# ---- block 1 ----
===== config.mk =====
export PLATFORM = sky130hd
export DESIGN_NAME = sdram_traffic_tester
export DESIGN_NICKNAME = d
export VERILOG_FILES = /design/src/rtl/sdram_tester_pkg.sv /design/src/rtl/sdram_pattern_gen.sv /design/src/rtl/sdram_traffic_tester.sv
export SDC_FILE = /design/constraint.sdc
export NUM_CORES = 1
export LEC_CHECK = 0
export CAP_MARGIN = 20
export CORE_MARGIN = 2
export CORE_UTILIZATION = 25
export CTS_CLUSTER_DIAMETER = 60
export DETAILED_ROUTE_END_ITERATION = 10
export GPL_TIMING_DRIVEN = 0
export PLACE_DENSITY_LB_ADDON = 0.08
export SLEW_MARGIN = 20
export SYNTH_ARGS = -nofsm -noshare
export SYNTH_HDL_FRONTEND = slang
export SYNTH_SLANG_ARGS = --single-unit

===== constraint.sdc =====
create_clock -name clk -period 5.5 [get_ports clk]
set_input_delay 1.65 -clock clk [delete_from_list [all_inputs] [get_ports clk]]
set_output_delay 1.65 -clock clk [all_outputs]
set_load 0.01 [all_outputs]

===== src/rtl/sdram_tester_pkg.sv =====
// Shared types and constants for the SDRAM traffic tester: FSM encoding,
// pattern modes, LFSR polynomial and the Galois LFSR step.
package sdram_tester_pkg;

  typedef enum logic [2:0] {
    ST_IDLE     = 3'd0,
    ST_WR_ISSUE = 3'd1,
    ST_WR_WAIT  = 3'd2,
    ST_RD_ISSUE = 3'd3,
    ST_RD_WAIT  = 3'd4,
    ST_DONE     = 3'd5
  } state_t;

  localparam logic [1:0] MODE_ADDR = 2'd0;
  localparam logic [1:0] MODE_WALK = 2'd1;
  localparam logic [1:0] MODE_LFSR = 2'd2;
  localparam logic [1:0] MODE_INV  = 2'd3;

  localparam int          LFSR_W    = 32;
  localparam logic [31:0] LFSR_POLY = 32'h8020_0003;
  localparam int          ERR_CNT_W = 16;

  // Right-shifting Galois form: feedback taps applied when the bit shifted out is 1.
  function automatic logic [LFSR_W-1:0] lfsr_step(input logic [LFSR_W-1:0] s);
    return {1'b0, s[LFSR_W-1:1]} ^ (s[0] ? LFSR_POLY : {LFSR_W{1'b0}});
  endfunction

endpackage


===== src/rtl/sdram_pattern_gen.sv =====
// Combinational data-pattern generator: maps (mode, index, LFSR state) to the
// test word and the LFSR state to use for the following word.
module sdram_pattern_gen
  import sdram_tester_pkg::*;
#(
  parameter int DATA_WIDTH = 32,
  parameter int IDX_W      = 11
) (
  input  logic [1:0]            i_mode,
  input  logic [IDX_W-1:0]      i_index,
  input  logic [LFSR_W-1:0]     i_lfsr,
  output logic [DATA_WIDTH-1:0] o_data,
  output logic [LFSR_W-1:0]     o_lfsr_next
);

  logic [DATA_WIDTH-1:0] w_index;
  logic [31:0]           w_bit_pos;

  assign w_index     = DATA_WIDTH'(i_index);
  assign w_bit_pos   = 32'(i_index) % 32'(DATA_WIDTH);
  assign o_lfsr_next = lfsr_step(i_lfsr);

  // Pattern select
  always_comb begin
    o_data = '0;
    case (i_mode)
      MODE_ADDR: o_data = w_index;
      MODE_WALK: o_data = DATA_WIDTH'(1'b1) << w_bit_pos;
      MODE_LFSR: o_data = DATA_WIDTH'(i_lfsr);
      MODE_INV:  o_data = ~w_index;
      default:   o_data = '0;
    endcase
  end

endmodule


===== src/rtl/sdram_traffic_tester.sv =====
// Write-then-read-back traffic generator/checker for the SoC side of
// sdram_controller; reports pass/fail, error count and first-failure details.
module sdram_traffic_tester
  import sdram_tester_pkg::*;
#(
  parameter int          ADDR_WIDTH     = 23,
  parameter int          DATA_WIDTH     = 32,
  parameter int          MASK_WIDTH     = 4,
  parameter int unsigned START_ADDR     = 32'd0,
  parameter int          WORD_COUNT     = 1024,
  parameter int          TIMEOUT_CYCLES = 4096,
  parameter logic [31:0] LFSR_SEED      = 32'hACE1_2B3D
) (
  input  logic                  clk,
  input  logic                  reset_port,
  input  logic                  start_port,
  input  logic [1:0]            mode_port,
  input  logic                  stop_on_error_port,
  output logic                  running_port,
  output logic                  done_port,
  output logic                  pass_port,
  output logic                  timeout_port,
  output logic [ERR_CNT_W-1:0]  error_count_port,
  output logic [ADDR_WIDTH-1:0] first_err_addr_port,
  output logic [DATA_WIDTH-1:0] first_err_expected_port,
  output logic [DATA_WIDTH-1:0] first_err_actual_port,
  input  logic                  soc_side_busy_port,
  input  logic                  soc_side_ready_port,
  input  logic [DATA_WIDTH-1:0] soc_side_rd_data_port,
  output logic [ADDR_WIDTH-1:0] soc_side_addr_port,
  output logic [DATA_WIDTH-1:0] soc_side_wr_data_port,
  output logic [MASK_WIDTH-1:0] soc_side_wr_mask_port,
  output logic                  soc_side_wr_en_port,
  output logic                  soc_side_rd_en_port
);

  localparam int                    IDX_W    = $clog2(WORD_COUNT + 1);
  localparam int                    TMO_W    = $clog2(TIMEOUT_CYCLES + 1);
  localparam logic [IDX_W-1:0]      LAST_IDX = IDX_W'(WORD_COUNT - 1);
  localparam logic [TMO_W-1:0]      TMO_LAST = TMO_W'(TIMEOUT_CYCLES - 1);
  localparam logic [ADDR_WIDTH-1:0] BASE     = ADDR_WIDTH'(START_ADDR);

  state_t                r_state;
  logic [1:0]            r_mode;
  logic [IDX_W-1:0]      r_idx;
  logic [LFSR_W-1:0]     r_lfsr;
  logic [TMO_W-1:0]      r_tmo_cnt;
  logic                  r_seen_busy;
  logic                  r_running;
  logic                  r_done;
  logic                  r_pass;
  logic                  r_timeout;
  logic [ERR_CNT_W-1:0]  r_err_cnt;
  logic [ADDR_WIDTH-1:0] r_err_addr;
  logic [DATA_WIDTH-1:0] r_err_exp;
  logic [DATA_WIDTH-1:0] r_err_act;
  logic [ADDR_WIDTH-1:0] r_addr;
  logic [DATA_WIDTH-1:0] r_wr_data;
  logic                  r_wr_en;
  logic                  r_rd_en;

  logic [DATA_WIDTH-1:0] w_data;
  logic [LFSR_W-1:0]     w_lfsr_next;
  logic [ADDR_WIDTH-1:0] w_addr;
  logic                  w_mismatch;
  logic                  w_tmo_hit;
  logic                  w_stall;

  sdram_pattern_gen #(
    .DATA_WIDTH (DATA_WIDTH),
    .IDX_W      (IDX_W)
  ) u_pattern (
    .i_mode      (r_mode),
    .i_index     (r_idx),
    .i_lfsr      (r_lfsr),
    .o_data      (w_data),
    .o_lfsr_next (w_lfsr_next)
  );

  assign w_addr     = BASE + ADDR_WIDTH'(r_idx);
  assign w_mismatch = (soc_side_rd_data_port != w_data);
  assign w_tmo_hit  = (r_tmo_cnt == TMO_LAST);

  // A stalled cycle is one spent in an issue/wait state without making progress.
  always_comb begin
    w_stall = 1'b0;
    case (r_state)
      ST_WR_ISSUE, ST_RD_ISSUE: w_stall = soc_side_busy_port;
      ST_WR_WAIT:               w_stall = !(r_seen_busy && !soc_side_busy_port);
      ST_RD_WAIT:               w_stall = !soc_side_ready_port;
      default:                  w_stall = 1'b0;
    endcase
  end

  // Tester FSM with registered request and result outputs
  always_ff @(posedge clk) begin
    if (reset_port) begin
      r_state     <= ST_IDLE;
      r_mode      <= MODE_ADDR;
      r_idx       <= '0;
      r_lfsr      <= '0;
      r_tmo_cnt   <= '0;
      r_seen_busy <= 1'b0;
      r_running   <= 1'b0;
      r_done      <= 1'b0;
      r_pass      <= 1'b0;
      r_timeout   <= 1'b0;
      r_err_cnt   <= '0;
      r_err_addr  <= '0;
      r_err_exp   <= '0;
      r_err_act   <= '0;
      r_addr      <= '0;
      r_wr_data   <= '0;
      r_wr_en     <= 1'b0;
      r_rd_en     <= 1'b0;
    end else begin
      r_wr_en <= 1'b0;
      r_rd_en <= 1'b0;
      case (r_state)
        ST_IDLE, ST_DONE: begin
          if (start_port) begin
            r_running  <= 1'b1;
            r_done     <= 1'b0;
            r_pass     <= 1'b0;
            r_timeout  <= 1'b0;
            r_err_cnt  <= '0;
            r_err_addr <= '0;
            r_err_exp  <= '0;
            r_err_act  <= '0;
            r_idx      <= '0;
            r_lfsr     <= LFSR_SEED;
            r_mode     <= mode_port;
            r_tmo_cnt  <= '0;
            r_state    <= ST_WR_ISSUE;
          end
        end
        ST_WR_ISSUE: begin
          if (!w_stall) begin
            r_wr_en     <= 1'b1;
            r_addr      <= w_addr;
            r_wr_data   <= w_data;
            r_lfsr      <= w_lfsr_next;
            r_seen_busy <= 1'b0;
            r_tmo_cnt   <= '0;
            r_state     <= ST_WR_WAIT;
          end
        end
        ST_WR_WAIT: begin
          if (soc_side_busy_port) begin
            r_seen_busy <= 1'b1;
          end
          if (!w_stall) begin
            r_tmo_cnt <= '0;
            if (r_idx == LAST_IDX) begin
              r_idx   <= '0;
              r_lfsr  <= LFSR_SEED;
              r_state <= ST_RD_ISSUE;
            end else begin
              r_idx   <= r_idx + IDX_W'(1);
              r_state <= ST_WR_ISSUE;
            end
          end
        end
        ST_RD_ISSUE: begin
          if (!w_stall) begin
            r_rd_en   <= 1'b1;
            r_addr    <= w_addr;
            r_tmo_cnt <= '0;
            r_state   <= ST_RD_WAIT;
          end
        end
        ST_RD_WAIT: begin
          if (!w_stall) begin
            r_lfsr    <= w_lfsr_next;
            r_tmo_cnt <= '0;
            if (w_mismatch) begin
              if (r_err_cnt != {ERR_CNT_W{1'b1}}) begin
                r_err_cnt <= r_err_cnt + ERR_CNT_W'(1);
              end
              if (r_err_cnt == '0) begin
                r_err_addr <= r_addr;
                r_err_exp  <= w_data;
                r_err_act  <= soc_side_rd_data_port;
              end
            end
            if ((w_mismatch && stop_on_error_port) || (r_idx == LAST_IDX)) begin
              r_running <= 1'b0;
              r_done    <= 1'b1;
              r_pass    <= (r_err_cnt == '0) && !w_mismatch;
              r_state   <= ST_DONE;
            end else begin
              r_idx   <= r_idx + IDX_W'(1);
              r_state <= ST_RD_ISSUE;
            end
          end
        end
        default: r_state <= ST_IDLE;
      endcase
      // The per-transaction watchdog overrides whatever the state branch chose.
      if (w_stall) begin
        if (w_tmo_hit) begin
          r_timeout <= 1'b1;
          r_running <= 1'b0;
          r_done    <= 1'b1;
          r_pass    <= 1'b0;
          r_wr_en   <= 1'b0;
          r_rd_en   <= 1'b0;
          r_state   <= ST_DONE;
        end else begin
          r_tmo_cnt <= r_tmo_cnt + TMO_W'(1);
        end
      end
    end
  end

  assign running_port            = r_running;
  assign done_port               = r_done;
  assign pass_port               = r_pass;
  assign timeout_port            = r_timeout;
  assign error_count_port        = r_err_cnt;
  assign first_err_addr_port     = r_err_addr;
  assign first_err_expected_port = r_err_exp;
  assign first_err_actual_port   = r_err_act;
  assign soc_side_addr_port      = r_addr;
  assign soc_side_wr_data_port   = r_wr_data;
  assign soc_side_wr_mask_port   = '0;
  assign soc_side_wr_en_port     = r_wr_en;
  assign soc_side_rd_en_port     = r_rd_en;

endmodule

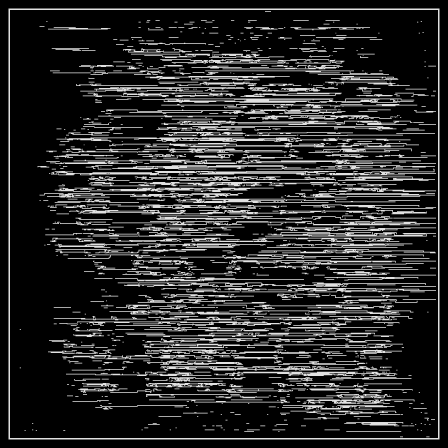
Fig. 1. Met1 routing (block 1).
share of all routed wire: 49%
wire length on this layer: 23.5 mm
nets with wire on the layer: 1465
longest straight run: 79.1 um
via count: 10800
met1 Resource Use GR: 0.312

==> sequential cells by signal, indices dropped and copies added (netlist names), 13 cells and up <==
| signal | cells |
|---|---|
| r_tmo_cnt | 13 |
| soc_side_wr_data_port | 32 |
| first_err_actual_port | 32 |
| r_lfsr | 32 |
| error_count_port | 16 |
| first_err_expected_port | 32 |
==> layout make-up <==
type	instances	share of cell area
clock buffers	34	0.0525
flip-flops and latches	202	0.290
multi-input cells	943	0.411
well taps	532	0.0478
repair buffers	179	0.129
clock inverters	15	0.0113
inverters	32	0.00862
plain buffers	142	0.0495
==> where the power goes <==
group,internal (W),total [W],switching [W]
combinational,0.000172,0.000532,0.000360
clock,0.00108,0.00178,0.000704
sequential,0.00150,0.00154,0.0000436
total,0.00275,0.00386,0.00111
==> worst max-delay path, delay by kind of cell (launching register included) <==
family,cells,cell delay (ns)
compound gates,3,1.75
xor+xnor,1,0.20
flops,1,0.53
simple gates,4,1.18
fa+ha+maj,1,0.34
buf+inv,4,1.06
==> per-layer routing <==
layer | routed length, um | part of all wire
met5 | 0 | 0
met4 | 1020 | 0.021
met3 | 2150 | 0.045
met2 | 21200 | 0.44
met1 | 23500 | 0.49
==> ci_impl_report.md <==
## PnR job results

| Metric | Value |
|---|---|
| CP Max Fanout | `10` |
| Top_reg_cell synth | `dfxtp_1` |
| Warning total across the stage logs | `31` |
| Clk Tree Root Cell | `clkbuf_16` |
| Complex-gate fraction of the synthesized area | `0.204` |
| Vert. Die Dim | `209 um` |
| CP arrival | `5.63 ns` |
| WL/cell | `23.0 um` |
| Postcts setup bufs | `0` |
| Synth-to-Final Area Change | `33.0%` |
| Routing usage on met2 | `0.330` |
| Max incr delay on CP | `0.90 ns` |
| CTS clock-pin slew for the worst setup and hold paths | `0.06 ns` |
| Pwr Total | `0.00386 W` |
| Placed cell area | `13000 um2` |
| Status | `complete, no violations` |
| ANT cells | `0` |
| Top Ports | `208` |
| Core area | `41100 um2` |
| Yosys warning count | `0` |
| Detailed Route Iter0 Violations | `840` |
| Slew margin rel. | `0.231` |
| Commonest cells in the netlist | `dfxtp_1, nand2_1, nor2_1` |

# ---- block 2 ----
Fig. 2: block 2, metal 3
Bar = 50 um.
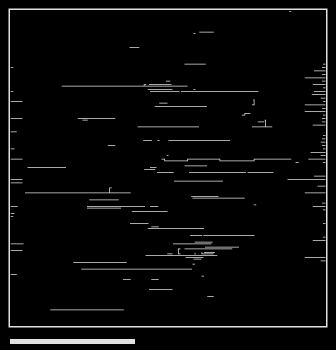
Fig. 3: block 2, M2 wires
Bar = 50 um.
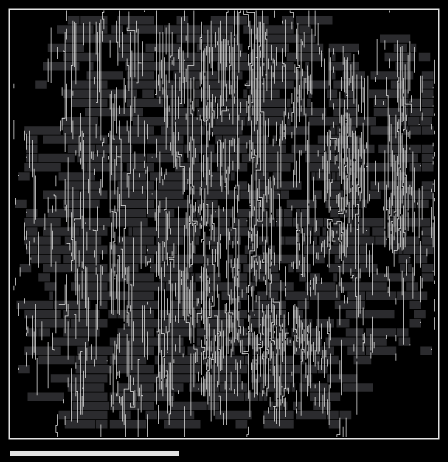
### config.mk
export PLATFORM = sky130hd
export DESIGN_NAME = ioctl_slot_loader
export DESIGN_NICKNAME = d
export VERILOG_FILES = /design/src/rtl/ioctl_loader_pkg.sv /design/src/rtl/ioctl_slot_loader_fifo.sv /design/src/rtl/ioctl_slot_loader.sv
export SDC_FILE = /design/constraint.sdc
export NUM_CORES = 1
export LEC_CHECK = 0
export CAP_MARGIN = 20
export CORE_UTILIZATION = 57
export CTS_CLUSTER_DIAMETER = 100
export CTS_CLUSTER_SIZE = 20
export DETAILED_ROUTE_END_ITERATION = 16
export PLACE_DENSITY = 0.79
export SETUP_SLACK_MARGIN = 0.15
export SYNTH_ARGS = -nofsm -noshare
export SYNTH_HDL_FRONTEND = slang
export SYNTH_SLANG_ARGS = --single-unit
### constraint.sdc
create_clock -name clk_sys -period 4.1 [get_ports clk_sys]
set_input_delay 0.615 -clock clk_sys [delete_from_list [all_inputs] [get_ports clk_sys]]
set_output_delay 0.615 -clock clk_sys [all_outputs]
set_load 0.005 [all_outputs]
### src/rtl/ioctl_loader_pkg.sv
// Shared types and slot numbering for the HPS ioctl download engine.
package ioctl_loader_pkg;

  typedef enum logic [1:0] {
    IDLE  = 2'd0,
    LOAD  = 2'd1,
    DRAIN = 2'd2,
    HOLD  = 2'd3
  } state_t;

  localparam logic [7:0] SLOT_ROM  = 8'd0;
  localparam logic [7:0] SLOT_PAC  = 8'd1;
  localparam logic [7:0] SLOT_TAPE = 8'd2;

endpackage

### src/rtl/ioctl_slot_loader_fifo.sv
// Small synchronous FIFO; caller guarantees no push when full without a pop and no pop when empty.
module sync_fifo #(
  parameter int DATA_W = 32,
  parameter int DEPTH  = 4,
  localparam int PTR_W = $clog2(DEPTH),
  localparam int CNT_W = PTR_W + 1
) (
  input  logic              clk_sys,
  input  logic              reset,
  input  logic              push,
  input  logic [DATA_W-1:0] push_data,
  input  logic              pop,
  output logic [DATA_W-1:0] pop_data,
  output logic              full,
  output logic              empty,
  output logic [CNT_W-1:0]  count
);

  logic [DATA_W-1:0] mem_r [DEPTH];
  logic [PTR_W-1:0]  wr_ptr_r;
  logic [PTR_W-1:0]  rd_ptr_r;
  logic [CNT_W-1:0]  count_r;

  // Word storage; contents are don't-care until written
  always_ff @(posedge clk_sys) begin
    if (push) begin
      mem_r[wr_ptr_r] <= push_data;
    end
  end

  // Pointers wrap naturally because DEPTH is a power of two
  always_ff @(posedge clk_sys or posedge reset) begin
    if (reset) begin
      wr_ptr_r <= '0;
      rd_ptr_r <= '0;
      count_r  <= '0;
    end else begin
      if (push) wr_ptr_r <= wr_ptr_r + PTR_W'(1);
      if (pop)  rd_ptr_r <= rd_ptr_r + PTR_W'(1);
      count_r <= count_r + CNT_W'(push) - CNT_W'(pop);
    end
  end

  assign pop_data = mem_r[rd_ptr_r];
  assign full     = (count_r == CNT_W'(DEPTH));
  assign empty    = (count_r == '0);
  assign count    = count_r;

endmodule

### src/rtl/ioctl_slot_loader.sv
// Multi-slot HPS download engine: buffers ioctl words, writes them bytewise to a relocated
// RAM window per slot, tracks per-slot loaded flags and holds the core in reset around a download.
module ioctl_slot_loader
  import ioctl_loader_pkg::*;
#(
  parameter int NUM_SLOTS   = 3,
  parameter int ADDR_W      = 16,
  parameter int FIFO_DEPTH  = 4,
  parameter int HOLD_CYCLES = 16,
  parameter logic [NUM_SLOTS*ADDR_W-1:0]     SLOT_BASE = '0,
  parameter logic [NUM_SLOTS*(ADDR_W+1)-1:0] SLOT_SIZE = {NUM_SLOTS{{1'b1, {ADDR_W{1'b0}}}}}
) (
  input  logic                 clk_sys,
  input  logic                 reset,
  input  logic                 ioctl_download,
  input  logic [7:0]           ioctl_index,
  input  logic [ADDR_W-1:0]    ioctl_addr,
  input  logic [15:0]          ioctl_dout,
  input  logic                 ioctl_wr,
  output logic                 ioctl_wait,
  output logic [ADDR_W-1:0]    mem_addr,
  output logic [7:0]           mem_din,
  output logic                 mem_wr,
  input  logic                 mem_busy,
  output logic [NUM_SLOTS-1:0] loaded,
  output logic                 core_reset,
  output logic [7:0]           active_slot,
  output logic                 overflow,
  output logic                 truncated
);

  localparam int CNT_W  = $clog2(FIFO_DEPTH) + 1;
  localparam int HC_W   = $clog2(HOLD_CYCLES + 1);
  localparam int DATA_W = ADDR_W + 16;
  localparam logic [7:0] NUM_SLOTS_B = 8'(NUM_SLOTS);

  state_t state_r, state_nxt_s;
  logic dl_q_r, rise_s, fall_s, start_s, finish_s, drain_done_s;
  logic [HC_W-1:0] hold_cnt_r;
  logic core_reset_r, ioctl_wait_r, mem_wr_r;
  logic [ADDR_W-1:0] mem_addr_r;
  logic [7:0] mem_din_r;
  logic [NUM_SLOTS-1:0] loaded_r;
  logic [7:0] active_slot_r;
  logic overflow_r, truncated_r, wrote_any_r;
  logic hi_pend_r;
  logic [7:0] hi_data_r;
  logic [ADDR_W-1:0] hi_addr_r;
  logic push_req_s, push_ok_s, drop_s, pop_s, fifo_full_s, fifo_empty_s;
  logic [CNT_W-1:0] fifo_count_s, cnt_nxt_s;
  logic [DATA_W-1:0] head_s;
  logic slot_ok_s, in_range_s, emit_s, wr_now_s, trunc_s, cur_phase_s;
  logic [ADDR_W-1:0] base_s, cur_addr_s, nxt_addr_s;
  logic [ADDR_W:0] size_s, off_s;
  logic [7:0] cur_data_s;

  assign rise_s   = ioctl_download & ~dl_q_r;
  assign fall_s   = ~ioctl_download & dl_q_r;
  assign start_s  = (state_nxt_s == LOAD) && (state_r != LOAD);
  assign finish_s = (state_r == HOLD) && (state_nxt_s == IDLE);

  // Emitter is idle once nothing is queued, no high byte is pending and no write is stalled
  assign drain_done_s = fifo_empty_s && !hi_pend_r && !(mem_wr_r && mem_busy);

  assign push_req_s = ioctl_wr && ((state_r == LOAD) || (state_r == DRAIN));
  assign pop_s      = !mem_busy && !hi_pend_r && !fifo_empty_s;
  assign push_ok_s  = push_req_s && (!fifo_full_s || pop_s);
  assign drop_s     = push_req_s && fifo_full_s && !pop_s;
  assign cnt_nxt_s  = fifo_count_s + CNT_W'(push_ok_s) - CNT_W'(pop_s);

  sync_fifo #(.DATA_W(DATA_W), .DEPTH(FIFO_DEPTH)) u_fifo (
    .clk_sys   (clk_sys),
    .reset     (reset),
    .push      (push_ok_s),
    .push_data ({ioctl_addr, ioctl_dout}),
    .pop       (pop_s),
    .pop_data  (head_s),
    .full      (fifo_full_s),
    .empty     (fifo_empty_s),
    .count     (fifo_count_s)
  );

  // Download sequencing: edges of ioctl_download drive the state, the hold counter ends it
  always_comb begin
    state_nxt_s = state_r;
    case (state_r)
      IDLE:    if (rise_s) state_nxt_s = LOAD;  else state_nxt_s = IDLE;
      LOAD:    if (fall_s) state_nxt_s = DRAIN; else state_nxt_s = LOAD;
      DRAIN:   if (drain_done_s) state_nxt_s = HOLD; else state_nxt_s = DRAIN;
      HOLD: begin
        if (rise_s)                 state_nxt_s = LOAD;
        else if (hold_cnt_r == '0)  state_nxt_s = IDLE;
        else                        state_nxt_s = HOLD;
      end
      default: state_nxt_s = IDLE;
    endcase
  end

  // Byte selection and relocation: phase 0 comes straight from the FIFO head at pop time
  always_comb begin
    slot_ok_s = (active_slot_r < NUM_SLOTS_B);
    base_s    = '0;
    size_s    = '0;
    for (int i = 0; i < NUM_SLOTS; i++) begin
      base_s = (active_slot_r == 8'(i)) ? SLOT_BASE[i*ADDR_W +: ADDR_W] : base_s;
      size_s = (active_slot_r == 8'(i)) ? SLOT_SIZE[i*(ADDR_W+1) +: ADDR_W+1] : size_s;
    end
    if (hi_pend_r) begin
      cur_addr_s  = hi_addr_r;
      cur_data_s  = hi_data_r;
      cur_phase_s = 1'b1;
    end else begin
      cur_addr_s  = head_s[DATA_W-1:16];
      cur_data_s  = head_s[7:0];
      cur_phase_s = 1'b0;
    end
    off_s      = {1'b0, cur_addr_s} + {{ADDR_W{1'b0}}, cur_phase_s};
    in_range_s = (off_s < size_s);
    emit_s     = !mem_busy && (hi_pend_r || !fifo_empty_s);
    wr_now_s   = emit_s && slot_ok_s && in_range_s;
    trunc_s    = emit_s && slot_ok_s && !in_range_s;
    nxt_addr_s = base_s + off_s[ADDR_W-1:0];
  end

  // State register, core reset request, back-pressure and hold timer
  always_ff @(posedge clk_sys or posedge reset) begin
    if (reset) begin
      state_r      <= IDLE;
      dl_q_r       <= 1'b0;
      core_reset_r <= 1'b0;
      ioctl_wait_r <= 1'b0;
      hold_cnt_r   <= '0;
    end else begin
      state_r      <= state_nxt_s;
      dl_q_r       <= ioctl_download;
      core_reset_r <= (state_nxt_s != IDLE);
      ioctl_wait_r <= (cnt_nxt_s >= CNT_W'(FIFO_DEPTH - 1));
      if ((state_r == DRAIN) && (state_nxt_s == HOLD))
        hold_cnt_r <= HC_W'(HOLD_CYCLES - 1);
      else if ((state_r == HOLD) && (hold_cnt_r != '0))
        hold_cnt_r <= hold_cnt_r - HC_W'(1);
    end
  end

  // Per-download status; loaded is only granted for a clean, non-empty download
  always_ff @(posedge clk_sys or posedge reset) begin
    if (reset) begin
      active_slot_r <= 8'd0;
      overflow_r    <= 1'b0;
      truncated_r   <= 1'b0;
      wrote_any_r   <= 1'b0;
      loaded_r      <= '0;
    end else if (start_s) begin
      active_slot_r <= ioctl_index;
      overflow_r    <= 1'b0;
      truncated_r   <= 1'b0;
      wrote_any_r   <= 1'b0;
      for (int i = 0; i < NUM_SLOTS; i++)
        if (ioctl_index == 8'(i)) loaded_r[i] <= 1'b0;
    end else begin
      if (drop_s)   overflow_r  <= 1'b1;
      if (trunc_s)  truncated_r <= 1'b1;
      if (wr_now_s) wrote_any_r <= 1'b1;
      if (finish_s && slot_ok_s && !overflow_r && wrote_any_r)
        for (int i = 0; i < NUM_SLOTS; i++)
          if (active_slot_r == 8'(i)) loaded_r[i] <= 1'b1;
    end
  end

  // RAM port and pending high byte; everything freezes while the RAM is busy
  always_ff @(posedge clk_sys or posedge reset) begin
    if (reset) begin
      mem_wr_r   <= 1'b0;
      mem_addr_r <= '0;
      mem_din_r  <= 8'd0;
      hi_pend_r  <= 1'b0;
      hi_data_r  <= 8'd0;
      hi_addr_r  <= '0;
    end else if (!mem_busy) begin
      mem_wr_r <= wr_now_s;
      if (wr_now_s) begin
        mem_addr_r <= nxt_addr_s;
        mem_din_r  <= cur_data_s;
      end
      if (hi_pend_r) begin
        hi_pend_r <= 1'b0;
      end else if (pop_s) begin
        hi_pend_r <= 1'b1;
        hi_data_r <= head_s[15:8];
        hi_addr_r <= head_s[DATA_W-1:16];
      end
    end
  end

  assign ioctl_wait  = ioctl_wait_r;
  assign mem_addr    = mem_addr_r;
  assign mem_din     = mem_din_r;
  assign mem_wr      = mem_wr_r;
  assign loaded      = loaded_r;
  assign core_reset  = core_reset_r;
  assign active_slot = active_slot_r;
  assign overflow    = overflow_r;
  assign truncated   = truncated_r;

endmodule

==> ci_impl_report.md <==
## PnR job results

| Metric | Value |
|---|---|
| Count leader, synth | `edfxtp_1` |
| Worst Hold Slack | `0.486 ns` |
| Largest net degree at the start of global routing | `50` |
| Via count of the first global-routing pass | `5254` |
| Status | `complete, no violations` |
| Clk ins delay skew pair | `0.48 ns` |
| Hold Path Sink | `hi_addr_r[13]` |
| WL/cell | `20.0 um` |
| Initial antenna violation count | `0` |
| Maxcap violations | `0` |
| Synth-to-Final Area Change | `16.5%` |
| Clock skew | `0.0301 ns` |
| TritonCTS clock tree | `built` |
| Pre-CTS setup slack | `0.818 ns` |
| Final net count | `724` |
| Total CTS buffers | `14` |
| Drt pass-1 iters | `5` |
| Hold path startpoint | `hi_addr_r[13]` |
| Reg2reg start | `u_fifo.rd_ptr_r[0]` |
| Final setup viols | `0` |
## Picture notes: Fig. 2
longest straight run: 50.1 um
share of all routed wire: 5.7%

## Picture notes: Fig. 3
share of all routed wire: 50%
nets with wire on the layer: 645
wire length on this layer: 8540 um
longest straight run: 61.5 um
main direction: vertical
routing usage on met2: 0.375
final wirelength: 17.2 mm
via count: 5135

where the power goes:
part           internal, W  total [W]  switching, W
combinational      0.00112    0.00217       0.00105
clock             0.000688    0.00134      0.000656
sequential         0.00264    0.00295      0.000319
total              0.00444    0.00647       0.00203
layout make-up:
type                       instances  area (um2)  area share
clock inverter                     1        16.3     0.00157
timing repair buffer              98         958      0.0927
tap                              188         235      0.0227
multi-input combinational        319        2770       0.268
clock buffer                      23         405      0.0392
inverter                          22        83.8     0.00811
sequential                       209        5870       0.568
per-layer routing:
| metal | track usage | vias to the layer above |
|---|---|---|
| met5 | 0 | - |
| met4 | 0.0574 | 0 |
| met3 | 0.0304 | 21 |
| met2 | 0.375 | 189 |
| met1 | 0.315 | 2597 |
| li1 | - | 2328 |
worst max-delay path, cell delays in order (launching register included):
cell,delay [ns]
dfrtp_2,0.66
buf_4,0.34
mux4_2,0.59
a31oi_2,0.32
nor4_2,0.14
a31oi_4,0.54
buf_12,0.24
mux2_4,0.30
cells by family after synthesis:
kind of cell,synth area share
multiplexers,0.138
buffers and inverters,0.0269
adder cells (fa/ha/maj),0.0220
XOR/XNOR,0.0187
AND/OR/NAND/NOR,0.0845
AND-OR/OR-AND,0.0490
flip-flops,0.661

# ---- block 3 ----
**config.mk**
```make
export PLATFORM = sky130hd
export DESIGN_NAME = axis_tx_msix_mc_bridge_flat
export DESIGN_NICKNAME = d
export VERILOG_FILES = /design/src/rtl/msix_bridge_pkg.sv /design/src/rtl/pcie_ss_hdr_pkg.sv /design/src/rtl/pcie_ss_axis_if.sv /design/src/rtl/msix_ch_fifo.sv /design/src/rtl/axis_tx_msix_mc_bridge.sv /design/src/flat_wrapper.sv
export SDC_FILE = /design/constraint.sdc
export NUM_CORES = 2
export LEC_CHECK = 0
export CORE_ASPECT_RATIO = 0.75
export CORE_MARGIN = 3
export CORE_UTILIZATION = 30
export CTS_CLUSTER_SIZE = 12
export DETAILED_ROUTE_END_ITERATION = 6
export PLACE_DENSITY = 0.57
export SLEW_MARGIN = 20
export SYNTH_ARGS = -nofsm -noshare
export SYNTH_HDL_FRONTEND = slang
export SYNTH_SLANG_ARGS = --single-unit
```
**constraint.sdc**
```tcl
create_clock -name clk -period 10.3 [get_ports clk]
set_clock_uncertainty 0.05 [all_clocks]
set_input_delay 2.06 -clock clk [delete_from_list [all_inputs] [get_ports clk]]
set_output_delay 2.06 -clock clk [all_outputs]
set_load 0.1 [all_outputs]
```
**src/rtl/msix_bridge_pkg.sv**
```systemverilog
// Shared types for the multi-channel MSI-X Tx bridge.
package msix_bridge_pkg;

    localparam int FUNC_W = 15;

    typedef struct packed {
        logic        vf_active;
        logic [10:0] vf_num;
        logic [2:0]  pf_num;
    } ch_func_t;

    typedef struct packed {
        ch_func_t    func;
        logic [15:0] vector;
    } msix_entry_t;

endpackage

```
**src/rtl/pcie_ss_hdr_pkg.sv**
```systemverilog
// PCIe SS Tx header types used by the interrupt bridges.
// Interrupt header occupies tdata[255:0]; upper beat bits stay zero.
package pcie_ss_hdr_pkg;

    localparam int TDATA_W = 512;
    localparam int TUSER_W = 10;

    localparam logic [7:0] DM_INTR = 8'h30;

    typedef struct packed {
        logic [191:0] rsvd_hi;
        logic [15:0]  vector_num;
        logic         vf_active;
        logic [10:0]  vf_num;
        logic [2:0]   pf_num;
        logic         rsvd_pf;
        logic [23:0]  rsvd_lo;
        logic [7:0]   fmt_type;
    } PCIe_IntrHdr_t;

endpackage

```
**src/rtl/pcie_ss_axis_if.sv**
```systemverilog
// PCIe SS AXI-S stream bundle with source/sink views.
interface pcie_ss_axis_if #(
    parameter int DATA_W = 512,
    parameter int USER_W = 10
) ();

    logic              tvalid;
    logic              tready;
    logic [DATA_W-1:0] tdata;
    logic [DATA_W/8-1:0] tkeep;
    logic              tlast;
    logic [USER_W-1:0] tuser_vendor;

    modport source (
        output tvalid, tdata, tkeep, tlast, tuser_vendor,
        input  tready
    );

    modport sink (
        input  tvalid, tdata, tkeep, tlast, tuser_vendor,
        output tready
    );

endinterface

```
**src/rtl/msix_ch_fifo.sv**
```systemverilog
// Per-channel showahead FIFO of MSI-X entries with overflow drop.
// MSIX_DUP_FILTER_EN: discard a push equal to the still-queued tail.
module msix_ch_fifo
    import msix_bridge_pkg::*;
#(
    parameter int DEPTH = 16
) (
    input  logic                     clk,
    input  logic                     rst,
    input  logic                     push,
    input  msix_entry_t              din,
    input  logic                     pop,
    output msix_entry_t              dout,
    output logic                     empty,
    output logic [$clog2(DEPTH):0]   cnt_nxt,
    output logic                     drop
);

    localparam int AW = $clog2(DEPTH);
    localparam int CW = AW + 1;

    msix_entry_t   mem [DEPTH];
    logic [AW-1:0] wr_ptr;
    logic [AW-1:0] rd_ptr;
    logic [CW-1:0] count;
    logic          full;
    logic          dup;
    logic          accept;

    assign full  = (count == CW'(DEPTH));
    assign empty = (count == '0);

`ifdef MSIX_DUP_FILTER_EN
    msix_entry_t last_q;
    logic        last_vld;

    // The tail is the most recent push for as long as the FIFO holds it
    assign dup = last_vld && (din == last_q);

    always_ff @(posedge clk or posedge rst) begin
        if (rst) begin
            last_vld <= 1'b0;
            last_q   <= '0;
        end else if (accept) begin
            last_vld <= 1'b1;
            last_q   <= din;
        end else if (pop && count == CW'(1)) begin
            last_vld <= 1'b0;
        end
    end
`else
    assign dup = 1'b0;
`endif

    assign accept  = push && !dup && (!full || pop);
    assign drop    = push && !dup && full && !pop;
    assign cnt_nxt = count + CW'(accept) - CW'(pop);
    assign dout    = mem[rd_ptr];

    always_ff @(posedge clk) begin
        if (accept) begin
            mem[wr_ptr] <= din;
        end
    end

    always_ff @(posedge clk or posedge rst) begin
        if (rst) begin
            wr_ptr <= '0;
            rd_ptr <= '0;
            count  <= '0;
        end else begin
            if (accept) begin
                wr_ptr <= wr_ptr + 1'b1;
            end
            if (pop) begin
                rd_ptr <= rd_ptr + 1'b1;
            end
            count <= cnt_nxt;
        end
    end

endmodule

```
**src/rtl/axis_tx_msix_mc_bridge.sv**
```systemverilog
// Multi-channel MSI-X strobes -> round-robin DM_INTR headers on PCIe SS Tx.
// Optional MSIX_DUP_FILTER_EN drops repeats of a channel's queued tail.
module axis_tx_msix_mc_bridge
    import msix_bridge_pkg::*;
    import pcie_ss_hdr_pkg::*;
#(
    parameter int NUM_CH     = 4,
    parameter int FIFO_DEPTH = 16,
    parameter int VEC_W      = 16
) (
    input  logic                    clk,
    input  logic                    rst,
    pcie_ss_axis_if.source          axis_tx_if,
    input  logic [NUM_CH-1:0]       msix_strb,
    input  logic [NUM_CH*VEC_W-1:0] msix_num,
    input  logic [NUM_CH*FUNC_W-1:0] ch_func,
    output logic [NUM_CH-1:0]       msix_ready,
    output logic [NUM_CH-1:0]       ovf_sticky,
    output logic [NUM_CH-1:0]       pending,
    output logic                    axis_tx_error
);

    localparam int CW   = $clog2(FIFO_DEPTH) + 1;
    localparam int CH_W = (NUM_CH > 1) ? $clog2(NUM_CH) : 1;

    logic [NUM_CH-1:0] strb_q;
    msix_entry_t       in_q [NUM_CH];
    msix_entry_t       head [NUM_CH];
    logic [CW-1:0]     cnt_nxt [NUM_CH];
    logic [NUM_CH-1:0] empty;
    logic [NUM_CH-1:0] drop;
    logic [NUM_CH-1:0] pop;

    logic [CH_W-1:0]   rr_ptr;
    logic [CH_W-1:0]   gnt;
    logic              any;
    logic              load;
    int                idx;

    logic              tvalid_q;
    msix_entry_t       ent_q;
    PCIe_IntrHdr_t     hdr;

    always_ff @(posedge clk or posedge rst) begin
        if (rst) begin
            strb_q <= '0;
            for (int c = 0; c < NUM_CH; c++) begin
                in_q[c] <= '0;
            end
        end else begin
            strb_q <= msix_strb;
            for (int c = 0; c < NUM_CH; c++) begin
                in_q[c].func   <= ch_func_t'(ch_func[c*FUNC_W +: FUNC_W]);
                in_q[c].vector <= 16'(msix_num[c*VEC_W +: VEC_W]);
            end
        end
    end

    for (genvar c = 0; c < NUM_CH; c++) begin : g_ch
        msix_ch_fifo #(
            .DEPTH (FIFO_DEPTH)
        ) u_fifo (
            .clk     (clk),
            .rst     (rst),
            .push    (strb_q[c]),
            .din     (in_q[c]),
            .pop     (pop[c]),
            .dout    (head[c]),
            .empty   (empty[c]),
            .cnt_nxt (cnt_nxt[c]),
            .drop    (drop[c])
        );
    end

    // Descending scan so the channel closest to rr_ptr wins
    always_comb begin
        gnt = rr_ptr;
        any = 1'b0;
        idx = 0;
        for (int i = NUM_CH - 1; i >= 0; i--) begin
            idx = int'(rr_ptr) + i;
            if (idx >= NUM_CH) begin
                idx = idx - NUM_CH;
            end
            if (!empty[idx]) begin
                gnt = CH_W'(idx);
                any = 1'b1;
            end
        end
    end

    assign load = any && (!tvalid_q || axis_tx_if.tready);

    always_comb begin
        pop = '0;
        if (load) begin
            pop[gnt] = 1'b1;
        end
    end

    always_ff @(posedge clk or posedge rst) begin
        if (rst) begin
            tvalid_q <= 1'b0;
            ent_q    <= '0;
            rr_ptr   <= '0;
        end else if (load) begin
            tvalid_q <= 1'b1;
            ent_q    <= head[gnt];
            rr_ptr   <= (gnt == CH_W'(NUM_CH - 1)) ? '0 : gnt + 1'b1;
        end else if (axis_tx_if.tready) begin
            tvalid_q <= 1'b0;
        end
    end

    always_ff @(posedge clk or posedge rst) begin
        if (rst) begin
            msix_ready    <= '0;
            ovf_sticky    <= '0;
            axis_tx_error <= 1'b0;
        end else begin
            for (int c = 0; c < NUM_CH; c++) begin
                msix_ready[c] <= (cnt_nxt[c] <= CW'(FIFO_DEPTH - 3));
            end
            ovf_sticky    <= ovf_sticky | drop;
            axis_tx_error <= |drop;
        end
    end

    assign pending = ~empty;

    always_comb begin
        hdr            = '0;
        hdr.fmt_type   = DM_INTR;
        hdr.pf_num     = ent_q.func.pf_num;
        hdr.vf_num     = ent_q.func.vf_num;
        hdr.vf_active  = ent_q.func.vf_active;
        hdr.vector_num = ent_q.vector;
    end

    assign axis_tx_if.tvalid       = tvalid_q;
    assign axis_tx_if.tdata        =
        {{(TDATA_W - $bits(PCIe_IntrHdr_t)){1'b0}}, hdr};
    assign axis_tx_if.tkeep        = '1;
    assign axis_tx_if.tlast        = tvalid_q;
    assign axis_tx_if.tuser_vendor = tvalid_q ? 10'h1 : 10'h0;

endmodule

```
**src/flat_wrapper.sv**
```systemverilog
// flat-port wrapper written by rule: the top's interface ports become plain ports
module axis_tx_msix_mc_bridge_flat import msix_bridge_pkg::*; import pcie_ss_hdr_pkg::*;
#(
    parameter int NUM_CH     = 4,
    parameter int FIFO_DEPTH = 16,
    parameter int VEC_W      = 16
)
  (clk, rst, msix_strb, msix_num, ch_func, msix_ready, ovf_sticky, pending, axis_tx_error, axis_tx_if_tvalid, axis_tx_if_tdata, axis_tx_if_tkeep, axis_tx_if_tlast, axis_tx_if_tuser_vendor, axis_tx_if_tready);
  pcie_ss_axis_if axis_tx_if_i ();
  input  logic clk;
  input  logic rst;
  input  logic [NUM_CH-1:0] msix_strb;
  input  logic [NUM_CH*VEC_W-1:0] msix_num;
  input  logic [NUM_CH*FUNC_W-1:0] ch_func;
  output logic [NUM_CH-1:0] msix_ready;
  output logic [NUM_CH-1:0] ovf_sticky;
  output logic [NUM_CH-1:0] pending;
  output logic axis_tx_error;
  output wire logic [$bits(axis_tx_if_i.tvalid)-1:0] axis_tx_if_tvalid;
  output wire logic [$bits(axis_tx_if_i.tdata)-1:0] axis_tx_if_tdata;
  output wire logic [$bits(axis_tx_if_i.tkeep)-1:0] axis_tx_if_tkeep;
  output wire logic [$bits(axis_tx_if_i.tlast)-1:0] axis_tx_if_tlast;
  output wire logic [$bits(axis_tx_if_i.tuser_vendor)-1:0] axis_tx_if_tuser_vendor;
  input wire logic [$bits(axis_tx_if_i.tready)-1:0] axis_tx_if_tready;
  assign axis_tx_if_tvalid = axis_tx_if_i.tvalid;
  assign axis_tx_if_tdata = axis_tx_if_i.tdata;
  assign axis_tx_if_tkeep = axis_tx_if_i.tkeep;
  assign axis_tx_if_tlast = axis_tx_if_i.tlast;
  assign axis_tx_if_tuser_vendor = axis_tx_if_i.tuser_vendor;
  assign axis_tx_if_i.tready = axis_tx_if_tready;
  axis_tx_msix_mc_bridge #(.NUM_CH(NUM_CH), .FIFO_DEPTH(FIFO_DEPTH), .VEC_W(VEC_W)) u_core (.clk(clk), .rst(rst), .axis_tx_if(axis_tx_if_i), .msix_strb(msix_strb), .msix_num(msix_num), .ch_func(ch_func), .msix_ready(msix_ready), .ovf_sticky(ovf_sticky), .pending(pending), .axis_tx_error(axis_tx_error));
endmodule
```
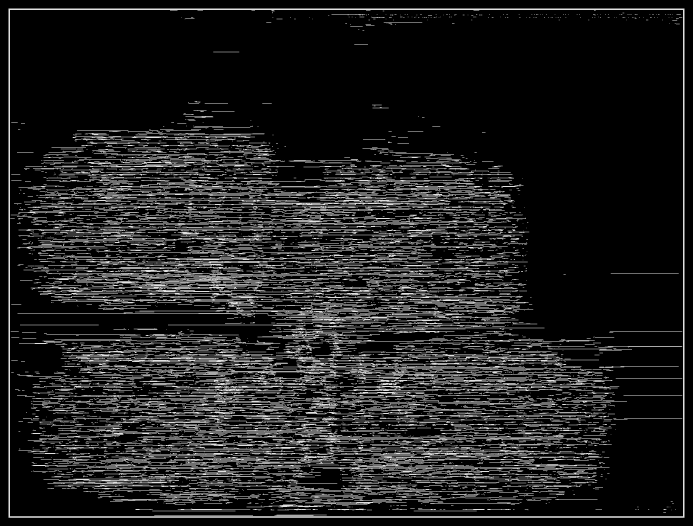
Fig. 4. Met1 routing (block 3).
nets with wire on the layer: 4303
longest straight run: 203 um
share of all routed wire: 45%
wire length on this layer: 94.1 mm
via count: 40400
met1 Resource Use GR: 0.198
final wirelength: 211 mm

==> ci_impl_report.md <==
## PnR job results

| Metric | Value |
|---|---|
| Init Core Util | `0.302` |
| Hold Path Stages | `1` |
| Comb area share | `0.199` |
| Routing usage on met2 | `0.213` |
| Row count | `171` |
| Worst Setup EP | `u_core.g_ch[0].u_fifo.mem[5][6]` |
| Initial antenna violation count | `27` |
| Delay-heaviest family, CP | `simple AND/OR/NAND/NOR gates` |
| Net switching power | `0.00985 W` |
| Clk Tree Root Cell | `clkbuf_16` |
| Vert. Die Dim | `474 um` |
| Worst Hold Slack | `0.414 ns` |
| CTS clock-pin slew for the worst setup and hold paths | `0.06 ns` |
| Inverters | `62` |
| Yosys chip area | `87600 um2` |
| Number of hold violations in the final report | `0` |
| Status | `complete, no violations` |
| Hold Path Sink | `u_core.ovf_sticky[2]` |
| Vias per cell | `4.64` |
| Via count of the first global-routing pass | `40200` |
| Final WS setup | `4.72 ns` |
| Async set-reset flop share out of synthesis | `0.101` |
| Fill cells | `27000` |
| Chip area | `299000 um2` |
| Final period util | `0.542` |
| RSZ-0062 raised after global routing | `no` |
| DRT met1 WL | `94.1 mm` |
| Cell Type Count | `61` |
| Worst r2r dst | `u_core.g_ch[0].u_fifo.mem[5][6]` |
layout by cell type (no fill, tap or decap), drive strengths merged, types with 13 or more instances in the layout:
cell and n:
conb 554, dfrtp 223, clkdlybuf4s50 174, nand2 157, edfxtp 1984, nand3 41, nor4 13, a21oi 41
o21ai 38, mux4 496, buf 84, clkinv 18, a221o 31, and2 24, nor2 36, clkbuf 356
ha 47, mux2 34, a22oi 248, xnor2 31, inv 66, nor2b 15
cell families after synthesis:
group / synth area share
adder cells (fa/ha/maj): 0.00763
XOR/XNOR: 0.00370
other: 0.0000857
AND-OR/OR-AND: 0.0321
flip-flops: 0.744
AND/OR/NAND/NOR: 0.0199
buffers and inverters: 0.0597
multiplexers: 0.133
state kept, by name, indices dropped and copies added (netlist names):
name and flops:
u_core.axis_tx_error 1, u_core.axis_tx_if.tdata 31, u_core.axis_tx_if.tlast 1, u_core.g_ch.u_fifo.count 20
u_core.g_ch.u_fifo.mem 1984, u_core.g_ch.u_fifo.rd_ptr 16, u_core.g_ch.u_fifo.wr_ptr 16, u_core.in_q 124
u_core.msix_ready 4, u_core.ovf_sticky 4, u_core.rr_ptr 2, u_core.strb_q 4

# ---- block 4 ----
Fig. 5: block 4, met1 routing
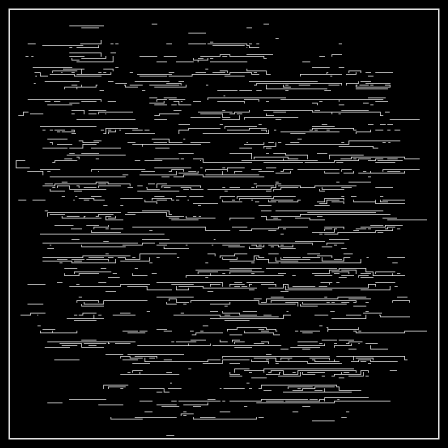
Fig. 6: block 4, M2 wires
Bar = 20 um.
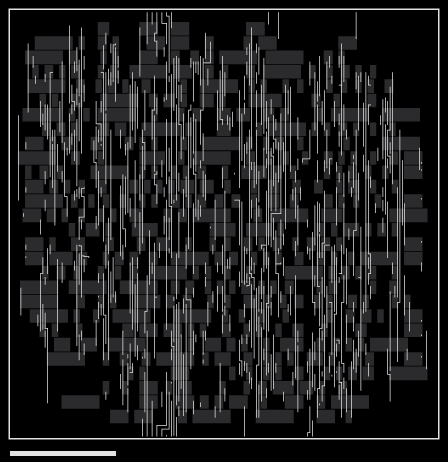
File: src/rtl/game_timer.sv
// Single-clock prescaled timer for the BlackJack FSM: free-run, one-shot and periodic
// modes, start/stop/zero control and a one-cycle done pulse at terminal count.
module game_timer #(
    parameter int          WIDTH   = 12,
    parameter int unsigned CLK_HZ  = 50_000_000,
    parameter int unsigned TICK_HZ = 2_000
) (
    input  logic             clk_50M,
    input  logic             i_Reset,
    input  logic             i_Start,
    input  logic             i_Stop,
    input  logic             i_Zero,
    input  logic [1:0]       i_Mode,
    input  logic [WIDTH-1:0] i_Limit,
    output logic [WIDTH-1:0] o_Count,
    output logic             o_Busy,
    output logic             o_Tick,
    output logic             o_Done
);

    localparam int unsigned DIV = CLK_HZ / TICK_HZ;
    localparam int unsigned PW  = (DIV > 1) ? $clog2(DIV) : 1;
    localparam logic [PW-1:0]    DIV_LAST  = PW'(DIV - 1);
    localparam logic [PW-1:0]    PRESC_ONE = PW'(1);
    localparam logic [WIDTH-1:0] CNT_ONE   = WIDTH'(1);
    localparam logic [WIDTH-1:0] CNT_ZERO  = {WIDTH{1'b0}};
    localparam logic [WIDTH-1:0] CNT_MAX   = {WIDTH{1'b1}};
    localparam logic [1:0]       MODE_FREE     = 2'd0;
    localparam logic [1:0]       MODE_PERIODIC = 2'd2;

    typedef enum logic {IDLE = 1'b0, RUN = 1'b1} state_t;

    state_t           state_r, state_s;
    logic [WIDTH-1:0] count_r, count_s;
    logic [PW-1:0]    presc_r, presc_s;
    logic [1:0]       mode_r, mode_s;
    logic [WIDTH-1:0] limit_r, limit_s;
    logic             tick_r, tick_s;
    logic             done_r, done_s;
    logic             busy_r;
    logic [WIDTH-1:0] count_inc_s;
    logic [WIDTH-1:0] eff_limit_s;

    // Next-state, datapath and output decode; priority start > stop > zero > tick.
    always_comb begin
        state_s     = state_r;
        count_s     = count_r;
        presc_s     = presc_r;
        mode_s      = mode_r;
        limit_s     = limit_r;
        tick_s      = 1'b0;
        done_s      = 1'b0;
        count_inc_s = count_r + CNT_ONE;
        // A latched limit of zero behaves as one so the run still terminates.
        eff_limit_s = (limit_r == CNT_ZERO) ? CNT_ONE : limit_r;

        if (i_Start) begin
            mode_s  = i_Mode;
            limit_s = i_Limit;
            count_s = CNT_ZERO;
            presc_s = {PW{1'b0}};
            state_s = RUN;
        end else if (i_Stop && (state_r == RUN)) begin
            state_s = IDLE;
            presc_s = {PW{1'b0}};
        end else if (i_Zero) begin
            count_s = CNT_ZERO;
            presc_s = {PW{1'b0}};
        end else if (state_r == RUN) begin
            if (presc_r != DIV_LAST) begin
                presc_s = presc_r + PRESC_ONE;
            end else begin
                presc_s = {PW{1'b0}};
                tick_s  = 1'b1;
                case (mode_r)
                    MODE_FREE: begin
                        count_s = count_inc_s;
                        done_s  = (count_r == CNT_MAX);
                    end
                    MODE_PERIODIC: begin
                        if (count_inc_s == eff_limit_s) begin
                            count_s = CNT_ZERO;
                            done_s  = 1'b1;
                        end else begin
                            count_s = count_inc_s;
                        end
                    end
                    default: begin
                        count_s = count_inc_s;
                        if (count_inc_s == eff_limit_s) begin
                            done_s  = 1'b1;
                            state_s = IDLE;
                        end else begin
                            state_s = RUN;
                        end
                    end
                endcase
            end
        end else begin
            presc_s = {PW{1'b0}};
        end
    end

    // State, datapath and registered outputs with synchronous active-low reset.
    always_ff @(posedge clk_50M) begin
        if (!i_Reset) begin
            state_r <= IDLE;
            count_r <= CNT_ZERO;
            presc_r <= {PW{1'b0}};
            mode_r  <= 2'd0;
            limit_r <= CNT_ZERO;
            tick_r  <= 1'b0;
            done_r  <= 1'b0;
            busy_r  <= 1'b0;
        end else begin
            state_r <= state_s;
            count_r <= count_s;
            presc_r <= presc_s;
            mode_r  <= mode_s;
            limit_r <= limit_s;
            tick_r  <= tick_s;
            done_r  <= done_s;
            busy_r  <= (state_s == RUN);
        end
    end

    assign o_Count = count_r;
    assign o_Busy  = busy_r;
    assign o_Tick  = tick_r;
    assign o_Done  = done_r;

endmodule

File: config.mk
export PLATFORM = sky130hd
export DESIGN_NAME = game_timer
export DESIGN_NICKNAME = d
export VERILOG_FILES = /design/src/rtl/game_timer.sv
export SDC_FILE = /design/constraint.sdc
export NUM_CORES = 1
export LEC_CHECK = 0
export ABC_AREA = 1
export ABC_CLOCK_PERIOD_IN_PS = 2500
export CAP_MARGIN = 10
export CELL_PAD_IN_SITES_DETAIL_PLACEMENT = 1
export CELL_PAD_IN_SITES_GLOBAL_PLACEMENT = 1
export CORE_UTILIZATION = 38
export DETAILED_ROUTE_END_ITERATION = 10
export PLACE_DENSITY = 0.84
export SLEW_MARGIN = 10
export SYNTH_ARGS = -nofsm -noshare
export SYNTH_HDL_FRONTEND = slang
export SYNTH_SLANG_ARGS = --single-unit
File: constraint.sdc
create_clock -name clk_50M -period 2.5 [get_ports clk_50M]
set_input_delay 0.625 -clock clk_50M [delete_from_list [all_inputs] [get_ports clk_50M]]
set_output_delay 0.625 -clock clk_50M [all_outputs]
set_load 0.01 [all_outputs]
==> ci_impl_report.md <==
## PnR job results

| Metric | Value |
|---|---|
| Share of cells above drive strength 1 | `0.0657` |
| Logic family by area | `simple AND/OR/NAND/NOR gates` |
| Cell type with the largest total area | `dfxtp_1` |
| Flip-flops with a built-in enable | `0` |
| Register area | `881 um2` |
| Status | `complete, no violations` |
| Reg2reg start | `o_Count[1]` |
| Path depth of the worst reg2reg path | `12` |
| Top Ports | `34` |
| Top_reg_cell synth | `dfxtp_1` |
| Inverters | `46` |
| Synth area leaders | `dfxtp_1, nand2_1, nand3_1, nor2_1, a21oi_1` |
| Number of cells in Yosys stat | `370` |
| Post-DP HPWL | `5.19 mm` |
| Congestion Overflow GR | `0` |
| Hold Path Stages | `1` |
| Largest cell class | `multi-input combinational cells` |
| Initial antenna violation count | `0` |
| Final period util | `0.897` |
| Slowest cell on crit path | `dfxtp_1` |
About Fig. 5:
longest straight run: 29.0 um
wire length on this layer: 3090 um
main direction: horizontal
share of all routed wire: 46%
met1 Resource Use GR: 0.260
final wirelength: 6.72 mm

About Fig. 6:
main direction: vertical
wire length on this layer: 3320 um

## metrics by stage
step | instance area, um2 | power [W] | std cells | worst slack (ns) | hold WS [ns]
6_report | 2910 | 0.00134 | 486 | 0.258 | 0.461
5_1_grt | 2910 | 0.00139 | 486 | 0.0600 | 0.492
4_1_cts | 2900 | 0.00135 | 486 | 0.170 | 0.470
3_5_place_dp | 2810 | 0.000875 | 478 | 0.184 | 0.458
3_3_place_gp | 2810 | 0.000870 | 478 | 0.319 | 0.437
2_1_floorplan | 2370 | 0.000812 | 370 | 0.603 | 0.418
## power breakdown
part,internal (W),switching (W)
clock,0.000225,0.000254
sequential,0.000718,0.0000132
combinational,0.0000590,0.0000698
total,0.00100,0.000337
## routing by layer
metal  global-route usage  vias to the layer above  routed length, um
li1                     -                     1273                  -
met1                0.260                     1153               3090
met2                0.415                       32               3320
met3               0.0281                       14                118
met4               0.0946                        0                194
met5                    0                        -                  0
## cells in the final DEF, fill, tap and decap left out, drive strengths merged, types with 2 or more instances in the layout
cell and instances:
or2 2, nor3 5, inv 45, ha 2, nor3b 3, a21oi 35, nand4 5, buf 7
nor2 53, clkbuf 7, nand2 99, o21ai 20, dfxtp 44, clkdlybuf4s50 33, nand3 39, xnor2 4

# ---- block 5 ----
Fig. 7: block 5, met1 routing
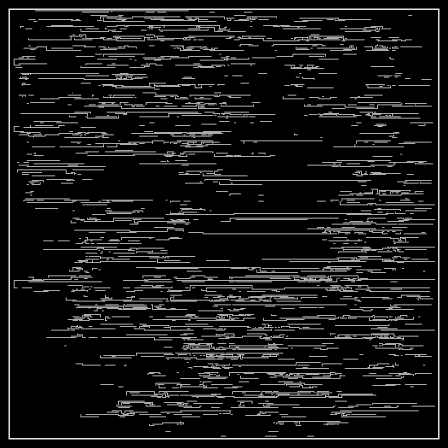
Fig. 8: block 5, M2 wires
Bar = 20 um.
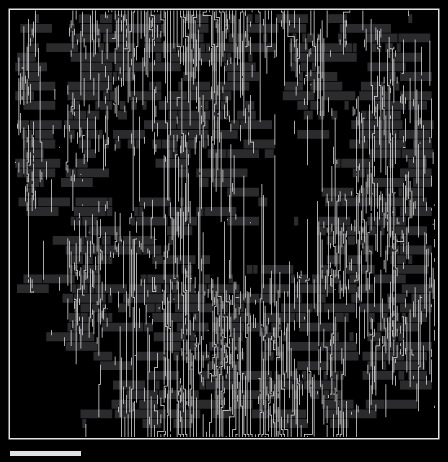
===== src/rtl/rv32i_lsu.sv =====
// Load/store unit between EX and WB: drives a req/ack data bus, extends loads,
// lanes stores, and registers non-memory results straight through to WB.
//   state | meaning
//   IDLE  | pass EX results to WB, or launch a bus op
//   BUSY  | bus request outstanding, waiting for mem_ack or timeout
//   DONE  | result visible on wb_*, pipeline released
module rv32i_lsu #(
  parameter int unsigned TIMEOUT = 16
) (
  input  logic        clk,
  input  logic        rst,
  input  logic        ex_we,
  input  logic [4:0]  ex_waddr,
  input  logic [2:0]  ex_alufun3,
  input  logic [31:0] ex_alures,
  input  logic        ex_memce,
  input  logic        ex_memwe,
  input  logic [31:0] ex_memdata,
  output logic        stall,
  output logic        mem_req,
  output logic        mem_we,
  output logic [31:0] mem_addr,
  output logic [3:0]  mem_be,
  output logic [31:0] mem_wdata,
  input  logic [31:0] mem_rdata,
  input  logic        mem_ack,
  output logic        wb_we,
  output logic [4:0]  wb_waddr,
  output logic [31:0] wb_data,
  output logic        lsu_err
);

  localparam logic [1:0] ST_IDLE = 2'd0;
  localparam logic [1:0] ST_BUSY = 2'd1;
  localparam logic [1:0] ST_DONE = 2'd2;
  localparam logic [7:0] CNT_TC  = 8'(TIMEOUT - 1);

  logic [1:0]  state;
  logic [7:0]  cnt;
  logic        l_we;
  logic        l_load;
  logic [4:0]  l_waddr;
  logic [2:0]  l_fun3;
  logic [1:0]  l_off;
  logic        legal;
  logic [3:0]  be_nxt;
  logic [31:0] wdata_nxt;
  logic [7:0]  ld_byte;
  logic [15:0] ld_half;
  logic [31:0] ld_data;

  always_comb begin
    legal     = 1'b1;
    be_nxt    = 4'b1111;
    wdata_nxt = ex_memdata;
    case (ex_alufun3)
      3'b000: begin
        if (ex_memwe) begin
          be_nxt    = 4'b0001 << ex_alures[1:0];
          wdata_nxt = {4{ex_memdata[7:0]}};
        end
      end
      3'b001: begin
        legal = ~ex_alures[0];
        if (ex_memwe) begin
          be_nxt    = ex_alures[1] ? 4'b1100 : 4'b0011;
          wdata_nxt = {2{ex_memdata[15:0]}};
        end
      end
      3'b010:  legal = (ex_alures[1:0] == 2'b00);
      3'b100:  legal = ~ex_memwe;
      3'b101:  legal = ~ex_memwe & ~ex_alures[0];
      default: legal = 1'b0;
    endcase
  end

  // Gated with rst so the stall drops the instant reset asserts.
  assign stall = rst & (((state == ST_IDLE) & ex_memce & legal) | (state == ST_BUSY));

  always_comb begin
    ld_byte = mem_rdata[{l_off, 3'b000} +: 8];
    ld_half = l_off[1] ? mem_rdata[31:16] : mem_rdata[15:0];
    case (l_fun3)
      3'b000:  ld_data = {{24{ld_byte[7]}}, ld_byte};
      3'b001:  ld_data = {{16{ld_half[15]}}, ld_half};
      3'b100:  ld_data = {24'd0, ld_byte};
      3'b101:  ld_data = {16'd0, ld_half};
      default: ld_data = mem_rdata;
    endcase
  end

  always_ff @(posedge clk or negedge rst) begin
    if (!rst) begin
      state     <= ST_IDLE;
      cnt       <= 8'd0;
      l_we      <= 1'b0;
      l_load    <= 1'b0;
      l_waddr   <= 5'd0;
      l_fun3    <= 3'd0;
      l_off     <= 2'd0;
      mem_req   <= 1'b0;
      mem_we    <= 1'b0;
      mem_addr  <= 32'd0;
      mem_be    <= 4'd0;
      mem_wdata <= 32'd0;
      wb_we     <= 1'b0;
      wb_waddr  <= 5'd0;
      wb_data   <= 32'd0;
      lsu_err   <= 1'b0;
    end else begin
      case (state)
        ST_IDLE: begin
          if (!ex_memce) begin
            wb_we    <= ex_we;
            wb_waddr <= ex_waddr;
            wb_data  <= ex_alures;
            lsu_err  <= 1'b0;
          end else if (!legal) begin
            wb_we   <= 1'b0;
            lsu_err <= 1'b1;
          end else begin
            mem_req   <= 1'b1;
            mem_we    <= ex_memwe;
            mem_addr  <= {ex_alures[31:2], 2'b00};
            mem_be    <= be_nxt;
            mem_wdata <= wdata_nxt;
            l_we      <= ex_we;
            l_load    <= ~ex_memwe;
            l_waddr   <= ex_waddr;
            l_fun3    <= ex_alufun3;
            l_off     <= ex_alures[1:0];
            wb_we     <= 1'b0;
            lsu_err   <= 1'b0;
            state     <= ST_BUSY;
          end
        end
        ST_BUSY: begin
          cnt <= cnt + 8'd1;
          if (mem_ack) begin
            mem_req <= 1'b0;
            state   <= ST_DONE;
            if (l_load) begin
              wb_we    <= l_we;
              wb_waddr <= l_waddr;
              wb_data  <= ld_data;
            end else begin
              wb_we <= 1'b0;
            end
          end else if (cnt == CNT_TC) begin
            mem_req <= 1'b0;
            lsu_err <= 1'b1;
            wb_we   <= 1'b0;
            state   <= ST_DONE;
          end
        end
        default: begin
          // wb_we is a single-cycle strobe so the load is not written back twice.
          cnt     <= 8'd0;
          lsu_err <= 1'b0;
          wb_we   <= 1'b0;
          state   <= ST_IDLE;
        end
      endcase
    end
  end

endmodule

===== config.mk =====
export PLATFORM = sky130hd
export DESIGN_NAME = rv32i_lsu
export DESIGN_NICKNAME = d
export VERILOG_FILES = /design/src/rtl/rv32i_lsu.sv
export SDC_FILE = /design/constraint.sdc
export NUM_CORES = 1
export LEC_CHECK = 0
export ABC_AREA = 0
export CORE_UTILIZATION = 45
export DETAILED_ROUTE_END_ITERATION = 16
export DONT_BUFFER_PORTS = 1
export GPL_TIMING_DRIVEN = 1
export PLACE_DENSITY = 0.59
export SLEW_MARGIN = 40
export SYNTH_ARGS = -nofsm -noshare
export SYNTH_HDL_FRONTEND = slang
export SYNTH_SLANG_ARGS = --single-unit

===== constraint.sdc =====
create_clock -name clk -period 3.05 [get_ports clk]
set_input_delay 0.7625 -clock clk [delete_from_list [all_inputs] [get_ports clk]]
set_output_delay 0.7625 -clock clk [all_outputs]
set_load 0.03 [all_outputs]

==> ci_impl_report.md <==
## PnR job results

| Metric | Value |
|---|---|
| Detailed Route Iter0 Violations | `279` |
| Post-route ant nets | `0` |
| IO Port Bufs | `0` |
| DRC Markers | `0` |
| Top Ports | `220` |
| Inverters | `7` |
| Maxcap violations | `0` |
| Peak VDD IR | `0.485 mV` |
| CP Max Fanout | `7` |
| First-pass GRT wire length | `25.0 mm` |
| CTS Buffer Depth | `2` |
| Slew margin rel. | `0.584` |
| Commonest cells in the netlist | `dfrtp_1, nand2_1, o21ai_0` |
| Comb area share | `0.403` |
| Status | `complete, no violations` |
| Final GP Congestion | `0.804` |
| TritonCTS clock tree | `built` |
| Placed cell area | `6450 um2` |
| Clock skew | `0.00560 ns` |
| Placed cells | `734` |
| Clk ins delay skew pair | `0.42 ns` |
| Total Neg Setup Slack | `0 ns` |
| Worst EP required | `2.29 ns` |
| Multi-input logic area | `2850 um2` |
| Yosys chip area | `6350 um2` |
## Picture notes: Fig. 7
share of all routed wire: 42%
nets with wire on the layer: 648
main direction: horizontal
longest straight run: 43.7 um

## Picture notes: Fig. 8
longest straight run: 51.3 um
nets with wire on the layer: 566
main direction: vertical
wire length on this layer: 7890 um

[per-stage QoR]
stage               hold WS (ns)  utilization  total power, W
floorplan                  0.467            -         0.00487
global placement           0.470        0.466         0.00520
detailed placement         0.470        0.466         0.00526
CTS                       0.0222        0.512         0.00742
global route              0.0189        0.512         0.00769
finish                    0.0404        0.512         0.00736
[cells by family after synthesis]
family | share of synthesized area
mux | 0.176
simple gates | 0.108
buf+inv | 0.0444
other cells | 0.000591
flops | 0.509
fa+ha+maj | 0.00197
xor+xnor | 0.00966
compound gates | 0.151
[metal layers]
metal,GRT usage,part of all wire,vias to the layer above
met4,0.106,0.020,0
li1,-,-,2060
met5,0,0,-
met1,0.284,0.42,2231
met3,0.0797,0.085,29
met2,0.355,0.48,189
[layout by cell type (no fill, tap or decap), types with 6 or more instances in the layout]
cell type	instances
mux2i_1	30
o21ai_1	6
nand2_1	90
a21o_1	6
inv_1	6
mux2_4	50
or3_1	7
nor2_1	28
a21oi_1	31
o21ai_0	56
buf_4	13
dfrtp_1	129
clkbuf_16	17
a22oi_1	20
[critical path, cell delays in order]
cell and delay, ns:
nor4_1 0.34, o211ai_1 0.20, a21boi_1 0.20, buf_4 0.19

# ---- block 6 ----
Fig. 9: block 6, met1 routing
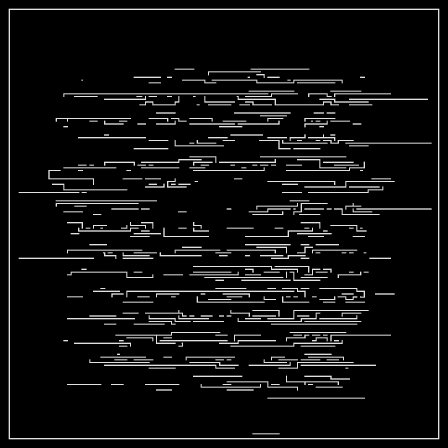
Fig. 10: block 6, signal wires on met4
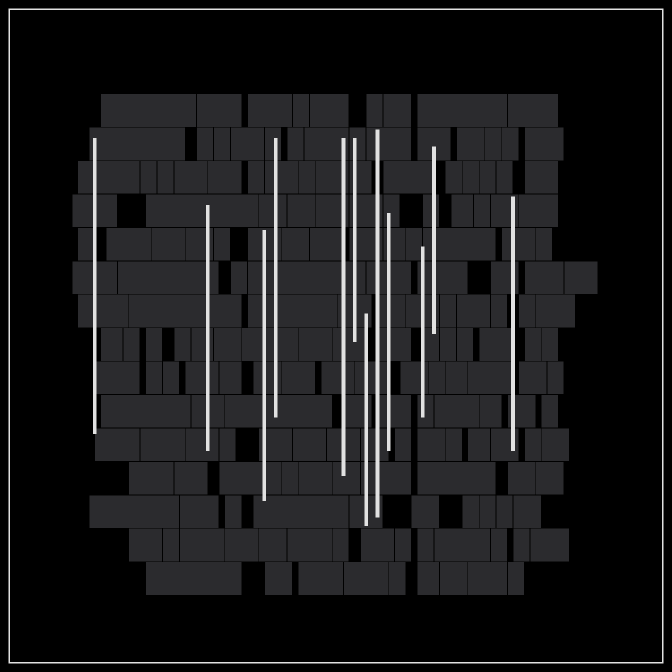
<file path="src/rtl/cond_flag_scoreboard.sv">
// NZCV scoreboard: holds architectural flags, counts in-flight flag writers,
// stalls conditional issue until flags are final, and registers execute/squash.
module cond_flag_scoreboard #(
   parameter int MAX_PENDING = 4,
   parameter bit AL_BYPASS   = 1'b1,
   localparam int CW         = $clog2(MAX_PENDING + 1)
) (
   input  logic          clk,
   input  logic          rst,
   input  logic          in_valid,
   input  logic [3:0]    in_cond,
   input  logic          in_set_flags,
   output logic          in_ready,
   input  logic          wb_valid,
   input  logic [3:0]    wb_flags,
   input  logic          flush,
   output logic          out_valid,
   output logic          out_exec,
   output logic [3:0]    status_q,
   output logic [CW-1:0] pending_cnt,
   output logic          err_underflow
);

   localparam logic [CW-1:0] MAX_CNT = CW'(MAX_PENDING);

   logic [3:0]    r_status_p0;
   logic [CW-1:0] r_cnt_p0;
   logic          r_err_p0;
   logic          vld_p1;
   logic          r_exec_p1;

   logic [3:0]    w_eff;
   logic          w_pass;
   logic          w_dep_ok;
   logic          w_cap_ok;
   logic          w_accept;
   logic          w_inc;
   logic          w_dec;

   function automatic logic cond_pass(input logic [3:0] cond, input logic [3:0] f);
      logic n, z, c, v;
      n = f[3];
      z = f[2];
      c = f[1];
      v = f[0];
      case (cond)
         4'b0000: cond_pass = z;
         4'b0001: cond_pass = !z;
         4'b0010: cond_pass = c;
         4'b0011: cond_pass = !c;
         4'b0100: cond_pass = n;
         4'b0101: cond_pass = !n;
         4'b0110: cond_pass = v;
         4'b0111: cond_pass = !v;
         4'b1000: cond_pass = c & !z;
         4'b1001: cond_pass = !c | z;
         4'b1010: cond_pass = (n == v);
         4'b1011: cond_pass = (n != v);
         4'b1100: cond_pass = !z & (n == v);
         4'b1101: cond_pass = z | (n != v);
         4'b1110: cond_pass = 1'b1;
         default: cond_pass = 1'b0;
      endcase
   endfunction

   // Issue stage: writeback bypass makes the flags visible in the cycle they land
   assign w_eff    = wb_valid ? wb_flags : r_status_p0;
   assign w_pass   = cond_pass(in_cond, w_eff);
   assign w_dep_ok = (r_cnt_p0 == '0) || ((r_cnt_p0 == CW'(1)) && wb_valid) ||
                     (AL_BYPASS && (in_cond == 4'b1110));
   assign w_cap_ok = !in_set_flags || (r_cnt_p0 < MAX_CNT) || wb_valid;
   assign in_ready = !rst && !flush && w_dep_ok && w_cap_ok;
   assign w_accept = in_valid && in_ready;
   assign w_inc    = w_accept && in_set_flags && w_pass;
   assign w_dec    = wb_valid && (r_cnt_p0 != '0);

   always_ff @(posedge clk) begin
      if (rst) begin
         r_status_p0 <= '0;
         r_cnt_p0    <= '0;
         r_err_p0    <= 1'b0;
         vld_p1      <= 1'b0;
         r_exec_p1   <= 1'b0;
      end else begin
         vld_p1    <= w_accept;
         r_exec_p1 <= w_accept && w_pass;
         // Writebacks are older than anything a flush kills, so they always land
         if (wb_valid)
            r_status_p0 <= wb_flags;
         if (wb_valid && (r_cnt_p0 == '0) && !w_inc)
            r_err_p0 <= 1'b1;
         if (flush)
            r_cnt_p0 <= '0;
         else
            r_cnt_p0 <= r_cnt_p0 + CW'(w_inc) - CW'(w_dec);
      end
   end

   // Execute stage boundary: registered decision
   assign out_valid     = vld_p1;
   assign out_exec      = r_exec_p1;
   assign status_q      = r_status_p0;
   assign pending_cnt   = r_cnt_p0;
   assign err_underflow = r_err_p0;

endmodule

</file>
<file path="config.mk">
export PLATFORM = sky130hd
export DESIGN_NAME = cond_flag_scoreboard
export DESIGN_NICKNAME = d
export VERILOG_FILES = /design/src/rtl/cond_flag_scoreboard.sv
export SDC_FILE = /design/constraint.sdc
export NUM_CORES = 1
export LEC_CHECK = 0
export ABC_AREA = 1
export CAP_MARGIN = 20
export CORE_MARGIN = 5
export CORE_UTILIZATION = 39
export DETAILED_ROUTE_END_ITERATION = 6
export HOLD_SLACK_MARGIN = 0.05
export PLACE_DENSITY_LB_ADDON = 0.25
export RECOVER_POWER = 100
export SLEW_MARGIN = 20
export SYNTH_ARGS = -nofsm -noshare
export SYNTH_HDL_FRONTEND = slang
export SYNTH_SLANG_ARGS = --single-unit
export TNS_END_PERCENT = 20
</file>
<file path="constraint.sdc">
create_clock -name clk -period 2.2 [get_ports clk]
set_input_delay 0.22 -clock clk [delete_from_list [all_inputs] [get_ports clk]]
set_output_delay 0.22 -clock clk [all_outputs]
set_load 0.02 [all_outputs]
</file>
==> ci_impl_report.md <==
## PnR job results

| Metric | Value |
|---|---|
| Status | `complete, but fails checks` |
| Violated checks | `negative setup slack` |
| Detailed Route Iter0 Violations | `35` |
| Yosys chip area | `723 um2` |
| Post-route ant nets | `0` |
| Clock power share | `0.222` |
| Worst Path Buf+Inv | `4` |
| Cell type with the largest total area | `dfxtp_1` |
| Final GP Congestion | `0.857` |
| Critical Path End Type | `flop` |
| Fin util | `0.824` |
| Final WS setup | `-0.257 ns` |
| Core area | `1750 um2` |
| Heaviest power group | `combinational logic` |
| Cell Type Count | `17` |
| Placed cell area | `1150 um2` |
| Synth area leaders | `dfxtp_1, nand2_1, inv_1, nor2_1, nand2_2` |
| Adder Area Share | `0.0623` |
| Synthesized area | `723 um2` |
| Final setup viols | `3` |
| Worst hold path class | `reg -> reg` |
| Worst EP required | `2.39 ns` |
| Count leader, synth | `nand2_1` |
## Picture notes: Fig. 9
wire length on this layer: 1270 um
main direction: horizontal
via count: 1102
met1 Resource Use GR: 0.212
final wirelength: 3.43 mm

## Picture notes: Fig. 10
longest straight run: 31.3 um
main direction: vertical

metal layers:
| metal | wire (um) | share of wire | vias to the layer above | global-route usage |
|---|---|---|---|---|
| met3 | 212 | 0.062 | 24 | 0.0282 |
| met4 | 247 | 0.072 | 0 | 0.132 |
| li1 | - | - | 506 | - |
| met5 | 0 | 0 | - | 0 |
| met2 | 1700 | 0.50 | 66 | 0.403 |
| met1 | 1270 | 0.37 | 506 | 0.212 |
worst paths after layout:
kind | startpoint | endpoint | slack [ns] | cells past startpoint
worst min-delay path | err_underflow | err_underflow | 0.46 | 2
worst min register to register | err_underflow | err_underflow | 0.46 | 2
worst max register to register | status_q[0] | pending_cnt[2] | -0.26 | 17
worst max-delay path | status_q[0] | pending_cnt[2] | -0.26 | 17
area by class of cell:
cell class / count / area [um2]
fill: 116 / 308
clock buffer: 3 / 22.5
tap: 25 / 31.3
timing repair buffer: 62 / 519
inverter: 24 / 92.6
sequential: 10 / 209
multi-input combinational: 90 / 563
registers in the layout, indices dropped and copies added (netlist names):
signal,cells
out_valid,1
status_q,4
out_exec,1
pending_cnt,3
err_underflow,1

# ---- block 7 ----
Fig. 11: block 7, met1 routing
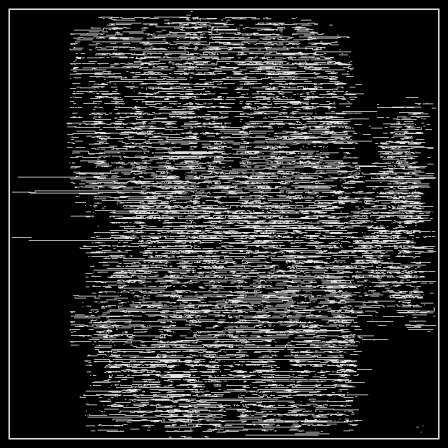
[src/rtl/sdram_line_buffer_pkg.sv]
// Shared types and constants for the single-line SDRAM buffer.
package sdram_line_buffer_pkg;

    localparam int         LINE_HW        = 32;
    localparam logic [7:0] BURST_LEN_CODE = 8'd31;

    localparam int TAG_MSB = 31;
    localparam int TAG_LSB = 6;
    localparam int TAG_W   = TAG_MSB - TAG_LSB + 1;
    localparam int IDX_MSB = 5;
    localparam int IDX_LSB = 2;
    localparam int IDX_W   = IDX_MSB - IDX_LSB + 1;

    typedef enum logic [2:0] {
        IDLE,
        WB_REQ,
        WB_DATA,
        FILL_REQ,
        FILL_DATA,
        RESPOND
    } state_t;

    function automatic logic [31:0] line_base(input logic [TAG_W-1:0] line_tag);
        return {line_tag, {TAG_LSB{1'b0}}};
    endfunction

endpackage

[src/rtl/sdram_line_buffer_line_ram.sv]
// Line storage: halfword array, one byte-masked word write port, two async halfword reads.
module line_ram
    import sdram_line_buffer_pkg::*;
#(
    parameter int DEPTH = LINE_HW,
    parameter int AW    = $clog2(DEPTH)
) (
    input  logic          clk,
    input  logic [AW-2:0] wr_word,
    input  logic [3:0]    wr_be,
    input  logic [31:0]   wr_data,
    input  logic [AW-1:0] rd_addr_a,
    output logic [15:0]   rd_data_a,
    input  logic [AW-1:0] rd_addr_b,
    output logic [15:0]   rd_data_b
);

    logic [15:0] mem [DEPTH];

    // NOTE: the array has no reset; its contents only matter once a complete fill sets valid.
    always_ff @(posedge clk) begin
        if (wr_be[0]) mem[{wr_word, 1'b0}][7:0]  <= wr_data[7:0];
        if (wr_be[1]) mem[{wr_word, 1'b0}][15:8] <= wr_data[15:8];
        if (wr_be[2]) mem[{wr_word, 1'b1}][7:0]  <= wr_data[23:16];
        if (wr_be[3]) mem[{wr_word, 1'b1}][15:8] <= wr_data[31:24];
    end

    assign rd_data_a = mem[rd_addr_a];
    assign rd_data_b = mem[rd_addr_b];

endmodule

[src/rtl/sdram_line_buffer.sv]
// One-line write-back buffer between a 32-bit CPU port and a 16-bit burst SDRAM controller.
module sdram_line_buffer #(
    parameter int         LINE_HW        = sdram_line_buffer_pkg::LINE_HW,
    parameter logic [7:0] BURST_LEN_CODE = sdram_line_buffer_pkg::BURST_LEN_CODE
) (
    input  logic        clk,
    input  logic        reset,
    input  logic        cpu_valid,
    input  logic        cpu_we,
    input  logic [31:0] cpu_addr,
    input  logic [31:0] cpu_wdata,
    input  logic [3:0]  cpu_be,
    output logic        cpu_ready,
    output logic [31:0] cpu_rdata,
    output logic        mem_rw_req,
    output logic        mem_rw,
    output logic [31:0] mem_address,
    output logic [15:0] mem_write_data,
    output logic [7:0]  mem_burst_len,
    input  logic [15:0] mem_read_data,
    input  logic        mem_data_bursting
);
    import sdram_line_buffer_pkg::*;

    localparam int               CNT_W     = $clog2(LINE_HW);
    localparam logic [CNT_W-1:0] LAST_BEAT = CNT_W'(LINE_HW - 1);

    state_t             state, state_next;
    logic [TAG_W-1:0]   tag;
    logic               valid, dirty, line_full;
    logic [CNT_W-1:0]   beat_cnt;
    logic [IDX_W-1:0]   word_idx;
    logic               hit, beat, enter_req, fill_we;
    logic [CNT_W-2:0]   wr_word;
    logic [3:0]         wr_be;
    logic [31:0]        wr_data;
    logic [CNT_W-1:0]   rd_addr_a;
    logic [15:0]        rd_data_a, rd_data_b;
    logic               unused_addr_lsbs;

    assign unused_addr_lsbs = ^cpu_addr[1:0];
    assign mem_burst_len    = BURST_LEN_CODE;

    assign word_idx  = cpu_addr[IDX_MSB:IDX_LSB];
    assign hit       = valid && (tag == cpu_addr[TAG_MSB:TAG_LSB]);
    assign beat      = mem_data_bursting && (state inside {WB_REQ, WB_DATA, FILL_REQ, FILL_DATA});
    assign enter_req = (state_next != state) && (state_next inside {WB_REQ, FILL_REQ});
    // Beats past the end of the line still arrive but must not overwrite the last halfword.
    assign fill_we   = beat && (state inside {FILL_REQ, FILL_DATA}) && !line_full;

    always_ff @(posedge clk) begin
        if (reset) state <= IDLE;
        else       state <= state_next;
    end

    // NOTE: every output and next-state signal gets a default first, so no path can infer a latch.
    always_comb begin
        state_next     = state;
        mem_rw_req     = 1'b0;
        mem_rw         = 1'b0;
        mem_address    = '0;
        mem_write_data = '0;
        cpu_ready      = 1'b0;
        cpu_rdata      = '0;
        unique case (state)
            IDLE: begin
                if (cpu_valid) begin
                    if (hit)        state_next = RESPOND;
                    else if (dirty) state_next = WB_REQ;
                    else            state_next = FILL_REQ;
                end
            end
            WB_REQ, WB_DATA: begin
                mem_rw_req  = (state == WB_REQ);
                mem_rw      = 1'b1;
                mem_address = line_base(tag);
                if (mem_data_bursting) begin
                    mem_write_data = rd_data_a;
                    state_next     = WB_DATA;
                end else if (state == WB_DATA) begin
                    state_next = FILL_REQ;
                end
            end
            FILL_REQ, FILL_DATA: begin
                mem_rw_req  = (state == FILL_REQ);
                mem_address = line_base(cpu_addr[TAG_MSB:TAG_LSB]);
                if (mem_data_bursting)      state_next = FILL_DATA;
                else if (state == FILL_DATA) state_next = line_full ? RESPOND : FILL_REQ;
            end
            RESPOND: begin
                cpu_ready  = 1'b1;
                cpu_rdata  = cpu_we ? 32'h0 : {rd_data_b, rd_data_a};
                state_next = IDLE;
            end
            default: state_next = IDLE;
        endcase
    end

    // NOTE: sequential state uses non-blocking assignments so every register samples pre-edge values.
    always_ff @(posedge clk) begin
        if (reset) begin
            tag       <= '0;
            valid     <= 1'b0;
            dirty     <= 1'b0;
            beat_cnt  <= '0;
            line_full <= 1'b0;
        end else begin
            if (enter_req) begin
                beat_cnt  <= '0;
                line_full <= 1'b0;
            end else if (beat) begin
                if (beat_cnt == LAST_BEAT) line_full <= 1'b1;
                else                       beat_cnt  <= beat_cnt + 1'b1;
            end
            if (enter_req && state_next == FILL_REQ) valid <= 1'b0;
            if (state == WB_DATA && !mem_data_bursting) dirty <= 1'b0;
            if (state == FILL_DATA && !mem_data_bursting && line_full) begin
                tag   <= cpu_addr[TAG_MSB:TAG_LSB];
                valid <= 1'b1;
            end
            if (state == RESPOND && cpu_we && cpu_be != 4'b0000) dirty <= 1'b1;
        end
    end

    always_comb begin
        wr_word = word_idx;
        wr_be   = 4'b0000;
        wr_data = cpu_wdata;
        if (fill_we) begin
            wr_word = beat_cnt[CNT_W-1:1];
            wr_be   = beat_cnt[0] ? 4'b1100 : 4'b0011;
            wr_data = {2{mem_read_data}};
        end else if (state == RESPOND && cpu_we) begin
            wr_be = cpu_be;
        end
    end

    assign rd_addr_a = (state == RESPOND) ? {word_idx, 1'b0} : beat_cnt;

    line_ram #(.DEPTH(LINE_HW)) u_line_ram (
        .clk       (clk),
        .wr_word   (wr_word),
        .wr_be     (wr_be),
        .wr_data   (wr_data),
        .rd_addr_a (rd_addr_a),
        .rd_data_a (rd_data_a),
        .rd_addr_b ({word_idx, 1'b1}),
        .rd_data_b (rd_data_b)
    );

endmodule

[config.mk]
export PLATFORM = sky130hd
export DESIGN_NAME = sdram_line_buffer
export DESIGN_NICKNAME = d
export VERILOG_FILES = /design/src/rtl/sdram_line_buffer_pkg.sv /design/src/rtl/sdram_line_buffer_line_ram.sv /design/src/rtl/sdram_line_buffer.sv
export SDC_FILE = /design/constraint.sdc
export NUM_CORES = 1
export LEC_CHECK = 0
export CAP_MARGIN = 40
export CORE_MARGIN = 2
export CORE_UTILIZATION = 49
export CTS_BUF_LIST = sky130_fd_sc_hd__clkbuf_2
export CTS_CLUSTER_SIZE = 24
export DETAILED_ROUTE_END_ITERATION = 12
export GPL_TIMING_DRIVEN = 0
export PLACE_DENSITY = 0.76
export REMOVE_ABC_BUFFERS = 1
export SLEW_MARGIN = 20
export SYNTH_ARGS = -nofsm -noshare
export SYNTH_HDL_FRONTEND = slang
export SYNTH_SLANG_ARGS = --single-unit
export TNS_END_PERCENT = 20
[constraint.sdc]
create_clock -name clk -period 3.69 [get_ports clk]
set_clock_uncertainty 0.15 [all_clocks]
set_input_delay 0.369 -clock clk [delete_from_list [all_inputs] [get_ports clk]]
set_output_delay 0.369 -clock clk [all_outputs]
set_load 0.1 [all_outputs]
==> ci_impl_report.md <==
## PnR job results

| Metric | Value |
|---|---|
| Status | `complete, but fails checks` |
| Placed cells | `2645` |
| Final wirelength | `99.1 mm` |
| TritonCTS clock tree | `built` |
| Internal power | `0.00957 W` |
| Cell type with the largest total area | `edfxtp_1` |
| Warning total across the stage logs | `32` |
| Final WS setup | `-0.862 ns` |
| CTS clock-pin slew for the worst setup and hold paths | `0.09 ns` |
| Critical Path End Type | `primary output` |
| Hold-fix buffers at CTS | `39` |
| Multi-input logic area | `10800 um2` |
| Violated checks | `negative setup slack` |
| Core area | `52600 um2` |
| CP startpoint kind | `flop` |
| Async set-reset flop share out of synthesis | `0` |
| Cell Type Count | `68` |
| Row count | `84` |
| Final setup viols | `106` |
| Worst Setup EP | `cpu_rdata[5]` |
| Register area | `16100 um2` |
About Fig. 11:
wire length on this layer: 29.8 mm
nets with wire on the layer: 2174
main direction: horizontal
longest straight run: 60.9 um
share of all routed wire: 30%

==> per-layer routing <==
metal,up-vias,global-route usage,wire length [um]
li1,8041,-,-
met1,10100,0.408,29800
met2,2373,0.527,44700
met3,653,0.118,16300
met4,3,0.209,8160
met5,-,0,53
==> cells by family (layout without fill, tap and decap cells) <==
| family | Yosys count | in the layout | share of synthesized area |
|---|---|---|---|
| flip-flops | 549 | 549 | 0.619 |
| AND/OR/NAND/NOR | 528 | 535 | 0.0942 |
| AND-OR/OR-AND | 280 | 282 | 0.0798 |
| multiplexers | 231 | 232 | 0.166 |
| buffers and inverters | 168 | 672 | 0.0296 |
| XOR/XNOR | 30 | 30 | 0.0101 |
| adder cells (fa/ha/maj) | 2 | 2 | 0.000961 |
| other | 2 | 15 | 0.000288 |
==> worst min-delay path, stage by stage <==
cell	delay (ns)
clkdlybuf4s50_1	0.63
o21a_1	0.21
a21oi_1	0.15
nor2_1	0.05
==> flip-flops by register name, indices dropped and copies added, names as in the netlist <==
name and count:
beat_cnt 5, dirty 1, line_full 1, state 3
tag 26, u_line_ram.mem 512, valid 1

# ---- block 8 ----
Fig. 12: block 8, met1 routing
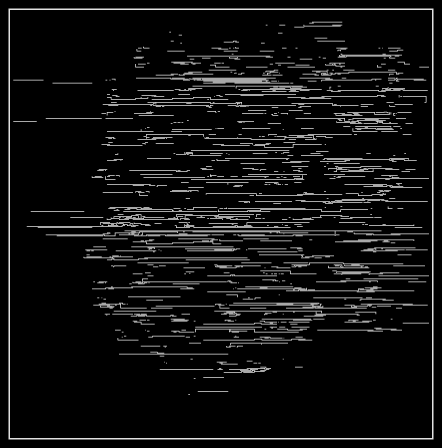
Fig. 13: block 8, M2 wires
Bar = 50 um.
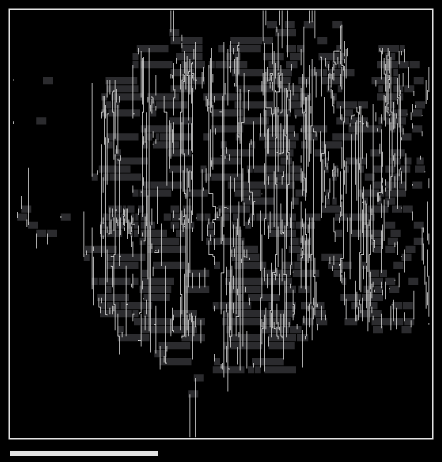
--- config.mk ---
export PLATFORM = sky130hd
export DESIGN_NAME = alu_issue_stage
export DESIGN_NICKNAME = d
export VERILOG_FILES = /design/src/rtl/alu_issue_stage_pkg.sv /design/src/rtl/alu_issue_stage_reg_file.sv /design/src/rtl/alu_issue_stage.sv
export SDC_FILE = /design/constraint.sdc
export NUM_CORES = 1
export LEC_CHECK = 0
export CORE_AREA = 2 2 141 143
export DETAILED_ROUTE_END_ITERATION = 8
export DIE_AREA = 0 0 143 145
export PLACE_DENSITY_LB_ADDON = 0.2
export SLEW_MARGIN = 5
export SYNTH_ARGS = -nofsm -noshare
export SYNTH_HDL_FRONTEND = slang
export SYNTH_HIERARCHICAL = 1
export SYNTH_SLANG_ARGS = --single-unit
--- constraint.sdc ---
create_clock -name Clk -period 2.9 [get_ports Clk]
set_clock_uncertainty 0.05 [all_clocks]
set_input_delay 0.87 -clock Clk [delete_from_list [all_inputs] [get_ports Clk]]
set_output_delay 0.87 -clock Clk [all_outputs]
set_load 0.05 [all_outputs]
--- src/rtl/alu_issue_stage_pkg.sv ---
// rtl/alu_issue_stage_pkg.sv - shared widths, opcode mnemonics and issue record for the ALU issue stage
package alu_issue_stage_pkg;

  localparam int ISSUE_W   = 8;
  localparam int ISSUE_OPS = 4;
  localparam int ISSUE_A   = 3;

  typedef enum logic [ISSUE_OPS-1:0] {
    ADD = 4'd1,
    SUB = 4'd2,
    AND = 4'd3,
    OR  = 4'd4,
    XOR = 4'd5,
    SHL = 4'd6,
    SHR = 4'd7
  } op_mne;

  // All-zero opcode; this is what the ALU sees out of reset.
  localparam op_mne NOP = op_mne'(4'd0);

  typedef struct packed {
    op_mne              op;
    logic [ISSUE_W-1:0] a;
    logic [ISSUE_W-1:0] b;
    logic               sc;
  } issue_t;

endpackage

--- src/rtl/alu_issue_stage_reg_file.sv ---
// rtl/alu_issue_stage_reg_file.sv - 2**A x W register file, two async read ports with write-back bypass
module alu_issue_stage_reg_file
  import alu_issue_stage_pkg::*;
#(
  parameter int W = ISSUE_W,
  parameter int A = ISSUE_A
) (
  input  logic         Clk,
  input  logic         Reset,
  input  logic         wb_en,
  input  logic [A-1:0] wb_addr,
  input  logic [W-1:0] wb_data,
  input  logic [A-1:0] rd_addr_a,
  input  logic [A-1:0] rd_addr_b,
  output logic [W-1:0] rd_data_a,
  output logic [W-1:0] rd_data_b
);

  logic [W-1:0] mem_q [2**A];

  // Storage: reset clears every entry, otherwise one write per cycle from write-back.
  always_ff @(posedge Clk) begin
    if (Reset) begin
      for (int i = 0; i < 2**A; i++) begin
        mem_q[i] <= '0;
      end
    end else if (wb_en) begin
      mem_q[wb_addr] <= wb_data;
    end
  end

  // A same-cycle write to the address being read is forwarded so the reader sees the new value.
  assign rd_data_a = (wb_en && (wb_addr == rd_addr_a)) ? wb_data : mem_q[rd_addr_a];
  assign rd_data_b = (wb_en && (wb_addr == rd_addr_b)) ? wb_data : mem_q[rd_addr_b];

endmodule

--- src/rtl/alu_issue_stage.sv ---
// rtl/alu_issue_stage.sv - operand-issue stage feeding the ALU through a valid/ready output register
module alu_issue_stage
  import alu_issue_stage_pkg::*;
#(
  parameter int W   = ISSUE_W,
  parameter int Ops = ISSUE_OPS,
  parameter int A   = ISSUE_A
) (
  input  logic           Clk,
  input  logic           Reset,
  input  logic           in_valid,
  output logic           in_ready,
  input  logic [Ops-1:0] in_op,
  input  logic [A-1:0]   in_ra,
  input  logic [A-1:0]   in_rb,
  input  logic           in_use_imm,
  input  logic [W-1:0]   in_imm,
  input  logic           in_sc,
  input  logic           flush,
  input  logic           wb_en,
  input  logic [A-1:0]   wb_addr,
  input  logic [W-1:0]   wb_data,
  output logic           out_valid,
  input  logic           out_ready,
  output logic [W-1:0]   InputA,
  output logic [W-1:0]   InputB,
  output logic [Ops-1:0] OP,
  output logic           SC_in
);

  logic [W-1:0] rd_a;
  logic [W-1:0] rd_b;
  issue_t       issue_d;
  issue_t       issue_q;
  logic         valid_q;
  logic         accept;

  alu_issue_stage_reg_file #(.W(W), .A(A)) u_rf (
    .Clk       (Clk),
    .Reset     (Reset),
    .wb_en     (wb_en),
    .wb_addr   (wb_addr),
    .wb_data   (wb_data),
    .rd_addr_a (in_ra),
    .rd_addr_b (in_rb),
    .rd_data_a (rd_a),
    .rd_data_b (rd_b)
  );

  // Slot is free when empty or when the consumer takes the held entry this cycle.
  assign in_ready = !valid_q || out_ready;
  assign accept   = in_valid && in_ready;

  // Operand selection for the incoming instruction; immediate replaces register B.
  always_comb begin
    issue_d    = '0;
    issue_d.op = op_mne'(in_op);
    issue_d.a  = rd_a;
    issue_d.b  = in_use_imm ? in_imm : rd_b;
    issue_d.sc = in_sc;
  end

  // Output register: flush beats accept; on drain only the valid bit drops, data is kept.
  always_ff @(posedge Clk) begin
    if (Reset) begin
      issue_q <= '0;
      valid_q <= 1'b0;
    end else if (flush) begin
      valid_q <= 1'b0;
    end else if (accept) begin
      issue_q <= issue_d;
      valid_q <= 1'b1;
    end else if (out_ready) begin
      valid_q <= 1'b0;
    end
  end

  assign out_valid = valid_q;
  assign InputA    = issue_q.a;
  assign InputB    = issue_q.b;
  assign OP        = issue_q.op;
  assign SC_in     = issue_q.sc;

endmodule

==> ci_impl_report.md <==
## PnR job results

| Metric | Value |
|---|---|
| Number of hold violations in the final report | `0` |
| Delay-heaviest family, CP | `multiplexers` |
| Leakage | `2.11 nW` |
| Complex-gate fraction of the synthesized area | `0.0613` |
| Pre-CTS setup slack | `-0.300 ns` |
| Share of the synthesized area in the top cell type | `0.404` |
| Power in sequential cells | `0.00144 W` |
| CP Max Fanout | `8` |
| Peak VDD IR | `0.266 mV` |
| Placed cells | `664` |
| Flip-flops with a built-in enable | `64` |
| Status | `complete, no violations` |
| TritonCTS clock tree | `built` |
| Share of cells above drive strength 1 | `0.277` |
| Flop share of the area | `0.390` |
| Final GP Congestion | `0.779` |
| Heaviest power group | `sequential cells` |
Notes on Fig. 12 above:
share of all routed wire: 45%
nets with wire on the layer: 404
wire length on this layer: 5520 um
main direction: horizontal
met1 Resource Use GR: 0.162
via count: 3020
final wirelength: 12.2 mm

Notes on Fig. 13 above:
wire length on this layer: 5980 um
share of all routed wire: 49%

flip-flops by register name, summed over array words and instances (netlist names):
register    flops
InputA          8
InputB          8
OP              4
SC_in           1
out_valid       1
u_rf/mem_q     64
cell usage in the layout (no fill, tap or decap), types with 2 or more instances in the layout:
cell type and count:
a211oi_2 7, a21oi_1 14, a21oi_2 7, and2_1 64, buf_12 4, buf_4 23
clkbuf_16 9, clkdlybuf4s50_1 58, clkinvlp_4 2, dfxtp_1 22, edfxtp_1 64, mux2_2 30
mux2_4 2, mux2i_1 8, mux4_1 18, mux4_2 14, nand2b_1 2, nand3_1 13
nand4_1 2, nor2_1 7, nor3_1 3, o21ai_0 3, o21ai_1 10, or2_2 8
xnor2_1 6
worst paths after layout:
kind               end  cells past startpoint
max          InputB[1]                      7
min              OP[1]                      2
max reg2reg  InputB[1]                      5
min reg2reg      OP[1]                      2
worst register-to-register path: stages (launching register included):
cell,delay (ns)
edfxtp_1,0.40
mux4_2,0.52
mux2_2,0.29
mux2_2,0.27
mux2i_1,0.17
a211oi_2,0.09
per-layer routing:
layer	routed length, um	part of all wire	up-vias
met5	0	0	-
met4	186	0.015	0
met3	532	0.044	12
met2	5980	0.49	73
met1	5520	0.45	1497
li1	-	-	1438

# ---- block 9 ----
Fig. 14: block 9, met1 routing
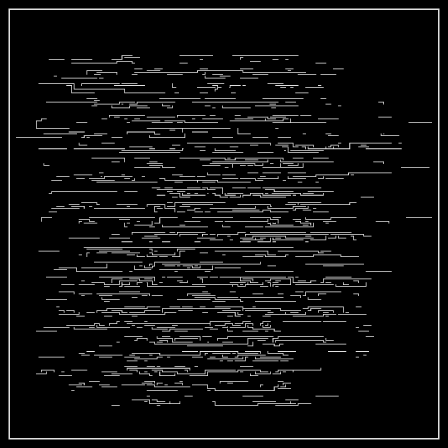
Fig. 15: block 9, M2 wires
Bar = 20 um.
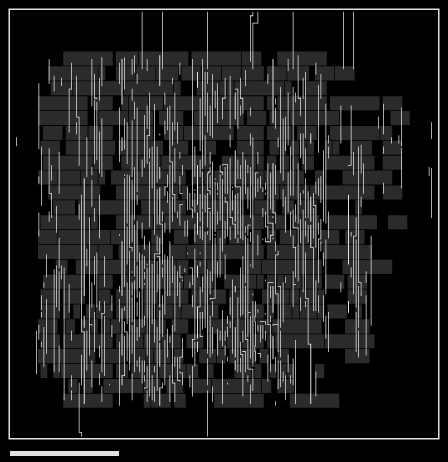
File: src/rtl/uart_rx_cfg.sv
// rtl/uart_rx_cfg.sv - configurable oversampling UART receiver with valid/ready holding register
//
// Receives LSB-first frames of DATA_WIDTH bits with optional parity and one or two
// stop bits, using 2-of-3 majority sampling around mid-bit. Good words are held in
// P_DATA under a valid/ready handshake; a good word that cannot be stored is dropped
// and flagged as overrun. Break (all-zero frame including first stop) is reported.
//
// Ports:
//   clk           receiver clock (Prescale x baud)
//   rst           asynchronous active-low reset
//   RX_IN         serial line, idle high, asynchronous to clk
//   PAR_EN        parity bit present
//   PAR_TYP       0 = even, 1 = odd parity
//   STOP2         two stop bits expected
//   Prescale      clocks per bit; LSB ignored; values below 8 act as 8
//   data_ready    consumer accepts P_DATA while data_valid is high
//   P_DATA        received word
//   data_valid    P_DATA holds an unconsumed good frame
//   parity_error  1-cycle pulse on parity mismatch
//   framing_error 1-cycle pulse when any stop sample is 0
//   break_det     1-cycle pulse on a break frame
//   overrun       1-cycle pulse when a good word is dropped
//   busy          receiver FSM is not idle
module uart_rx_cfg #(
  parameter int DATA_WIDTH = 8,
  parameter int PRESC_W    = 6
) (
  input  logic                  clk,
  input  logic                  rst,
  input  logic                  RX_IN,
  input  logic                  PAR_EN,
  input  logic                  PAR_TYP,
  input  logic                  STOP2,
  input  logic [PRESC_W-1:0]    Prescale,
  input  logic                  data_ready,
  output logic [DATA_WIDTH-1:0] P_DATA,
  output logic                  data_valid,
  output logic                  parity_error,
  output logic                  framing_error,
  output logic                  break_det,
  output logic                  overrun,
  output logic                  busy
);

  localparam int BCW = $clog2(DATA_WIDTH);

  localparam logic [2:0] S_IDLE   = 3'd0;
  localparam logic [2:0] S_START  = 3'd1;
  localparam logic [2:0] S_DATA   = 3'd2;
  localparam logic [2:0] S_PARITY = 3'd3;
  localparam logic [2:0] S_STOP   = 3'd4;

  localparam logic [PRESC_W-1:0] P_MIN       = PRESC_W'(8);
  localparam logic [PRESC_W-1:0] P_EVEN_MASK = {{(PRESC_W-1){1'b1}}, 1'b0};

  logic                  sync1;
  logic                  rx;
  logic [2:0]            state;
  logic [PRESC_W-1:0]    edge_cnt;
  logic [PRESC_W-1:0]    presc_q;
  logic [PRESC_W-1:0]    p_raw;
  logic [PRESC_W-1:0]    p_new;
  logic [PRESC_W-1:0]    half;
  logic [BCW-1:0]        bit_cnt;
  logic [DATA_WIDTH-1:0] shreg;
  logic                  par_en_q;
  logic                  par_typ_q;
  logic                  stop2_q;
  logic                  s0;
  logic                  s1;
  logic                  par_bit;
  logic                  stop_err;
  logic                  stop_first;
  logic                  stop_cnt;
  logic                  done;
  logic                  wait_high;
  logic                  at_s0;
  logic                  at_s1;
  logic                  at_sp;
  logic                  at_end;
  logic                  maj;
  logic                  frame_done;
  logic                  is_break;
  logic                  par_bad;

  // Two-flop synchroniser; resets to the idle line level.
  always_ff @(posedge clk or negedge rst) begin
    if (!rst) begin
      sync1 <= 1'b1;
      rx    <= 1'b1;
    end else begin
      sync1 <= RX_IN;
      rx    <= sync1;
    end
  end

  assign p_raw = Prescale & P_EVEN_MASK;
  assign p_new = (p_raw < P_MIN) ? P_MIN : p_raw;
  assign half  = presc_q >> 1;

  assign at_s0  = (edge_cnt == half - PRESC_W'(1));
  assign at_s1  = (edge_cnt == half);
  assign at_sp  = (edge_cnt == half + PRESC_W'(1));
  assign at_end = (edge_cnt == presc_q - PRESC_W'(1));

  // Third sample is the live rx at the sample point.
  assign maj = (s0 & s1) | (s0 & rx) | (s1 & rx);

  assign frame_done = (state == S_STOP) && done;
  assign is_break   = (shreg == '0) && !(par_en_q && par_bit) && !stop_first;
  assign par_bad    = par_en_q && (par_bit != (^shreg ^ par_typ_q));
  assign busy       = (state != S_IDLE);

  always_ff @(posedge clk or negedge rst) begin
    if (!rst) begin
      state      <= S_IDLE;
      edge_cnt   <= '0;
      presc_q    <= P_MIN;
      bit_cnt    <= '0;
      shreg      <= '0;
      par_en_q   <= 1'b0;
      par_typ_q  <= 1'b0;
      stop2_q    <= 1'b0;
      s0         <= 1'b1;
      s1         <= 1'b1;
      par_bit    <= 1'b0;
      stop_err   <= 1'b0;
      stop_first <= 1'b1;
      stop_cnt   <= 1'b0;
      done       <= 1'b0;
      wait_high  <= 1'b0;
    end else begin
      if (state != S_IDLE) begin
        edge_cnt <= at_end ? '0 : edge_cnt + PRESC_W'(1);
        if (at_s0) s0 <= rx;
        if (at_s1) s1 <= rx;
      end
      case (state)
        S_IDLE: begin
          // After a break the line must go high before a new start is armed.
          if (wait_high) begin
            if (rx) wait_high <= 1'b0;
          end else if (!rx) begin
            state     <= S_START;
            edge_cnt  <= '0;
            par_en_q  <= PAR_EN;
            par_typ_q <= PAR_TYP;
            stop2_q   <= STOP2;
            presc_q   <= p_new;
            bit_cnt   <= '0;
            stop_err  <= 1'b0;
            stop_cnt  <= 1'b0;
            done      <= 1'b0;
          end
        end
        S_START: begin
          if (at_sp && maj) state <= S_IDLE;
          else if (at_end)  state <= S_DATA;
        end
        S_DATA: begin
          if (at_sp) shreg <= {maj, shreg[DATA_WIDTH-1:1]};
          if (at_end) begin
            if (bit_cnt == BCW'(DATA_WIDTH - 1)) state <= par_en_q ? S_PARITY : S_STOP;
            else bit_cnt <= bit_cnt + BCW'(1);
          end
        end
        S_PARITY: begin
          if (at_sp)  par_bit <= maj;
          if (at_end) state   <= S_STOP;
        end
        S_STOP: begin
          // Leave half a bit early so the next start edge is caught on time.
          if (done) begin
            state     <= S_IDLE;
            done      <= 1'b0;
            wait_high <= is_break;
          end else begin
            if (at_sp) begin
              if (!maj) stop_err <= 1'b1;
              if (!stop_cnt) stop_first <= maj;
              if (stop_cnt == stop2_q) done <= 1'b1;
            end
            if (at_end) stop_cnt <= 1'b1;
          end
        end
        default: state <= S_IDLE;
      endcase
    end
  end

  always_ff @(posedge clk or negedge rst) begin
    if (!rst) begin
      P_DATA        <= '0;
      data_valid    <= 1'b0;
      parity_error  <= 1'b0;
      framing_error <= 1'b0;
      break_det     <= 1'b0;
      overrun       <= 1'b0;
    end else begin
      parity_error  <= 1'b0;
      framing_error <= 1'b0;
      break_det     <= 1'b0;
      overrun       <= 1'b0;
      if (data_valid && data_ready) data_valid <= 1'b0;
      if (frame_done) begin
        if (is_break) begin
          break_det     <= 1'b1;
          framing_error <= 1'b1;
        end else begin
          framing_error <= stop_err;
          parity_error  <= par_bad;
          if (!stop_err && !par_bad) begin
            // A same-cycle consume frees the register for the new word.
            if (!data_valid || data_ready) begin
              P_DATA     <= shreg;
              data_valid <= 1'b1;
            end else begin
              overrun <= 1'b1;
            end
          end
        end
      end
    end
  end

endmodule

File: config.mk
export PLATFORM = sky130hd
export DESIGN_NAME = uart_rx_cfg
export DESIGN_NICKNAME = d
export VERILOG_FILES = /design/src/rtl/uart_rx_cfg.sv
export SDC_FILE = /design/constraint.sdc
export NUM_CORES = 1
export LEC_CHECK = 0
export CAP_MARGIN = 30
export CORE_MARGIN = 5
export CORE_UTILIZATION = 62
export DETAILED_ROUTE_END_ITERATION = 12
export GPL_TIMING_DRIVEN = 0
export MAX_ROUTING_LAYER = met4
export PLACE_DENSITY = 0.9
export SYNTH_ARGS = -nofsm -noshare
export SYNTH_HDL_FRONTEND = slang
export SYNTH_SLANG_ARGS = --single-unit
File: constraint.sdc
create_clock -name clk -period 4.9 [get_ports clk]
set_input_delay 0.98 -clock clk [delete_from_list [all_inputs] [get_ports clk]]
set_output_delay 0.98 -clock clk [all_outputs]
set_load 0.05 [all_outputs]
==> ci_impl_report.md <==
## PnR job results

| Metric | Value |
|---|---|
| Slowest cell on crit path | `clkdlybuf4s50_1` |
| Most instantiated logic cells after routing | `dfrtp_1, clkdlybuf4s50_1, nand2_1` |
| Post-route ant nets | `0` |
| IO Port Bufs | `25` |
| Final net count | `336` |
| Number of hold violations in the final report | `0` |
| Fin util | `0.751` |
| CP Max Fanout | `9` |
| Path depth of the worst reg2reg path | `8` |
| Worst hold path class | `reg -> reg` |
| Row count | `24` |
| CP arrival | `2.89 ns` |
| Via count of the first global-routing pass | `2196` |
| Vert. Die Dim | `78.2 um` |
| Status | `complete, no violations` |
| TritonCTS clock tree | `built` |
| Metal2 WL | `2.99 mm` |
| Yosys chip area | `2890 um2` |
| Die x size | `78.2 um` |
| Chip area | `6120 um2` |
| Mapped Cells | `281` |
| Final wirelength | `6.04 mm` |
| Max-slew violations | `0` |
| Met1 Resource Use GR | `0.261` |
| Met3 usage | `0.0458` |
| GRT busiest layer | `met2` |
| Complex-gate fraction of the synthesized area | `0.129` |
| Period minus WS final | `3.87 ns` |
| Reg2reg start | `presc_q[1]` |
Notes on Fig. 14 above:
main direction: horizontal
longest straight run: 38.2 um
nets with wire on the layer: 307
wire length on this layer: 2590 um
share of all routed wire: 43%

Notes on Fig. 15 above:
wire length on this layer: 2990 um
longest straight run: 28.2 um

state kept, by name, indices dropped and copies added (netlist names), 3 cells and up:
name      count
P_DATA        8
bit_cnt       3
edge_cnt      6
presc_q       5
shreg         8
state         3
cell type report:
cell class / count / area, um2
multi-input combinational: 198 / 1470
clock buffer: 6 / 82.6
sequential: 51 / 1280
buffer: 16 / 73.8
clock inverter: 2 / 38.8
inverter: 16 / 60.1
timing repair buffer: 26 / 265
tap: 52 / 65.1
fill: 301 / 1110
power by group:
| part | total [W] | internal, W | switching (W) |
|---|---|---|---|
| sequential | 0.000579 | 0.000511 | 0.0000684 |
| combinational | 0.000865 | 0.000348 | 0.000517 |
| clock | 0.000308 | 0.000168 | 0.000140 |
| total | 0.00175 | 0.00103 | 0.000726 |
worst min-delay path by stage:
stage,from,to,slack [ns],cells past startpoint
final,sync1,rx,0.37,0
after global routing,sync1,rx,0.38,0
after CTS,sync1,rx,0.38,0
after detailed placement,sync1,rx,0.35,0
after global placement,sync1,rx,0.35,0
after floorplan,sync1,rx,0.35,0
critical path: cells and delay by family, from the launching register on:
family / cells / cell delay, ns
flops: 1 / 0.37
buf+inv: 3 / 1.48
simple gates: 1 / 0.73

# ---- block 10 ----
### config.mk
export PLATFORM = sky130hd
export DESIGN_NAME = csel_resolver
export DESIGN_NICKNAME = d
export VERILOG_FILES = /design/src/rtl/csel_resolver.sv
export SDC_FILE = /design/constraint.sdc
export NUM_CORES = 1
export LEC_CHECK = 0
export ABC_CLOCK_PERIOD_IN_PS = 1500
export CAP_MARGIN = 25
export CORE_MARGIN = 3
export CORE_UTILIZATION = 43
export DETAILED_ROUTE_END_ITERATION = 7
export MAX_ROUTING_LAYER = met4
export PLACE_DENSITY = 0.79
export SYNTH_ARGS = -nofsm -noshare
export SYNTH_HDL_FRONTEND = slang
export SYNTH_SLANG_ARGS = --single-unit
export TNS_END_PERCENT = 100
### constraint.sdc
create_clock -name clk -period 1.5 [get_ports clk]
set_input_delay 0.3 -clock clk [delete_from_list [all_inputs] [get_ports clk]]
set_output_delay 0.3 -clock clk [all_outputs]
set_load 0.005 [all_outputs]
### src/rtl/csel_resolver.sv
// csel_resolver: serial carry-select resolver for conditional-sum slice pairs.
// Each accepted pair carries a 2-bit sum and carry-out for carry-in 0 and 1.
// The running carry picks one of the two. Slice 0 (the LSBs) is resolved first.
// Latency: out_valid rises one cycle after the last slice transfer.
// Backpressure: in_ready is high only in COLLECT. The result is held in DONE until out_ready.
//
// Ports:
//   clk, rst            clock, asynchronous active-high reset
//   start, cin          begin a new resolution with the given initial carry
//   in_valid/in_ready   slice-pair handshake
//   sum0/cout0          slice result assuming carry-in 0
//   sum1/cout1          slice result assuming carry-in 1
//   out_valid/out_ready result handshake
//   result, cout        resolved sum and final carry-out
//   busy                high whenever the FSM is not IDLE
//   err                 (ERR_CHK_EN only) sticky pair-consistency error
//
// Optional feature macro: ERR_CHK_EN adds the err port and the per-pair consistency check.
module csel_resolver #(
  parameter int N_SLICES = 4
) (
  input  logic                  clk,
  input  logic                  rst,
  input  logic                  start,
  input  logic                  cin,
  input  logic                  in_valid,
  output logic                  in_ready,
  input  logic [1:0]            sum1,
  input  logic                  cout1,
  input  logic [1:0]            sum0,
  input  logic                  cout0,
  output logic                  out_valid,
  input  logic                  out_ready,
  output logic [2*N_SLICES-1:0] result,
  output logic                  cout,
  output logic                  busy
`ifdef ERR_CHK_EN
  ,
  output logic                  err
`endif
);

  localparam int IDX_W = $clog2(N_SLICES);
  localparam logic [IDX_W-1:0] LAST_IDX = IDX_W'(N_SLICES - 1);

  typedef enum logic [1:0] {
    IDLE    = 2'd0,
    COLLECT = 2'd1,
    DONE    = 2'd2
  } state_t;

  state_t           state;
  logic [IDX_W-1:0] idx;
  logic             carry;

  // The running carry decides which precomputed slice result is the real one.
  logic [1:0] sel_s;
  logic       sel_c;
  assign sel_s = carry ? sum1  : sum0;
  assign sel_c = carry ? cout1 : cout0;

`ifdef ERR_CHK_EN
  // A consistent pair satisfies {cout1,sum1} == {cout0,sum0} + 1.
  // The sum is taken at 4 bits, so a wrap from 7 to 0 is never treated as a match.
  logic pair_bad;
  assign pair_bad = ({1'b0, cout1, sum1} != ({1'b0, cout0, sum0} + 4'd1));
`endif

  always_ff @(posedge clk or posedge rst) begin
    if (rst) begin
      state     <= IDLE;
      idx       <= '0;
      carry     <= 1'b0;
      result    <= '0;
      cout      <= 1'b0;
      in_ready  <= 1'b0;
      out_valid <= 1'b0;
      busy      <= 1'b0;
`ifdef ERR_CHK_EN
      err       <= 1'b0;
`endif
    end else begin
      case (state)
        IDLE: begin
          if (start) begin
            state    <= COLLECT;
            carry    <= cin;
            idx      <= '0;
            result   <= '0;
            in_ready <= 1'b1;
            busy     <= 1'b1;
`ifdef ERR_CHK_EN
            err      <= 1'b0;
`endif
          end
        end

        COLLECT: begin
          // in_ready is always high here, so in_valid alone marks a transfer.
          if (in_valid) begin
            result[{idx, 1'b0} +: 2] <= sel_s;
            carry                    <= sel_c;
`ifdef ERR_CHK_EN
            if (pair_bad) err <= 1'b1;
`endif
            if (idx == LAST_IDX) begin
              state     <= DONE;
              cout      <= sel_c;
              idx       <= '0;
              in_ready  <= 1'b0;
              out_valid <= 1'b1;
            end else begin
              idx <= idx + 1'b1;
            end
          end
        end

        DONE: begin
          if (out_ready) begin
            out_valid <= 1'b0;
            if (start) begin
              // Back-to-back: skip IDLE and go straight to collecting.
              state    <= COLLECT;
              carry    <= cin;
              idx      <= '0;
              result   <= '0;
              in_ready <= 1'b1;
`ifdef ERR_CHK_EN
              err      <= 1'b0;
`endif
            end else begin
              state <= IDLE;
              busy  <= 1'b0;
            end
          end
        end

        default: begin
          state     <= IDLE;
          idx       <= '0;
          in_ready  <= 1'b0;
          out_valid <= 1'b0;
          busy      <= 1'b0;
        end
      endcase
    end
  end

endmodule

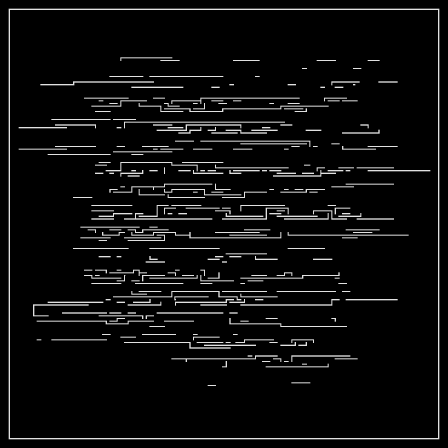
Fig. 16. Met1 routing (block 10).
wire length on this layer: 1030 um
share of all routed wire: 44%
main direction: horizontal
nets with wire on the layer: 137
longest straight run: 20.2 um
final wirelength: 2.35 mm
met1 Resource Use GR: 0.203

==> ci_impl_report.md <==
## PnR job results

| Metric | Value |
|---|---|
| Reg2reg start | `state[0]` |
| Fin cells | `163` |
| Core area | `2080 um2` |
| Slew of the pin with the lowest slew margin | `0.349 ns` |
| DRT met1 WL | `1.03 mm` |
| Fin util | `0.688` |
| Internal power | `0.00129 W` |
| GRT Total Usage | `0.179` |
| Clk Tree Root Cell | `clkbuf_4` |
| Status | `complete, no violations` |
| Total CTS buffers | `3` |
| Clock skew | `0.00573 ns` |
| Path depth of the worst reg2reg path | `5` |
| Vias per cell | `5.37` |
| Top Layer Used | `met4` |
| Yosys chip area | `997 um2` |
| Power Combinational | `0.00118 W` |
| Chip area | `2930 um2` |
| Heaviest power group | `combinational logic` |
| FF+latch count, synth | `17` |
## layout make-up
type | count | area, um2
Sequential cell | 17 | 427
Inverter | 3 | 11.3
Timing Repair Buffer | 40 | 393
Multi-Input combinational cell | 72 | 541
Tap cell | 27 | 33.8
Clock buffer | 4 | 26.3
Fill cell | 168 | 651
## placed cells by master (no fill, tap or decap), drive strengths merged, types with 3 or more instances in the layout
cell | synthesis | routed
clkdlybuf4s50 | 0 | 14
nor2 | 8 | 8
ha | 6 | 6
nand2b | 3 | 3
nand2 | 11 | 11
dlymetal6s2s | 0 | 9
a21oi | 4 | 4
o2bb2ai | 6 | 6
clkbuf | 0 | 4
mux2i | 3 | 3
o21ai | 6 | 6
buf | 4 | 17
inv | 3 | 3
dfrtp | 17 | 17
## kinds of logic (layout without fill, tap and decap cells)
| family | count (synthesis) | count (layout) | share of synthesized area |
|---|---|---|---|
| multiplexers | 3 | 3 | 0.0301 |
| flip-flops | 17 | 17 | 0.427 |
| adder cells (fa/ha/maj) | 6 | 6 | 0.0753 |
| AND-OR/OR-AND | 29 | 29 | 0.232 |
| AND/OR/NAND/NOR | 34 | 34 | 0.187 |
| buffers and inverters | 7 | 47 | 0.0489 |

# ---- block 11 ----
$ cat src/rtl/debug_run_controller_pkg.sv
// Shared command codes, frame constants and FSM state encoding for the debug run controller.
package debug_run_controller_pkg;

    localparam logic [7:0] CMD_STEP     = 8'h01;
    localparam logic [7:0] CMD_RUN      = 8'h02;
    localparam logic [7:0] CMD_DUMP     = 8'h03;
    localparam logic [7:0] CMD_RESET    = 8'h04;
    localparam logic [7:0] HDR_BYTE_DEF = 8'hA5;

    typedef enum logic [5:0] {
        ST_IDLE = 6'b000001,
        ST_STEP = 6'b000010,
        ST_RUN  = 6'b000100,
        ST_SNAP = 6'b001000,
        ST_SEND = 6'b010000,
        ST_FIN  = 6'b100000
    } state_e;

    function automatic logic state_is_busy(input state_e s);
        return !((s == ST_IDLE) || (s == ST_FIN));
    endfunction

endpackage

$ cat src/rtl/debug_run_controller_if.sv
// Bundles the UART command/TX FIFO side and the datapath control/probe side of the controller.
interface debug_run_controller_if #(
    parameter int DUMP_BYTES = 172
);
    logic                    rx_rdy;
    logic [7:0]              rx_bus;
    logic                    halt_in;
    logic [DUMP_BYTES*8-1:0] dp_bus;
    logic                    tx_full;
    logic                    dp_clk_en;
    logic                    dp_reset;
    logic                    tx_write;
    logic [7:0]              tx_bus;
    logic                    busy;
    logic                    halted;

    modport master (
        input  rx_rdy, rx_bus, halt_in, dp_bus, tx_full,
        output dp_clk_en, dp_reset, tx_write, tx_bus, busy, halted
    );

    modport slave (
        output rx_rdy, rx_bus, halt_in, dp_bus, tx_full,
        input  dp_clk_en, dp_reset, tx_write, tx_bus, busy, halted
    );
endinterface

$ cat src/rtl/debug_run_controller_serializer.sv
// Streams header, snapshot bytes (LSB byte first) and an XOR checksum to the TX FIFO, one byte per free cycle.
module debug_frame_serializer
    import debug_run_controller_pkg::*;
#(
    parameter int         DUMP_BYTES = 172,
    parameter logic [7:0] HDR_BYTE   = HDR_BYTE_DEF
) (
    input  logic                    clk,
    input  logic                    reset,
    input  logic                    i_start,
    input  logic [DUMP_BYTES*8-1:0] i_snapshot,
    input  logic                    i_tx_full,
    output logic                    o_done,
    output logic                    o_tx_write,
    output logic [7:0]              o_tx_bus
);
    localparam int CNT_W = $clog2(DUMP_BYTES + 2);
    localparam logic [CNT_W-1:0] CNT_LAST = CNT_W'(DUMP_BYTES + 1);
    localparam logic [CNT_W-1:0] CNT_ONE  = CNT_W'(1);

    logic                    r_active;
    logic [CNT_W-1:0]        r_cnt;
    logic [7:0]              r_csum;
    logic                    r_tx_write;
    logic [7:0]              r_tx_bus;
    logic                    r_done;
    logic [CNT_W-1:0]        w_idx;
    logic [DUMP_BYTES*8-1:0] w_shift;
    logic [7:0]              w_data;
    logic [7:0]              w_byte;

    // Select the byte for the current counter position: header, data byte, or checksum.
    always_comb begin
        w_idx   = r_cnt - CNT_ONE;
        w_shift = i_snapshot >> {w_idx, 3'b000};
        w_data  = w_shift[7:0];
        w_byte  = w_data;
        if (r_cnt == {CNT_W{1'b0}}) begin
            w_byte = HDR_BYTE;
        end else if (r_cnt == CNT_LAST) begin
            w_byte = r_csum;
        end else begin
            w_byte = w_data;
        end
    end

    // Counter, checksum and registered write strobe; the strobe follows the tx_full seen last cycle.
    always_ff @(posedge clk or posedge reset) begin
        if (reset) begin
            r_active   <= 1'b0;
            r_cnt      <= {CNT_W{1'b0}};
            r_csum     <= 8'h00;
            r_tx_write <= 1'b0;
            r_tx_bus   <= 8'h00;
            r_done     <= 1'b0;
        end else begin
            r_tx_write <= 1'b0;
            r_done     <= 1'b0;
            if (i_start) begin
                r_active <= 1'b1;
                r_cnt    <= {CNT_W{1'b0}};
                r_csum   <= 8'h00;
            end else if (r_active && !i_tx_full) begin
                r_tx_write <= 1'b1;
                r_tx_bus   <= w_byte;
                if ((r_cnt != {CNT_W{1'b0}}) && (r_cnt != CNT_LAST)) begin
                    r_csum <= r_csum ^ w_data;
                end
                if (r_cnt == CNT_LAST) begin
                    r_active <= 1'b0;
                    r_done   <= 1'b1;
                end else begin
                    r_cnt <= r_cnt + CNT_ONE;
                end
            end
        end
    end

    assign o_done     = r_done;
    assign o_tx_write = r_tx_write;
    assign o_tx_bus   = r_tx_bus;

endmodule

$ cat src/rtl/debug_run_controller.sv
// Command FSM for the debug link: gates the datapath clock enable, snapshots the probe bus and frames it out.
module debug_run_controller
    import debug_run_controller_pkg::*;
#(
    parameter int         DUMP_BYTES = 172,
    parameter logic [7:0] HDR_BYTE   = HDR_BYTE_DEF
) (
    input  logic                   clk,
    input  logic                   reset,
    debug_run_controller_if.master bus
);
    state_e                  r_state;
    state_e                  w_next;
    logic                    r_dp_reset;
    logic                    r_halted;
    logic [DUMP_BYTES*8-1:0] r_snapshot;
    logic                    w_clk_en;
    logic                    w_start;
    logic                    w_rst_req;
    logic                    w_done;

    // Next-state decode; command bytes are only honoured in IDLE and FIN.
    always_comb begin
        w_next    = r_state;
        w_clk_en  = 1'b0;
        w_start   = 1'b0;
        w_rst_req = 1'b0;
        case (r_state)
            ST_IDLE: begin
                if (bus.rx_rdy) begin
                    case (bus.rx_bus)
                        CMD_STEP:  w_next    = ST_STEP;
                        CMD_RUN:   w_next    = ST_RUN;
                        CMD_DUMP:  w_next    = ST_SNAP;
                        CMD_RESET: w_rst_req = 1'b1;
                        default:   w_next    = ST_IDLE;
                    endcase
                end else begin
                    w_next = ST_IDLE;
                end
            end
            ST_STEP: begin
                w_clk_en = 1'b1;
                w_next   = ST_SNAP;
            end
            ST_RUN: begin
                if (bus.halt_in) begin
                    w_next = ST_SNAP;
                end else begin
                    w_clk_en = 1'b1;
                end
            end
            ST_SNAP: begin
                w_start = 1'b1;
                w_next  = ST_SEND;
            end
            ST_SEND: begin
                if (w_done) begin
                    w_next = r_halted ? ST_FIN : ST_IDLE;
                end else begin
                    w_next = ST_SEND;
                end
            end
            ST_FIN: begin
                if (bus.rx_rdy) begin
                    case (bus.rx_bus)
                        CMD_RESET: begin
                            w_rst_req = 1'b1;
                            w_next    = ST_IDLE;
                        end
                        CMD_DUMP: w_next = ST_SNAP;
                        default:  w_next = ST_FIN;
                    endcase
                end else begin
                    w_next = ST_FIN;
                end
            end
            default: w_next = ST_IDLE;
        endcase
    end

    // State, datapath reset pulse, sticky halted flag and probe snapshot.
    always_ff @(posedge clk or posedge reset) begin
        if (reset) begin
            r_state    <= ST_IDLE;
            r_dp_reset <= 1'b0;
            r_halted   <= 1'b0;
            r_snapshot <= '0;
        end else begin
            r_state    <= w_next;
            r_dp_reset <= w_rst_req;
            if (w_rst_req) begin
                r_halted <= 1'b0;
            end else if (r_state == ST_SNAP) begin
                r_halted <= r_halted | bus.halt_in;
            end
            if (r_state == ST_SNAP) begin
                r_snapshot <= bus.dp_bus;
            end
        end
    end

    debug_frame_serializer #(
        .DUMP_BYTES (DUMP_BYTES),
        .HDR_BYTE   (HDR_BYTE)
    ) u_ser (
        .clk        (clk),
        .reset      (reset),
        .i_start    (w_start),
        .i_snapshot (r_snapshot),
        .i_tx_full  (bus.tx_full),
        .o_done     (w_done),
        .o_tx_write (bus.tx_write),
        .o_tx_bus   (bus.tx_bus)
    );

    // The RUN enable is combinational on halt_in so the halting cycle itself is never clocked.
    assign bus.dp_clk_en = w_clk_en;
    assign bus.dp_reset  = r_dp_reset;
    assign bus.busy      = state_is_busy(r_state);
    assign bus.halted    = r_halted;

endmodule

$ cat src/flat_wrapper.sv
// flat-port wrapper written by rule: the top's interface ports become plain ports
module debug_run_controller_flat import debug_run_controller_pkg::*;
#(
    parameter int         DUMP_BYTES = 172,
    parameter logic [7:0] HDR_BYTE   = HDR_BYTE_DEF
)
  (clk, reset, bus_rx_rdy, bus_rx_bus, bus_halt_in, bus_dp_bus, bus_tx_full, bus_dp_clk_en, bus_dp_reset, bus_tx_write, bus_tx_bus, bus_busy, bus_halted);
  debug_run_controller_if #(.DUMP_BYTES(DUMP_BYTES)) bus_i ();
  input  logic clk;
  input  logic reset;
  input wire logic [$bits(bus_i.rx_rdy)-1:0] bus_rx_rdy;
  input wire logic [$bits(bus_i.rx_bus)-1:0] bus_rx_bus;
  input wire logic [$bits(bus_i.halt_in)-1:0] bus_halt_in;
  input wire logic [$bits(bus_i.dp_bus)-1:0] bus_dp_bus;
  input wire logic [$bits(bus_i.tx_full)-1:0] bus_tx_full;
  output wire logic [$bits(bus_i.dp_clk_en)-1:0] bus_dp_clk_en;
  output wire logic [$bits(bus_i.dp_reset)-1:0] bus_dp_reset;
  output wire logic [$bits(bus_i.tx_write)-1:0] bus_tx_write;
  output wire logic [$bits(bus_i.tx_bus)-1:0] bus_tx_bus;
  output wire logic [$bits(bus_i.busy)-1:0] bus_busy;
  output wire logic [$bits(bus_i.halted)-1:0] bus_halted;
  assign bus_i.rx_rdy = bus_rx_rdy;
  assign bus_i.rx_bus = bus_rx_bus;
  assign bus_i.halt_in = bus_halt_in;
  assign bus_i.dp_bus = bus_dp_bus;
  assign bus_i.tx_full = bus_tx_full;
  assign bus_dp_clk_en = bus_i.dp_clk_en;
  assign bus_dp_reset = bus_i.dp_reset;
  assign bus_tx_write = bus_i.tx_write;
  assign bus_tx_bus = bus_i.tx_bus;
  assign bus_busy = bus_i.busy;
  assign bus_halted = bus_i.halted;
  debug_run_controller #(.DUMP_BYTES(DUMP_BYTES), .HDR_BYTE(HDR_BYTE)) u_core (.clk(clk), .reset(reset), .bus(bus_i));
endmodule
$ cat config.mk
export PLATFORM = sky130hd
export DESIGN_NAME = debug_run_controller_flat
export DESIGN_NICKNAME = d
export VERILOG_FILES = /design/src/rtl/debug_run_controller_pkg.sv /design/src/rtl/debug_run_controller_if.sv /design/src/rtl/debug_run_controller_serializer.sv /design/src/rtl/debug_run_controller.sv /design/src/flat_wrapper.sv
export SDC_FILE = /design/constraint.sdc
export NUM_CORES = 2
export LEC_CHECK = 0
export CAP_MARGIN = 25
export CORE_AREA = 5 5 546 548
export DETAILED_ROUTE_END_ITERATION = 10
export DIE_AREA = 0 0 551 553
export SLEW_MARGIN = 20
export SYNTH_ARGS = -nofsm -noshare
export SYNTH_HDL_FRONTEND = slang
export SYNTH_SLANG_ARGS = --single-unit
$ cat constraint.sdc
create_clock -name clk -period 51.3 [get_ports clk]
set_input_delay 7.695 -clock clk [delete_from_list [all_inputs] [get_ports clk]]
set_output_delay 7.695 -clock clk [all_outputs]
set_load 0.05 [all_outputs]
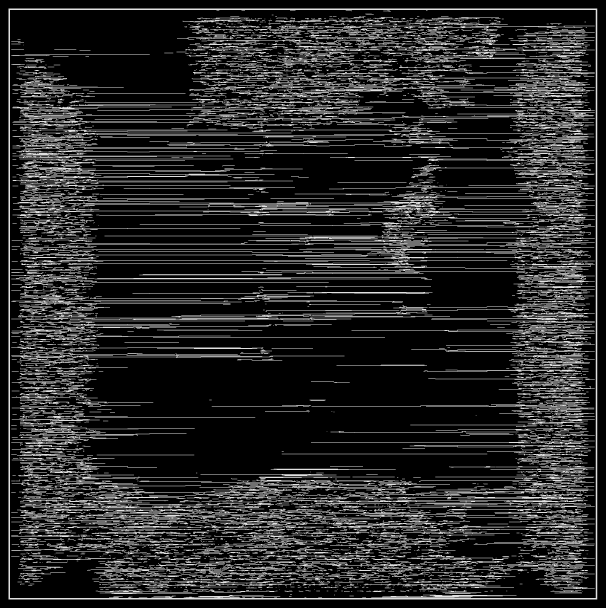
Fig. 17. Met1 routing (block 11).
wire length on this layer: 124 mm
main direction: horizontal

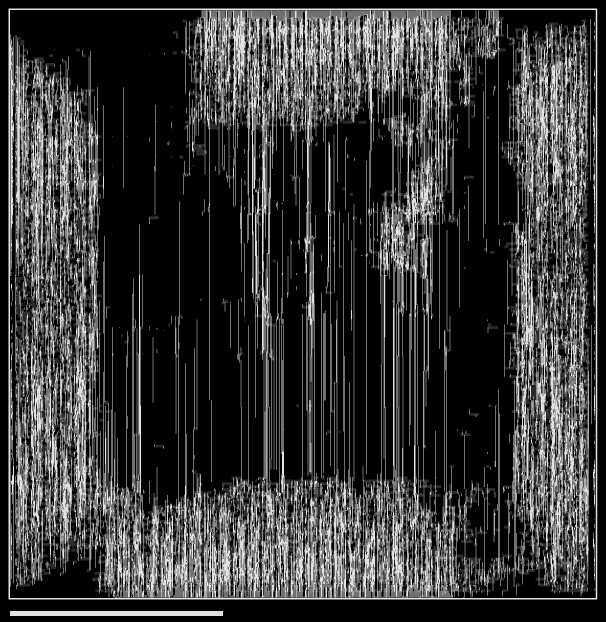
Fig. 18. M2 wires (block 11).
Bar = 200 um.
longest straight run: 260 um
wire length on this layer: 148 mm
main direction: vertical

kinds of logic after synthesis:
kind of cell               count (synthesis)  synth area share
and+or+nand+nor                         4506             0.268
muxes                                    421             0.135
buffers and inverters                    455            0.0312
adders and majority gates                  4          0.000772
AOI/OAI and AO/OA                        164            0.0180
xor gates and xnor gates                  17           0.00276
DFF                                     1411             0.545
stage by stage:
stage | setup slack, ns | total power, W | area (um2) | cells
6_report | 34.05 | 0.00377 | 88700 | 12300
5_1_grt | 33.94 | 0.00394 | 88700 | 12300
4_1_cts | 34.05 | 0.00387 | 88500 | 12300
3_5_place_dp | 34.06 | 0.00262 | 82800 | 12000
3_3_place_gp | 33.94 | 0.00261 | 82800 | 12000
2_1_floorplan | 3.82 | 0.00190 | 64800 | 6978
power by group through the flow:
stage / logic (W) / clock network, W / registers [W]
after global placement: 0.00139 / 0 / 0.00122
final: 0.00134 / 0.00124 / 0.00120
after global routing: 0.00143 / 0.00131 / 0.00120
after detailed placement: 0.00140 / 0 / 0.00122
after CTS: 0.00140 / 0.00127 / 0.00120
after floorplan: 0.000684 / 0 / 0.00121
metal layers:
metal	wire [um]	vias up
li1	-	25000
met1	124000	27000
met2	148000	2074
met3	22600	492
met4	10900	88
met5	572	-
==> ci_impl_report.md <==
## PnR job results

| Metric | Value |
|---|---|
| First-pass GRT wire length | `423 mm` |
| Status | `complete, no violations` |
| Setup crit start | `bus_halt_in` |
| Period minus WS final | `17.25 ns` |
| Register area | `35300 um2` |
| Final wirelength | `306 mm` |
| Multi-input logic area | `27600 um2` |
| Synth Area per Inst | `9.29 um2` |
| H-tree depth | `4` |
| Number of hold violations in the final report | `0` |
| Synthesized area | `64800 um2` |
| Max Clock Freq | `58.0 MHz` |
| FF+latch count, synth | `1411` |
| Post-DP HPWL | `232 mm` |
| Final net count | `9605` |
| Routing usage on met2 | `0.324` |

# ---- block 12 ----
Fig. 19: block 12, met1 routing
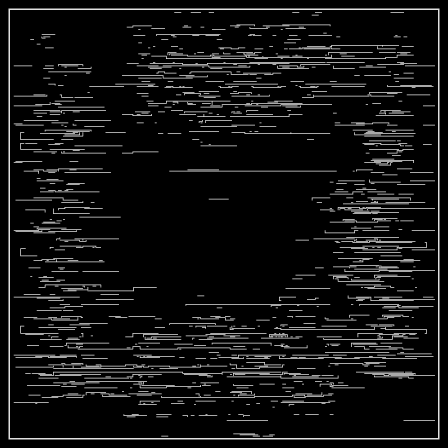
Fig. 20: block 12, M2 wires
Bar = 20 um.
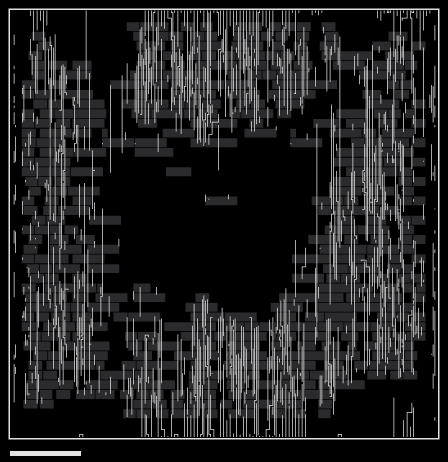
**config.mk**
```make
export PLATFORM = sky130hd
export DESIGN_NAME = my_riscv_core_input_stage
export DESIGN_NICKNAME = d
export VERILOG_FILES = /design/src/rtl/my_riscv_core_ahb_pkg.sv /design/src/rtl/my_riscv_core_input_stage.sv
export SDC_FILE = /design/constraint.sdc
export NUM_CORES = 1
export LEC_CHECK = 0
export CAP_MARGIN = 20
export CORE_MARGIN = 3
export CORE_UTILIZATION = 38
export CTS_CLUSTER_SIZE = 24
export DETAILED_ROUTE_END_ITERATION = 6
export MAX_ROUTING_LAYER = met4
export PLACE_DENSITY = 0.91
export SLEW_MARGIN = 20
export SYNTH_ARGS = -nofsm -noshare
export SYNTH_HDL_FRONTEND = slang
export SYNTH_SLANG_ARGS = --single-unit
export TNS_END_PERCENT = 1
```
**constraint.sdc**
```tcl
create_clock -name HCLK -period 1.9 [get_ports HCLK]
set_input_delay 0.38 -clock HCLK [delete_from_list [all_inputs] [get_ports HCLK]]
set_output_delay 0.38 -clock HCLK [all_outputs]
set_load 0.05 [all_outputs]
```
**src/rtl/my_riscv_core_ahb_pkg.sv**
```systemverilog
// Shared AHB encodings and field widths for the L1 bus matrix.
// Also defines the input-stage state encoding {pend_tran, data_phase}.
package my_riscv_core_ahb_pkg;

    localparam int SIZE_W   = 3;
    localparam int BURST_W  = 3;
    localparam int PROT_W   = 4;
    localparam int MASTER_W = 4;

    typedef enum logic [1:0] {
        TRANS_IDLE   = 2'b00,
        TRANS_BUSY   = 2'b01,
        TRANS_NONSEQ = 2'b10,
        TRANS_SEQ    = 2'b11
    } htrans_t;

    typedef enum logic [1:0] {
        RESP_OKAY  = 2'b00,
        RESP_ERROR = 2'b01
    } hresp_t;

    // Bit 1 is pend_tran, bit 0 is data_phase.
    typedef enum logic [1:0] {
        ST_IDLE   = 2'b00,
        ST_DATA   = 2'b01,
        ST_ADDR_P = 2'b10,
        ST_DATA_N = 2'b11
    } stage_state_t;

    typedef struct packed {
        logic                sel;
        logic [1:0]          trans;
        logic                write;
        logic [SIZE_W-1:0]   size;
        logic [BURST_W-1:0]  burst;
        logic [PROT_W-1:0]   prot;
        logic [MASTER_W-1:0] master;
        logic                mastlock;
    } ctrl_t;

endpackage

```
**src/rtl/my_riscv_core_input_stage.sv**
```systemverilog
// Per-master AHB input stage: holds an address phase the output stage has not
// yet taken, and returns the owning output stage's data-phase response.
module my_riscv_core_input_stage
    import my_riscv_core_ahb_pkg::*;
#(
    parameter int ADDR_W = 32,
    parameter int USER_W = 32
) (
    input  logic                HCLK,
    input  logic                HRESETn,
    input  logic                HSELS,
    input  logic [ADDR_W-1:0]   HADDRS,
    input  logic [USER_W-1:0]   HAUSERS,
    input  logic [1:0]          HTRANSS,
    input  logic                HWRITES,
    input  logic [SIZE_W-1:0]   HSIZES,
    input  logic [BURST_W-1:0]  HBURSTS,
    input  logic [PROT_W-1:0]   HPROTS,
    input  logic [MASTER_W-1:0] HMASTERS,
    input  logic                HMASTLOCKS,
    input  logic [31:0]         HWDATAS,
    input  logic [31:0]         HWUSERS,
    input  logic                HREADYS,
    output logic                HREADYOUTS,
    output logic [1:0]          HRESPS,
    output logic                sel_ip,
    output logic [ADDR_W-1:0]   addr_ip,
    output logic [USER_W-1:0]   auser_ip,
    output logic [1:0]          trans_ip,
    output logic                write_ip,
    output logic [SIZE_W-1:0]   size_ip,
    output logic [BURST_W-1:0]  burst_ip,
    output logic [PROT_W-1:0]   prot_ip,
    output logic [MASTER_W-1:0] master_ip,
    output logic                mastlock_ip,
    output logic [31:0]         wdata_ip,
    output logic [31:0]         wuser_ip,
    output logic                held_tran_ip,
    input  logic                active_ip,
    input  logic                readyout_ip,
    input  logic [1:0]          resp_ip
);

    stage_state_t state, state_next;
    logic         pend_tran, data_phase;
    logic         pend_next, data_next;
    logic         live_req, accept;

    ctrl_t             live_ctrl, hold_ctrl, mux_ctrl;
    logic [ADDR_W-1:0] hold_addr;
    logic [USER_W-1:0] hold_auser;

    assign {pend_tran, data_phase} = state;

    assign live_req     = HSELS & HTRANSS[1] & HREADYS;
    assign held_tran_ip = pend_tran | live_req;
    assign accept       = held_tran_ip & active_ip & readyout_ip;

    assign live_ctrl = '{sel: HSELS, trans: HTRANSS, write: HWRITES, size: HSIZES,
                         burst: HBURSTS, prot: HPROTS, master: HMASTERS,
                         mastlock: HMASTLOCKS};

    // Capture every sampled address phase until one is left pending, so the
    // held copy is always the transfer the master believes was issued.
    // NOTE: sequential state uses non-blocking assignments so all registers
    // update together from pre-edge values.
    always_ff @(posedge HCLK or negedge HRESETn) begin
        if (!HRESETn) begin
            hold_ctrl  <= '0;
            hold_addr  <= '0;
            hold_auser <= '0;
        end else if (HREADYS && !pend_tran) begin
            hold_ctrl  <= live_ctrl;
            hold_addr  <= HADDRS;
            hold_auser <= HAUSERS;
        end
    end

    always_ff @(posedge HCLK or negedge HRESETn) begin
        if (!HRESETn) state <= ST_IDLE;
        else          state <= state_next;
    end

    // NOTE: every always_comb output gets a default first so no path can
    // leave it unassigned and infer a latch.
    always_comb begin
        pend_next  = pend_tran;
        data_next  = data_phase;
        HREADYOUTS = 1'b1;
        HRESPS     = RESP_OKAY;

        if (accept)                       pend_next = 1'b0;
        else if (live_req && !pend_tran)  pend_next = 1'b1;

        if (accept)                        data_next = 1'b1;
        else if (data_phase && readyout_ip) data_next = 1'b0;

        state_next = stage_state_t'({pend_next, data_next});

        unique case (state)
            ST_IDLE:            HREADYOUTS = 1'b1;
            ST_ADDR_P:          HREADYOUTS = 1'b0;
            ST_DATA, ST_DATA_N: begin
                HREADYOUTS = readyout_ip;
                HRESPS     = resp_ip;
            end
            default:            HREADYOUTS = 1'b1;
        endcase
    end

    assign mux_ctrl    = pend_tran ? hold_ctrl : live_ctrl;
    assign addr_ip     = pend_tran ? hold_addr : HADDRS;
    assign auser_ip    = pend_tran ? hold_auser : HAUSERS;
    assign sel_ip      = mux_ctrl.sel;
    assign trans_ip    = mux_ctrl.trans;
    assign write_ip    = mux_ctrl.write;
    assign size_ip     = mux_ctrl.size;
    assign burst_ip    = mux_ctrl.burst;
    assign prot_ip     = mux_ctrl.prot;
    assign master_ip   = mux_ctrl.master;
    assign mastlock_ip = mux_ctrl.mastlock;

    assign wdata_ip = HWDATAS;
    assign wuser_ip = HWUSERS;

endmodule
```
==> ci_impl_report.md <==
## PnR job results

| Metric | Value |
|---|---|
| Status | `complete, but fails checks` |
| Violated checks | `negative setup slack` |
| Worst hold path class | `in -> async` |
| Placed cell area | `6280 um2` |
| Clk ins delay skew pair | `0.33 ns` |
| Via count | `3056` |
| Top Layer Used | `met4` |
| Clock skew | `0.00464 ns` |
| Final setup viols | `62` |
| Final net count | `623` |
| Met1 Resource Use GR | `0.174` |
| Final WS setup | `-0.108 ns` |
| WL/cell | `19.0 um` |
| Fin util | `0.559` |
| Final period util | `1.06` |
| FF+latch count, synth | `85` |
| Initial antenna violation count | `0` |
## Picture notes: Fig. 19
nets with wire on the layer: 492
share of all routed wire: 40%
main direction: horizontal

## Picture notes: Fig. 20
nets with wire on the layer: 566
main direction: vertical

## kinds of logic (layout without fill, tap and decap cells)
kind of cell           after synthesis  count (layout)  synth area share
AND/OR/NAND/NOR                      5               5           0.00681
multiplexers                       166             166             0.430
buffers and inverters               85             213             0.130
flip-flops                          85              85             0.429
AND-OR/OR-AND                        4               4           0.00454
## stage by stage
stage	setup TNS, ns	power (W)	setup WS [ns]	cells
floorplan	0	0.00454	0.248	345
global placement	0	0.00496	0.122	621
detailed placement	0	0.00502	0.0975	621
CTS	-8.80	0.00691	-0.131	636
global route	-8.76	0.00745	-0.157	645
finish	-5.05	0.00717	-0.108	645
## layout make-up
class	count	area, um2
clock buffer	10	239
timing repair buffer	196	2220
inverter	2	7.51
sequential	85	2130
tap	172	215
clock inverter	5	75.1
multi-input combinational	175	2200
fill	1024	5590
## sequential cells by signal, indices dropped and copies added (netlist names)
| name | count |
|---|---|
| hold_addr | 32 |
| hold_ctrl | 19 |
| hold_auser | 32 |
| state | 2 |
## critical path, stage by stage, from the launching register on
cell and delay (ns):
dfrtp_4 0.47, buf_12 0.15, buf_6 0.15, mux2_2 0.34
buf_4 0.19

# ---- block 13 ----
## config.mk

```make
export PLATFORM = sky130hd
export DESIGN_NAME = plab3_mem_domain_tdm_arbiter
export DESIGN_NICKNAME = d
export VERILOG_FILES = /design/src/rtl/plab3_mem_domain_tdm_arbiter.sv
export SDC_FILE = /design/constraint.sdc
export NUM_CORES = 1
export LEC_CHECK = 0
export CAP_MARGIN = 10
export CORE_AREA = 5 5 379 381
export DETAILED_ROUTE_END_ITERATION = 8
export DIE_AREA = 0 0 384 386
export GPL_TIMING_DRIVEN = 0
export SLEW_MARGIN = 15
export SYNTH_ARGS = -nofsm -noshare
export SYNTH_HDL_FRONTEND = slang
export SYNTH_SLANG_ARGS = --single-unit
```

## constraint.sdc

```tcl
create_clock -name clk -period 12.9 [get_ports clk]
set_input_delay 2.58 -clock clk [delete_from_list [all_inputs] [get_ports clk]]
set_output_delay 2.58 -clock clk [all_outputs]
set_load 0.03 [all_outputs]
```

## src/rtl/plab3_mem_domain_tdm_arbiter.sv

```systemverilog
// Two-domain TDM arbiter in front of the blocking L2. Fixed slots decide which domain may
// issue; one L2 transaction is in flight at a time, and its response is routed back to its owner.
module plab3_mem_domain_tdm_arbiter #(
    parameter int p_opaque_nbits = 8,
    parameter int p_addr_nbits   = 32,
    parameter int p_data_nbits   = 128,
    parameter int p_slot_cycles  = 16,
    parameter int p_guard_cycles = 4,
    localparam int len_nbits  = $clog2(p_data_nbits/8),
    localparam int req_nbits  = 3 + p_opaque_nbits + p_addr_nbits + len_nbits + p_data_nbits,
    localparam int resp_nbits = 3 + p_opaque_nbits + len_nbits + p_data_nbits,
    localparam int cnt_nbits  = $clog2(p_slot_cycles)
) (
    input  logic                  clk,
    input  logic                  reset,
    input  logic [req_nbits-1:0]  in0_req_msg,
    input  logic                  in0_req_val,
    output logic                  in0_req_rdy,
    output logic [resp_nbits-1:0] in0_resp_msg,
    output logic                  in0_resp_val,
    input  logic                  in0_resp_rdy,
    input  logic [req_nbits-1:0]  in1_req_msg,
    input  logic                  in1_req_val,
    output logic                  in1_req_rdy,
    output logic [resp_nbits-1:0] in1_resp_msg,
    output logic                  in1_resp_val,
    input  logic                  in1_resp_rdy,
    output logic [req_nbits-1:0]  out_req_msg,
    output logic                  out_req_val,
    input  logic                  out_req_rdy,
    input  logic [resp_nbits-1:0] out_resp_msg,
    input  logic                  out_resp_val,
    output logic                  out_resp_rdy,
    output logic                  sd,
    output logic [1:0]            dbg_state_o,
    output logic [cnt_nbits-1:0]  dbg_slot_cnt_o,
    output logic                  dbg_cur_dom_o
);

    // Handshake: a transfer fires in any cycle where val and rdy are both high; val never
    // depends on rdy of the same channel, and responses pass straight through in WAIT.
    typedef enum logic [1:0] {IDLE = 2'd0, ISSUE = 2'd1, WAIT = 2'd2} state_t;

    localparam logic [cnt_nbits-1:0] slot_last = cnt_nbits'(p_slot_cycles - 1);
    localparam logic [cnt_nbits:0]   win_end   = (cnt_nbits+1)'(p_slot_cycles - p_guard_cycles);

    state_t                 state_q;
    logic [cnt_nbits-1:0]   slot_q, slot_d;
    logic                   cur_dom_q, cur_dom_d;
    logic                   owner_q;
    logic [req_nbits-1:0]   req_q;

    logic win, in_idle, in_issue, in_wait;
    logic own_resp_rdy, accept, resp_fire;
    logic [req_nbits-1:0] cur_req_msg;

    // The slot counter free-runs regardless of transaction state so slot timing never leaks.
    always_comb begin
        slot_d    = slot_q + 1'b1;
        cur_dom_d = cur_dom_q;
        if (slot_q == slot_last) begin
            slot_d    = '0;
            cur_dom_d = ~cur_dom_q;
        end
    end

    assign win      = ({1'b0, slot_q} < win_end);
    assign in_idle  = !reset && (state_q == IDLE);
    assign in_issue = !reset && (state_q == ISSUE);
    assign in_wait  = !reset && (state_q == WAIT);

    assign in0_req_rdy = in_idle && win && !cur_dom_q;
    assign in1_req_rdy = in_idle && win &&  cur_dom_q;
    assign accept      = (in0_req_val && in0_req_rdy) || (in1_req_val && in1_req_rdy);
    assign cur_req_msg = cur_dom_q ? in1_req_msg : in0_req_msg;

    assign out_req_val = in_issue;
    assign out_req_msg = in_issue ? req_q : '0;

    assign own_resp_rdy = owner_q ? in1_resp_rdy : in0_resp_rdy;
    assign out_resp_rdy = in_wait && own_resp_rdy;
    assign in0_resp_val = in_wait && !owner_q && out_resp_val;
    assign in1_resp_val = in_wait &&  owner_q && out_resp_val;
    assign in0_resp_msg = out_resp_msg;
    assign in1_resp_msg = out_resp_msg;
    assign resp_fire    = in_wait && out_resp_val && own_resp_rdy;

    // sd follows the owner for the whole L2 transaction, even across a slot boundary.
    assign sd = reset ? 1'b0 : ((state_q == IDLE) ? cur_dom_q : owner_q);

    assign dbg_state_o    = state_q;
    assign dbg_slot_cnt_o = slot_q;
    assign dbg_cur_dom_o  = cur_dom_q;

    always_ff @(posedge clk or posedge reset) begin
        if (reset) begin
            slot_q    <= '0;
            cur_dom_q <= 1'b0;
            state_q   <= IDLE;
            req_q     <= '0;
            owner_q   <= 1'b0;
        end else begin
            slot_q    <= slot_d;
            cur_dom_q <= cur_dom_d;
            case (state_q)
                IDLE: begin
                    if (accept) begin
                        req_q   <= cur_req_msg;
                        owner_q <= cur_dom_q;
                        state_q <= ISSUE;
                    end
                end
                ISSUE: begin
                    if (out_req_rdy) state_q <= WAIT;
                end
                WAIT: begin
                    if (resp_fire) state_q <= IDLE;
                end
                default: state_q <= IDLE;
            endcase
        end
    end

endmodule
```

==> ci_impl_report.md <==
## PnR job results

| Metric | Value |
|---|---|
| Resized Gates After CTS | `0` |
| #MultiIn Comb | `559` |
| Yosys chip area | `12400 um2` |
| Yosys warning count | `0` |
| Sw frac | `0.375` |
| Multi-input logic area | `5260 um2` |
| Die x size | `384 um` |
| Total Neg Setup Slack | `0 ns` |
| Top_reg_cell synth | `dfrtp_1` |
| Worst Setup Path Type | `in -> out` |
| Async set-reset flop share out of synthesis | `1.00` |
| Hold Path Stages | `1` |
| Register area | `4580 um2` |
| DRC Markers | `0` |
| Flop2flop setup slack | `9.77 ns` |
| Synth-to-Final Area Change | `91.8%` |
| Power Clock | `0.000582 W` |
| Congestion Overflow GR | `0` |
| Status | `complete, no violations` |
| Critical Path End Type | `primary output` |
[sequential cells by signal, indices dropped and copies added (netlist names)]
signal,cells
req_q,175
dbg_slot_cnt_o,4
dbg_state_o,2
dbg_cur_dom_o,1
owner_q,1
[logic make-up after synthesis]
| family | Yosys count | share of synthesized area |
|---|---|---|
| compound gates | 11 | 0.00696 |
| xor+xnor | 2 | 0.00141 |
| fa+ha+maj | 1 | 0.00101 |
| buf+inv | 349 | 0.207 |
| flops | 183 | 0.369 |
| mux | 352 | 0.319 |
| simple gates | 193 | 0.0953 |
[worst max path at each step]
stage           from              end  slack, ns  cells past startpoint
2_1_floorplan  reset    dbg_cur_dom_o       5.35                      1
3_3_place_gp   reset        req_q[59]       1.60                      2
3_5_place_dp   reset  out_req_msg[97]       3.96                      6
4_1_cts        reset  out_req_msg[97]       3.96                      6
5_1_grt        reset  out_req_msg[97]       4.02                      6
6_report       reset  out_req_msg[97]       4.31                      6
[critical path: cells and delay by family]
family                 cells  cell delay (ns)
buffers and inverters      4             2.63
AND/OR/NAND/NOR            2             0.74
[routing by layer]
metal	track usage	up-vias
met2	0.200	560
met1	0.132	5397
li1	-	5063
met4	0.0206	2
met5	0	-
met3	0.0365	43
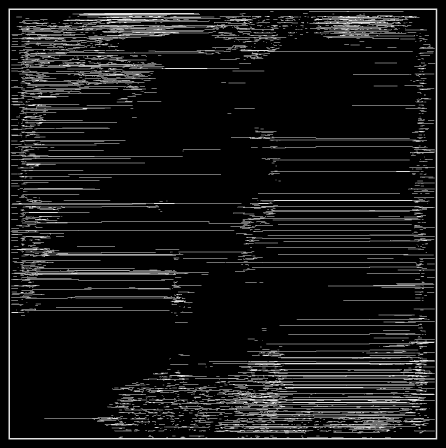
Fig. 21. Met1 routing (block 13).
main direction: horizontal
share of all routed wire: 41%
nets with wire on the layer: 2167


# ---- block 14 ----
Fig. 22: block 14, met1 routing
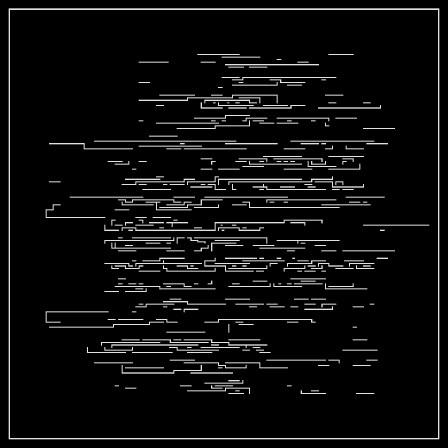
<file path="src/rtl/mem_bus_arbiter_if.sv">
// C2 command encodings and the arbiter/requester bus bundle.
// Requesters use the master side; the arbiter uses the slave side.
package c2_bus_pkg;
  localparam logic [1:0] C2_NOP        = 2'b00;
  localparam logic [1:0] C2_READ_LINE  = 2'b01;
  localparam logic [1:0] C2_WRITE_LINE = 2'b10;
  localparam logic [1:0] C2_RESPONSE   = 2'b11;
endpackage

interface mem_bus_arbiter_if #(
  parameter int N_REQ = 2
);
  localparam int OW = (N_REQ > 1) ? $clog2(N_REQ) : 1;

  logic [N_REQ-1:0] req;
  logic [1:0]       cmd_bus;
  logic [N_REQ-1:0] gnt;
  logic [OW-1:0]    owner_id;
  logic             busy;
  logic             timeout_err;

  modport master (
    output req, cmd_bus,
    input  gnt, owner_id, busy, timeout_err
  );

  modport slave (
    input  req, cmd_bus,
    output gnt, owner_id, busy, timeout_err
  );
endinterface

</file>
<file path="src/rtl/mem_bus_arbiter.sv">
// Round-robin arbiter for the shared C2 memory bus: one transaction per
// grant, command-window and response timeouts, one-cycle bus turnaround.
module mem_bus_arbiter
  import c2_bus_pkg::*;
#(
  parameter int N_REQ        = 2,
  parameter int CMD_WINDOW   = 4,
  parameter int RESP_TIMEOUT = 255
) (
  input  logic               clk,
  input  logic               reset,
  mem_bus_arbiter_if.slave   bus
);

  localparam int OW    = (N_REQ > 1) ? $clog2(N_REQ) : 1;
  localparam int T_MAX = (CMD_WINDOW > RESP_TIMEOUT) ? CMD_WINDOW : RESP_TIMEOUT;
  localparam int CW    = $clog2(T_MAX + 1);

  typedef enum logic [2:0] {
    S_IDLE,
    S_GRANT,
    S_WAIT_RESP,
    S_DRAIN,
    S_TURN
  } state_t;

  state_t           r_state;
  logic [N_REQ-1:0] r_gnt;
  logic [OW-1:0]    r_owner;
  logic [OW-1:0]    r_last;
  logic [CW-1:0]    r_cnt;
  logic             r_busy;
  logic             r_err;

  logic [OW-1:0]    w_winner;
  logic [CW-1:0]    w_cnt_inc;
  logic             w_cmd_line;
  logic             w_cmd_resp;
  logic             w_owner_req;

  // An undriven (x/z) cmd_bus fails both compares, so it behaves as C2_NOP.
  assign w_cmd_line  = (bus.cmd_bus == C2_READ_LINE) || (bus.cmd_bus == C2_WRITE_LINE);
  assign w_cmd_resp  = (bus.cmd_bus == C2_RESPONSE);
  assign w_owner_req = bus.req[r_owner];
  assign w_cnt_inc   = (r_cnt == {CW{1'b1}}) ? r_cnt : r_cnt + 1'b1;

  // Lowest requester above r_last wins; if none, lowest requester at or
  // below r_last (wrap-around). Descending loops leave the lowest index.
  always_comb begin
    // NOTE: default assignment first so no path leaves w_winner unassigned,
    // which would otherwise infer a latch.
    w_winner = '0;
    for (int i = N_REQ - 1; i >= 0; i--) begin
      if (bus.req[i] && (OW'(i) <= r_last)) w_winner = OW'(i);
    end
    for (int i = N_REQ - 1; i >= 0; i--) begin
      if (bus.req[i] && (OW'(i) > r_last)) w_winner = OW'(i);
    end
  end

  // NOTE: all state below is updated with non-blocking assignments so every
  // register samples the pre-edge values regardless of statement order.
  always_ff @(posedge clk or negedge reset) begin
    if (!reset) begin
      r_state <= S_IDLE;
      r_gnt   <= '0;
      r_owner <= '0;
      r_last  <= OW'(N_REQ - 1);
      r_cnt   <= '0;
      r_busy  <= 1'b0;
      r_err   <= 1'b0;
    end else begin
      r_err <= 1'b0;
      case (r_state)
        S_IDLE: begin
          if (|bus.req) begin
            r_gnt   <= {{(N_REQ-1){1'b0}}, 1'b1} << w_winner;
            r_owner <= w_winner;
            r_cnt   <= '0;
            r_busy  <= 1'b1;
            r_state <= S_GRANT;
          end
        end

        S_GRANT: begin
          if (w_cmd_line) begin
            r_cnt   <= '0;
            r_state <= S_WAIT_RESP;
          end else if (!w_owner_req) begin
            r_gnt   <= '0;
            r_cnt   <= '0;
            r_state <= S_TURN;
          end else if (r_cnt == CW'(CMD_WINDOW - 1)) begin
            r_gnt   <= '0;
            r_cnt   <= '0;
            r_err   <= 1'b1;
            r_state <= S_TURN;
          end else begin
            r_cnt <= w_cnt_inc;
          end
        end

        S_WAIT_RESP: begin
          if (w_cmd_resp) begin
            r_cnt   <= '0;
            r_state <= S_DRAIN;
          end else if (r_cnt == CW'(RESP_TIMEOUT - 1)) begin
            r_gnt   <= '0;
            r_cnt   <= '0;
            r_err   <= 1'b1;
            r_state <= S_TURN;
          end else begin
            r_cnt <= w_cnt_inc;
          end
        end

        S_DRAIN: begin
          if (!w_cmd_resp) begin
            r_gnt   <= '0;
            r_state <= S_TURN;
          end
        end

        S_TURN: begin
          r_last  <= r_owner;
          r_busy  <= 1'b0;
          r_state <= S_IDLE;
        end

        default: begin
          r_gnt   <= '0;
          r_busy  <= 1'b0;
          r_state <= S_IDLE;
        end
      endcase
    end
  end

  assign bus.gnt         = r_gnt;
  assign bus.owner_id    = r_owner;
  assign bus.busy        = r_busy;
  assign bus.timeout_err = r_err;

endmodule
</file>
<file path="src/flat_wrapper.sv">
// flat-port wrapper written by rule: the top's interface ports become plain ports
module mem_bus_arbiter_flat import c2_bus_pkg::*;
#(
  parameter int N_REQ        = 2,
  parameter int CMD_WINDOW   = 4,
  parameter int RESP_TIMEOUT = 255
)
  (clk, reset, bus_req, bus_cmd_bus, bus_gnt, bus_owner_id, bus_busy, bus_timeout_err);
  mem_bus_arbiter_if #(.N_REQ(N_REQ)) bus_i ();
  input  logic clk;
  input  logic reset;
  input wire logic [$bits(bus_i.req)-1:0] bus_req;
  input wire logic [$bits(bus_i.cmd_bus)-1:0] bus_cmd_bus;
  output wire logic [$bits(bus_i.gnt)-1:0] bus_gnt;
  output wire logic [$bits(bus_i.owner_id)-1:0] bus_owner_id;
  output wire logic [$bits(bus_i.busy)-1:0] bus_busy;
  output wire logic [$bits(bus_i.timeout_err)-1:0] bus_timeout_err;
  assign bus_i.req = bus_req;
  assign bus_i.cmd_bus = bus_cmd_bus;
  assign bus_gnt = bus_i.gnt;
  assign bus_owner_id = bus_i.owner_id;
  assign bus_busy = bus_i.busy;
  assign bus_timeout_err = bus_i.timeout_err;
  mem_bus_arbiter #(.N_REQ(N_REQ), .CMD_WINDOW(CMD_WINDOW), .RESP_TIMEOUT(RESP_TIMEOUT)) u_core (.clk(clk), .reset(reset), .bus(bus_i));
endmodule
</file>
<file path="config.mk">
export PLATFORM = sky130hd
export DESIGN_NAME = mem_bus_arbiter_flat
export DESIGN_NICKNAME = d
export VERILOG_FILES = /design/src/rtl/mem_bus_arbiter_if.sv /design/src/rtl/mem_bus_arbiter.sv /design/src/flat_wrapper.sv
export SDC_FILE = /design/constraint.sdc
export NUM_CORES = 1
export LEC_CHECK = 0
export CAP_MARGIN = 5
export CORE_MARGIN = 5
export CORE_UTILIZATION = 45
export CTS_BUF_LIST = sky130_fd_sc_hd__clkbuf_8
export DETAILED_ROUTE_END_ITERATION = 10
export MAX_ROUTING_LAYER = met4
export PLACE_DENSITY = 0.75
export SETUP_SLACK_MARGIN = 0.2
export SLEW_MARGIN = 20
export SYNTH_ARGS = -nofsm -noshare
export SYNTH_HDL_FRONTEND = slang
export SYNTH_SLANG_ARGS = --single-unit
export TNS_END_PERCENT = 30
</file>
<file path="constraint.sdc">
create_clock -name clk -period 1.6 [get_ports clk]
set_input_delay 0.32 -clock clk [delete_from_list [all_inputs] [get_ports clk]]
set_output_delay 0.32 -clock clk [all_outputs]
set_load 0.01 [all_outputs]
</file>
==> ci_impl_report.md <==
## PnR job results

| Metric | Value |
|---|---|
| Status | `complete, but fails checks` |
| Violated checks | `negative setup slack` |
| Setup crit start | `u_core.r_cnt[0]` |
| Final setup viols | `12` |
| Complex-gate fraction of the synthesized area | `0.207` |
| Synthesized area | `998 um2` |
| Metal2 WL | `1.40 mm` |
| Most instantiated logic cells after routing | `buf_4, dfrtp_1, nor2_1` |
| Delay-heaviest family, CP | `AND-OR/OR-AND gates` |
| Peak VDD IR | `0.780 mV` |
| Mapped Cells | `110` |
| Routing usage on met2 | `0.312` |
| CTS clock-pin slew for the worst setup and hold paths | `0.06 ns` |
| Dominant logic cell type in the layout | `buf_4` |
| Path depth of the worst reg2reg path | `8` |
| Final WS setup | `-0.0991 ns` |
| CP Max Fanout | `8` |
| Clock skew | `0.00151 ns` |
| GRT busiest layer | `met2` |
About Fig. 22:
share of all routed wire: 42%
wire length on this layer: 1160 um
final wirelength: 2.76 mm
via count: 1008

## timing repair
action	in CTS	in global routing
hold buffers	0	0
setup endpoints to repair	20	16
resized	26	8
endpoints found under the hold margin	0	0
pin swaps	7	5
gates cloned	1	0
buffers inserted	3	1
## flip-flops by register name, indices dropped and copies added, names as in the netlist
register / cells
u_core.r_cnt: 8
u_core.r_state: 3
u_core.bus.gnt: 2
u_core.bus.busy: 1
u_core.bus.owner_id: 1
u_core.bus.timeout_err: 1
u_core.r_last: 1
## worst min-delay path by stage
stage / endpoint / startpoint / cells after the start / slack, ns
6_report: u_core.r_state[0] / reset / 2 / 0.40
5_1_grt: u_core.r_cnt[2] / reset / 2 / 0.42
4_1_cts: u_core.r_cnt[2] / reset / 2 / 0.40
3_5_place_dp: u_core.bus.gnt[0] / u_core.bus.gnt[0] / 1 / 0.48
3_3_place_gp: u_core.bus.gnt[0] / u_core.bus.gnt[0] / 1 / 0.46
2_1_floorplan: u_core.bus.busy / reset / 0 / 0.02
## final cells by class
type	instances	area (um2)
Clock buffer	3	41.3
Clock inverter	1	3.75
Fill cell	165	689
Inverter	3	11.3
Multi-Input combinational cell	86	638
Sequential cell	17	428
Tap cell	28	35.0
Timing Repair Buffer	36	323

# ---- block 15 ----
Fig. 23: block 15, met1 routing
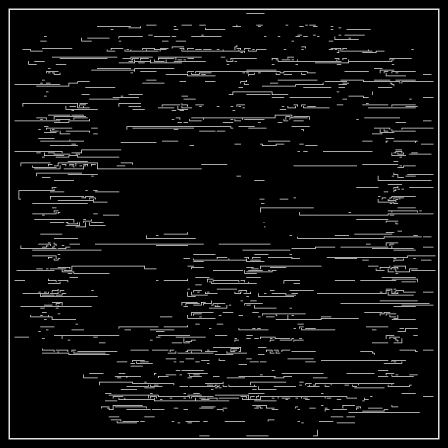
File: src/rtl/ex_mem_if.sv
// EX/MEM pipeline bus: execute-stage inputs and the memory-stage and forwarding outputs.
// The master drives the ex_* side; the slave (the pipeline register) drives mem_* and forward_*.
interface ex_mem_if #(
  parameter int XLEN = 32
);
  logic            ex_valid;
  logic [XLEN-1:0] ex_alu_result;
  logic [XLEN-1:0] ex_pc;
  logic [XLEN-1:0] ex_store_data;
  logic [4:0]      ex_rd;
  logic            ex_reg_write;
  logic            ex_mem_read;
  logic            ex_mem_write;
  logic [1:0]      ex_mem_size;
  logic            ex_is_link;

  logic            mem_valid;
  logic [XLEN-1:0] mem_addr;
  logic [XLEN-1:0] mem_store_data;
  logic [4:0]      mem_rd;
  logic            mem_reg_write;
  logic            mem_mem_read;
  logic            mem_mem_write;
  logic [1:0]      mem_mem_size;
  logic            mem_misaligned;
  logic [XLEN-1:0] forward_ex_mem;
  logic [4:0]      forward_ex_mem_rd;
  logic            forward_ex_mem_en;

  modport master (
    output ex_valid, ex_alu_result, ex_pc, ex_store_data, ex_rd, ex_reg_write,
           ex_mem_read, ex_mem_write, ex_mem_size, ex_is_link,
    input  mem_valid, mem_addr, mem_store_data, mem_rd, mem_reg_write, mem_mem_read,
           mem_mem_write, mem_mem_size, mem_misaligned, forward_ex_mem,
           forward_ex_mem_rd, forward_ex_mem_en
  );

  modport slave (
    input  ex_valid, ex_alu_result, ex_pc, ex_store_data, ex_rd, ex_reg_write,
           ex_mem_read, ex_mem_write, ex_mem_size, ex_is_link,
    output mem_valid, mem_addr, mem_store_data, mem_rd, mem_reg_write, mem_mem_read,
           mem_mem_write, mem_mem_size, mem_misaligned, forward_ex_mem,
           forward_ex_mem_rd, forward_ex_mem_en
  );
endinterface

File: src/rtl/ex_mem_reg.sv
// EX/MEM pipeline register with stall/flush, load/store alignment check and EX forwarding.
// Optional feature macro: EX_MEM_LINK_FWD_EN (forward PC+4 for JAL/JALR instead of the ALU result).
module ex_mem_reg #(
  parameter int XLEN = 32
) (
  input  logic     clk,
  input  logic     rst,
  input  logic     stall,
  input  logic     flush,
  ex_mem_if.slave  bus
);

  function automatic logic misaligned(input logic [1:0] size, input logic [1:0] addr_lo);
    logic m;
    m = 1'b0;
    case (size)
      2'b01:   m = addr_lo[0];
      2'b10:   m = (addr_lo != 2'b00);
      2'b11:   m = 1'b1;
      default: m = 1'b0;
    endcase
    return m;
  endfunction

  logic            rd_eff_p0;
  logic            mis_p0;
  logic            mis_q_p0;
  logic            rd_q_p0;
  logic            wr_q_p0;
  logic            rw_q_p0;
  logic            fwd_en_p0;
  logic [XLEN-1:0] fwd_val_p0;

  always_comb begin
    // Both strobes set is treated as a store, so the read is dropped up front.
    rd_eff_p0  = bus.ex_mem_read & ~bus.ex_mem_write;
    mis_p0     = (bus.ex_mem_read | bus.ex_mem_write) &
                 misaligned(bus.ex_mem_size, bus.ex_alu_result[1:0]);
    mis_q_p0   = bus.ex_valid & mis_p0;
    rd_q_p0    = bus.ex_valid & rd_eff_p0 & ~mis_p0;
    wr_q_p0    = bus.ex_valid & bus.ex_mem_write & ~mis_p0;
    rw_q_p0    = bus.ex_valid & bus.ex_reg_write & (bus.ex_rd != 5'd0) & ~(rd_eff_p0 & mis_p0);
    fwd_en_p0  = rw_q_p0 & ~rd_eff_p0;
`ifdef EX_MEM_LINK_FWD_EN
    fwd_val_p0 = bus.ex_is_link ? (bus.ex_pc + XLEN'(4)) : bus.ex_alu_result;
`else
    fwd_val_p0 = bus.ex_alu_result;
`endif
  end

`ifndef EX_MEM_LINK_FWD_EN
  logic unused_link_p0;
  assign unused_link_p0 = ^{bus.ex_pc, bus.ex_is_link};
`endif

  logic            vld_p1;
  logic [XLEN-1:0] addr_p1;
  logic [XLEN-1:0] store_data_p1;
  logic [4:0]      rd_p1;
  logic            rw_p1;
  logic            mrd_p1;
  logic            mwr_p1;
  logic [1:0]      size_p1;
  logic            mis_p1;
  logic [XLEN-1:0] fwd_val_p1;
  logic            fwd_en_p1;

  // ---- p0 -> p1 boundary: rst > flush > stall > load ----
  always_ff @(posedge clk or posedge rst) begin
    if (rst) begin
      vld_p1        <= 1'b0;
      addr_p1       <= '0;
      store_data_p1 <= '0;
      rd_p1         <= 5'd0;
      rw_p1         <= 1'b0;
      mrd_p1        <= 1'b0;
      mwr_p1        <= 1'b0;
      size_p1       <= 2'b00;
      mis_p1        <= 1'b0;
      fwd_val_p1    <= '0;
      fwd_en_p1     <= 1'b0;
    end else if (flush) begin
      vld_p1    <= 1'b0;
      rw_p1     <= 1'b0;
      mrd_p1    <= 1'b0;
      mwr_p1    <= 1'b0;
      mis_p1    <= 1'b0;
      fwd_en_p1 <= 1'b0;
    end else if (!stall) begin
      vld_p1        <= bus.ex_valid;
      addr_p1       <= bus.ex_alu_result;
      store_data_p1 <= bus.ex_store_data;
      rd_p1         <= bus.ex_rd;
      rw_p1         <= rw_q_p0;
      mrd_p1        <= rd_q_p0;
      mwr_p1        <= wr_q_p0;
      size_p1       <= bus.ex_mem_size;
      mis_p1        <= mis_q_p0;
      fwd_val_p1    <= fwd_val_p0;
      fwd_en_p1     <= fwd_en_p0;
    end
  end

  assign bus.mem_valid         = vld_p1;
  assign bus.mem_addr          = addr_p1;
  assign bus.mem_store_data    = store_data_p1;
  assign bus.mem_rd            = rd_p1;
  assign bus.mem_reg_write     = rw_p1;
  assign bus.mem_mem_read      = mrd_p1;
  assign bus.mem_mem_write     = mwr_p1;
  assign bus.mem_mem_size      = size_p1;
  assign bus.mem_misaligned    = mis_p1;
  assign bus.forward_ex_mem    = fwd_val_p1;
  assign bus.forward_ex_mem_rd = rd_p1;
  assign bus.forward_ex_mem_en = fwd_en_p1;

endmodule

File: src/flat_wrapper.sv
// flat-port wrapper written by rule: the top's interface ports become plain ports
module ex_mem_reg_flat 
#(
  parameter int XLEN = 32
)
  (clk, rst, stall, flush, bus_ex_valid, bus_ex_alu_result, bus_ex_pc, bus_ex_store_data, bus_ex_rd, bus_ex_reg_write, bus_ex_mem_read, bus_ex_mem_write, bus_ex_mem_size, bus_ex_is_link, bus_mem_valid, bus_mem_addr, bus_mem_store_data, bus_mem_rd, bus_mem_reg_write, bus_mem_mem_read, bus_mem_mem_write, bus_mem_mem_size, bus_mem_misaligned, bus_forward_ex_mem, bus_forward_ex_mem_rd, bus_forward_ex_mem_en);
  ex_mem_if #(.XLEN(XLEN)) bus_i ();
  input  logic clk;
  input  logic rst;
  input  logic stall;
  input  logic flush;
  input wire logic [$bits(bus_i.ex_valid)-1:0] bus_ex_valid;
  input wire logic [$bits(bus_i.ex_alu_result)-1:0] bus_ex_alu_result;
  input wire logic [$bits(bus_i.ex_pc)-1:0] bus_ex_pc;
  input wire logic [$bits(bus_i.ex_store_data)-1:0] bus_ex_store_data;
  input wire logic [$bits(bus_i.ex_rd)-1:0] bus_ex_rd;
  input wire logic [$bits(bus_i.ex_reg_write)-1:0] bus_ex_reg_write;
  input wire logic [$bits(bus_i.ex_mem_read)-1:0] bus_ex_mem_read;
  input wire logic [$bits(bus_i.ex_mem_write)-1:0] bus_ex_mem_write;
  input wire logic [$bits(bus_i.ex_mem_size)-1:0] bus_ex_mem_size;
  input wire logic [$bits(bus_i.ex_is_link)-1:0] bus_ex_is_link;
  output wire logic [$bits(bus_i.mem_valid)-1:0] bus_mem_valid;
  output wire logic [$bits(bus_i.mem_addr)-1:0] bus_mem_addr;
  output wire logic [$bits(bus_i.mem_store_data)-1:0] bus_mem_store_data;
  output wire logic [$bits(bus_i.mem_rd)-1:0] bus_mem_rd;
  output wire logic [$bits(bus_i.mem_reg_write)-1:0] bus_mem_reg_write;
  output wire logic [$bits(bus_i.mem_mem_read)-1:0] bus_mem_mem_read;
  output wire logic [$bits(bus_i.mem_mem_write)-1:0] bus_mem_mem_write;
  output wire logic [$bits(bus_i.mem_mem_size)-1:0] bus_mem_mem_size;
  output wire logic [$bits(bus_i.mem_misaligned)-1:0] bus_mem_misaligned;
  output wire logic [$bits(bus_i.forward_ex_mem)-1:0] bus_forward_ex_mem;
  output wire logic [$bits(bus_i.forward_ex_mem_rd)-1:0] bus_forward_ex_mem_rd;
  output wire logic [$bits(bus_i.forward_ex_mem_en)-1:0] bus_forward_ex_mem_en;
  assign bus_i.ex_valid = bus_ex_valid;
  assign bus_i.ex_alu_result = bus_ex_alu_result;
  assign bus_i.ex_pc = bus_ex_pc;
  assign bus_i.ex_store_data = bus_ex_store_data;
  assign bus_i.ex_rd = bus_ex_rd;
  assign bus_i.ex_reg_write = bus_ex_reg_write;
  assign bus_i.ex_mem_read = bus_ex_mem_read;
  assign bus_i.ex_mem_write = bus_ex_mem_write;
  assign bus_i.ex_mem_size = bus_ex_mem_size;
  assign bus_i.ex_is_link = bus_ex_is_link;
  assign bus_mem_valid = bus_i.mem_valid;
  assign bus_mem_addr = bus_i.mem_addr;
  assign bus_mem_store_data = bus_i.mem_store_data;
  assign bus_mem_rd = bus_i.mem_rd;
  assign bus_mem_reg_write = bus_i.mem_reg_write;
  assign bus_mem_mem_read = bus_i.mem_mem_read;
  assign bus_mem_mem_write = bus_i.mem_mem_write;
  assign bus_mem_mem_size = bus_i.mem_mem_size;
  assign bus_mem_misaligned = bus_i.mem_misaligned;
  assign bus_forward_ex_mem = bus_i.forward_ex_mem;
  assign bus_forward_ex_mem_rd = bus_i.forward_ex_mem_rd;
  assign bus_forward_ex_mem_en = bus_i.forward_ex_mem_en;
  ex_mem_reg #(.XLEN(XLEN)) u_core (.clk(clk), .rst(rst), .stall(stall), .flush(flush), .bus(bus_i));
endmodule
File: config.mk
export PLATFORM = sky130hd
export DESIGN_NAME = ex_mem_reg_flat
export DESIGN_NICKNAME = d
export VERILOG_FILES = /design/src/rtl/ex_mem_if.sv /design/src/rtl/ex_mem_reg.sv /design/src/flat_wrapper.sv
export SDC_FILE = /design/constraint.sdc
export NUM_CORES = 1
export LEC_CHECK = 0
export ABC_AREA = 1
export CAP_MARGIN = 0
export CORE_MARGIN = 2
export CORE_UTILIZATION = 35
export CTS_CLUSTER_SIZE = 20
export DETAILED_ROUTE_END_ITERATION = 10
export GPL_ROUTABILITY_DRIVEN = 0
export PLACE_DENSITY = 0.8
export SLEW_MARGIN = 25
export SYNTH_ARGS = -nofsm -noshare
export SYNTH_HDL_FRONTEND = slang
export SYNTH_SLANG_ARGS = --single-unit
export TNS_END_PERCENT = 100
File: constraint.sdc
create_clock -name clk -period 3.55 [get_ports clk]
set_clock_uncertainty 0.2 [all_clocks]
set_input_delay 0.71 -clock clk [delete_from_list [all_inputs] [get_ports clk]]
set_output_delay 0.71 -clock clk [all_outputs]
set_load 0.1 [all_outputs]
==> ci_impl_report.md <==
## PnR job results

| Metric | Value |
|---|---|
| Max incr delay on CP | `0.54 ns` |
| CP arrival | `2.53 ns` |
| Pre-CTS setup slack | `0.749 ns` |
| CTS Buffer Depth | `2` |
| Inverters | `9` |
| Metal2 WL | `4.28 mm` |
| Status | `complete, no violations` |
| Synth Seq Share | `0.594` |
| Resized Gates After CTS | `0` |
| Initial antenna violation count | `0` |
| Max-slew violations | `0` |
| Multi-input logic area | `932 um2` |
| Worst Setup Path Type | `in -> reg` |
| Total CTS buffers | `9` |
| Cell Type Count | `13` |
| Sw frac | `0.517` |
| Register area | `1930 um2` |
| Met3 usage | `0.0376` |
| Worst EP required | `3.63 ns` |
| Combinational share of power | `0.501` |
| Die x size | `100 um` |
| Clk Tree Root Cell | `clkbuf_8` |
Notes on Fig. 23 above:
wire length on this layer: 3210 um
nets with wire on the layer: 504
main direction: horizontal
share of all routed wire: 40%
met1 Resource Use GR: 0.183
final wirelength: 8.09 mm
via count: 2828

-- kinds of logic (layout without fill, tap and decap cells) --
| kind of cell | Yosys count | in the layout | share of synthesized area |
|---|---|---|---|
| simple gates | 240 | 240 | 0.283 |
| flops | 77 | 77 | 0.594 |
| buf+inv | 60 | 220 | 0.118 |
| compound gates | 3 | 3 | 0.00463 |
-- stage by stage --
| step | total power, W | hold WS, ns |
|---|---|---|
| global placement | 0.00275 | 0.255 |
| finish | 0.00336 | 0.275 |
| detailed placement | 0.00276 | 0.260 |
| global route | 0.00348 | 0.304 |
| CTS | 0.00339 | 0.280 |
| floorplan | 0.00243 | 0.627 |
-- worst paths after layout --
| kind | start | endpoint | slack, ns |
|---|---|---|---|
| worst max-delay path | flush | u_core.bus.mem_reg_write | 1.10 |
| min in group asynchronous | rst | u_core.bus.mem_store_data[3] | 0.53 |
| worst max register to register | u_core.bus.mem_mem_size[1] | u_core.bus.mem_mem_size[1] | 2.68 |
| worst min-delay path | u_core.bus.mem_valid | u_core.bus.mem_valid | 0.28 |
| worst min register to register | u_core.bus.mem_valid | u_core.bus.mem_valid | 0.28 |
| max in group asynchronous | rst | u_core.bus.mem_addr[17] | 1.90 |

# ---- block 16 ----
==> config.mk <==
export PLATFORM = sky130hd
export DESIGN_NAME = gmii_mac
export DESIGN_NICKNAME = d
export VERILOG_FILES = /design/src/rtl/gmii_mac.sv
export SDC_FILE = /design/constraint.sdc
export NUM_CORES = 1
export LEC_CHECK = 0
export CORE_MARGIN = 4
export CORE_UTILIZATION = 30
export DETAILED_ROUTE_END_ITERATION = 7
export MAX_ROUTING_LAYER = met4
export PLACE_DENSITY = 0.45
export SETUP_SLACK_MARGIN = 0.4
export SYNTH_ARGS = -nofsm -noshare
export SYNTH_HDL_FRONTEND = slang
export SYNTH_SLANG_ARGS = --single-unit
==> constraint.sdc <==
create_clock -name rx_clk -period 2.4 [get_ports rx_clk]
set_clock_uncertainty 0.1 [all_clocks]
set_input_delay 0.24 -clock rx_clk [delete_from_list [all_inputs] [get_ports rx_clk]]
set_output_delay 0.24 -clock rx_clk [all_outputs]
set_load 0.03 [all_outputs]
==> src/rtl/gmii_mac.sv <==
// GMII receive-filter-loopback MAC: parses preamble/SFD/header,
// forwards accepted frames back out on TX with a fresh preamble.
module gmii_mac #(
  parameter logic [47:0] MAC_ADDR = 48'h386B1C1DF565,
  parameter logic [15:0] ETH_TYPE = 16'h0800,
  parameter logic [7:0]  SFD_BYTE = 8'hD5,
  parameter int unsigned PRE_MIN  = 7
) (
  input  logic       rx_clk,
  input  logic       reset,
  input  logic       sys_clk,
  output logic       gtx_clk,
  output logic [7:0] txd,
  output logic       txen,
  input  logic [7:0] rxd,
  input  logic       rxdv,
  input  logic       rxer
);

  localparam int          DL_LEN  = 22;
  localparam logic [3:0]  PRE_LIM = 4'(PRE_MIN);
  localparam logic [7:0]  PRE_B   = 8'h55;

  typedef enum logic [2:0] {
    RX_IDLE, RX_PRE, RX_HDR, RX_PAY, RX_DROP
  } rx_state_t;

  typedef enum logic [1:0] {
    TX_IDLE, TX_PRE, TX_DATA
  } tx_state_t;

  rx_state_t rx_state, rx_state_n;
  tx_state_t tx_state, tx_state_n;

  logic [3:0] pre_cnt, pre_cnt_n;
  logic [3:0] byte_cnt, byte_cnt_n;
  logic [7:0] hdr [0:12];
  logic       hdr_we;
  logic       tx_start, start_n;
  logic [2:0] tx_cnt, tx_cnt_n;
  logic       txen_n;
  logic [7:0] txd_n;

  logic [DL_LEN-1:0] dl_v;
  logic [7:0]        dl_d [0:DL_LEN-1];
  logic              din_v;

  logic [47:0] dest;
  logic        pass;
  logic        unused_ok;

  assign gtx_clk   = rx_clk;
  assign unused_ok = sys_clk;

  assign dest = {hdr[0], hdr[1], hdr[2], hdr[3], hdr[4], hdr[5]};
  assign pass = (dest == MAC_ADDR || dest == 48'hFFFFFFFFFFFF)
             && ({hdr[12], rxd} == ETH_TYPE);

  assign din_v = rxdv
              && (rx_state == RX_HDR || rx_state == RX_PAY);

  always_comb begin
    rx_state_n = rx_state;
    pre_cnt_n  = pre_cnt;
    byte_cnt_n = byte_cnt;
    hdr_we     = 1'b0;
    start_n    = 1'b0;
    unique case (rx_state)
      RX_IDLE: begin
        if (rxdv && rxd == PRE_B) begin
          rx_state_n = RX_PRE;
          pre_cnt_n  = 4'd1;
        end
      end
      RX_PRE: begin
        if (!rxdv) begin
          rx_state_n = RX_IDLE;
        end else if (rxer) begin
          rx_state_n = RX_DROP;
        end else if (rxd == PRE_B) begin
          if (pre_cnt != 4'hF) pre_cnt_n = pre_cnt + 4'd1;
        end else if (rxd == SFD_BYTE && pre_cnt >= PRE_LIM) begin
          rx_state_n = RX_HDR;
          byte_cnt_n = 4'd0;
        end else begin
          rx_state_n = RX_DROP;
        end
      end
      RX_HDR: begin
        if (!rxdv) begin
          rx_state_n = RX_IDLE;
        end else if (rxer) begin
          rx_state_n = RX_DROP;
        end else begin
          hdr_we     = 1'b1;
          byte_cnt_n = byte_cnt + 4'd1;
          if (byte_cnt == 4'd13) begin
            if (pass) begin
              rx_state_n = RX_PAY;
              start_n    = 1'b1;
            end else begin
              rx_state_n = RX_DROP;
            end
          end
        end
      end
      RX_PAY, RX_DROP: begin
        if (!rxdv) rx_state_n = RX_IDLE;
      end
      default: rx_state_n = RX_IDLE;
    endcase
  end

  // Output is registered, so the 22-stage line plus this
  // register gives the 22-edge loop latency.
  always_comb begin
    tx_state_n = tx_state;
    tx_cnt_n   = tx_cnt;
    txen_n     = 1'b0;
    txd_n      = 8'h00;
    unique case (tx_state)
      TX_IDLE: begin
        if (tx_start) begin
          tx_state_n = TX_PRE;
          tx_cnt_n   = 3'd1;
          txen_n     = 1'b1;
          txd_n      = PRE_B;
        end
      end
      TX_PRE: begin
        txen_n   = 1'b1;
        txd_n    = (tx_cnt == 3'd7) ? SFD_BYTE : PRE_B;
        tx_cnt_n = tx_cnt + 3'd1;
        if (tx_cnt == 3'd7) tx_state_n = TX_DATA;
      end
      TX_DATA: begin
        txen_n = dl_v[DL_LEN-1];
        txd_n  = dl_v[DL_LEN-1] ? dl_d[DL_LEN-1] : 8'h00;
        if (!dl_v[DL_LEN-1]) tx_state_n = TX_IDLE;
      end
      default: tx_state_n = TX_IDLE;
    endcase
  end

  always_ff @(posedge rx_clk) begin
    if (reset) begin
      rx_state <= RX_IDLE;
      tx_state <= TX_IDLE;
      pre_cnt  <= '0;
      byte_cnt <= '0;
      tx_start <= 1'b0;
      tx_cnt   <= '0;
      txen     <= 1'b0;
      txd      <= '0;
      dl_v     <= '0;
      for (int i = 0; i < 13; i++) hdr[i] <= '0;
    end else begin
      rx_state <= rx_state_n;
      tx_state <= tx_state_n;
      pre_cnt  <= pre_cnt_n;
      byte_cnt <= byte_cnt_n;
      tx_start <= start_n;
      tx_cnt   <= tx_cnt_n;
      txen     <= txen_n;
      txd      <= txd_n;
      dl_v     <= {dl_v[DL_LEN-2:0], din_v};
      if (hdr_we && byte_cnt < 4'd13) hdr[byte_cnt] <= rxd;
    end
  end

  always_ff @(posedge rx_clk) begin
    dl_d[0] <= rxd;
    for (int i = 1; i < DL_LEN; i++) dl_d[i] <= dl_d[i-1];
  end

endmodule

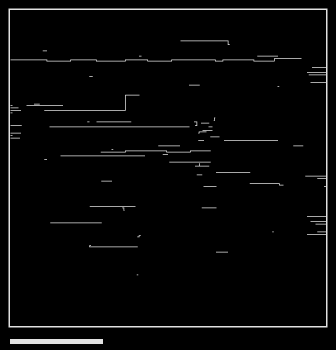
Fig. 24. Metal 3 (block 16).
Bar = 50 um.
nets with wire on the layer: 43
wire length on this layer: 869 um
longest straight run: 75.0 um
final wirelength: 12.8 mm
met3 usage: 0.0321
via count: 4110

==> ci_impl_report.md <==
## PnR job results

| Metric | Value |
|---|---|
| Status | `complete, no violations` |
| Clock power share | `0.471` |
| Top reg by flops | `dl_d` |
| Number of cells in Yosys stat | `537` |
| Post-route ant nets | `0` |
| Sw frac | `0.192` |
| Worst hold path class | `in -> reg` |
| Max Clock Freq | `464 MHz` |
| Initial antenna violation count | `0` |
| Slowest cell on crit path | `or4b_4` |
| Critical-path cell list | `or4b_4 > nor4_4 > nand3_1 > o311a_1 > a21oi_2` |
| Yosys warning count | `0` |
| Hold Path Sink | `dl_d[0][3]` |
| Register area | `6170 um2` |
| CP arrival | `2.62 ns` |
| Via count of the first global-routing pass | `4052` |
| PD cells | `1000 nW/um2` |
| Largest cell class | `flip-flops and latches` |
| Postcts setup bufs | `0` |
| Synth Seq Share | `0.784` |
| Worst r2r dst | `rx_state[0]` |
| Init Core Util | `0.304` |
| Congestion Overflow GR | `0` |
| GRT Total Usage | `0.0939` |
| Mapped Cells | `537` |
| Count leader, synth | `dfxtp_1` |
| Maxcap violations | `0` |
| Delay-heaviest family, CP | `simple AND/OR/NAND/NOR gates` |
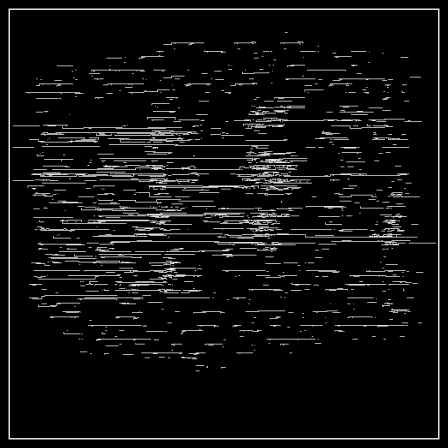
Fig. 25. Met1 routing (block 16).
share of all routed wire: 46%
longest straight run: 60.7 um
main direction: horizontal

==> stage by stage <==
stage          power [W]  cell area [um2]  setup slack [ns]
3_5_place_dp     0.00536             8750            0.0772
4_1_cts          0.00999             9780             0.290
6_report         0.00981             9800             0.245
3_3_place_gp     0.00535             8750            0.0782
5_1_grt           0.0102             9800             0.229
2_1_floorplan    0.00524             7870             0.436
==> cells by family after synthesis <==
family | count (synthesis) | share of synthesized area
DFF | 280 | 0.784
and+or+nand+nor | 184 | 0.149
adders and majority gates | 8 | 0.0127
xor gates and xnor gates | 1 | 0.00111
AOI/OAI and AO/OA | 44 | 0.0426
buffers and inverters | 20 | 0.0105
==> metal layers <==
| layer | global-route usage | vias up |
|---|---|---|
| li1 | - | 2024 |
| met1 | 0.121 | 1960 |
| met2 | 0.140 | 98 |
| met3 | 0.0321 | 28 |
| met4 | 0.0292 | 0 |
| met5 | - | - |
==> power by group through the flow <==
stage               registers [W]  clock network (W)   logic, W
floorplan                 0.00513          0.0000624  0.0000462
global placement          0.00514          0.0000694   0.000144
detailed placement        0.00515          0.0000694   0.000145
CTS                       0.00504            0.00480   0.000146
global route              0.00506            0.00498   0.000157
finish                    0.00504            0.00462   0.000144

# ---- block 17 ----
Fig. 26: block 17, met1 routing
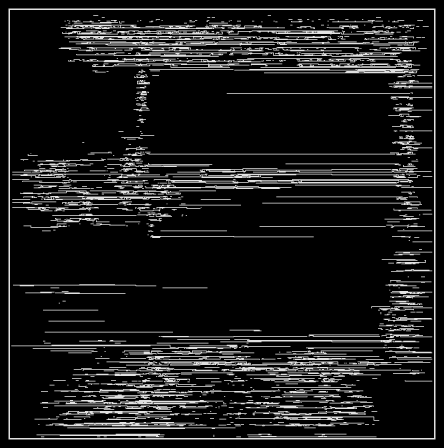
Fig. 27: block 17, M2 wires
Bar = 50 um.
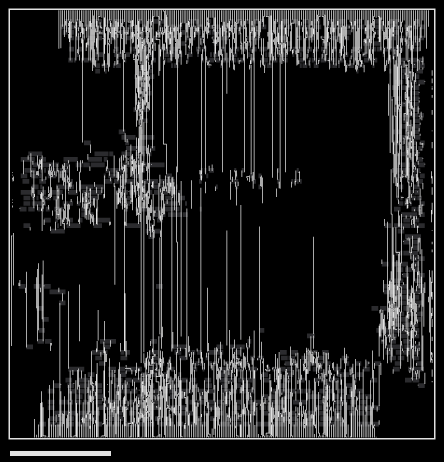
## src/rtl/frog_player_array.sv

```systemverilog
// Frog player for a pixel-grid crossing game: button-edge movement, hazard collisions
// with a blinking invulnerable period, goal scoring, lives and game-over handling.
module frog_player_array #(
    parameter int ROWS       = 16,
    parameter int COLS       = 16,
    parameter int START_ROW  = ROWS - 1,
    parameter int START_COL  = 11,
    parameter int LIVES      = 3,
    parameter int HIT_CYCLES = 8,
    parameter int SCORE_W    = 4
) (
    input  logic                       clock,
    input  logic                       reset,
    input  logic                       enable,
    input  logic                       up,
    input  logic                       down,
    input  logic                       left,
    input  logic                       right,
    input  logic [ROWS-1:0][COLS-1:0]  RedPixels,
    output logic [ROWS-1:0][COLS-1:0]  GrnPixels,
    output logic                       win,
    output logic [SCORE_W-1:0]         score,
    output logic [2:0]                 lives,
    output logic                       game_over
);

    localparam int ROW_W = (ROWS > 1) ? $clog2(ROWS) : 1;
    localparam int COL_W = (COLS > 1) ? $clog2(COLS) : 1;
    // The blink reads counter bit 1, so the counter is never narrower than two bits.
    localparam int CNT_W = (HIT_CYCLES > 4) ? $clog2(HIT_CYCLES) : 2;

    localparam logic [ROW_W-1:0]   ROW_MAX    = ROW_W'(ROWS - 1);
    localparam logic [COL_W-1:0]   COL_MAX    = COL_W'(COLS - 1);
    localparam logic [ROW_W-1:0]   SPAWN_ROW  = ROW_W'(START_ROW);
    localparam logic [COL_W-1:0]   SPAWN_COL  = COL_W'(START_COL);
    localparam logic [2:0]         LIVES_INIT = 3'(LIVES);
    localparam logic [CNT_W-1:0]   HIT_LAST   = CNT_W'(HIT_CYCLES - 1);
    localparam logic [SCORE_W-1:0] SCORE_MAX  = '1;

    localparam logic [1:0] ST_PLAY = 2'd0;
    localparam logic [1:0] ST_HIT  = 2'd1;
    localparam logic [1:0] ST_OVER = 2'd2;

    logic [ROW_W-1:0]   r_row;
    logic [COL_W-1:0]   r_col;
    logic [2:0]         r_lives;
    logic [SCORE_W-1:0] r_score;
    logic [1:0]         r_state;
    logic [CNT_W-1:0]   r_hit_cnt;
    logic [3:0]         r_btn_prev;
    logic               r_win;

    logic [3:0]         w_btn;
    logic [3:0]         w_edge;
    logic               w_move;
    logic               w_hazard;
    logic               w_visible;
    logic [ROW_W-1:0]   w_next_row;
    logic [COL_W-1:0]   w_next_col;

    // Button order {up, down, left, right}; only a lone rising edge is a move request.
    assign w_btn    = {up, down, left, right};
    assign w_edge   = w_btn & ~r_btn_prev;
    assign w_move   = $onehot(w_edge);
    assign w_hazard = RedPixels[r_row][r_col];

    // NOTE: every signal driven in always_comb gets a default first, so no latch is inferred.
    always_comb begin
        w_next_row = r_row;
        w_next_col = r_col;
        if (w_move) begin
            if (w_edge[3] && (r_row != '0))     w_next_row = r_row - 1'b1;
            if (w_edge[2] && (r_row != ROW_MAX)) w_next_row = r_row + 1'b1;
            if (w_edge[1] && (r_col != COL_MAX)) w_next_col = r_col + 1'b1;
            if (w_edge[0] && (r_col != '0))     w_next_col = r_col - 1'b1;
        end
    end

    // NOTE: sequential state uses non-blocking assignments so every register samples pre-edge values.
    always_ff @(posedge clock) begin
        if (reset) begin
            r_row      <= SPAWN_ROW;
            r_col      <= SPAWN_COL;
            r_lives    <= LIVES_INIT;
            r_score    <= '0;
            r_state    <= ST_PLAY;
            r_hit_cnt  <= '0;
            r_win      <= 1'b0;
            r_btn_prev <= w_btn;
        end else begin
            r_btn_prev <= w_btn;
            r_win      <= 1'b0;
            if (enable) begin
                case (r_state)
                    ST_PLAY: begin
                        if (w_hazard) begin
                            r_row     <= SPAWN_ROW;
                            r_col     <= SPAWN_COL;
                            r_lives   <= r_lives - 1'b1;
                            r_hit_cnt <= '0;
                            r_state   <= (r_lives > 3'd1) ? ST_HIT : ST_OVER;
                        end else if (r_row == '0) begin
                            r_row   <= SPAWN_ROW;
                            r_col   <= SPAWN_COL;
                            r_win   <= 1'b1;
                            if (r_score != SCORE_MAX) r_score <= r_score + 1'b1;
                        end else begin
                            r_row <= w_next_row;
                            r_col <= w_next_col;
                        end
                    end
                    ST_HIT: begin
                        if (r_hit_cnt == HIT_LAST) begin
                            r_hit_cnt <= '0;
                            r_state   <= ST_PLAY;
                        end else begin
                            r_hit_cnt <= r_hit_cnt + 1'b1;
                        end
                    end
                    default: begin
                        // OVER holds everything until reset.
                    end
                endcase
            end
        end
    end

    assign w_visible = enable && ((r_state != ST_HIT) || !r_hit_cnt[1]);

    always_comb begin
        GrnPixels = '0;
        if (w_visible) GrnPixels[r_row][r_col] = 1'b1;
    end

    assign win       = r_win;
    assign score     = r_score;
    assign lives     = r_lives;
    assign game_over = (r_state == ST_OVER);

endmodule

```

## config.mk

```make
export PLATFORM = sky130hd
export DESIGN_NAME = frog_player_array
export DESIGN_NICKNAME = d
export VERILOG_FILES = /design/src/rtl/frog_player_array.sv
export SDC_FILE = /design/constraint.sdc
export NUM_CORES = 1
export LEC_CHECK = 0
export CORE_AREA = 4 4 205 207
export CTS_BUF_LIST = sky130_fd_sc_hd__clkbuf_8
export CTS_CLUSTER_DIAMETER = 80
export CTS_CLUSTER_SIZE = 12
export DETAILED_ROUTE_END_ITERATION = 8
export DIE_AREA = 0 0 209 211
export GPL_ROUTABILITY_DRIVEN = 0
export HOLD_SLACK_MARGIN = 0.1
export SYNTH_ARGS = -nofsm -noshare
export SYNTH_HDL_FRONTEND = slang
export SYNTH_SLANG_ARGS = --single-unit
```

## constraint.sdc

```tcl
create_clock -name clock -period 6.9 [get_ports clock]
set_input_delay 1.38 -clock clock [delete_from_list [all_inputs] [get_ports clock]]
set_output_delay 1.38 -clock clock [all_outputs]
set_load 0.1 [all_outputs]
```

==> ci_impl_report.md <==
## PnR job results

| Metric | Value |
|---|---|
| Top Ports | `528` |
| Share of the synthesized area in the top cell type | `0.247` |
| Async set-reset flop share out of synthesis | `0` |
| Max incr delay on CP | `1.17 ns` |
| Pwr Total | `0.000572 W` |
| Most instantiated logic cells after routing | `clkdlybuf4s50_1, nor2_1, buf_4` |
| Commonest cells in the netlist | `nor2_1, mux4_2, clkbuf_1` |
| Critical Path End Type | `primary output` |
| Multi-input logic area | `4050 um2` |
| Detailed Route Iter0 Violations | `572` |
| Final period util | `0.830` |
| Complex-gate fraction of the synthesized area | `0.132` |
| Worst Path Buf+Inv | `2` |
| ANT cells | `0` |
| Maxcap violations | `0` |
| Yosys warning count | `0` |
| Power Combinational | `0.000321 W` |
| Fill cells | `4459` |
| Multiplexer share | `0.302` |
| RSZ-0062 raised after global routing | `no` |
| Share of cells above drive strength 1 | `0.253` |
| Status | `complete, no violations` |
| Peak VDD IR | `0.123 mV` |
| Synth area leaders | `mux4_2, nor2_1, dfxtp_1, mux2i_1, clkbuf_1` |
| Congestion Overflow GR | `0` |
| Placed cell area | `10100 um2` |
## Picture notes: Fig. 26
share of all routed wire: 43%
longest straight run: 121 um
nets with wire on the layer: 1243
main direction: horizontal

## Picture notes: Fig. 27
longest straight run: 116 um
nets with wire on the layer: 1242
wire length on this layer: 17200 um
routing usage on met2: 0.247
final wirelength: 34.9 mm
via count: 7304

final timing paths:
check	startpoint	to	slack, ns	depth (start not counted)
max	enable	GrnPixels[62]	1.17	6
min	score[1]	score[1]	0.51	2
max reg2reg	r_row[1]	score[0]	2.78	8
min reg2reg	score[1]	score[1]	0.51	2
worst reg2reg max path, delay by kind of cell, from the launching register on:
family	cells	cell delay, ns
buffers and inverters	1	0.73
and+or+nand+nor	2	0.39
DFF	1	0.84
muxes	2	0.93
AOI/OAI and AO/OA	3	1.13
layer usage:
metal | global-route usage | vias up | wire [um]
li1 | - | 3390 | -
met1 | 0.194 | 3570 | 15000
met2 | 0.247 | 316 | 17200
met3 | 0.0236 | 24 | 2240
met4 | 0.0176 | 4 | 423
met5 | 0 | - | 18
final cells by class:
type                       instances  share of cell area
inverter                          11             0.00405
multi-input combinational        584               0.397
clock inverter                     1            0.000613
timing repair buffer             545               0.479
clock buffer                       3             0.00405
sequential                        25              0.0497
tap                              532              0.0653
registers in the layout (all words and copies together) (netlist names):
name,flops
r_col,4
r_row,4
lives,3
score,4
r_state,2
r_btn_prev,4
r_hit_cnt,3
win,1

# ---- block 18 ----
===== config.mk =====
export PLATFORM = sky130hd
export DESIGN_NAME = lcd1602_sequencer
export DESIGN_NICKNAME = d
export VERILOG_FILES = /design/src/rtl/lcd1602_sequencer.sv
export SDC_FILE = /design/constraint.sdc
export NUM_CORES = 1
export LEC_CHECK = 0
export CORE_MARGIN = 5
export CORE_UTILIZATION = 35
export CTS_CLUSTER_SIZE = 10
export DETAILED_ROUTE_END_ITERATION = 10
export GPL_TIMING_DRIVEN = 0
export PLACE_DENSITY_LB_ADDON = 0.05
export SYNTH_ARGS = -nofsm -noshare
export SYNTH_HDL_FRONTEND = slang
export SYNTH_SLANG_ARGS = --single-unit

===== constraint.sdc =====
create_clock -name clk -period 2.9 [get_ports clk]
set_input_delay 0.29 -clock clk [delete_from_list [all_inputs] [get_ports clk]]
set_output_delay 0.29 -clock clk [all_outputs]
set_load 0.1 [all_outputs]

===== src/rtl/lcd1602_sequencer.sv =====
// LCD1602 upstream sequencer: 4-bit power-on init, then 2x16 character buffer refresh to DDRAM.
// Optional LCD_DIRTY_REFRESH_EN: refresh passes run only after buffer writes.
module lcd1602_sequencer #(
   parameter int unsigned CLK_HZ    = 20_000_000,
   parameter int unsigned T_PWR_US  = 15000,
   parameter int unsigned T_LONG_US = 4100,
   parameter int unsigned T_CLR_US  = 1640,
   parameter int unsigned T_CMD_US  = 100
) (
   input  logic       clk,
   input  logic       rst,
   input  logic       wr_en,
   input  logic [4:0] wr_addr,
   input  logic [7:0] wr_data,
   input  logic       drv_rdy,
   output logic [7:0] drv_data,
   output logic       drv_is_data,
   output logic       drv_enable,
   output logic       init_done,
   output logic       busy
);

   localparam int unsigned CYC_US = CLK_HZ / 1_000_000;
   localparam int unsigned D_PWR  = CYC_US * T_PWR_US;
   localparam int unsigned D_LONG = CYC_US * T_LONG_US;
   localparam int unsigned D_CLR  = CYC_US * T_CLR_US;
   localparam int unsigned D_CMD  = CYC_US * T_CMD_US;
   localparam int unsigned CNT_W  = $clog2(D_PWR + 1);

   typedef enum logic [3:0] {
      PWR_WAIT, CMD_ISSUE, CMD_XFER, CMD_WAIT, IDLE,
      ADDR_ISSUE, ADDR_XFER, GAP, CHR_ISSUE, CHR_XFER
   } state_t;

   state_t           state;
   logic [CNT_W-1:0] cnt;
   logic [2:0]       init_idx;
   logic [4:0]       ptr;
   logic             after_addr;
   logic             seen_low;
   logic [7:0]       char_mem [32];
   logic             xfer_done_c;
   logic [7:0]       chr_c;
`ifdef LCD_DIRTY_REFRESH_EN
   logic             dirty;
`endif

   function automatic logic [7:0] init_cmd(input logic [2:0] i);
      case (i)
         3'd0:    return 8'h33;
         3'd1:    return 8'h32;
         3'd2:    return 8'h28;
         3'd3:    return 8'h0C;
         3'd4:    return 8'h01;
         default: return 8'h06;
      endcase
   endfunction

   function automatic logic [CNT_W-1:0] init_dly(input logic [2:0] i);
      case (i)
         3'd0:    return CNT_W'(D_LONG);
         3'd4:    return CNT_W'(D_CLR);
         default: return CNT_W'(D_CMD);
      endcase
   endfunction

   // A byte completes only on a rising drv_rdy after a low was observed in XFER.
   assign xfer_done_c = seen_low & drv_rdy;
   // Same-cycle write to the char being issued is forwarded.
   assign chr_c = (wr_en && wr_addr == ptr) ? wr_data : char_mem[ptr];

   always_ff @(posedge clk) begin
      if (rst) begin
         for (int i = 0; i < 32; i++) char_mem[i] <= 8'h20;
      end else if (wr_en) begin
         char_mem[wr_addr] <= wr_data;
      end
   end

   always_ff @(posedge clk) begin
      if (rst) begin
         state       <= PWR_WAIT;
         cnt         <= CNT_W'(D_PWR);
         init_idx    <= '0;
         ptr         <= '0;
         after_addr  <= 1'b0;
         seen_low    <= 1'b0;
         drv_data    <= '0;
         drv_is_data <= 1'b0;
         drv_enable  <= 1'b0;
         init_done   <= 1'b0;
         busy        <= 1'b0;
`ifdef LCD_DIRTY_REFRESH_EN
         dirty       <= 1'b1;
`endif
      end else begin
         busy <= 1'b1;
`ifdef LCD_DIRTY_REFRESH_EN
         if (wr_en) dirty <= 1'b1;
`endif
         case (state)
            PWR_WAIT: begin
               if (cnt == '0) state <= CMD_ISSUE;
               else           cnt   <= cnt - CNT_W'(1);
            end
            CMD_ISSUE: begin
               drv_data    <= init_cmd(init_idx);
               drv_is_data <= 1'b0;
               drv_enable  <= 1'b1;
               seen_low    <= 1'b0;
               state       <= CMD_XFER;
            end
            CMD_XFER: begin
               if (!drv_rdy) seen_low <= 1'b1;
               if (xfer_done_c) begin
                  drv_enable <= 1'b0;
                  cnt        <= init_dly(init_idx);
                  state      <= CMD_WAIT;
               end
            end
            CMD_WAIT: begin
               if (cnt != '0) begin
                  cnt <= cnt - CNT_W'(1);
               end else if (init_idx == 3'd5) begin
                  init_done <= 1'b1;
                  busy      <= 1'b0;
                  state     <= IDLE;
               end else begin
                  init_idx <= init_idx + 3'd1;
                  state    <= CMD_ISSUE;
               end
            end
            IDLE: begin
`ifdef LCD_DIRTY_REFRESH_EN
               // A write landing in the clearing cycle keeps dirty set.
               if (dirty) begin
                  dirty <= wr_en;
                  state <= ADDR_ISSUE;
               end else begin
                  busy <= 1'b0;
               end
`else
               state <= ADDR_ISSUE;
`endif
            end
            ADDR_ISSUE: begin
               drv_data    <= ptr[4] ? 8'hC0 : 8'h80;
               drv_is_data <= 1'b0;
               drv_enable  <= 1'b1;
               seen_low    <= 1'b0;
               after_addr  <= 1'b1;
               state       <= ADDR_XFER;
            end
            CHR_ISSUE: begin
               drv_data    <= chr_c;
               drv_is_data <= 1'b1;
               drv_enable  <= 1'b1;
               seen_low    <= 1'b0;
               state       <= CHR_XFER;
            end
            ADDR_XFER, CHR_XFER: begin
               if (!drv_rdy) seen_low <= 1'b1;
               if (xfer_done_c) begin
                  drv_enable <= 1'b0;
                  cnt        <= CNT_W'(D_CMD);
                  state      <= GAP;
               end
            end
            GAP: begin
               if (cnt != '0) begin
                  cnt <= cnt - CNT_W'(1);
               end else if (after_addr) begin
                  after_addr <= 1'b0;
                  state      <= CHR_ISSUE;
               end else if (ptr == 5'd31) begin
                  ptr   <= '0;
                  busy  <= 1'b0;
                  state <= IDLE;
               end else begin
                  ptr   <= ptr + 5'd1;
                  state <= (ptr == 5'd15) ? ADDR_ISSUE : CHR_ISSUE;
               end
            end
            default: state <= PWR_WAIT;
         endcase
      end
   end

endmodule

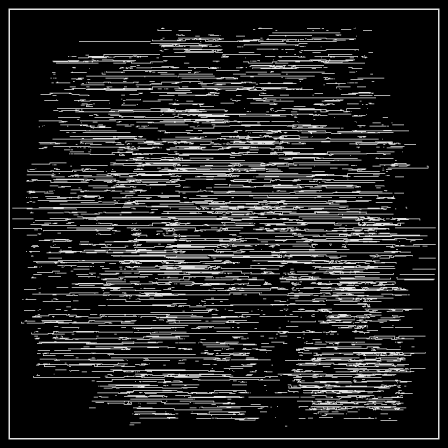
Fig. 28. Met1 routing (block 18).
share of all routed wire: 44%
main direction: horizontal
longest straight run: 60.3 um

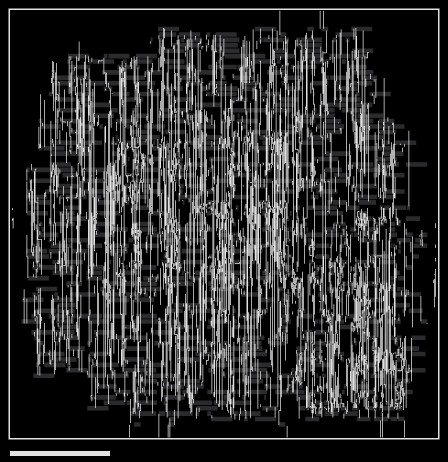
Fig. 29. M2 wires (block 18).
Bar = 50 um.
wire length on this layer: 22.8 mm
share of all routed wire: 47%
main direction: vertical
via count: 9797
final wirelength: 48.9 mm

==> ci_impl_report.md <==
## PnR job results

| Metric | Value |
|---|---|
| Worst Setup Path Type | `in -> reg` |
| Power Combinational | `0.00226 W` |
| Clock network area share | `0.0665` |
| Max Clock Freq | `356 MHz` |
| Fin cells | `1777` |
| Hold-fix buffers at CTS | `0` |
| Clk Tree Root Cell | `clkbuf_16` |
| Logic family by area | `simple AND/OR/NAND/NOR gates` |
| Final setup viols | `0` |
| Worst Hold Slack | `0.493 ns` |
| Complex-gate fraction of the synthesized area | `0.0774` |
| PD cells | `712 nW/um2` |
| Worst Path Buf+Inv | `3` |
| Leakage | `5.52 nW` |
| Status | `complete, no violations` |
| CTS Buffer Depth | `3` |
| Flop2flop setup slack | `0.16 ns` |
| Critical Path End Type | `flop` |
| Simple share | `0.179` |
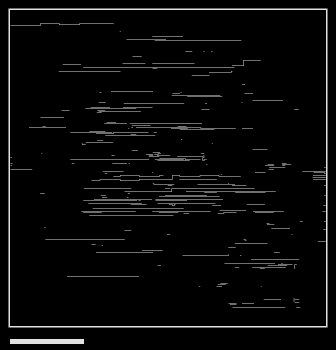
Fig. 30. Metal 3 (block 18).
Bar = 50 um.
nets with wire on the layer: 136
share of all routed wire: 6.1%
longest straight run: 103 um
met3 usage: 0.0336

## worst register-to-register path: stages, from the launching register on
cell	delay, ns
dfxtp_1	0.30
buf_2	0.36
buf_2	0.43
buf_4	0.36
mux4_2	0.40
a22oi_1	0.17
a31oi_1	0.14
o21ai_1	0.34
o31ai_1	0.12
## per-layer routing
layer  track usage  share of wire  vias up
li1              -              -     4437
met1         0.298           0.44     4922
met2         0.334           0.47      362
met3        0.0336          0.061       76
met4        0.0745          0.032        0
met5             0              0        -
## worst paths after layout
path,from,endpoint
worst max-delay path,wr_en,char_mem[23][4]
worst min-delay path,drv_enable,drv_enable
worst max register to register,flop,drv_data[2]
worst min register to register,drv_enable,drv_enable
## metrics by stage
step	power, W	area [um2]
floorplan	0.00691	14700
global placement	0.00768	15600
detailed placement	0.00768	15700
CTS	0.0122	16900
global route	0.0126	16900
finish	0.0120	16900
## cell families (layout without fill, tap and decap cells)
kind of cell,after synthesis,after routing
other cells,0,3
simple gates,454,454
compound gates,175,175
flops,306,306
xor+xnor,7,7
mux,76,76
buf+inv,101,205
fa+ha+maj,12,12

# ---- block 19 ----
Fig. 31: block 19, met1 routing
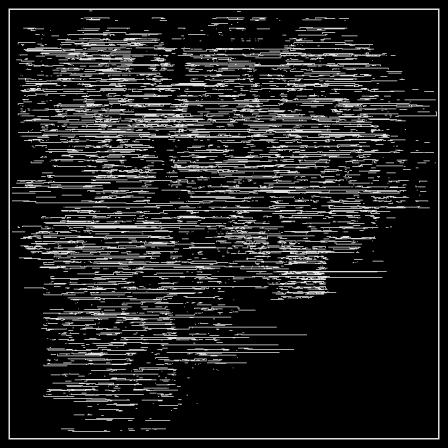
Fig. 32: block 19, M2 wires
Bar = 50 um.
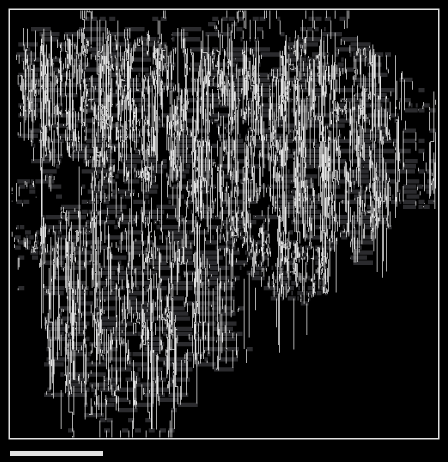
Fig. 33: block 19, metal 3
Bar = 50 um.
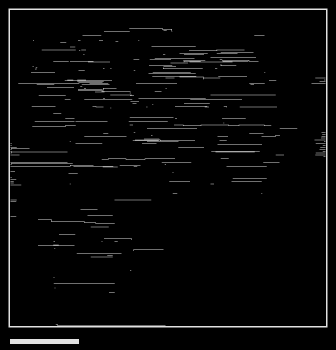
[src/rtl/lif_array_scheduler.sv]
// ============================================================================
// Module      : lif_array_scheduler
// Description : One time-multiplexed leaky-integrate-and-fire datapath swept
//               across N_NEURONS virtual neurons, with indexed spike events.
// Revision    : 1.0 - initial release
// ============================================================================
`default_nettype none

module lif_array_scheduler #(
  parameter int N_NEURONS  = 8,
  parameter int IDX_W      = 3,
  parameter int LEAK_SHIFT = 4
) (
  input  logic             clk_i,
  input  logic             reset_i,
  input  logic             tick_i,
  input  logic [15:0]      threshold_i,
  input  logic [7:0]       refractory_period_i,
  input  logic             cur_we_i,
  input  logic [IDX_W-1:0] cur_idx_i,
  input  logic [15:0]      cur_data_i,
  output logic             spk_valid_o,
  output logic [IDX_W-1:0] spk_idx_o,
  input  logic             spk_ready_i,
  output logic             busy_o,
  output logic             step_done_o,
  output logic             overrun_o,
  input  logic [IDX_W-1:0] rd_idx_i,
  output logic [15:0]      rd_potential_o
);

  typedef enum logic [0:0] {
    S_IDLE = 1'b0,
    S_RUN  = 1'b1
  } state_t;

  state_t           state_q;
  logic [IDX_W-1:0] ptr_q;
  logic             busy_q;
  logic             step_done_q;
  logic             overrun_q;
  logic             spk_valid_q;
  logic [IDX_W-1:0] spk_idx_q;
  logic [15:0]      rd_potential_q;

  logic [15:0] pot_q [N_NEURONS];
  logic [7:0]  ref_q [N_NEURONS];
  logic [15:0] cur_q [N_NEURONS];

  logic [15:0] pot_cur_d;
  logic [15:0] cur_cur_d;
  logic [7:0]  ref_cur_d;
  logic [16:0] sum_d;
  logic [15:0] pot_next_d;
  logic        refractory_d;
  logic        spike_d;
  logic        process_d;
  logic        last_d;

  assign pot_cur_d    = pot_q[ptr_q];
  assign cur_cur_d    = cur_q[ptr_q];
  assign ref_cur_d    = ref_q[ptr_q];
  // v - (v >> LEAK_SHIFT) never goes negative, so 17 bits hold the full sum.
  assign sum_d        = {1'b0, pot_cur_d} - {1'b0, (pot_cur_d >> LEAK_SHIFT)} + {1'b0, cur_cur_d};
  assign pot_next_d   = sum_d[16] ? 16'hFFFF : sum_d[15:0];
  assign refractory_d = (ref_cur_d != 8'd0);
  assign spike_d      = !refractory_d && (pot_next_d >= threshold_i);
  assign process_d    = (state_q == S_RUN) && (!spk_valid_q || spk_ready_i);
  assign last_d       = (ptr_q == IDX_W'(N_NEURONS - 1));

  always_ff @(posedge clk_i) begin
    if (reset_i) begin
      for (int i = 0; i < N_NEURONS; i++) begin
        pot_q[i] <= '0;
        ref_q[i] <= '0;
        cur_q[i] <= '0;
      end
      state_q        <= S_IDLE;
      ptr_q          <= '0;
      busy_q         <= 1'b0;
      step_done_q    <= 1'b0;
      overrun_q      <= 1'b0;
      spk_valid_q    <= 1'b0;
      spk_idx_q      <= '0;
      rd_potential_q <= '0;
    end else begin
      step_done_q    <= 1'b0;
      rd_potential_q <= pot_q[rd_idx_i];
      // busy stays up through the step_done cycle so a tick there counts as overrun.
      if (step_done_q) busy_q <= 1'b0;
      if (tick_i && busy_q) overrun_q <= 1'b1;
      if (cur_we_i) cur_q[cur_idx_i] <= cur_data_i;
      if (spk_valid_q && spk_ready_i) spk_valid_q <= 1'b0;

      case (state_q)
        S_IDLE: begin
          if (tick_i && !busy_q) begin
            state_q <= S_RUN;
            ptr_q   <= '0;
            busy_q  <= 1'b1;
          end
        end
        S_RUN: begin
          if (process_d) begin
            if (refractory_d) begin
              ref_q[ptr_q] <= ref_cur_d - 8'd1;
            end else if (spike_d) begin
              pot_q[ptr_q] <= '0;
              ref_q[ptr_q] <= refractory_period_i;
              spk_valid_q  <= 1'b1;
              spk_idx_q    <= ptr_q;
            end else begin
              pot_q[ptr_q] <= pot_next_d;
            end
            if (last_d) begin
              state_q     <= S_IDLE;
              step_done_q <= 1'b1;
            end else begin
              ptr_q <= ptr_q + IDX_W'(1);
            end
          end
        end
        default: state_q <= S_IDLE;
      endcase
    end
  end

  assign spk_valid_o    = spk_valid_q;
  assign spk_idx_o      = spk_idx_q;
  assign busy_o         = busy_q;
  assign step_done_o    = step_done_q;
  assign overrun_o      = overrun_q;
  assign rd_potential_o = rd_potential_q;

endmodule

`default_nettype wire

[config.mk]
export PLATFORM = sky130hd
export DESIGN_NAME = lif_array_scheduler
export DESIGN_NICKNAME = d
export VERILOG_FILES = /design/src/rtl/lif_array_scheduler.sv
export SDC_FILE = /design/constraint.sdc
export NUM_CORES = 1
export LEC_CHECK = 0
export ABC_CLOCK_PERIOD_IN_PS = 17000
export CORE_UTILIZATION = 35
export DETAILED_ROUTE_END_ITERATION = 10
export SLEW_MARGIN = 20
export SYNTH_ARGS = -nofsm -noshare
export SYNTH_HDL_FRONTEND = slang
export SYNTH_SLANG_ARGS = --single-unit
[constraint.sdc]
create_clock -name clk_i -period 17 [get_ports clk_i]
set_clock_uncertainty 0.2 [all_clocks]
set_input_delay 3.4 -clock clk_i [delete_from_list [all_inputs] [get_ports clk_i]]
set_output_delay 3.4 -clock clk_i [all_outputs]
set_load 0.05 [all_outputs]
==> ci_impl_report.md <==
## PnR job results

| Metric | Value |
|---|---|
| Dominant logic cell type in the layout | `edfxtp_1` |
| Worst Path Buf+Inv | `5` |
| Placed cells | `2035` |
| Final GP Congestion | `0.863` |
| Worst Setup Path Type | `reg -> reg` |
| Init Core Util | `0.357` |
| Chip area | `52500 um2` |
| Synth Seq Share | `0.565` |
| IO Port Bufs | `73` |
| Congestion Overflow GR | `0` |
| Register area | `10200 um2` |
| CP arrival | `8.99 ns` |
| Status | `complete, no violations` |
| H-tree depth | `2` |
| Clock buffers | `49` |
| Total Neg Setup Slack | `0 ns` |
| Most instantiated logic cells after routing | `edfxtp_1, nor2_1, and2_1` |
| Power in sequential cells | `0.00100 W` |
| Delay-heaviest family, CP | `simple AND/OR/NAND/NOR gates` |
| RSZ-0062 raised after global routing | `no` |
| Async set-reset flop share out of synthesis | `0` |
| Period minus WS final | `8.82 ns` |
| Slew margin rel. | `0.228` |
| Largest net degree at the start of global routing | `61` |
Notes on Fig. 31 above:
longest straight run: 78.2 um
nets with wire on the layer: 1462
met1 Resource Use GR: 0.249
via count: 11200
final wirelength: 48.0 mm

Notes on Fig. 32 above:
main direction: vertical
share of all routed wire: 48%
longest straight run: 93.8 um
routing usage on met2: 0.304

Notes on Fig. 33 above:
longest straight run: 78.2 um
main direction: horizontal
wire length on this layer: 2960 um
met3 usage: 0.0301

==> cell usage after synthesis, drive strengths merged (2+ instances only) <==
master and n:
a211oi 5, a21boi 3, a21o 17, a21oi 57, a22oi 2, a2bb2oi 2, and2 130, and4 2
buf 26, clkbuf 44, dfxtp 30, edfxtp 320, fa 12, ha 40, inv 83, mux2 7
mux2i 58, mux4 111, nand2 19, nand2b 21, nand3 15, nand4 11, nor2 205, nor2b 8
nor3 19, nor4 3, nor4b 2, o211a 2, o211ai 3, o21a 2, o21ai 17, o21bai 7
o31ai 2, o32ai 2, or2 12, or3 4, or4 4, xnor2 9, xor2 8
==> state kept, by name (all words and copies together) (netlist names), 3 cells and up, named ones only <==
signal and flops:
ptr_q 3, spk_idx_o 3, ref_q 64, pot_q 128, cur_q 128, rd_potential_o 16
==> stage by stage <==
| stage | setup slack (ns) | total power [W] |
|---|---|---|
| after floorplan | 9.53 | 0.00139 |
| after global placement | 8.29 | 0.00158 |
| after detailed placement | 8.14 | 0.00159 |
| after CTS | 8.09 | 0.00246 |
| after global routing | 7.51 | 0.00255 |
| final | 8.18 | 0.00244 |

# ---- block 20 ----
## src/rtl/ascon_perm_pkg.sv

```systemverilog
// ascon_perm_pkg: shared ASCON types, round constants, S-box table and
// rotation amounts used by the permutation core and its round function.
package ascon_perm_pkg;

    typedef logic [7:0]   u8_t;
    typedef logic [63:0]  u64_t;
    typedef logic [319:0] u320_t;
    typedef logic [3:0]   rnd_t;

    // x0 occupies the most significant word, so a u320_t casts directly.
    typedef struct packed {
        u64_t x0;
        u64_t x1;
        u64_t x2;
        u64_t x3;
        u64_t x4;
    } state_t;

    typedef enum logic [1:0] {
        ST_IDLE = 2'd0,
        ST_RUN  = 2'd1,
        ST_DONE = 2'd2
    } fsm_t;

    localparam int unsigned MAX_ROUNDS = 12;

    // Linear-layer rotation amounts per word x0..x4.
    localparam int unsigned ROT_A [5] = '{19, 61, 1, 10, 7};
    localparam int unsigned ROT_B [5] = '{28, 39, 6, 17, 41};

    localparam u8_t RndConst [12] = '{
        8'hf0, 8'he1, 8'hd2, 8'hc3, 8'hb4, 8'ha5,
        8'h96, 8'h87, 8'h78, 8'h69, 8'h5a, 8'h4b
    };

    // Indexed by {x0,x1,x2,x3,x4} bit column, x0 as MSB.
    localparam logic [4:0] Sbox [32] = '{
        5'h04, 5'h0b, 5'h1f, 5'h14, 5'h1a, 5'h15, 5'h09, 5'h02,
        5'h1b, 5'h05, 5'h08, 5'h12, 5'h1d, 5'h03, 5'h06, 5'h1c,
        5'h1e, 5'h13, 5'h07, 5'h0e, 5'h00, 5'h0d, 5'h11, 5'h18,
        5'h10, 5'h0c, 5'h01, 5'h19, 5'h16, 5'h0a, 5'h0f, 5'h17
    };

    function automatic u64_t ror64(input u64_t v, input int unsigned n);
        return (v >> n) | (v << (64 - n));
    endfunction

    // Out-of-range indices (counter parked at 12 or beyond) yield zero so the
    // idle round chain never reads past the table.
    function automatic u8_t rnd_const(input logic [4:0] idx);
        u8_t c;
        c = '0;
        if (idx < 5'(MAX_ROUNDS)) begin
            c = RndConst[idx[3:0]];
        end
        return c;
    endfunction

endpackage

```

## src/rtl/ascon_round.sv

```systemverilog
// ascon_round: one combinational ASCON round.
//   i_state : state before the round
//   i_const : round constant XORed into x2[7:0]
//   o_state : state after constant addition, S-box layer and linear layer
module ascon_round
    import ascon_perm_pkg::*;
(
    input  state_t i_state,
    input  u8_t    i_const,
    output state_t o_state
);

    state_t     w_add;
    state_t     w_sub;
    logic [4:0] w_sv;

    always_comb begin
        w_add          = i_state;
        w_add.x2[7:0]  = i_state.x2[7:0] ^ i_const;
    end

    // Bit-sliced substitution: each bit column is one 5-bit S-box lookup.
    always_comb begin
        w_sub = '0;
        w_sv  = '0;
        for (int unsigned j = 0; j < 64; j++) begin
            w_sv = Sbox[{w_add.x0[j], w_add.x1[j], w_add.x2[j], w_add.x3[j], w_add.x4[j]}];
            w_sub.x0[j] = w_sv[4];
            w_sub.x1[j] = w_sv[3];
            w_sub.x2[j] = w_sv[2];
            w_sub.x3[j] = w_sv[1];
            w_sub.x4[j] = w_sv[0];
        end
    end

    always_comb begin
        o_state.x0 = w_sub.x0 ^ ror64(w_sub.x0, ROT_A[0]) ^ ror64(w_sub.x0, ROT_B[0]);
        o_state.x1 = w_sub.x1 ^ ror64(w_sub.x1, ROT_A[1]) ^ ror64(w_sub.x1, ROT_B[1]);
        o_state.x2 = w_sub.x2 ^ ror64(w_sub.x2, ROT_A[2]) ^ ror64(w_sub.x2, ROT_B[2]);
        o_state.x3 = w_sub.x3 ^ ror64(w_sub.x3, ROT_A[3]) ^ ror64(w_sub.x3, ROT_B[3]);
        o_state.x4 = w_sub.x4 ^ ror64(w_sub.x4, ROT_A[4]) ^ ror64(w_sub.x4, ROT_B[4]);
    end

endmodule

```

## src/rtl/ascon_perm.sv

```systemverilog
// ascon_perm: iterative ASCON permutation, UNROLL (1 or 2) rounds per clock,
// 1..12 rounds selected per request.
//   clk_i, rst_ni            : clock, asynchronous active-low reset
//   in_valid_i / in_ready_o  : request handshake (ready only while idle)
//   in_state_i, in_rounds_i  : 320-bit state (x0 in MSBs) and round count
//   out_valid_o / out_ready_i: result handshake, result held until taken
//   out_state_o              : permuted state (the state register itself)
//   out_err_o                : request was illegal, state returned unchanged
module ascon_perm
    import ascon_perm_pkg::*;
#(
    parameter int unsigned UNROLL = 1
) (
    input  logic  clk_i,
    input  logic  rst_ni,
    input  logic  in_valid_i,
    output logic  in_ready_o,
    input  u320_t in_state_i,
    input  rnd_t  in_rounds_i,
    output logic  out_valid_o,
    input  logic  out_ready_i,
    output u320_t out_state_o,
    output logic  out_err_o
);

    if (UNROLL != 1 && UNROLL != 2) begin : g_bad_unroll
        $error("ascon_perm: UNROLL must be 1 or 2");
    end

    fsm_t       r_fsm;
    fsm_t       w_fsm_nxt;
    state_t     r_state;
    logic [4:0] r_cnt;
    logic       r_err;

    logic       w_illegal;
    logic [4:0] w_cnt_next;
    logic       w_last;
    state_t     w_chain [UNROLL+1];

    assign w_chain[0] = r_state;

    for (genvar g = 0; g < UNROLL; g++) begin : g_round
        logic [4:0] w_idx;
        u8_t        w_const;
        assign w_idx   = r_cnt + 5'(g);
        assign w_const = rnd_const(w_idx);
        ascon_round u_round (
            .i_state (w_chain[g]),
            .i_const (w_const),
            .o_state (w_chain[g+1])
        );
    end

    assign w_illegal  = (in_rounds_i == '0)
                     || (in_rounds_i > rnd_t'(MAX_ROUNDS))
                     || ((UNROLL == 2) && in_rounds_i[0]);
    assign w_cnt_next = r_cnt + 5'(UNROLL);
    assign w_last     = (w_cnt_next == 5'(MAX_ROUNDS));

    // An illegal request spends one RUN cycle with the state held so that its
    // result appears one cycle after accept, like the shortest legal job.
    always_comb begin
        w_fsm_nxt = r_fsm;
        case (r_fsm)
            ST_IDLE: if (in_valid_i)       w_fsm_nxt = ST_RUN;
            ST_RUN:  if (r_err || w_last)  w_fsm_nxt = ST_DONE;
            ST_DONE: if (out_ready_i)      w_fsm_nxt = ST_IDLE;
            default:                       w_fsm_nxt = ST_IDLE;
        endcase
    end

    always_ff @(posedge clk_i or negedge rst_ni) begin
        if (!rst_ni) begin
            r_fsm <= ST_IDLE;
        end else begin
            r_fsm <= w_fsm_nxt;
        end
    end

    always_ff @(posedge clk_i or negedge rst_ni) begin
        if (!rst_ni) begin
            r_state <= '0;
            r_cnt   <= '0;
            r_err   <= 1'b0;
        end else begin
            case (r_fsm)
                ST_IDLE: begin
                    if (in_valid_i) begin
                        r_state <= state_t'(in_state_i);
                        r_cnt   <= 5'(MAX_ROUNDS) - {1'b0, in_rounds_i};
                        r_err   <= w_illegal;
                    end
                end
                ST_RUN: begin
                    if (!r_err) begin
                        r_state <= w_chain[UNROLL];
                        r_cnt   <= w_cnt_next;
                    end
                end
                default: ;
            endcase
        end
    end

    assign in_ready_o  = (r_fsm == ST_IDLE);
    assign out_valid_o = (r_fsm == ST_DONE);
    assign out_state_o = r_state;
    assign out_err_o   = r_err;

endmodule

```

## config.mk

```make
export PLATFORM = sky130hd
export DESIGN_NAME = ascon_perm
export DESIGN_NICKNAME = d
export VERILOG_FILES = /design/src/rtl/ascon_perm_pkg.sv /design/src/rtl/ascon_round.sv /design/src/rtl/ascon_perm.sv
export SDC_FILE = /design/constraint.sdc
export NUM_CORES = 2
export LEC_CHECK = 0
export CAP_MARGIN = 0
export CORE_ASPECT_RATIO = 1.2
export CORE_UTILIZATION = 42
export DETAILED_ROUTE_END_ITERATION = 8
export PLACE_DENSITY = 0.72
export SETUP_SLACK_MARGIN = 0.5
export SYNTH_ARGS = -nofsm -noshare
export SYNTH_HDL_FRONTEND = slang
export SYNTH_SLANG_ARGS = --single-unit
```

## constraint.sdc

```tcl
create_clock -name clk_i -period 2.4 [get_ports clk_i]
set_input_delay 0.48 -clock clk_i [delete_from_list [all_inputs] [get_ports clk_i]]
set_output_delay 0.48 -clock clk_i [all_outputs]
set_load 0.01 [all_outputs]
```

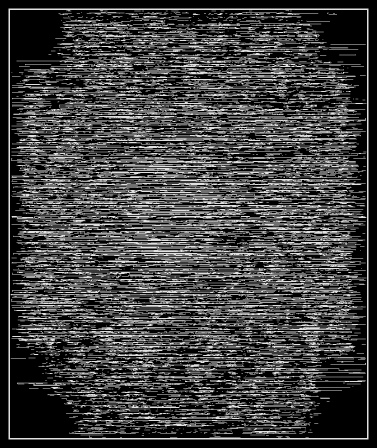
Fig. 34. Met1 routing (block 20).
share of all routed wire: 36%
main direction: horizontal
nets with wire on the layer: 5458

==> ci_impl_report.md <==
## PnR job results

| Metric | Value |
|---|---|
| Mapped Cells | `4038` |
| Clk ins delay skew pair | `0.61 ns` |
| DRC Markers | `1` |
| Slowest cell on crit path | `dfrtp_1` |
| Final setup viols | `1` |
| Final net count | `6198` |
| ANT cells | `1` |
| Final WS setup | `-0.00219 ns` |
| Number of cells in Yosys stat | `4038` |
| Flop2flop setup slack | `0.01 ns` |
| Multiplexer share | `0.0499` |
| Status | `complete, but fails checks` |
| Syn Nets | `4706` |
| Inverters | `265` |
| Violated checks | `design-rule violations, negative setup slack` |
==> repair_timing <==
action | in CTS | in global routing
pin swaps | 164 | 218
gates resized | 498 | 445
hold endpoints to repair | 25 | 0
gates cloned | 0 | 3
endpoints found under the setup margin | 643 | 618
setup buffers | 154 | 138
hold buffers | 1 | 0
==> flip-flops by register name, summed over array words and instances (netlist names) <==
register,cells
r_fsm,2
out_err_o,1
out_state_o,320
r_cnt,5
==> routing by layer <==
layer	GRT usage	share of wire	wire length (um)
met5	0	0.00042	82
met1	0.543	0.36	69900
met3	0.0894	0.11	20500
met2	0.681	0.43	84500
met4	0.357	0.10	20200
==> how the worst max path moves through the flow <==
stage	from	end	slack (ns)	cells past startpoint
final	out_state_o[233]	out_state_o[233]	-0.002	2
after global routing	out_state_o[106]	out_state_o[42]	-0.02	11
after CTS	out_state_o[46]	out_state_o[199]	0.04	10
after detailed placement	out_state_o[84]	out_state_o[215]	-0.35	9
after global placement	out_state_o[84]	out_state_o[215]	-0.38	9
after floorplan	out_state_o[16]	out_state_o[211]	0.11	10

# ---- block 21 ----
Fig. 35: block 21, metal 3
Bar = 20 um.
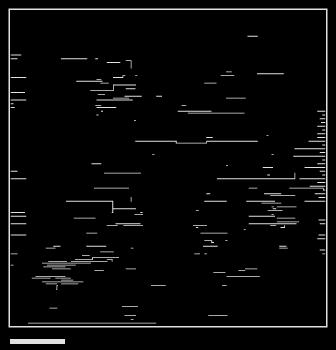
Fig. 36: block 21, signal wires on met4
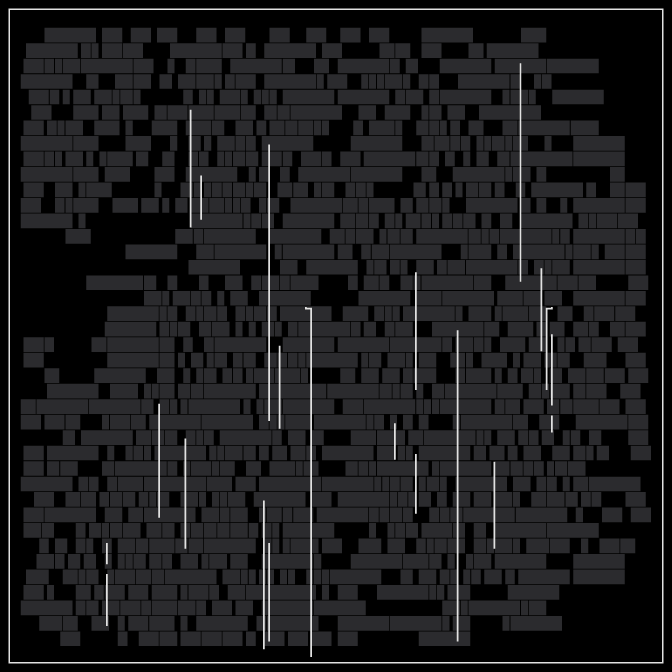
==> config.mk <==
export PLATFORM = sky130hd
export DESIGN_NAME = tmds_decoder_multi
export DESIGN_NICKNAME = d
export VERILOG_FILES = /design/src/rtl/tmds_pkg.sv /design/src/rtl/tmds_channel_dec.sv /design/src/rtl/tmds_decoder_multi.sv
export SDC_FILE = /design/constraint.sdc
export NUM_CORES = 1
export LEC_CHECK = 0
export ABC_AREA = 0
export CAP_MARGIN = 20
export CORE_MARGIN = 1.5
export CORE_UTILIZATION = 60
export DETAILED_ROUTE_END_ITERATION = 7
export GPL_TIMING_DRIVEN = 0
export PLACE_DENSITY = 0.94
export RECOVER_POWER = 100
export SYNTH_ARGS = -nofsm -noshare
export SYNTH_HDL_FRONTEND = slang
export SYNTH_SLANG_ARGS = --single-unit
export TNS_END_PERCENT = 5
==> constraint.sdc <==
create_clock -name clk -period 9.52 [get_ports clk]
set_input_delay 2.38 -clock clk [delete_from_list [all_inputs] [get_ports clk]]
set_output_delay 2.38 -clock clk [all_outputs]
set_load 0.01 [all_outputs]
==> src/rtl/tmds_pkg.sv <==
// Shared constants, types and decode helpers for the multi-channel TMDS decoder.
package tmds_pkg;

    localparam int unsigned WORD_W  = 10;
    localparam int unsigned BYTE_W  = 8;
    localparam int unsigned CTRL_W  = 2;
    localparam int unsigned TERC4_W = 4;

    localparam logic [WORD_W-1:0] CTRL_TOK_00 = 10'b1101010100;
    localparam logic [WORD_W-1:0] CTRL_TOK_01 = 10'b0010101011;
    localparam logic [WORD_W-1:0] CTRL_TOK_10 = 10'b0101010100;
    localparam logic [WORD_W-1:0] CTRL_TOK_11 = 10'b1010101011;

    localparam logic [WORD_W-1:0] TERC4_CODE [16] = '{
        10'b1010011100, 10'b1001100011, 10'b1011100100, 10'b1011100010,
        10'b0101110001, 10'b0100011110, 10'b0110001110, 10'b0100111100,
        10'b1011001100, 10'b0100111001, 10'b0110011100, 10'b1011000110,
        10'b1010001110, 10'b1001110001, 10'b0101100011, 10'b1011000011
    };

    typedef enum logic [1:0] {
        SEARCH    = 2'd0,
        SLIP_WAIT = 2'd1,
        LOCKED    = 2'd2
    } align_state_t;

    typedef struct packed {
        logic              hit;
        logic [CTRL_W-1:0] ctrl;
    } ctrl_match_t;

    typedef struct packed {
        logic               hit;
        logic [TERC4_W-1:0] idx;
    } terc4_match_t;

    // Control-token recogniser; ctrl is {C1,C0}.
    function automatic ctrl_match_t ctrl_match(input logic [WORD_W-1:0] w);
        ctrl_match_t m;
        m.hit  = 1'b1;
        m.ctrl = 2'b00;
        case (w)
            CTRL_TOK_00: m.ctrl = 2'b00;
            CTRL_TOK_01: m.ctrl = 2'b01;
            CTRL_TOK_10: m.ctrl = 2'b10;
            CTRL_TOK_11: m.ctrl = 2'b11;
            default:     m.hit  = 1'b0;
        endcase
        return m;
    endfunction

    // TERC4 table lookup; idx is only meaningful when hit is set.
    function automatic terc4_match_t terc4_match(input logic [WORD_W-1:0] w);
        terc4_match_t m;
        m.hit = 1'b0;
        m.idx = '0;
        for (int i = 0; i < 16; i++) begin
            if (w == TERC4_CODE[i]) begin
                m.hit = 1'b1;
                m.idx = TERC4_W'(i);
            end
        end
        return m;
    endfunction

    // Undo the DC-balance inversion, then the XOR/XNOR transition chain.
    function automatic logic [BYTE_W-1:0] video_decode(input logic [WORD_W-1:0] w);
        logic [BYTE_W-1:0] d;
        logic [BYTE_W-1:0] o;
        d    = w[9] ? ~w[7:0] : w[7:0];
        o    = '0;
        o[0] = d[0];
        for (int k = 1; k < 8; k++) begin
            o[k] = w[8] ? (d[k] ^ d[k-1]) : ~(d[k] ^ d[k-1]);
        end
        return o;
    endfunction

endpackage

==> src/rtl/tmds_channel_dec.sv <==
// One TMDS channel: video/control/TERC4 decode plus the word-alignment FSM.
module tmds_channel_dec
    import tmds_pkg::*;
#(
    parameter int unsigned CTRL_RUN       = 8,
    parameter int unsigned SEARCH_TIMEOUT = 4096,
    parameter int unsigned SLIP_HOLD      = 4
) (
    input  logic               clk,
    input  logic               rst,
    input  logic [WORD_W-1:0]  datain_i,
    output logic [BYTE_W-1:0]  data_o,
    output logic [CTRL_W-1:0]  ctrl_o,
    output logic               de_o,
    output logic [TERC4_W-1:0] terc4_o,
    output logic               terc4_valid_o,
    output logic               bitslip_o,
    output logic               locked_o
);

    localparam int unsigned RUN_W  = $clog2(CTRL_RUN + 1);
    localparam int unsigned TMR_W  = $clog2(SEARCH_TIMEOUT + 1);
    localparam int unsigned HOLD_W = $clog2(SLIP_HOLD + 1);

    ctrl_match_t        tok;
    terc4_match_t       terc;
    logic [RUN_W-1:0]   run_q, run_d;
    logic [TMR_W-1:0]   timer_q;
    logic [HOLD_W-1:0]  hold_q;
    align_state_t       state_q;
    logic               qual, expire;

    logic [BYTE_W-1:0]  data_q;
    logic [CTRL_W-1:0]  ctrl_q;
    logic               de_q;
    logic [TERC4_W-1:0] terc4_q;
    logic               terc4_valid_q;
    logic               bitslip_q;
    logic               locked_q;

    assign tok    = ctrl_match(datain_i);
    assign terc   = terc4_match(datain_i);
    assign qual   = (run_d == RUN_W'(CTRL_RUN));
    assign expire = (timer_q == TMR_W'(SEARCH_TIMEOUT - 1));

    // Saturating control-token run length including the current word.
    always_comb begin
        run_d = '0;
        if (tok.hit) begin
            run_d = (run_q == RUN_W'(CTRL_RUN)) ? run_q : run_q + RUN_W'(1);
        end
    end

    // Word decode: tokens update ctrl, everything else is video; TERC4 in parallel.
    always_ff @(posedge clk or posedge rst) begin
        if (rst) begin
            data_q        <= '0;
            ctrl_q        <= '0;
            de_q          <= 1'b0;
            terc4_q       <= '0;
            terc4_valid_q <= 1'b0;
        end else begin
            if (tok.hit) begin
                de_q   <= 1'b0;
                ctrl_q <= tok.ctrl;
            end else begin
                de_q   <= 1'b1;
                data_q <= video_decode(datain_i);
            end
            terc4_valid_q <= terc.hit;
            if (terc.hit) begin
                terc4_q <= terc.idx;
            end
        end
    end

    // Alignment FSM: a qualifying run beats timer expiry in the same cycle.
    always_ff @(posedge clk or posedge rst) begin
        if (rst) begin
            state_q   <= SEARCH;
            run_q     <= '0;
            timer_q   <= '0;
            hold_q    <= '0;
            bitslip_q <= 1'b0;
            locked_q  <= 1'b0;
        end else begin
            bitslip_q <= 1'b0;
            unique case (state_q)
                SEARCH: begin
                    if (qual) begin
                        state_q  <= LOCKED;
                        locked_q <= 1'b1;
                        run_q    <= run_d;
                        timer_q  <= '0;
                    end else if (expire) begin
                        state_q   <= SLIP_WAIT;
                        bitslip_q <= 1'b1;
                        run_q     <= '0;
                        timer_q   <= '0;
                        hold_q    <= '0;
                    end else begin
                        run_q   <= run_d;
                        timer_q <= timer_q + TMR_W'(1);
                    end
                end
                SLIP_WAIT: begin
                    run_q   <= '0;
                    timer_q <= '0;
                    if (hold_q == HOLD_W'(SLIP_HOLD - 1)) begin
                        state_q <= SEARCH;
                        hold_q  <= '0;
                    end else begin
                        hold_q <= hold_q + HOLD_W'(1);
                    end
                end
                LOCKED: begin
                    if (qual) begin
                        run_q   <= run_d;
                        timer_q <= '0;
                    end else if (expire) begin
                        state_q  <= SEARCH;
                        locked_q <= 1'b0;
                        run_q    <= '0;
                        timer_q  <= '0;
                    end else begin
                        run_q   <= run_d;
                        timer_q <= timer_q + TMR_W'(1);
                    end
                end
                default: state_q <= SEARCH;
            endcase
        end
    end

    assign data_o        = data_q;
    assign ctrl_o        = ctrl_q;
    assign de_o          = de_q;
    assign terc4_o       = terc4_q;
    assign terc4_valid_o = terc4_valid_q;
    assign bitslip_o     = bitslip_q;
    assign locked_o      = locked_q;

endmodule

==> src/rtl/tmds_decoder_multi.sv <==
// NCH parallel TMDS channel decoders with per-channel and aggregate lock.
module tmds_decoder_multi
    import tmds_pkg::*;
#(
    parameter int unsigned NCH            = 3,
    parameter int unsigned CTRL_RUN       = 8,
    parameter int unsigned SEARCH_TIMEOUT = 4096,
    parameter int unsigned SLIP_HOLD      = 4
) (
    input  logic                   clk,
    input  logic                   rst,
    input  logic [NCH*WORD_W-1:0]  datain,
    output logic [NCH*BYTE_W-1:0]  data_out,
    output logic [NCH*CTRL_W-1:0]  ctrl_out,
    output logic [NCH-1:0]         de_out,
    output logic [NCH*TERC4_W-1:0] terc4_out,
    output logic [NCH-1:0]         terc4_valid,
    output logic [NCH-1:0]         bitslip,
    output logic [NCH-1:0]         locked,
    output logic                   all_locked
);

    logic all_locked_q;

    for (genvar i = 0; i < NCH; i++) begin : g_ch
        tmds_channel_dec #(
            .CTRL_RUN       (CTRL_RUN),
            .SEARCH_TIMEOUT (SEARCH_TIMEOUT),
            .SLIP_HOLD      (SLIP_HOLD)
        ) u_ch (
            .clk           (clk),
            .rst           (rst),
            .datain_i      (datain[WORD_W*i +: WORD_W]),
            .data_o        (data_out[BYTE_W*i +: BYTE_W]),
            .ctrl_o        (ctrl_out[CTRL_W*i +: CTRL_W]),
            .de_o          (de_out[i]),
            .terc4_o       (terc4_out[TERC4_W*i +: TERC4_W]),
            .terc4_valid_o (terc4_valid[i]),
            .bitslip_o     (bitslip[i]),
            .locked_o      (locked[i])
        );
    end

    // Aggregate lock, one cycle behind the per-channel flags.
    always_ff @(posedge clk or posedge rst) begin
        if (rst) begin
            all_locked_q <= 1'b0;
        end else begin
            all_locked_q <= &locked;
        end
    end

    assign all_locked = all_locked_q;

endmodule

==> ci_impl_report.md <==
## PnR job results

| Metric | Value |
|---|---|
| Vert. Die Dim | `115 um` |
| IO Port Bufs | `81` |
| Clock skew | `0.00601 ns` |
| First-pass GRT wire length | `29.1 mm` |
| Setup crit start | `datain[0]` |
| Slew of the pin with the lowest slew margin | `1.88 ns` |
| Slowest cell on crit path | `or4_1` |
| N_taps | `168` |
| Worst Hold Slack | `0.461 ns` |
| Async set-reset flop share out of synthesis | `1.00` |
| CP arrival | `5.82 ns` |
| Flip-flops with a built-in enable | `0` |
| Maxcap violations | `1` |
| Signal buffers | `121` |
| Violated checks | `max-capacitance violations, max-slew violations` |
| Max-slew violations | `39` |
| Period minus WS final | `5.50 ns` |
| Final setup viols | `0` |
| Clock sink total | `121` |
| Worst Setup EP | `g_ch[0].u_ch.timer_q[7]` |
| Status | `complete, but fails checks` |
Notes on Fig. 35 above:
longest straight run: 46.2 um
main direction: horizontal
via count: 6591
final wirelength: 17.5 mm
met3 usage: 0.0492

Notes on Fig. 36 above:
nets with wire on the layer: 17
main direction: vertical
longest straight run: 61.1 um
wire length on this layer: 435 um
share of all routed wire: 2.5%

-- registers in the layout, indices dropped and copies added (netlist names), 3 cells and up --
register	count
g_ch.u_ch.run_q	12
g_ch.u_ch.terc4_o	12
g_ch.u_ch.state_q	6
g_ch.u_ch.ctrl_o	6
g_ch.u_ch.locked_o	3
g_ch.u_ch.de_o	3
g_ch.u_ch.hold_q	9
g_ch.u_ch.data_o	24
g_ch.u_ch.bitslip_o	3
g_ch.u_ch.timer_q	39
g_ch.u_ch.terc4_valid_o	3
-- critical path, delay by kind of cell --
family,cells,cell delay (ns)
fa+ha+maj,1,0.24
simple gates,3,1.01
mux,1,0.56
buf+inv,4,1.27
compound gates,2,0.34
-- cells in the mapped netlist, drive strengths merged, types with 20 or more instances --
master	count	area, um2
dfrtp	121	3030
nand2	93	349
nor2	58	218
o21ai	51	255
nand3	42	215
ha	40	500
inv	37	139
a21oi	35	179
xnor2	30	263
buf	25	160
nor3	22	110
xor2	22	193
nor2b	20	125
-- where the power goes --
part           internal (W)  switching, W  leakage [nW]
clock              0.000409      0.000224         0.296
combinational     0.0000961     0.0000964          2.16
sequential         0.000549     0.0000198          1.48
total               0.00105      0.000340          3.93

# ---- block 22 ----
$ cat config.mk
export PLATFORM = sky130hd
export DESIGN_NAME = rr_arbiter4_v
export DESIGN_NICKNAME = d
export VERILOG_FILES = /design/src/rtl/rr_arbiter4_v.sv
export SDC_FILE = /design/constraint.sdc
export NUM_CORES = 1
export LEC_CHECK = 0
export CAP_MARGIN = 20
export CORE_ASPECT_RATIO = 1.5
export CORE_MARGIN = 2
export CORE_UTILIZATION = 46
export DETAILED_ROUTE_END_ITERATION = 8
export PLACE_DENSITY = 0.82
export SYNTH_ARGS = -nofsm -noshare
export SYNTH_HDL_FRONTEND = slang
export SYNTH_SLANG_ARGS = --single-unit
export TNS_END_PERCENT = 1
$ cat constraint.sdc
create_clock -name i_clk -period 1.55 [get_ports i_clk]
set_input_delay 0.3875 -clock i_clk [delete_from_list [all_inputs] [get_ports i_clk]]
set_output_delay 0.3875 -clock i_clk [all_outputs]
set_load 0.005 [all_outputs]
$ cat src/rtl/rr_arbiter4_v.sv
// Four-way round-robin arbiter with registered one-hot grant and a hold
// limit that forces release after MAX_HOLD cycles of ownership.
module rr_arbiter4_v #(
    parameter int unsigned MAX_HOLD = 15
) (
    input  logic       i_clk,
    input  logic       i_rst,
    input  logic [3:0] i_req,
    input  logic       i_done,
    output logic [3:0] o_gnt,
    output logic [1:0] o_gnt_id,
    output logic       o_busy,
    output logic       o_any_req
);

    typedef enum logic {
        IDLE  = 1'b0,
        GRANT = 1'b1
    } state_t;

    state_t     state, state_nxt;
    logic [1:0] ptr, ptr_nxt;
    logic [7:0] hold_cnt, hold_nxt;
    logic [3:0] gnt_nxt;
    logic [1:0] gnt_id_nxt;
    logic       busy_nxt;

    logic [1:0] win;
    logic       found;
    logic [1:0] cand;
    logic       release_now;

    assign o_any_req = |i_req;

    // Search starts one past the last winner, so the previous owner ends up lowest priority.
    always_comb begin
        win   = '0;
        found = 1'b0;
        cand  = '0;
        for (int unsigned k = 1; k <= 4; k++) begin
            cand = ptr + 2'(k);
            if (!found && i_req[cand]) begin
                win   = cand;
                found = 1'b1;
            end
        end
    end

    assign release_now = i_done || !i_req[o_gnt_id] || (hold_cnt == 8'(MAX_HOLD));

    always_comb begin
        state_nxt  = state;
        ptr_nxt    = ptr;
        hold_nxt   = hold_cnt;
        gnt_nxt    = o_gnt;
        gnt_id_nxt = o_gnt_id;
        busy_nxt   = o_busy;
        unique case (state)
            IDLE: begin
                gnt_nxt  = '0;
                busy_nxt = 1'b0;
                if (found) begin
                    state_nxt  = GRANT;
                    gnt_nxt    = 4'b0001 << win;
                    gnt_id_nxt = win;
                    busy_nxt   = 1'b1;
                    hold_nxt   = 8'd1;
                end
            end
            GRANT: begin
                if (release_now) begin
                    state_nxt = IDLE;
                    gnt_nxt   = '0;
                    busy_nxt  = 1'b0;
                    ptr_nxt   = o_gnt_id;
                    hold_nxt  = '0;
                end else begin
                    hold_nxt = hold_cnt + 8'd1;
                end
            end
            default: begin
                state_nxt = IDLE;
                gnt_nxt   = '0;
                busy_nxt  = 1'b0;
                hold_nxt  = '0;
            end
        endcase
    end

    always_ff @(posedge i_clk) begin
        if (i_rst) begin
            state    <= IDLE;
            ptr      <= 2'd3;
            hold_cnt <= '0;
            o_gnt    <= '0;
            o_gnt_id <= '0;
            o_busy   <= 1'b0;
        end else begin
            state    <= state_nxt;
            ptr      <= ptr_nxt;
            hold_cnt <= hold_nxt;
            o_gnt    <= gnt_nxt;
            o_gnt_id <= gnt_id_nxt;
            o_busy   <= busy_nxt;
        end
    end

endmodule

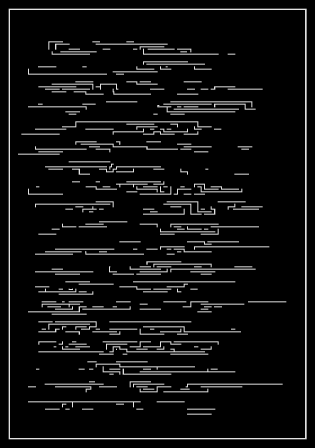
Fig. 37. Met1 routing (block 22).
wire length on this layer: 1050 um
longest straight run: 16.6 um
share of all routed wire: 38%

## layer usage
metal  routed length, um  vias to the layer above  track usage  share of wire
met5                   0                        -            0              0
met4                  59                        0       0.0936          0.021
met3                  92                        7       0.0230          0.033
met2                1550                       30        0.456           0.56
met1                1050                      491        0.266           0.38
li1                    -                      459            -              -
## worst max-delay path: cells and delay by family, from the launching register on
family             cells  cell delay, ns
AOI/OAI and AO/OA      3            0.62
DFF                    1            0.33
and+or+nand+nor        1            0.57
## area by class of cell
cell class / count / area [um2] / share of cell area
Clock buffer: 4 / 36.3 / 0.0267
Sequential cell: 18 / 372 / 0.273
Timing Repair Buffer: 40 / 327 / 0.240
Tap cell: 21 / 26.3 / 0.0193
Multi-Input combinational cell: 72 / 576 / 0.424
Inverter: 6 / 22.5 / 0.0166
## report_power, final
| group | internal (W) | switching [W] | leakage, nW |
|---|---|---|---|
| clock network | 0.000143 | 0.000157 | 0.0210 |
| registers | 0.000494 | 0.0000250 | 0.151 |
| logic | 0.000136 | 0.000122 | 0.393 |
## sequential cells by signal (all words and copies together) (netlist names)
signal / count
o_gnt: 4
hold_cnt: 8
state: 1
ptr: 2
o_gnt_id: 2
o_busy: 1
==> ci_impl_report.md <==
## PnR job results

| Metric | Value |
|---|---|
| Worst Hold Slack | `0.471 ns` |
| Final period util | `1.05` |
| Drt pass-1 iters | `4` |
| Via count | `987` |
| Period minus WS final | `1.62 ns` |
| Xor/xnor share | `0.00972` |
| Chip area | `2340 um2` |
| Status | `complete, but fails checks` |
| Violated checks | `negative setup slack` |
| Vias per cell | `6.13` |
| Reg2reg start | `hold_cnt[7]` |
| Share of cells above drive strength 1 | `0.421` |
| Final setup viols | `7` |
| Final WS setup | `-0.0717 ns` |
| Flop2flop setup slack | `-0.07 ns` |

# ---- block 23 ----
<file path="config.mk">
export PLATFORM = sky130hd
export DESIGN_NAME = branch_predict_pc
export DESIGN_NICKNAME = d
export VERILOG_FILES = /design/src/rtl/branch_predict_pc.sv
export SDC_FILE = /design/constraint.sdc
export NUM_CORES = 2
export LEC_CHECK = 0
export CAP_MARGIN = 20
export CORE_ASPECT_RATIO = 1.4
export CORE_MARGIN = 2
export CORE_UTILIZATION = 30
export DETAILED_ROUTE_END_ITERATION = 10
export HOLD_SLACK_MARGIN = 0.12
export SLEW_MARGIN = 40
export SYNTH_ARGS = -nofsm -noshare
export SYNTH_HDL_FRONTEND = slang
export SYNTH_SLANG_ARGS = --single-unit
</file>
<file path="constraint.sdc">
create_clock -name clk -period 5.7 [get_ports clk]
set_input_delay 0.855 -clock clk [delete_from_list [all_inputs] [get_ports clk]]
set_output_delay 0.855 -clock clk [all_outputs]
set_load 0.02 [all_outputs]
</file>
<file path="src/rtl/branch_predict_pc.sv">
// Fetch-stage PC with a direct-mapped BTB and 2-bit direction counters.
// Optional build macro: BP_PERF_COUNTERS_EN (resolve/mispredict performance counters).
module branch_predict_pc #(
  parameter int               WIDTH    = 32,
  parameter int               ENTRIES  = 64,
  parameter logic [WIDTH-1:0] RESET_PC = '0
) (
  input  logic             clk,
  input  logic             rst_n,
  input  logic             stall,
  output logic [WIDTH-1:0] pc_f,
  output logic             pred_taken_f,
  output logic [WIDTH-1:0] pred_target_f,
  input  logic             res_valid_e,
  input  logic             res_jalr_e,
  input  logic             res_taken_e,
  input  logic [WIDTH-1:0] res_pc_e,
  input  logic [WIDTH-1:0] res_target_e,
  input  logic             res_pred_taken_e,
  input  logic [WIDTH-1:0] res_pred_target_e,
  output logic             mispredict_e,
  output logic [31:0]      perf_branches,
  output logic [31:0]      perf_mispredicts
);

  localparam int IDX  = $clog2(ENTRIES);
  localparam int TAGW = WIDTH - IDX - 2;

  logic [ENTRIES-1:0] valid_q;
  logic [TAGW-1:0]    tag_q    [ENTRIES];
  logic [WIDTH-1:0]   target_q [ENTRIES];
  logic [1:0]         ctr_q    [ENTRIES];

  logic [IDX-1:0]   f_idx;
  logic [TAGW-1:0]  f_tag;
  logic             f_hit;
  logic [IDX-1:0]   r_idx;
  logic [TAGW-1:0]  r_tag;
  logic             r_hit;
  logic             tbl_we;
  logic [WIDTH-1:0] redirect_pc;
  logic [WIDTH-1:0] pc_next;

  // Fetch lookup reads only registered table state, so a same-cycle write is not bypassed.
  always_comb begin
    f_idx         = pc_f[IDX+1:2];
    f_tag         = pc_f[WIDTH-1:IDX+2];
    f_hit         = valid_q[f_idx] && (tag_q[f_idx] == f_tag);
    pred_taken_f  = f_hit && ctr_q[f_idx][1];
    pred_target_f = pred_taken_f ? target_q[f_idx] : pc_f + WIDTH'(4);
  end

  always_comb begin
    mispredict_e = res_valid_e &&
                   ((res_taken_e != res_pred_taken_e) ||
                    (res_taken_e && res_pred_taken_e && (res_target_e != res_pred_target_e)));
    redirect_pc  = res_taken_e ? res_target_e : res_pc_e + WIDTH'(4);
    if (mispredict_e)
      pc_next = redirect_pc;
    else if (stall)
      pc_next = pc_f;
    else
      pc_next = pred_target_f;
  end

  always_ff @(posedge clk or negedge rst_n) begin
    if (!rst_n)
      pc_f <= RESET_PC;
    else
      pc_f <= pc_next;
  end

  always_comb begin
    r_idx  = res_pc_e[IDX+1:2];
    r_tag  = res_pc_e[WIDTH-1:IDX+2];
    r_hit  = valid_q[r_idx] && (tag_q[r_idx] == r_tag);
    tbl_we = res_valid_e && !res_jalr_e && (r_hit || res_taken_e);
  end

  always_ff @(posedge clk or negedge rst_n) begin
    if (!rst_n) begin
      valid_q <= '0;
      for (int unsigned i = 0; i < ENTRIES; i++)
        ctr_q[i] <= 2'b01;
    end else if (tbl_we) begin
      if (r_hit) begin
        if (res_taken_e && ctr_q[r_idx] != 2'b11)
          ctr_q[r_idx] <= ctr_q[r_idx] + 2'd1;
        else if (!res_taken_e && ctr_q[r_idx] != 2'b00)
          ctr_q[r_idx] <= ctr_q[r_idx] - 2'd1;
      end else begin
        valid_q[r_idx] <= 1'b1;
        ctr_q[r_idx]   <= 2'b10;
      end
    end
  end

  // Tag/target carry no reset: they are only observed behind a set valid bit.
  always_ff @(posedge clk) begin
    if (tbl_we && res_taken_e) begin
      tag_q[r_idx]    <= r_tag;
      target_q[r_idx] <= res_target_e;
    end
  end

`ifdef BP_PERF_COUNTERS_EN
  always_ff @(posedge clk or negedge rst_n) begin
    if (!rst_n) begin
      perf_branches    <= '0;
      perf_mispredicts <= '0;
    end else begin
      if (res_valid_e)
        perf_branches <= perf_branches + 32'd1;
      if (mispredict_e)
        perf_mispredicts <= perf_mispredicts + 32'd1;
    end
  end
`else
  assign perf_branches    = '0;
  assign perf_mispredicts = '0;
`endif

endmodule

</file>
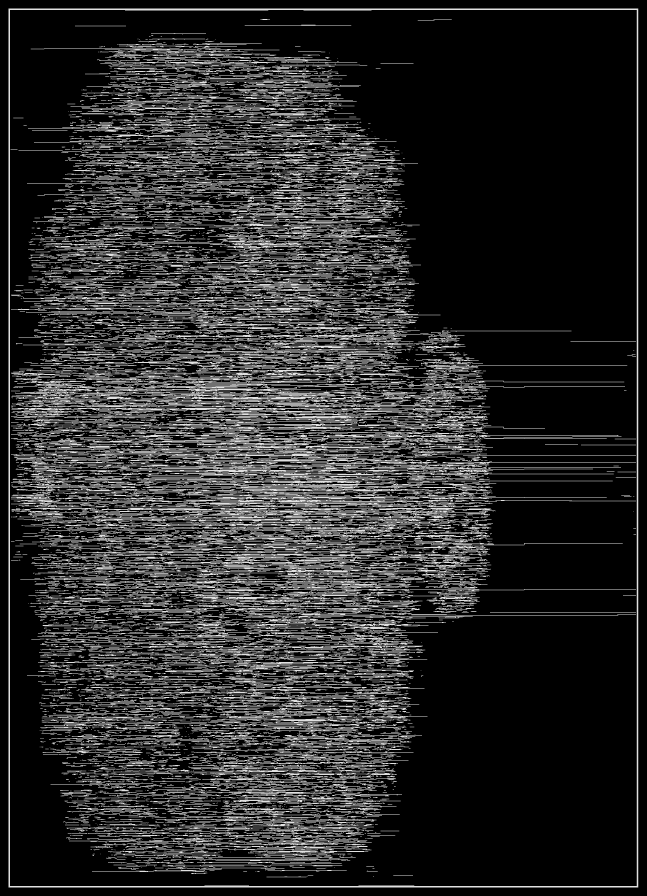
Fig. 38. Met1 routing (block 23).
main direction: horizontal
nets with wire on the layer: 9205

==> ci_impl_report.md <==
## PnR job results

| Metric | Value |
|---|---|
| Status | `complete, but fails checks` |
| Violated checks | `negative setup slack` |
| Final WS setup | `-1.08 ns` |
| Post-route ant nets | `0` |
| Final instance area | `198000 um2` |
| WL/cell | `39.7 um` |
| Power Combinational | `0.0221 W` |
| Most instantiated logic cells after routing | `edfxtp_1, mux4_2, buf_4` |
| H-tree depth | `5` |
| Placed cells | `16300` |
| Leakage | `64.3 nW` |
| Init Core Util | `0.301` |
| Via count | `101000` |
| Yosys chip area | `165000 um2` |
| Worst hold path class | `in -> reg` |
| Reg2reg start | `pc_f[3]` |
| Commonest cells in the netlist | `edfxtp_1, mux4_2, mux2i_1` |
| Mapped Cells | `8469` |
| Worst Hold Slack | `0.354 ns` |
| Met1 Resource Use GR | `0.275` |
| Congestion Overflow GR | `0` |
| Final setup viols | `33` |
| Worst r2r dst | `pc_f[5]` |
| Peak VDD IR | `0.259 mV` |
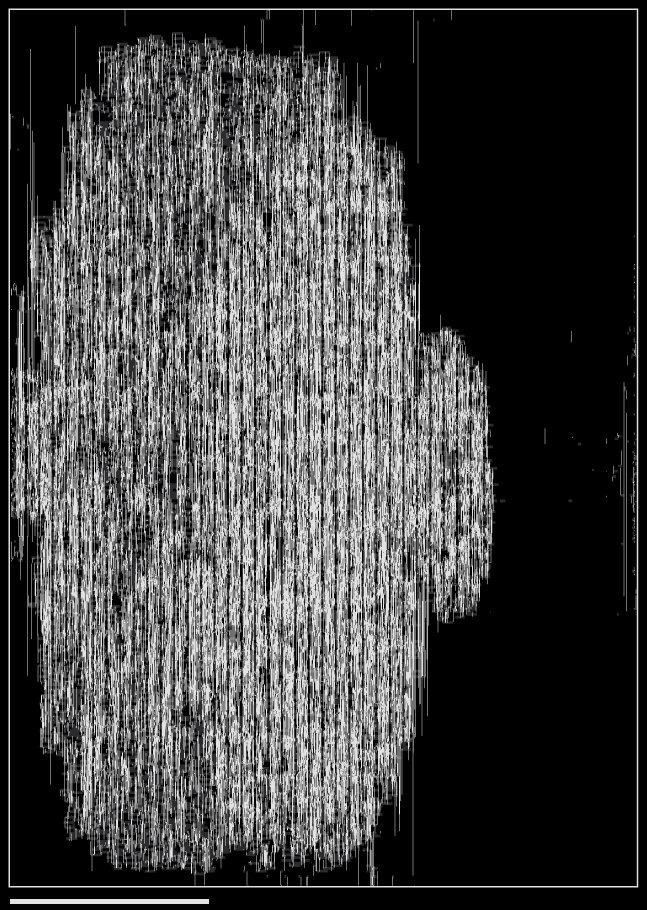
Fig. 39. M2 wires (block 23).
Bar = 200 um.
wire length on this layer: 317 mm
main direction: vertical
share of all routed wire: 47%
nets with wire on the layer: 8961
longest straight run: 245 um

-- layer usage --
| metal | vias to the layer above | share of wire |
|---|---|---|
| met1 | 54000 | 0.34 |
| met2 | 7421 | 0.47 |
| met5 | - | 0.000068 |
| met3 | 2034 | 0.10 |
| met4 | 8 | 0.091 |
| li1 | 37800 | - |
-- final cells by class --
type	instances	area [um2]
clock inverter	221	2200
antenna	23	57.6
timing repair buffer	1267	13400
tap	7290	9120
inverter	87	337
sequential	3808	113000
multi-input combinational	3981	49800
clock buffer	422	9380
fill	50500	351000
-- cell families after synthesis --
| kind of cell | share of synthesized area |
|---|---|
| buf+inv | 0.0243 |
| compound gates | 0.0534 |
| simple gates | 0.0272 |
| xor+xnor | 0.00722 |
| flops | 0.687 |
| other cells | 0.0000227 |
| fa+ha+maj | 0.000379 |
| mux | 0.201 |
-- repair_timing --
item,4_1_cts,5_1_grt
hold buffers,1,0
buffers inserted,17,58
resized,165,126
endpoints found under the setup margin,65,34
cloned,10,7
pin swaps,16,38
hold endpoints to repair,59,0
-- state kept, by name, indices dropped and copies added, names as in the netlist --
signal	count
target_q	2048
pc_f	32
tag_q	1536
valid_q	64
ctr_q	128

# ---- block 24 ----
Fig. 40: block 24, met1 routing
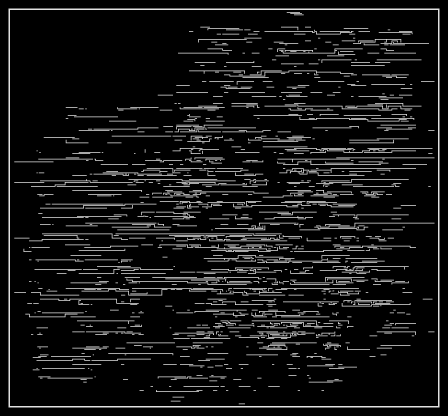
Fig. 41: block 24, M2 wires
Bar = 20 um.
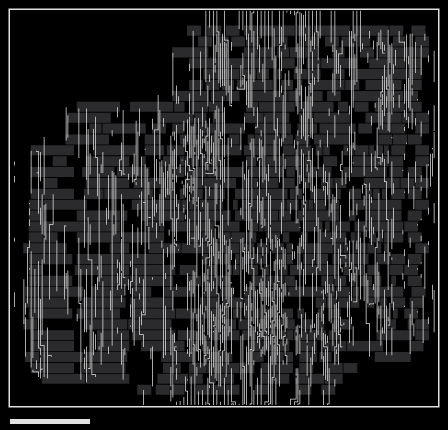
Fig. 42: block 24, metal 3
Bar = 20 um.
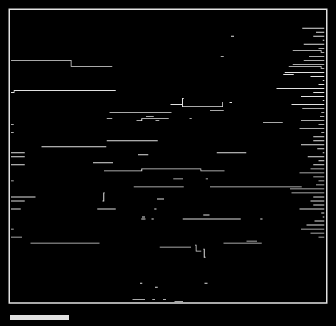
--- src/rtl/pipe_fetch_stage.sv ---
// Instruction-fetch front end: program counter, IF/ID pipeline register and a
// return-address stack. Redirects (jump, return, relative branch) take
// priority over stall; stall takes priority over normal sequential fetch.
module pipe_fetch_stage #(
  parameter int              PC_W      = 12,
  parameter int              INS_W     = 19,
  parameter int              OFF_W     = 8,
  parameter int              RAS_DEPTH = 4,
  parameter logic [PC_W-1:0] RESET_PC  = '0,
  localparam int             CNT_W     = $clog2(RAS_DEPTH + 1)
) (
  input  logic               clk,
  input  logic               rst,
  output logic [PC_W-1:0]    imem_addr,
  input  logic [INS_W-1:0]   imem_data,
  input  logic               stall,
  input  logic               flush,
  input  logic               redirect_valid,
  input  logic [1:0]         redirect_kind,
  input  logic [PC_W-1:0]    redirect_target,
  input  logic [PC_W-1:0]    redirect_base,
  input  logic [OFF_W-1:0]   redirect_offset,
  input  logic               push_valid,
  input  logic [PC_W-1:0]    push_addr,
  output logic [PC_W-1:0]    pc,
  output logic               ifid_valid,
  output logic [INS_W-1:0]   ifid_instr,
  output logic [PC_W-1:0]    ifid_pc_plus1,
  output logic [CNT_W-1:0]   ras_count,
  output logic               ras_overflow,
  output logic               ras_underflow
);

  localparam int IDX_W = $clog2(RAS_DEPTH);

  localparam logic [1:0] KIND_JUMP   = 2'b01;
  localparam logic [1:0] KIND_RETURN = 2'b10;
  localparam logic [1:0] KIND_BRANCH = 2'b11;

  // Request handshake: redirect_valid and push_valid are strobes with no
  // ready; the block accepts a request on every rising edge where its valid
  // is high and never applies backpressure. Payload fields are only looked at
  // while the matching valid is high.

  logic [PC_W-1:0]  ras_mem [RAS_DEPTH];
  logic [PC_W-1:0]  pc_plus1;
  logic [PC_W-1:0]  off_ext;
  logic [PC_W-1:0]  branch_target;
  logic [PC_W-1:0]  ras_top;
  logic [PC_W-1:0]  ret_target;
  logic [PC_W-1:0]  next_target;
  logic [IDX_W-1:0] top_idx;
  logic [IDX_W-1:0] push_idx;
  logic             redirect_eff;
  logic             ret_req;
  logic             ras_empty;
  logic             ras_full;

  assign imem_addr     = pc;
  assign pc_plus1      = pc + PC_W'(1);
  assign off_ext       = PC_W'($signed(redirect_offset));
  assign branch_target = redirect_base + off_ext;

  assign redirect_eff  = redirect_valid && (redirect_kind != 2'b00);
  assign ret_req       = redirect_valid && (redirect_kind == KIND_RETURN);

  assign ras_empty     = (ras_count == '0);
  assign ras_full      = (ras_count == CNT_W'(RAS_DEPTH));
  // top_idx is only meaningful while the stack is non-empty.
  assign top_idx       = IDX_W'(ras_count - CNT_W'(1));
  // push_idx is only used while the stack is not full, so it always fits.
  assign push_idx      = IDX_W'(ras_count);
  assign ras_top       = ras_mem[top_idx];
  assign ret_target    = ras_empty ? RESET_PC : ras_top;

  // Select the redirect destination by kind.
  always_comb begin
    next_target = redirect_target;
    case (redirect_kind)
      KIND_JUMP:   next_target = redirect_target;
      KIND_RETURN: next_target = ret_target;
      KIND_BRANCH: next_target = branch_target;
      default:     next_target = redirect_target;
    endcase
  end

  // PC and IF/ID register: redirect beats stall, stall beats sequential fetch.
  always_ff @(posedge clk or negedge rst) begin
    if (!rst) begin
      pc            <= RESET_PC;
      ifid_valid    <= 1'b0;
      ifid_instr    <= '0;
      ifid_pc_plus1 <= '0;
    end else if (redirect_eff) begin
      // The instruction fetched this cycle is on the wrong path.
      pc         <= next_target;
      ifid_valid <= 1'b0;
      ifid_instr <= '0;
    end else if (stall) begin
      if (flush) begin
        ifid_valid <= 1'b0;
        ifid_instr <= '0;
      end
    end else begin
      pc            <= pc_plus1;
      ifid_instr    <= flush ? '0 : imem_data;
      ifid_pc_plus1 <= pc_plus1;
      ifid_valid    <= ~flush;
    end
  end

  // Return-stack storage; a push together with a return overwrites the top.
  always_ff @(posedge clk) begin
    if (push_valid) begin
      if (ret_req && !ras_empty) begin
        ras_mem[top_idx] <= push_addr;
      end else if (!ras_full) begin
        ras_mem[push_idx] <= push_addr;
      end
    end
  end

  // Return-stack occupancy and sticky overflow/underflow flags.
  always_ff @(posedge clk or negedge rst) begin
    if (!rst) begin
      ras_count     <= '0;
      ras_overflow  <= 1'b0;
      ras_underflow <= 1'b0;
    end else begin
      case ({push_valid, ret_req})
        2'b11: begin
          if (ras_empty) begin
            ras_count     <= CNT_W'(1);
            ras_underflow <= 1'b1;
          end
        end
        2'b10: begin
          if (ras_full) ras_overflow <= 1'b1;
          else          ras_count    <= ras_count + CNT_W'(1);
        end
        2'b01: begin
          if (ras_empty) ras_underflow <= 1'b1;
          else           ras_count     <= ras_count - CNT_W'(1);
        end
        default: ;
      endcase
    end
  end

endmodule

--- config.mk ---
export PLATFORM = sky130hd
export DESIGN_NAME = pipe_fetch_stage
export DESIGN_NICKNAME = d
export VERILOG_FILES = /design/src/rtl/pipe_fetch_stage.sv
export SDC_FILE = /design/constraint.sdc
export NUM_CORES = 1
export LEC_CHECK = 0
export CAP_MARGIN = 20
export CORE_AREA = 2 2 105 97
export DETAILED_ROUTE_END_ITERATION = 10
export DIE_AREA = 0 0 107 99
export PLACE_DENSITY = 0.84
export RECOVER_POWER = 100
export SYNTH_ARGS = -nofsm -noshare
export SYNTH_HDL_FRONTEND = slang
export SYNTH_SLANG_ARGS = --single-unit
--- constraint.sdc ---
create_clock -name clk -period 4.9 [get_ports clk]
set_input_delay 1.47 -clock clk [delete_from_list [all_inputs] [get_ports clk]]
set_output_delay 1.47 -clock clk [all_outputs]
set_load 0.05 [all_outputs]
==> ci_impl_report.md <==
## PnR job results

| Metric | Value |
|---|---|
| Status | `complete, but fails checks` |
| Violated checks | `max-capacitance violations, max-slew violations` |
| Power Clock | `0.000487 W` |
| Max-slew violations | `40` |
| Top_reg_cell synth | `dfrtp_1` |
| Final period util | `0.789` |
| Power in sequential cells | `0.00116 W` |
| Maxcap violations | `1` |
| FF+latch count, synth | `97` |
| Hold-fix buffers at CTS | `0` |
| Vias per cell | `5.64` |
| Largest register FFs | `48` |
| Net switching power | `0.00127 W` |
| Resized Gates After CTS | `0` |
| Sw frac | `0.422` |
| CP startpoint kind | `input pin` |
| PD cells | `473 nW/um2` |
| Instance count on the critical path | `7` |
| Synth-to-Final Area Change | `31.6%` |
| Async set-reset flop share out of synthesis | `0.505` |
| DRT met1 WL | `4.62 mm` |
| TritonCTS clock tree | `built` |
| Biggest regs | `ras_mem x48, ifid_instr x19` |
| Worst r2r dst | `ras_mem[0][8]` |
| Critical-path cell list | `dlygate4sd3_1 > and3b_1 > o21ai_0 > nand2_1 > xnor2_1 > nor2_1 > clkbuf_1` |
| Fill cells | `731` |
| Commonest cells in the netlist | `dfrtp_1, edfxtp_1, nand2_1` |
| Post-DP HPWL | `8.69 mm` |
## Picture notes: Fig. 40
nets with wire on the layer: 515
main direction: horizontal

## Picture notes: Fig. 41
main direction: vertical
nets with wire on the layer: 541
wire length on this layer: 5680 um
share of all routed wire: 50%
longest straight run: 43.5 um
routing usage on met2: 0.379
via count: 3635
final wirelength: 11.3 mm

## Picture notes: Fig. 42
share of all routed wire: 6.1%
longest straight run: 34.3 um
main direction: horizontal
met3 usage: 0.0509

==> logic make-up after synthesis <==
kind of cell | Yosys count | share of synthesized area
AOI/OAI and AO/OA | 91 | 0.135
DFF | 97 | 0.551
xor gates and xnor gates | 32 | 0.0579
muxes | 16 | 0.0646
and+or+nand+nor | 97 | 0.0987
buffers and inverters | 39 | 0.0421
adders and majority gates | 19 | 0.0507
==> stage by stage <==
stage | setup slack, ns | utilization | area, um2 | total power, W
after floorplan | 1.64 | - | 4840 | 0.00215
after global placement | 1.18 | 0.654 | 6200 | 0.00256
after detailed placement | 1.03 | 0.655 | 6210 | 0.00260
after CTS | 1.41 | 0.674 | 6390 | 0.00309
after global routing | 0.904 | 0.672 | 6370 | 0.00316
final | 1.03 | 0.672 | 6370 | 0.00302
==> metal layers <==
metal,up-vias,global-route usage
li1,1705,-
met1,1769,0.269
met2,137,0.379
met3,24,0.0509
met4,0,0.0929
met5,-,0
==> worst register-to-register path, stage by stage, from the launching register on <==
cell and delay [ns]:
dfrtp_1 0.34, buf_4 0.28, inv_1 0.19, ha_1 0.73, a32o_1 0.27, nand2_1 0.07, nor2_1 0.13, clkbuf_1 0.58


## Gallery

Metal 3.
panel A
Bar = 20 um.
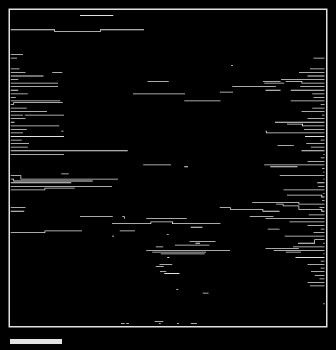
panel B
Bar = 10 um.
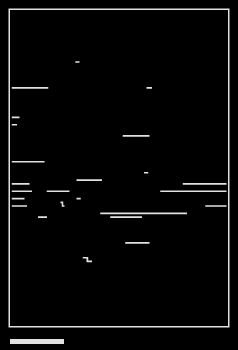
panel C
Bar = 100 um.
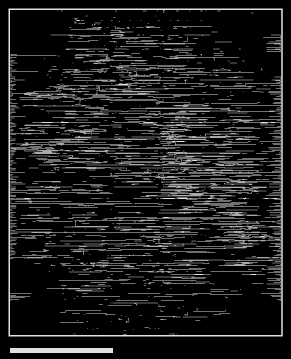
panel D
Bar = 20 um.
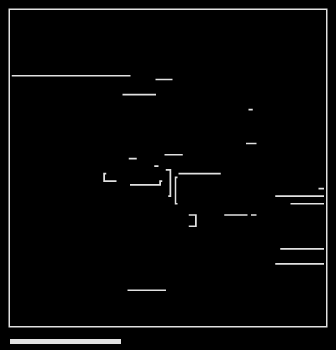
panel E
Bar = 200 um.
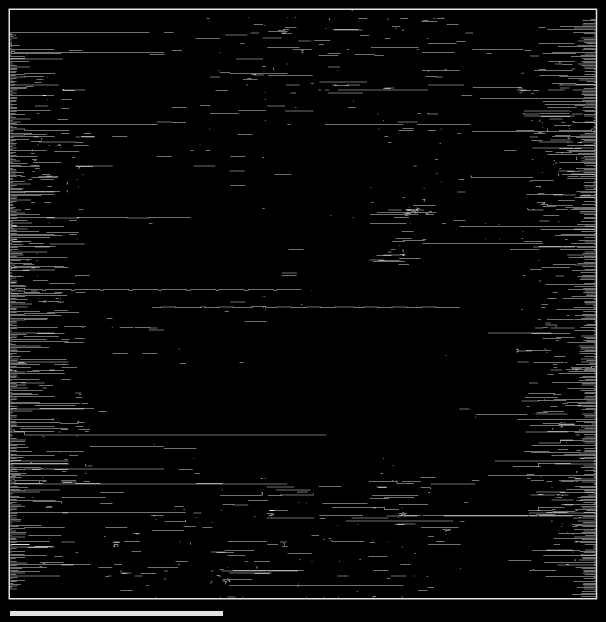
panel F
Bar = 50 um.
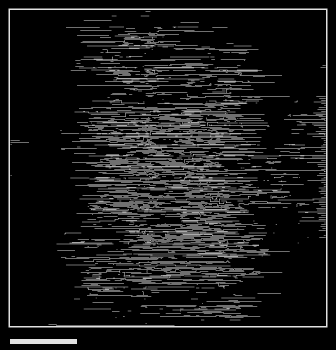
- block 22 = panel B
- block 11 = panel E
- block 14 = panel D
- block 20 = panel C
- block 7 = panel F
- block 5 = panel A


==> notes/layouts.md <==
Pictures saved along the way, in no particular order.

Layout detail.
picture 1
Bar = 5 um. Window x 10 to 30, y 49 to 69 um. Cells in gray, sequential cells in the stronger gray; small squares are vias.
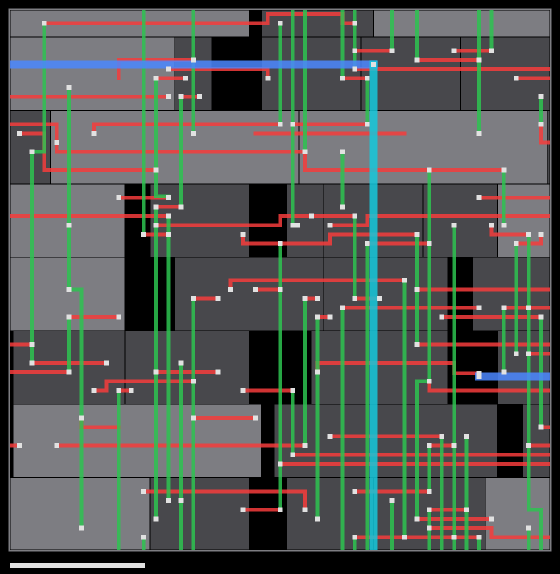
picture 2
Bar = 5 um. Window x 4 to 24, y 33 to 53 um. Cells in gray, sequential cells in the stronger gray; small squares are vias.
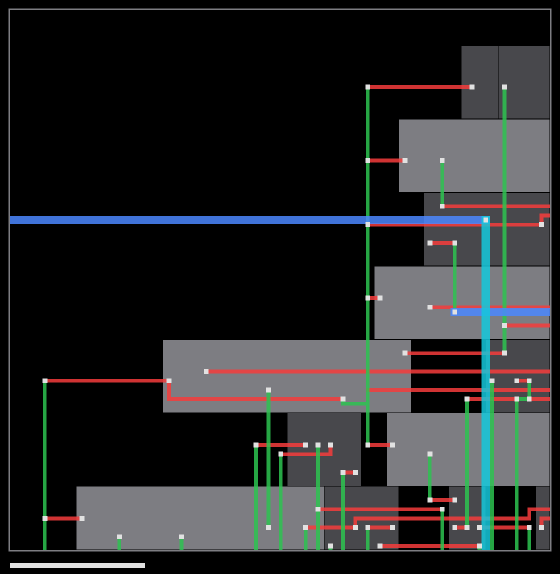
picture 3
Bar = 5 um. Window x 15 to 35, y 65 to 85 um. Cells in gray, sequential cells in the stronger gray; small squares are vias.
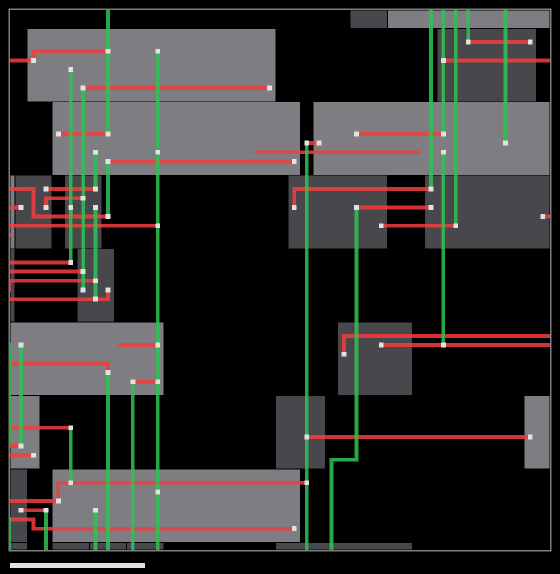
picture 4
Bar = 5 um. Window x 4 to 24, y 31 to 51 um. Cells in gray, sequential cells in the stronger gray; small squares are vias.
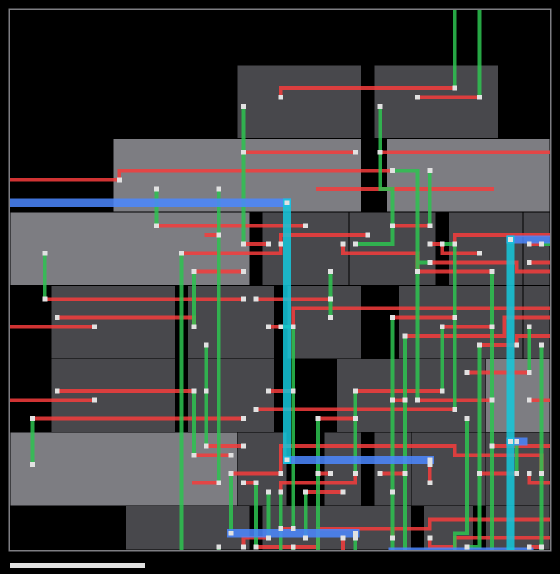
picture 5
Bar = 5 um. Window x 0 to 20, y 34 to 54 um. Cells in gray, sequential cells in the stronger gray; small squares are vias.
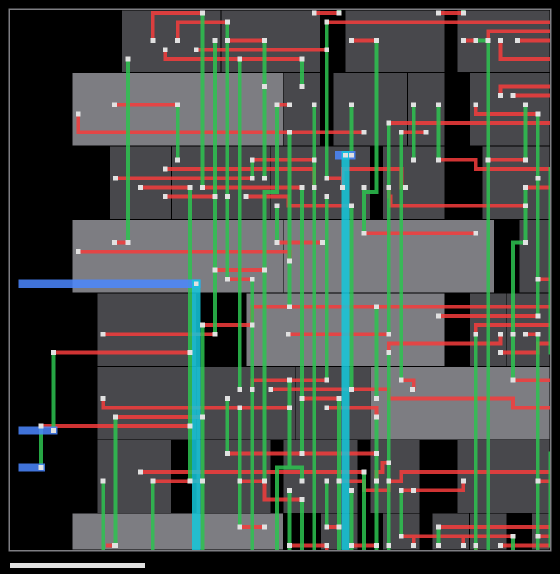
picture 6
Bar = 5 um. Window x 10 to 30, y 51 to 71 um. Cells in gray, sequential cells in the stronger gray; small squares are vias.
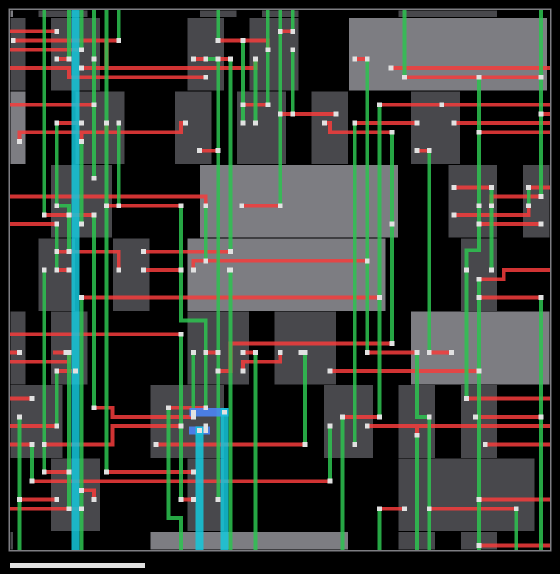
Of these, largest die: picture 3
Of these, smallest die: picture 5
- block 10 = picture 4
- block 14 = picture 2
- block 15 = picture 3
- block 9 = picture 1
- block 4 = picture 6
- block 22 = picture 5

Power figures rest on the tool's default switching activity, not on a simulated workload.
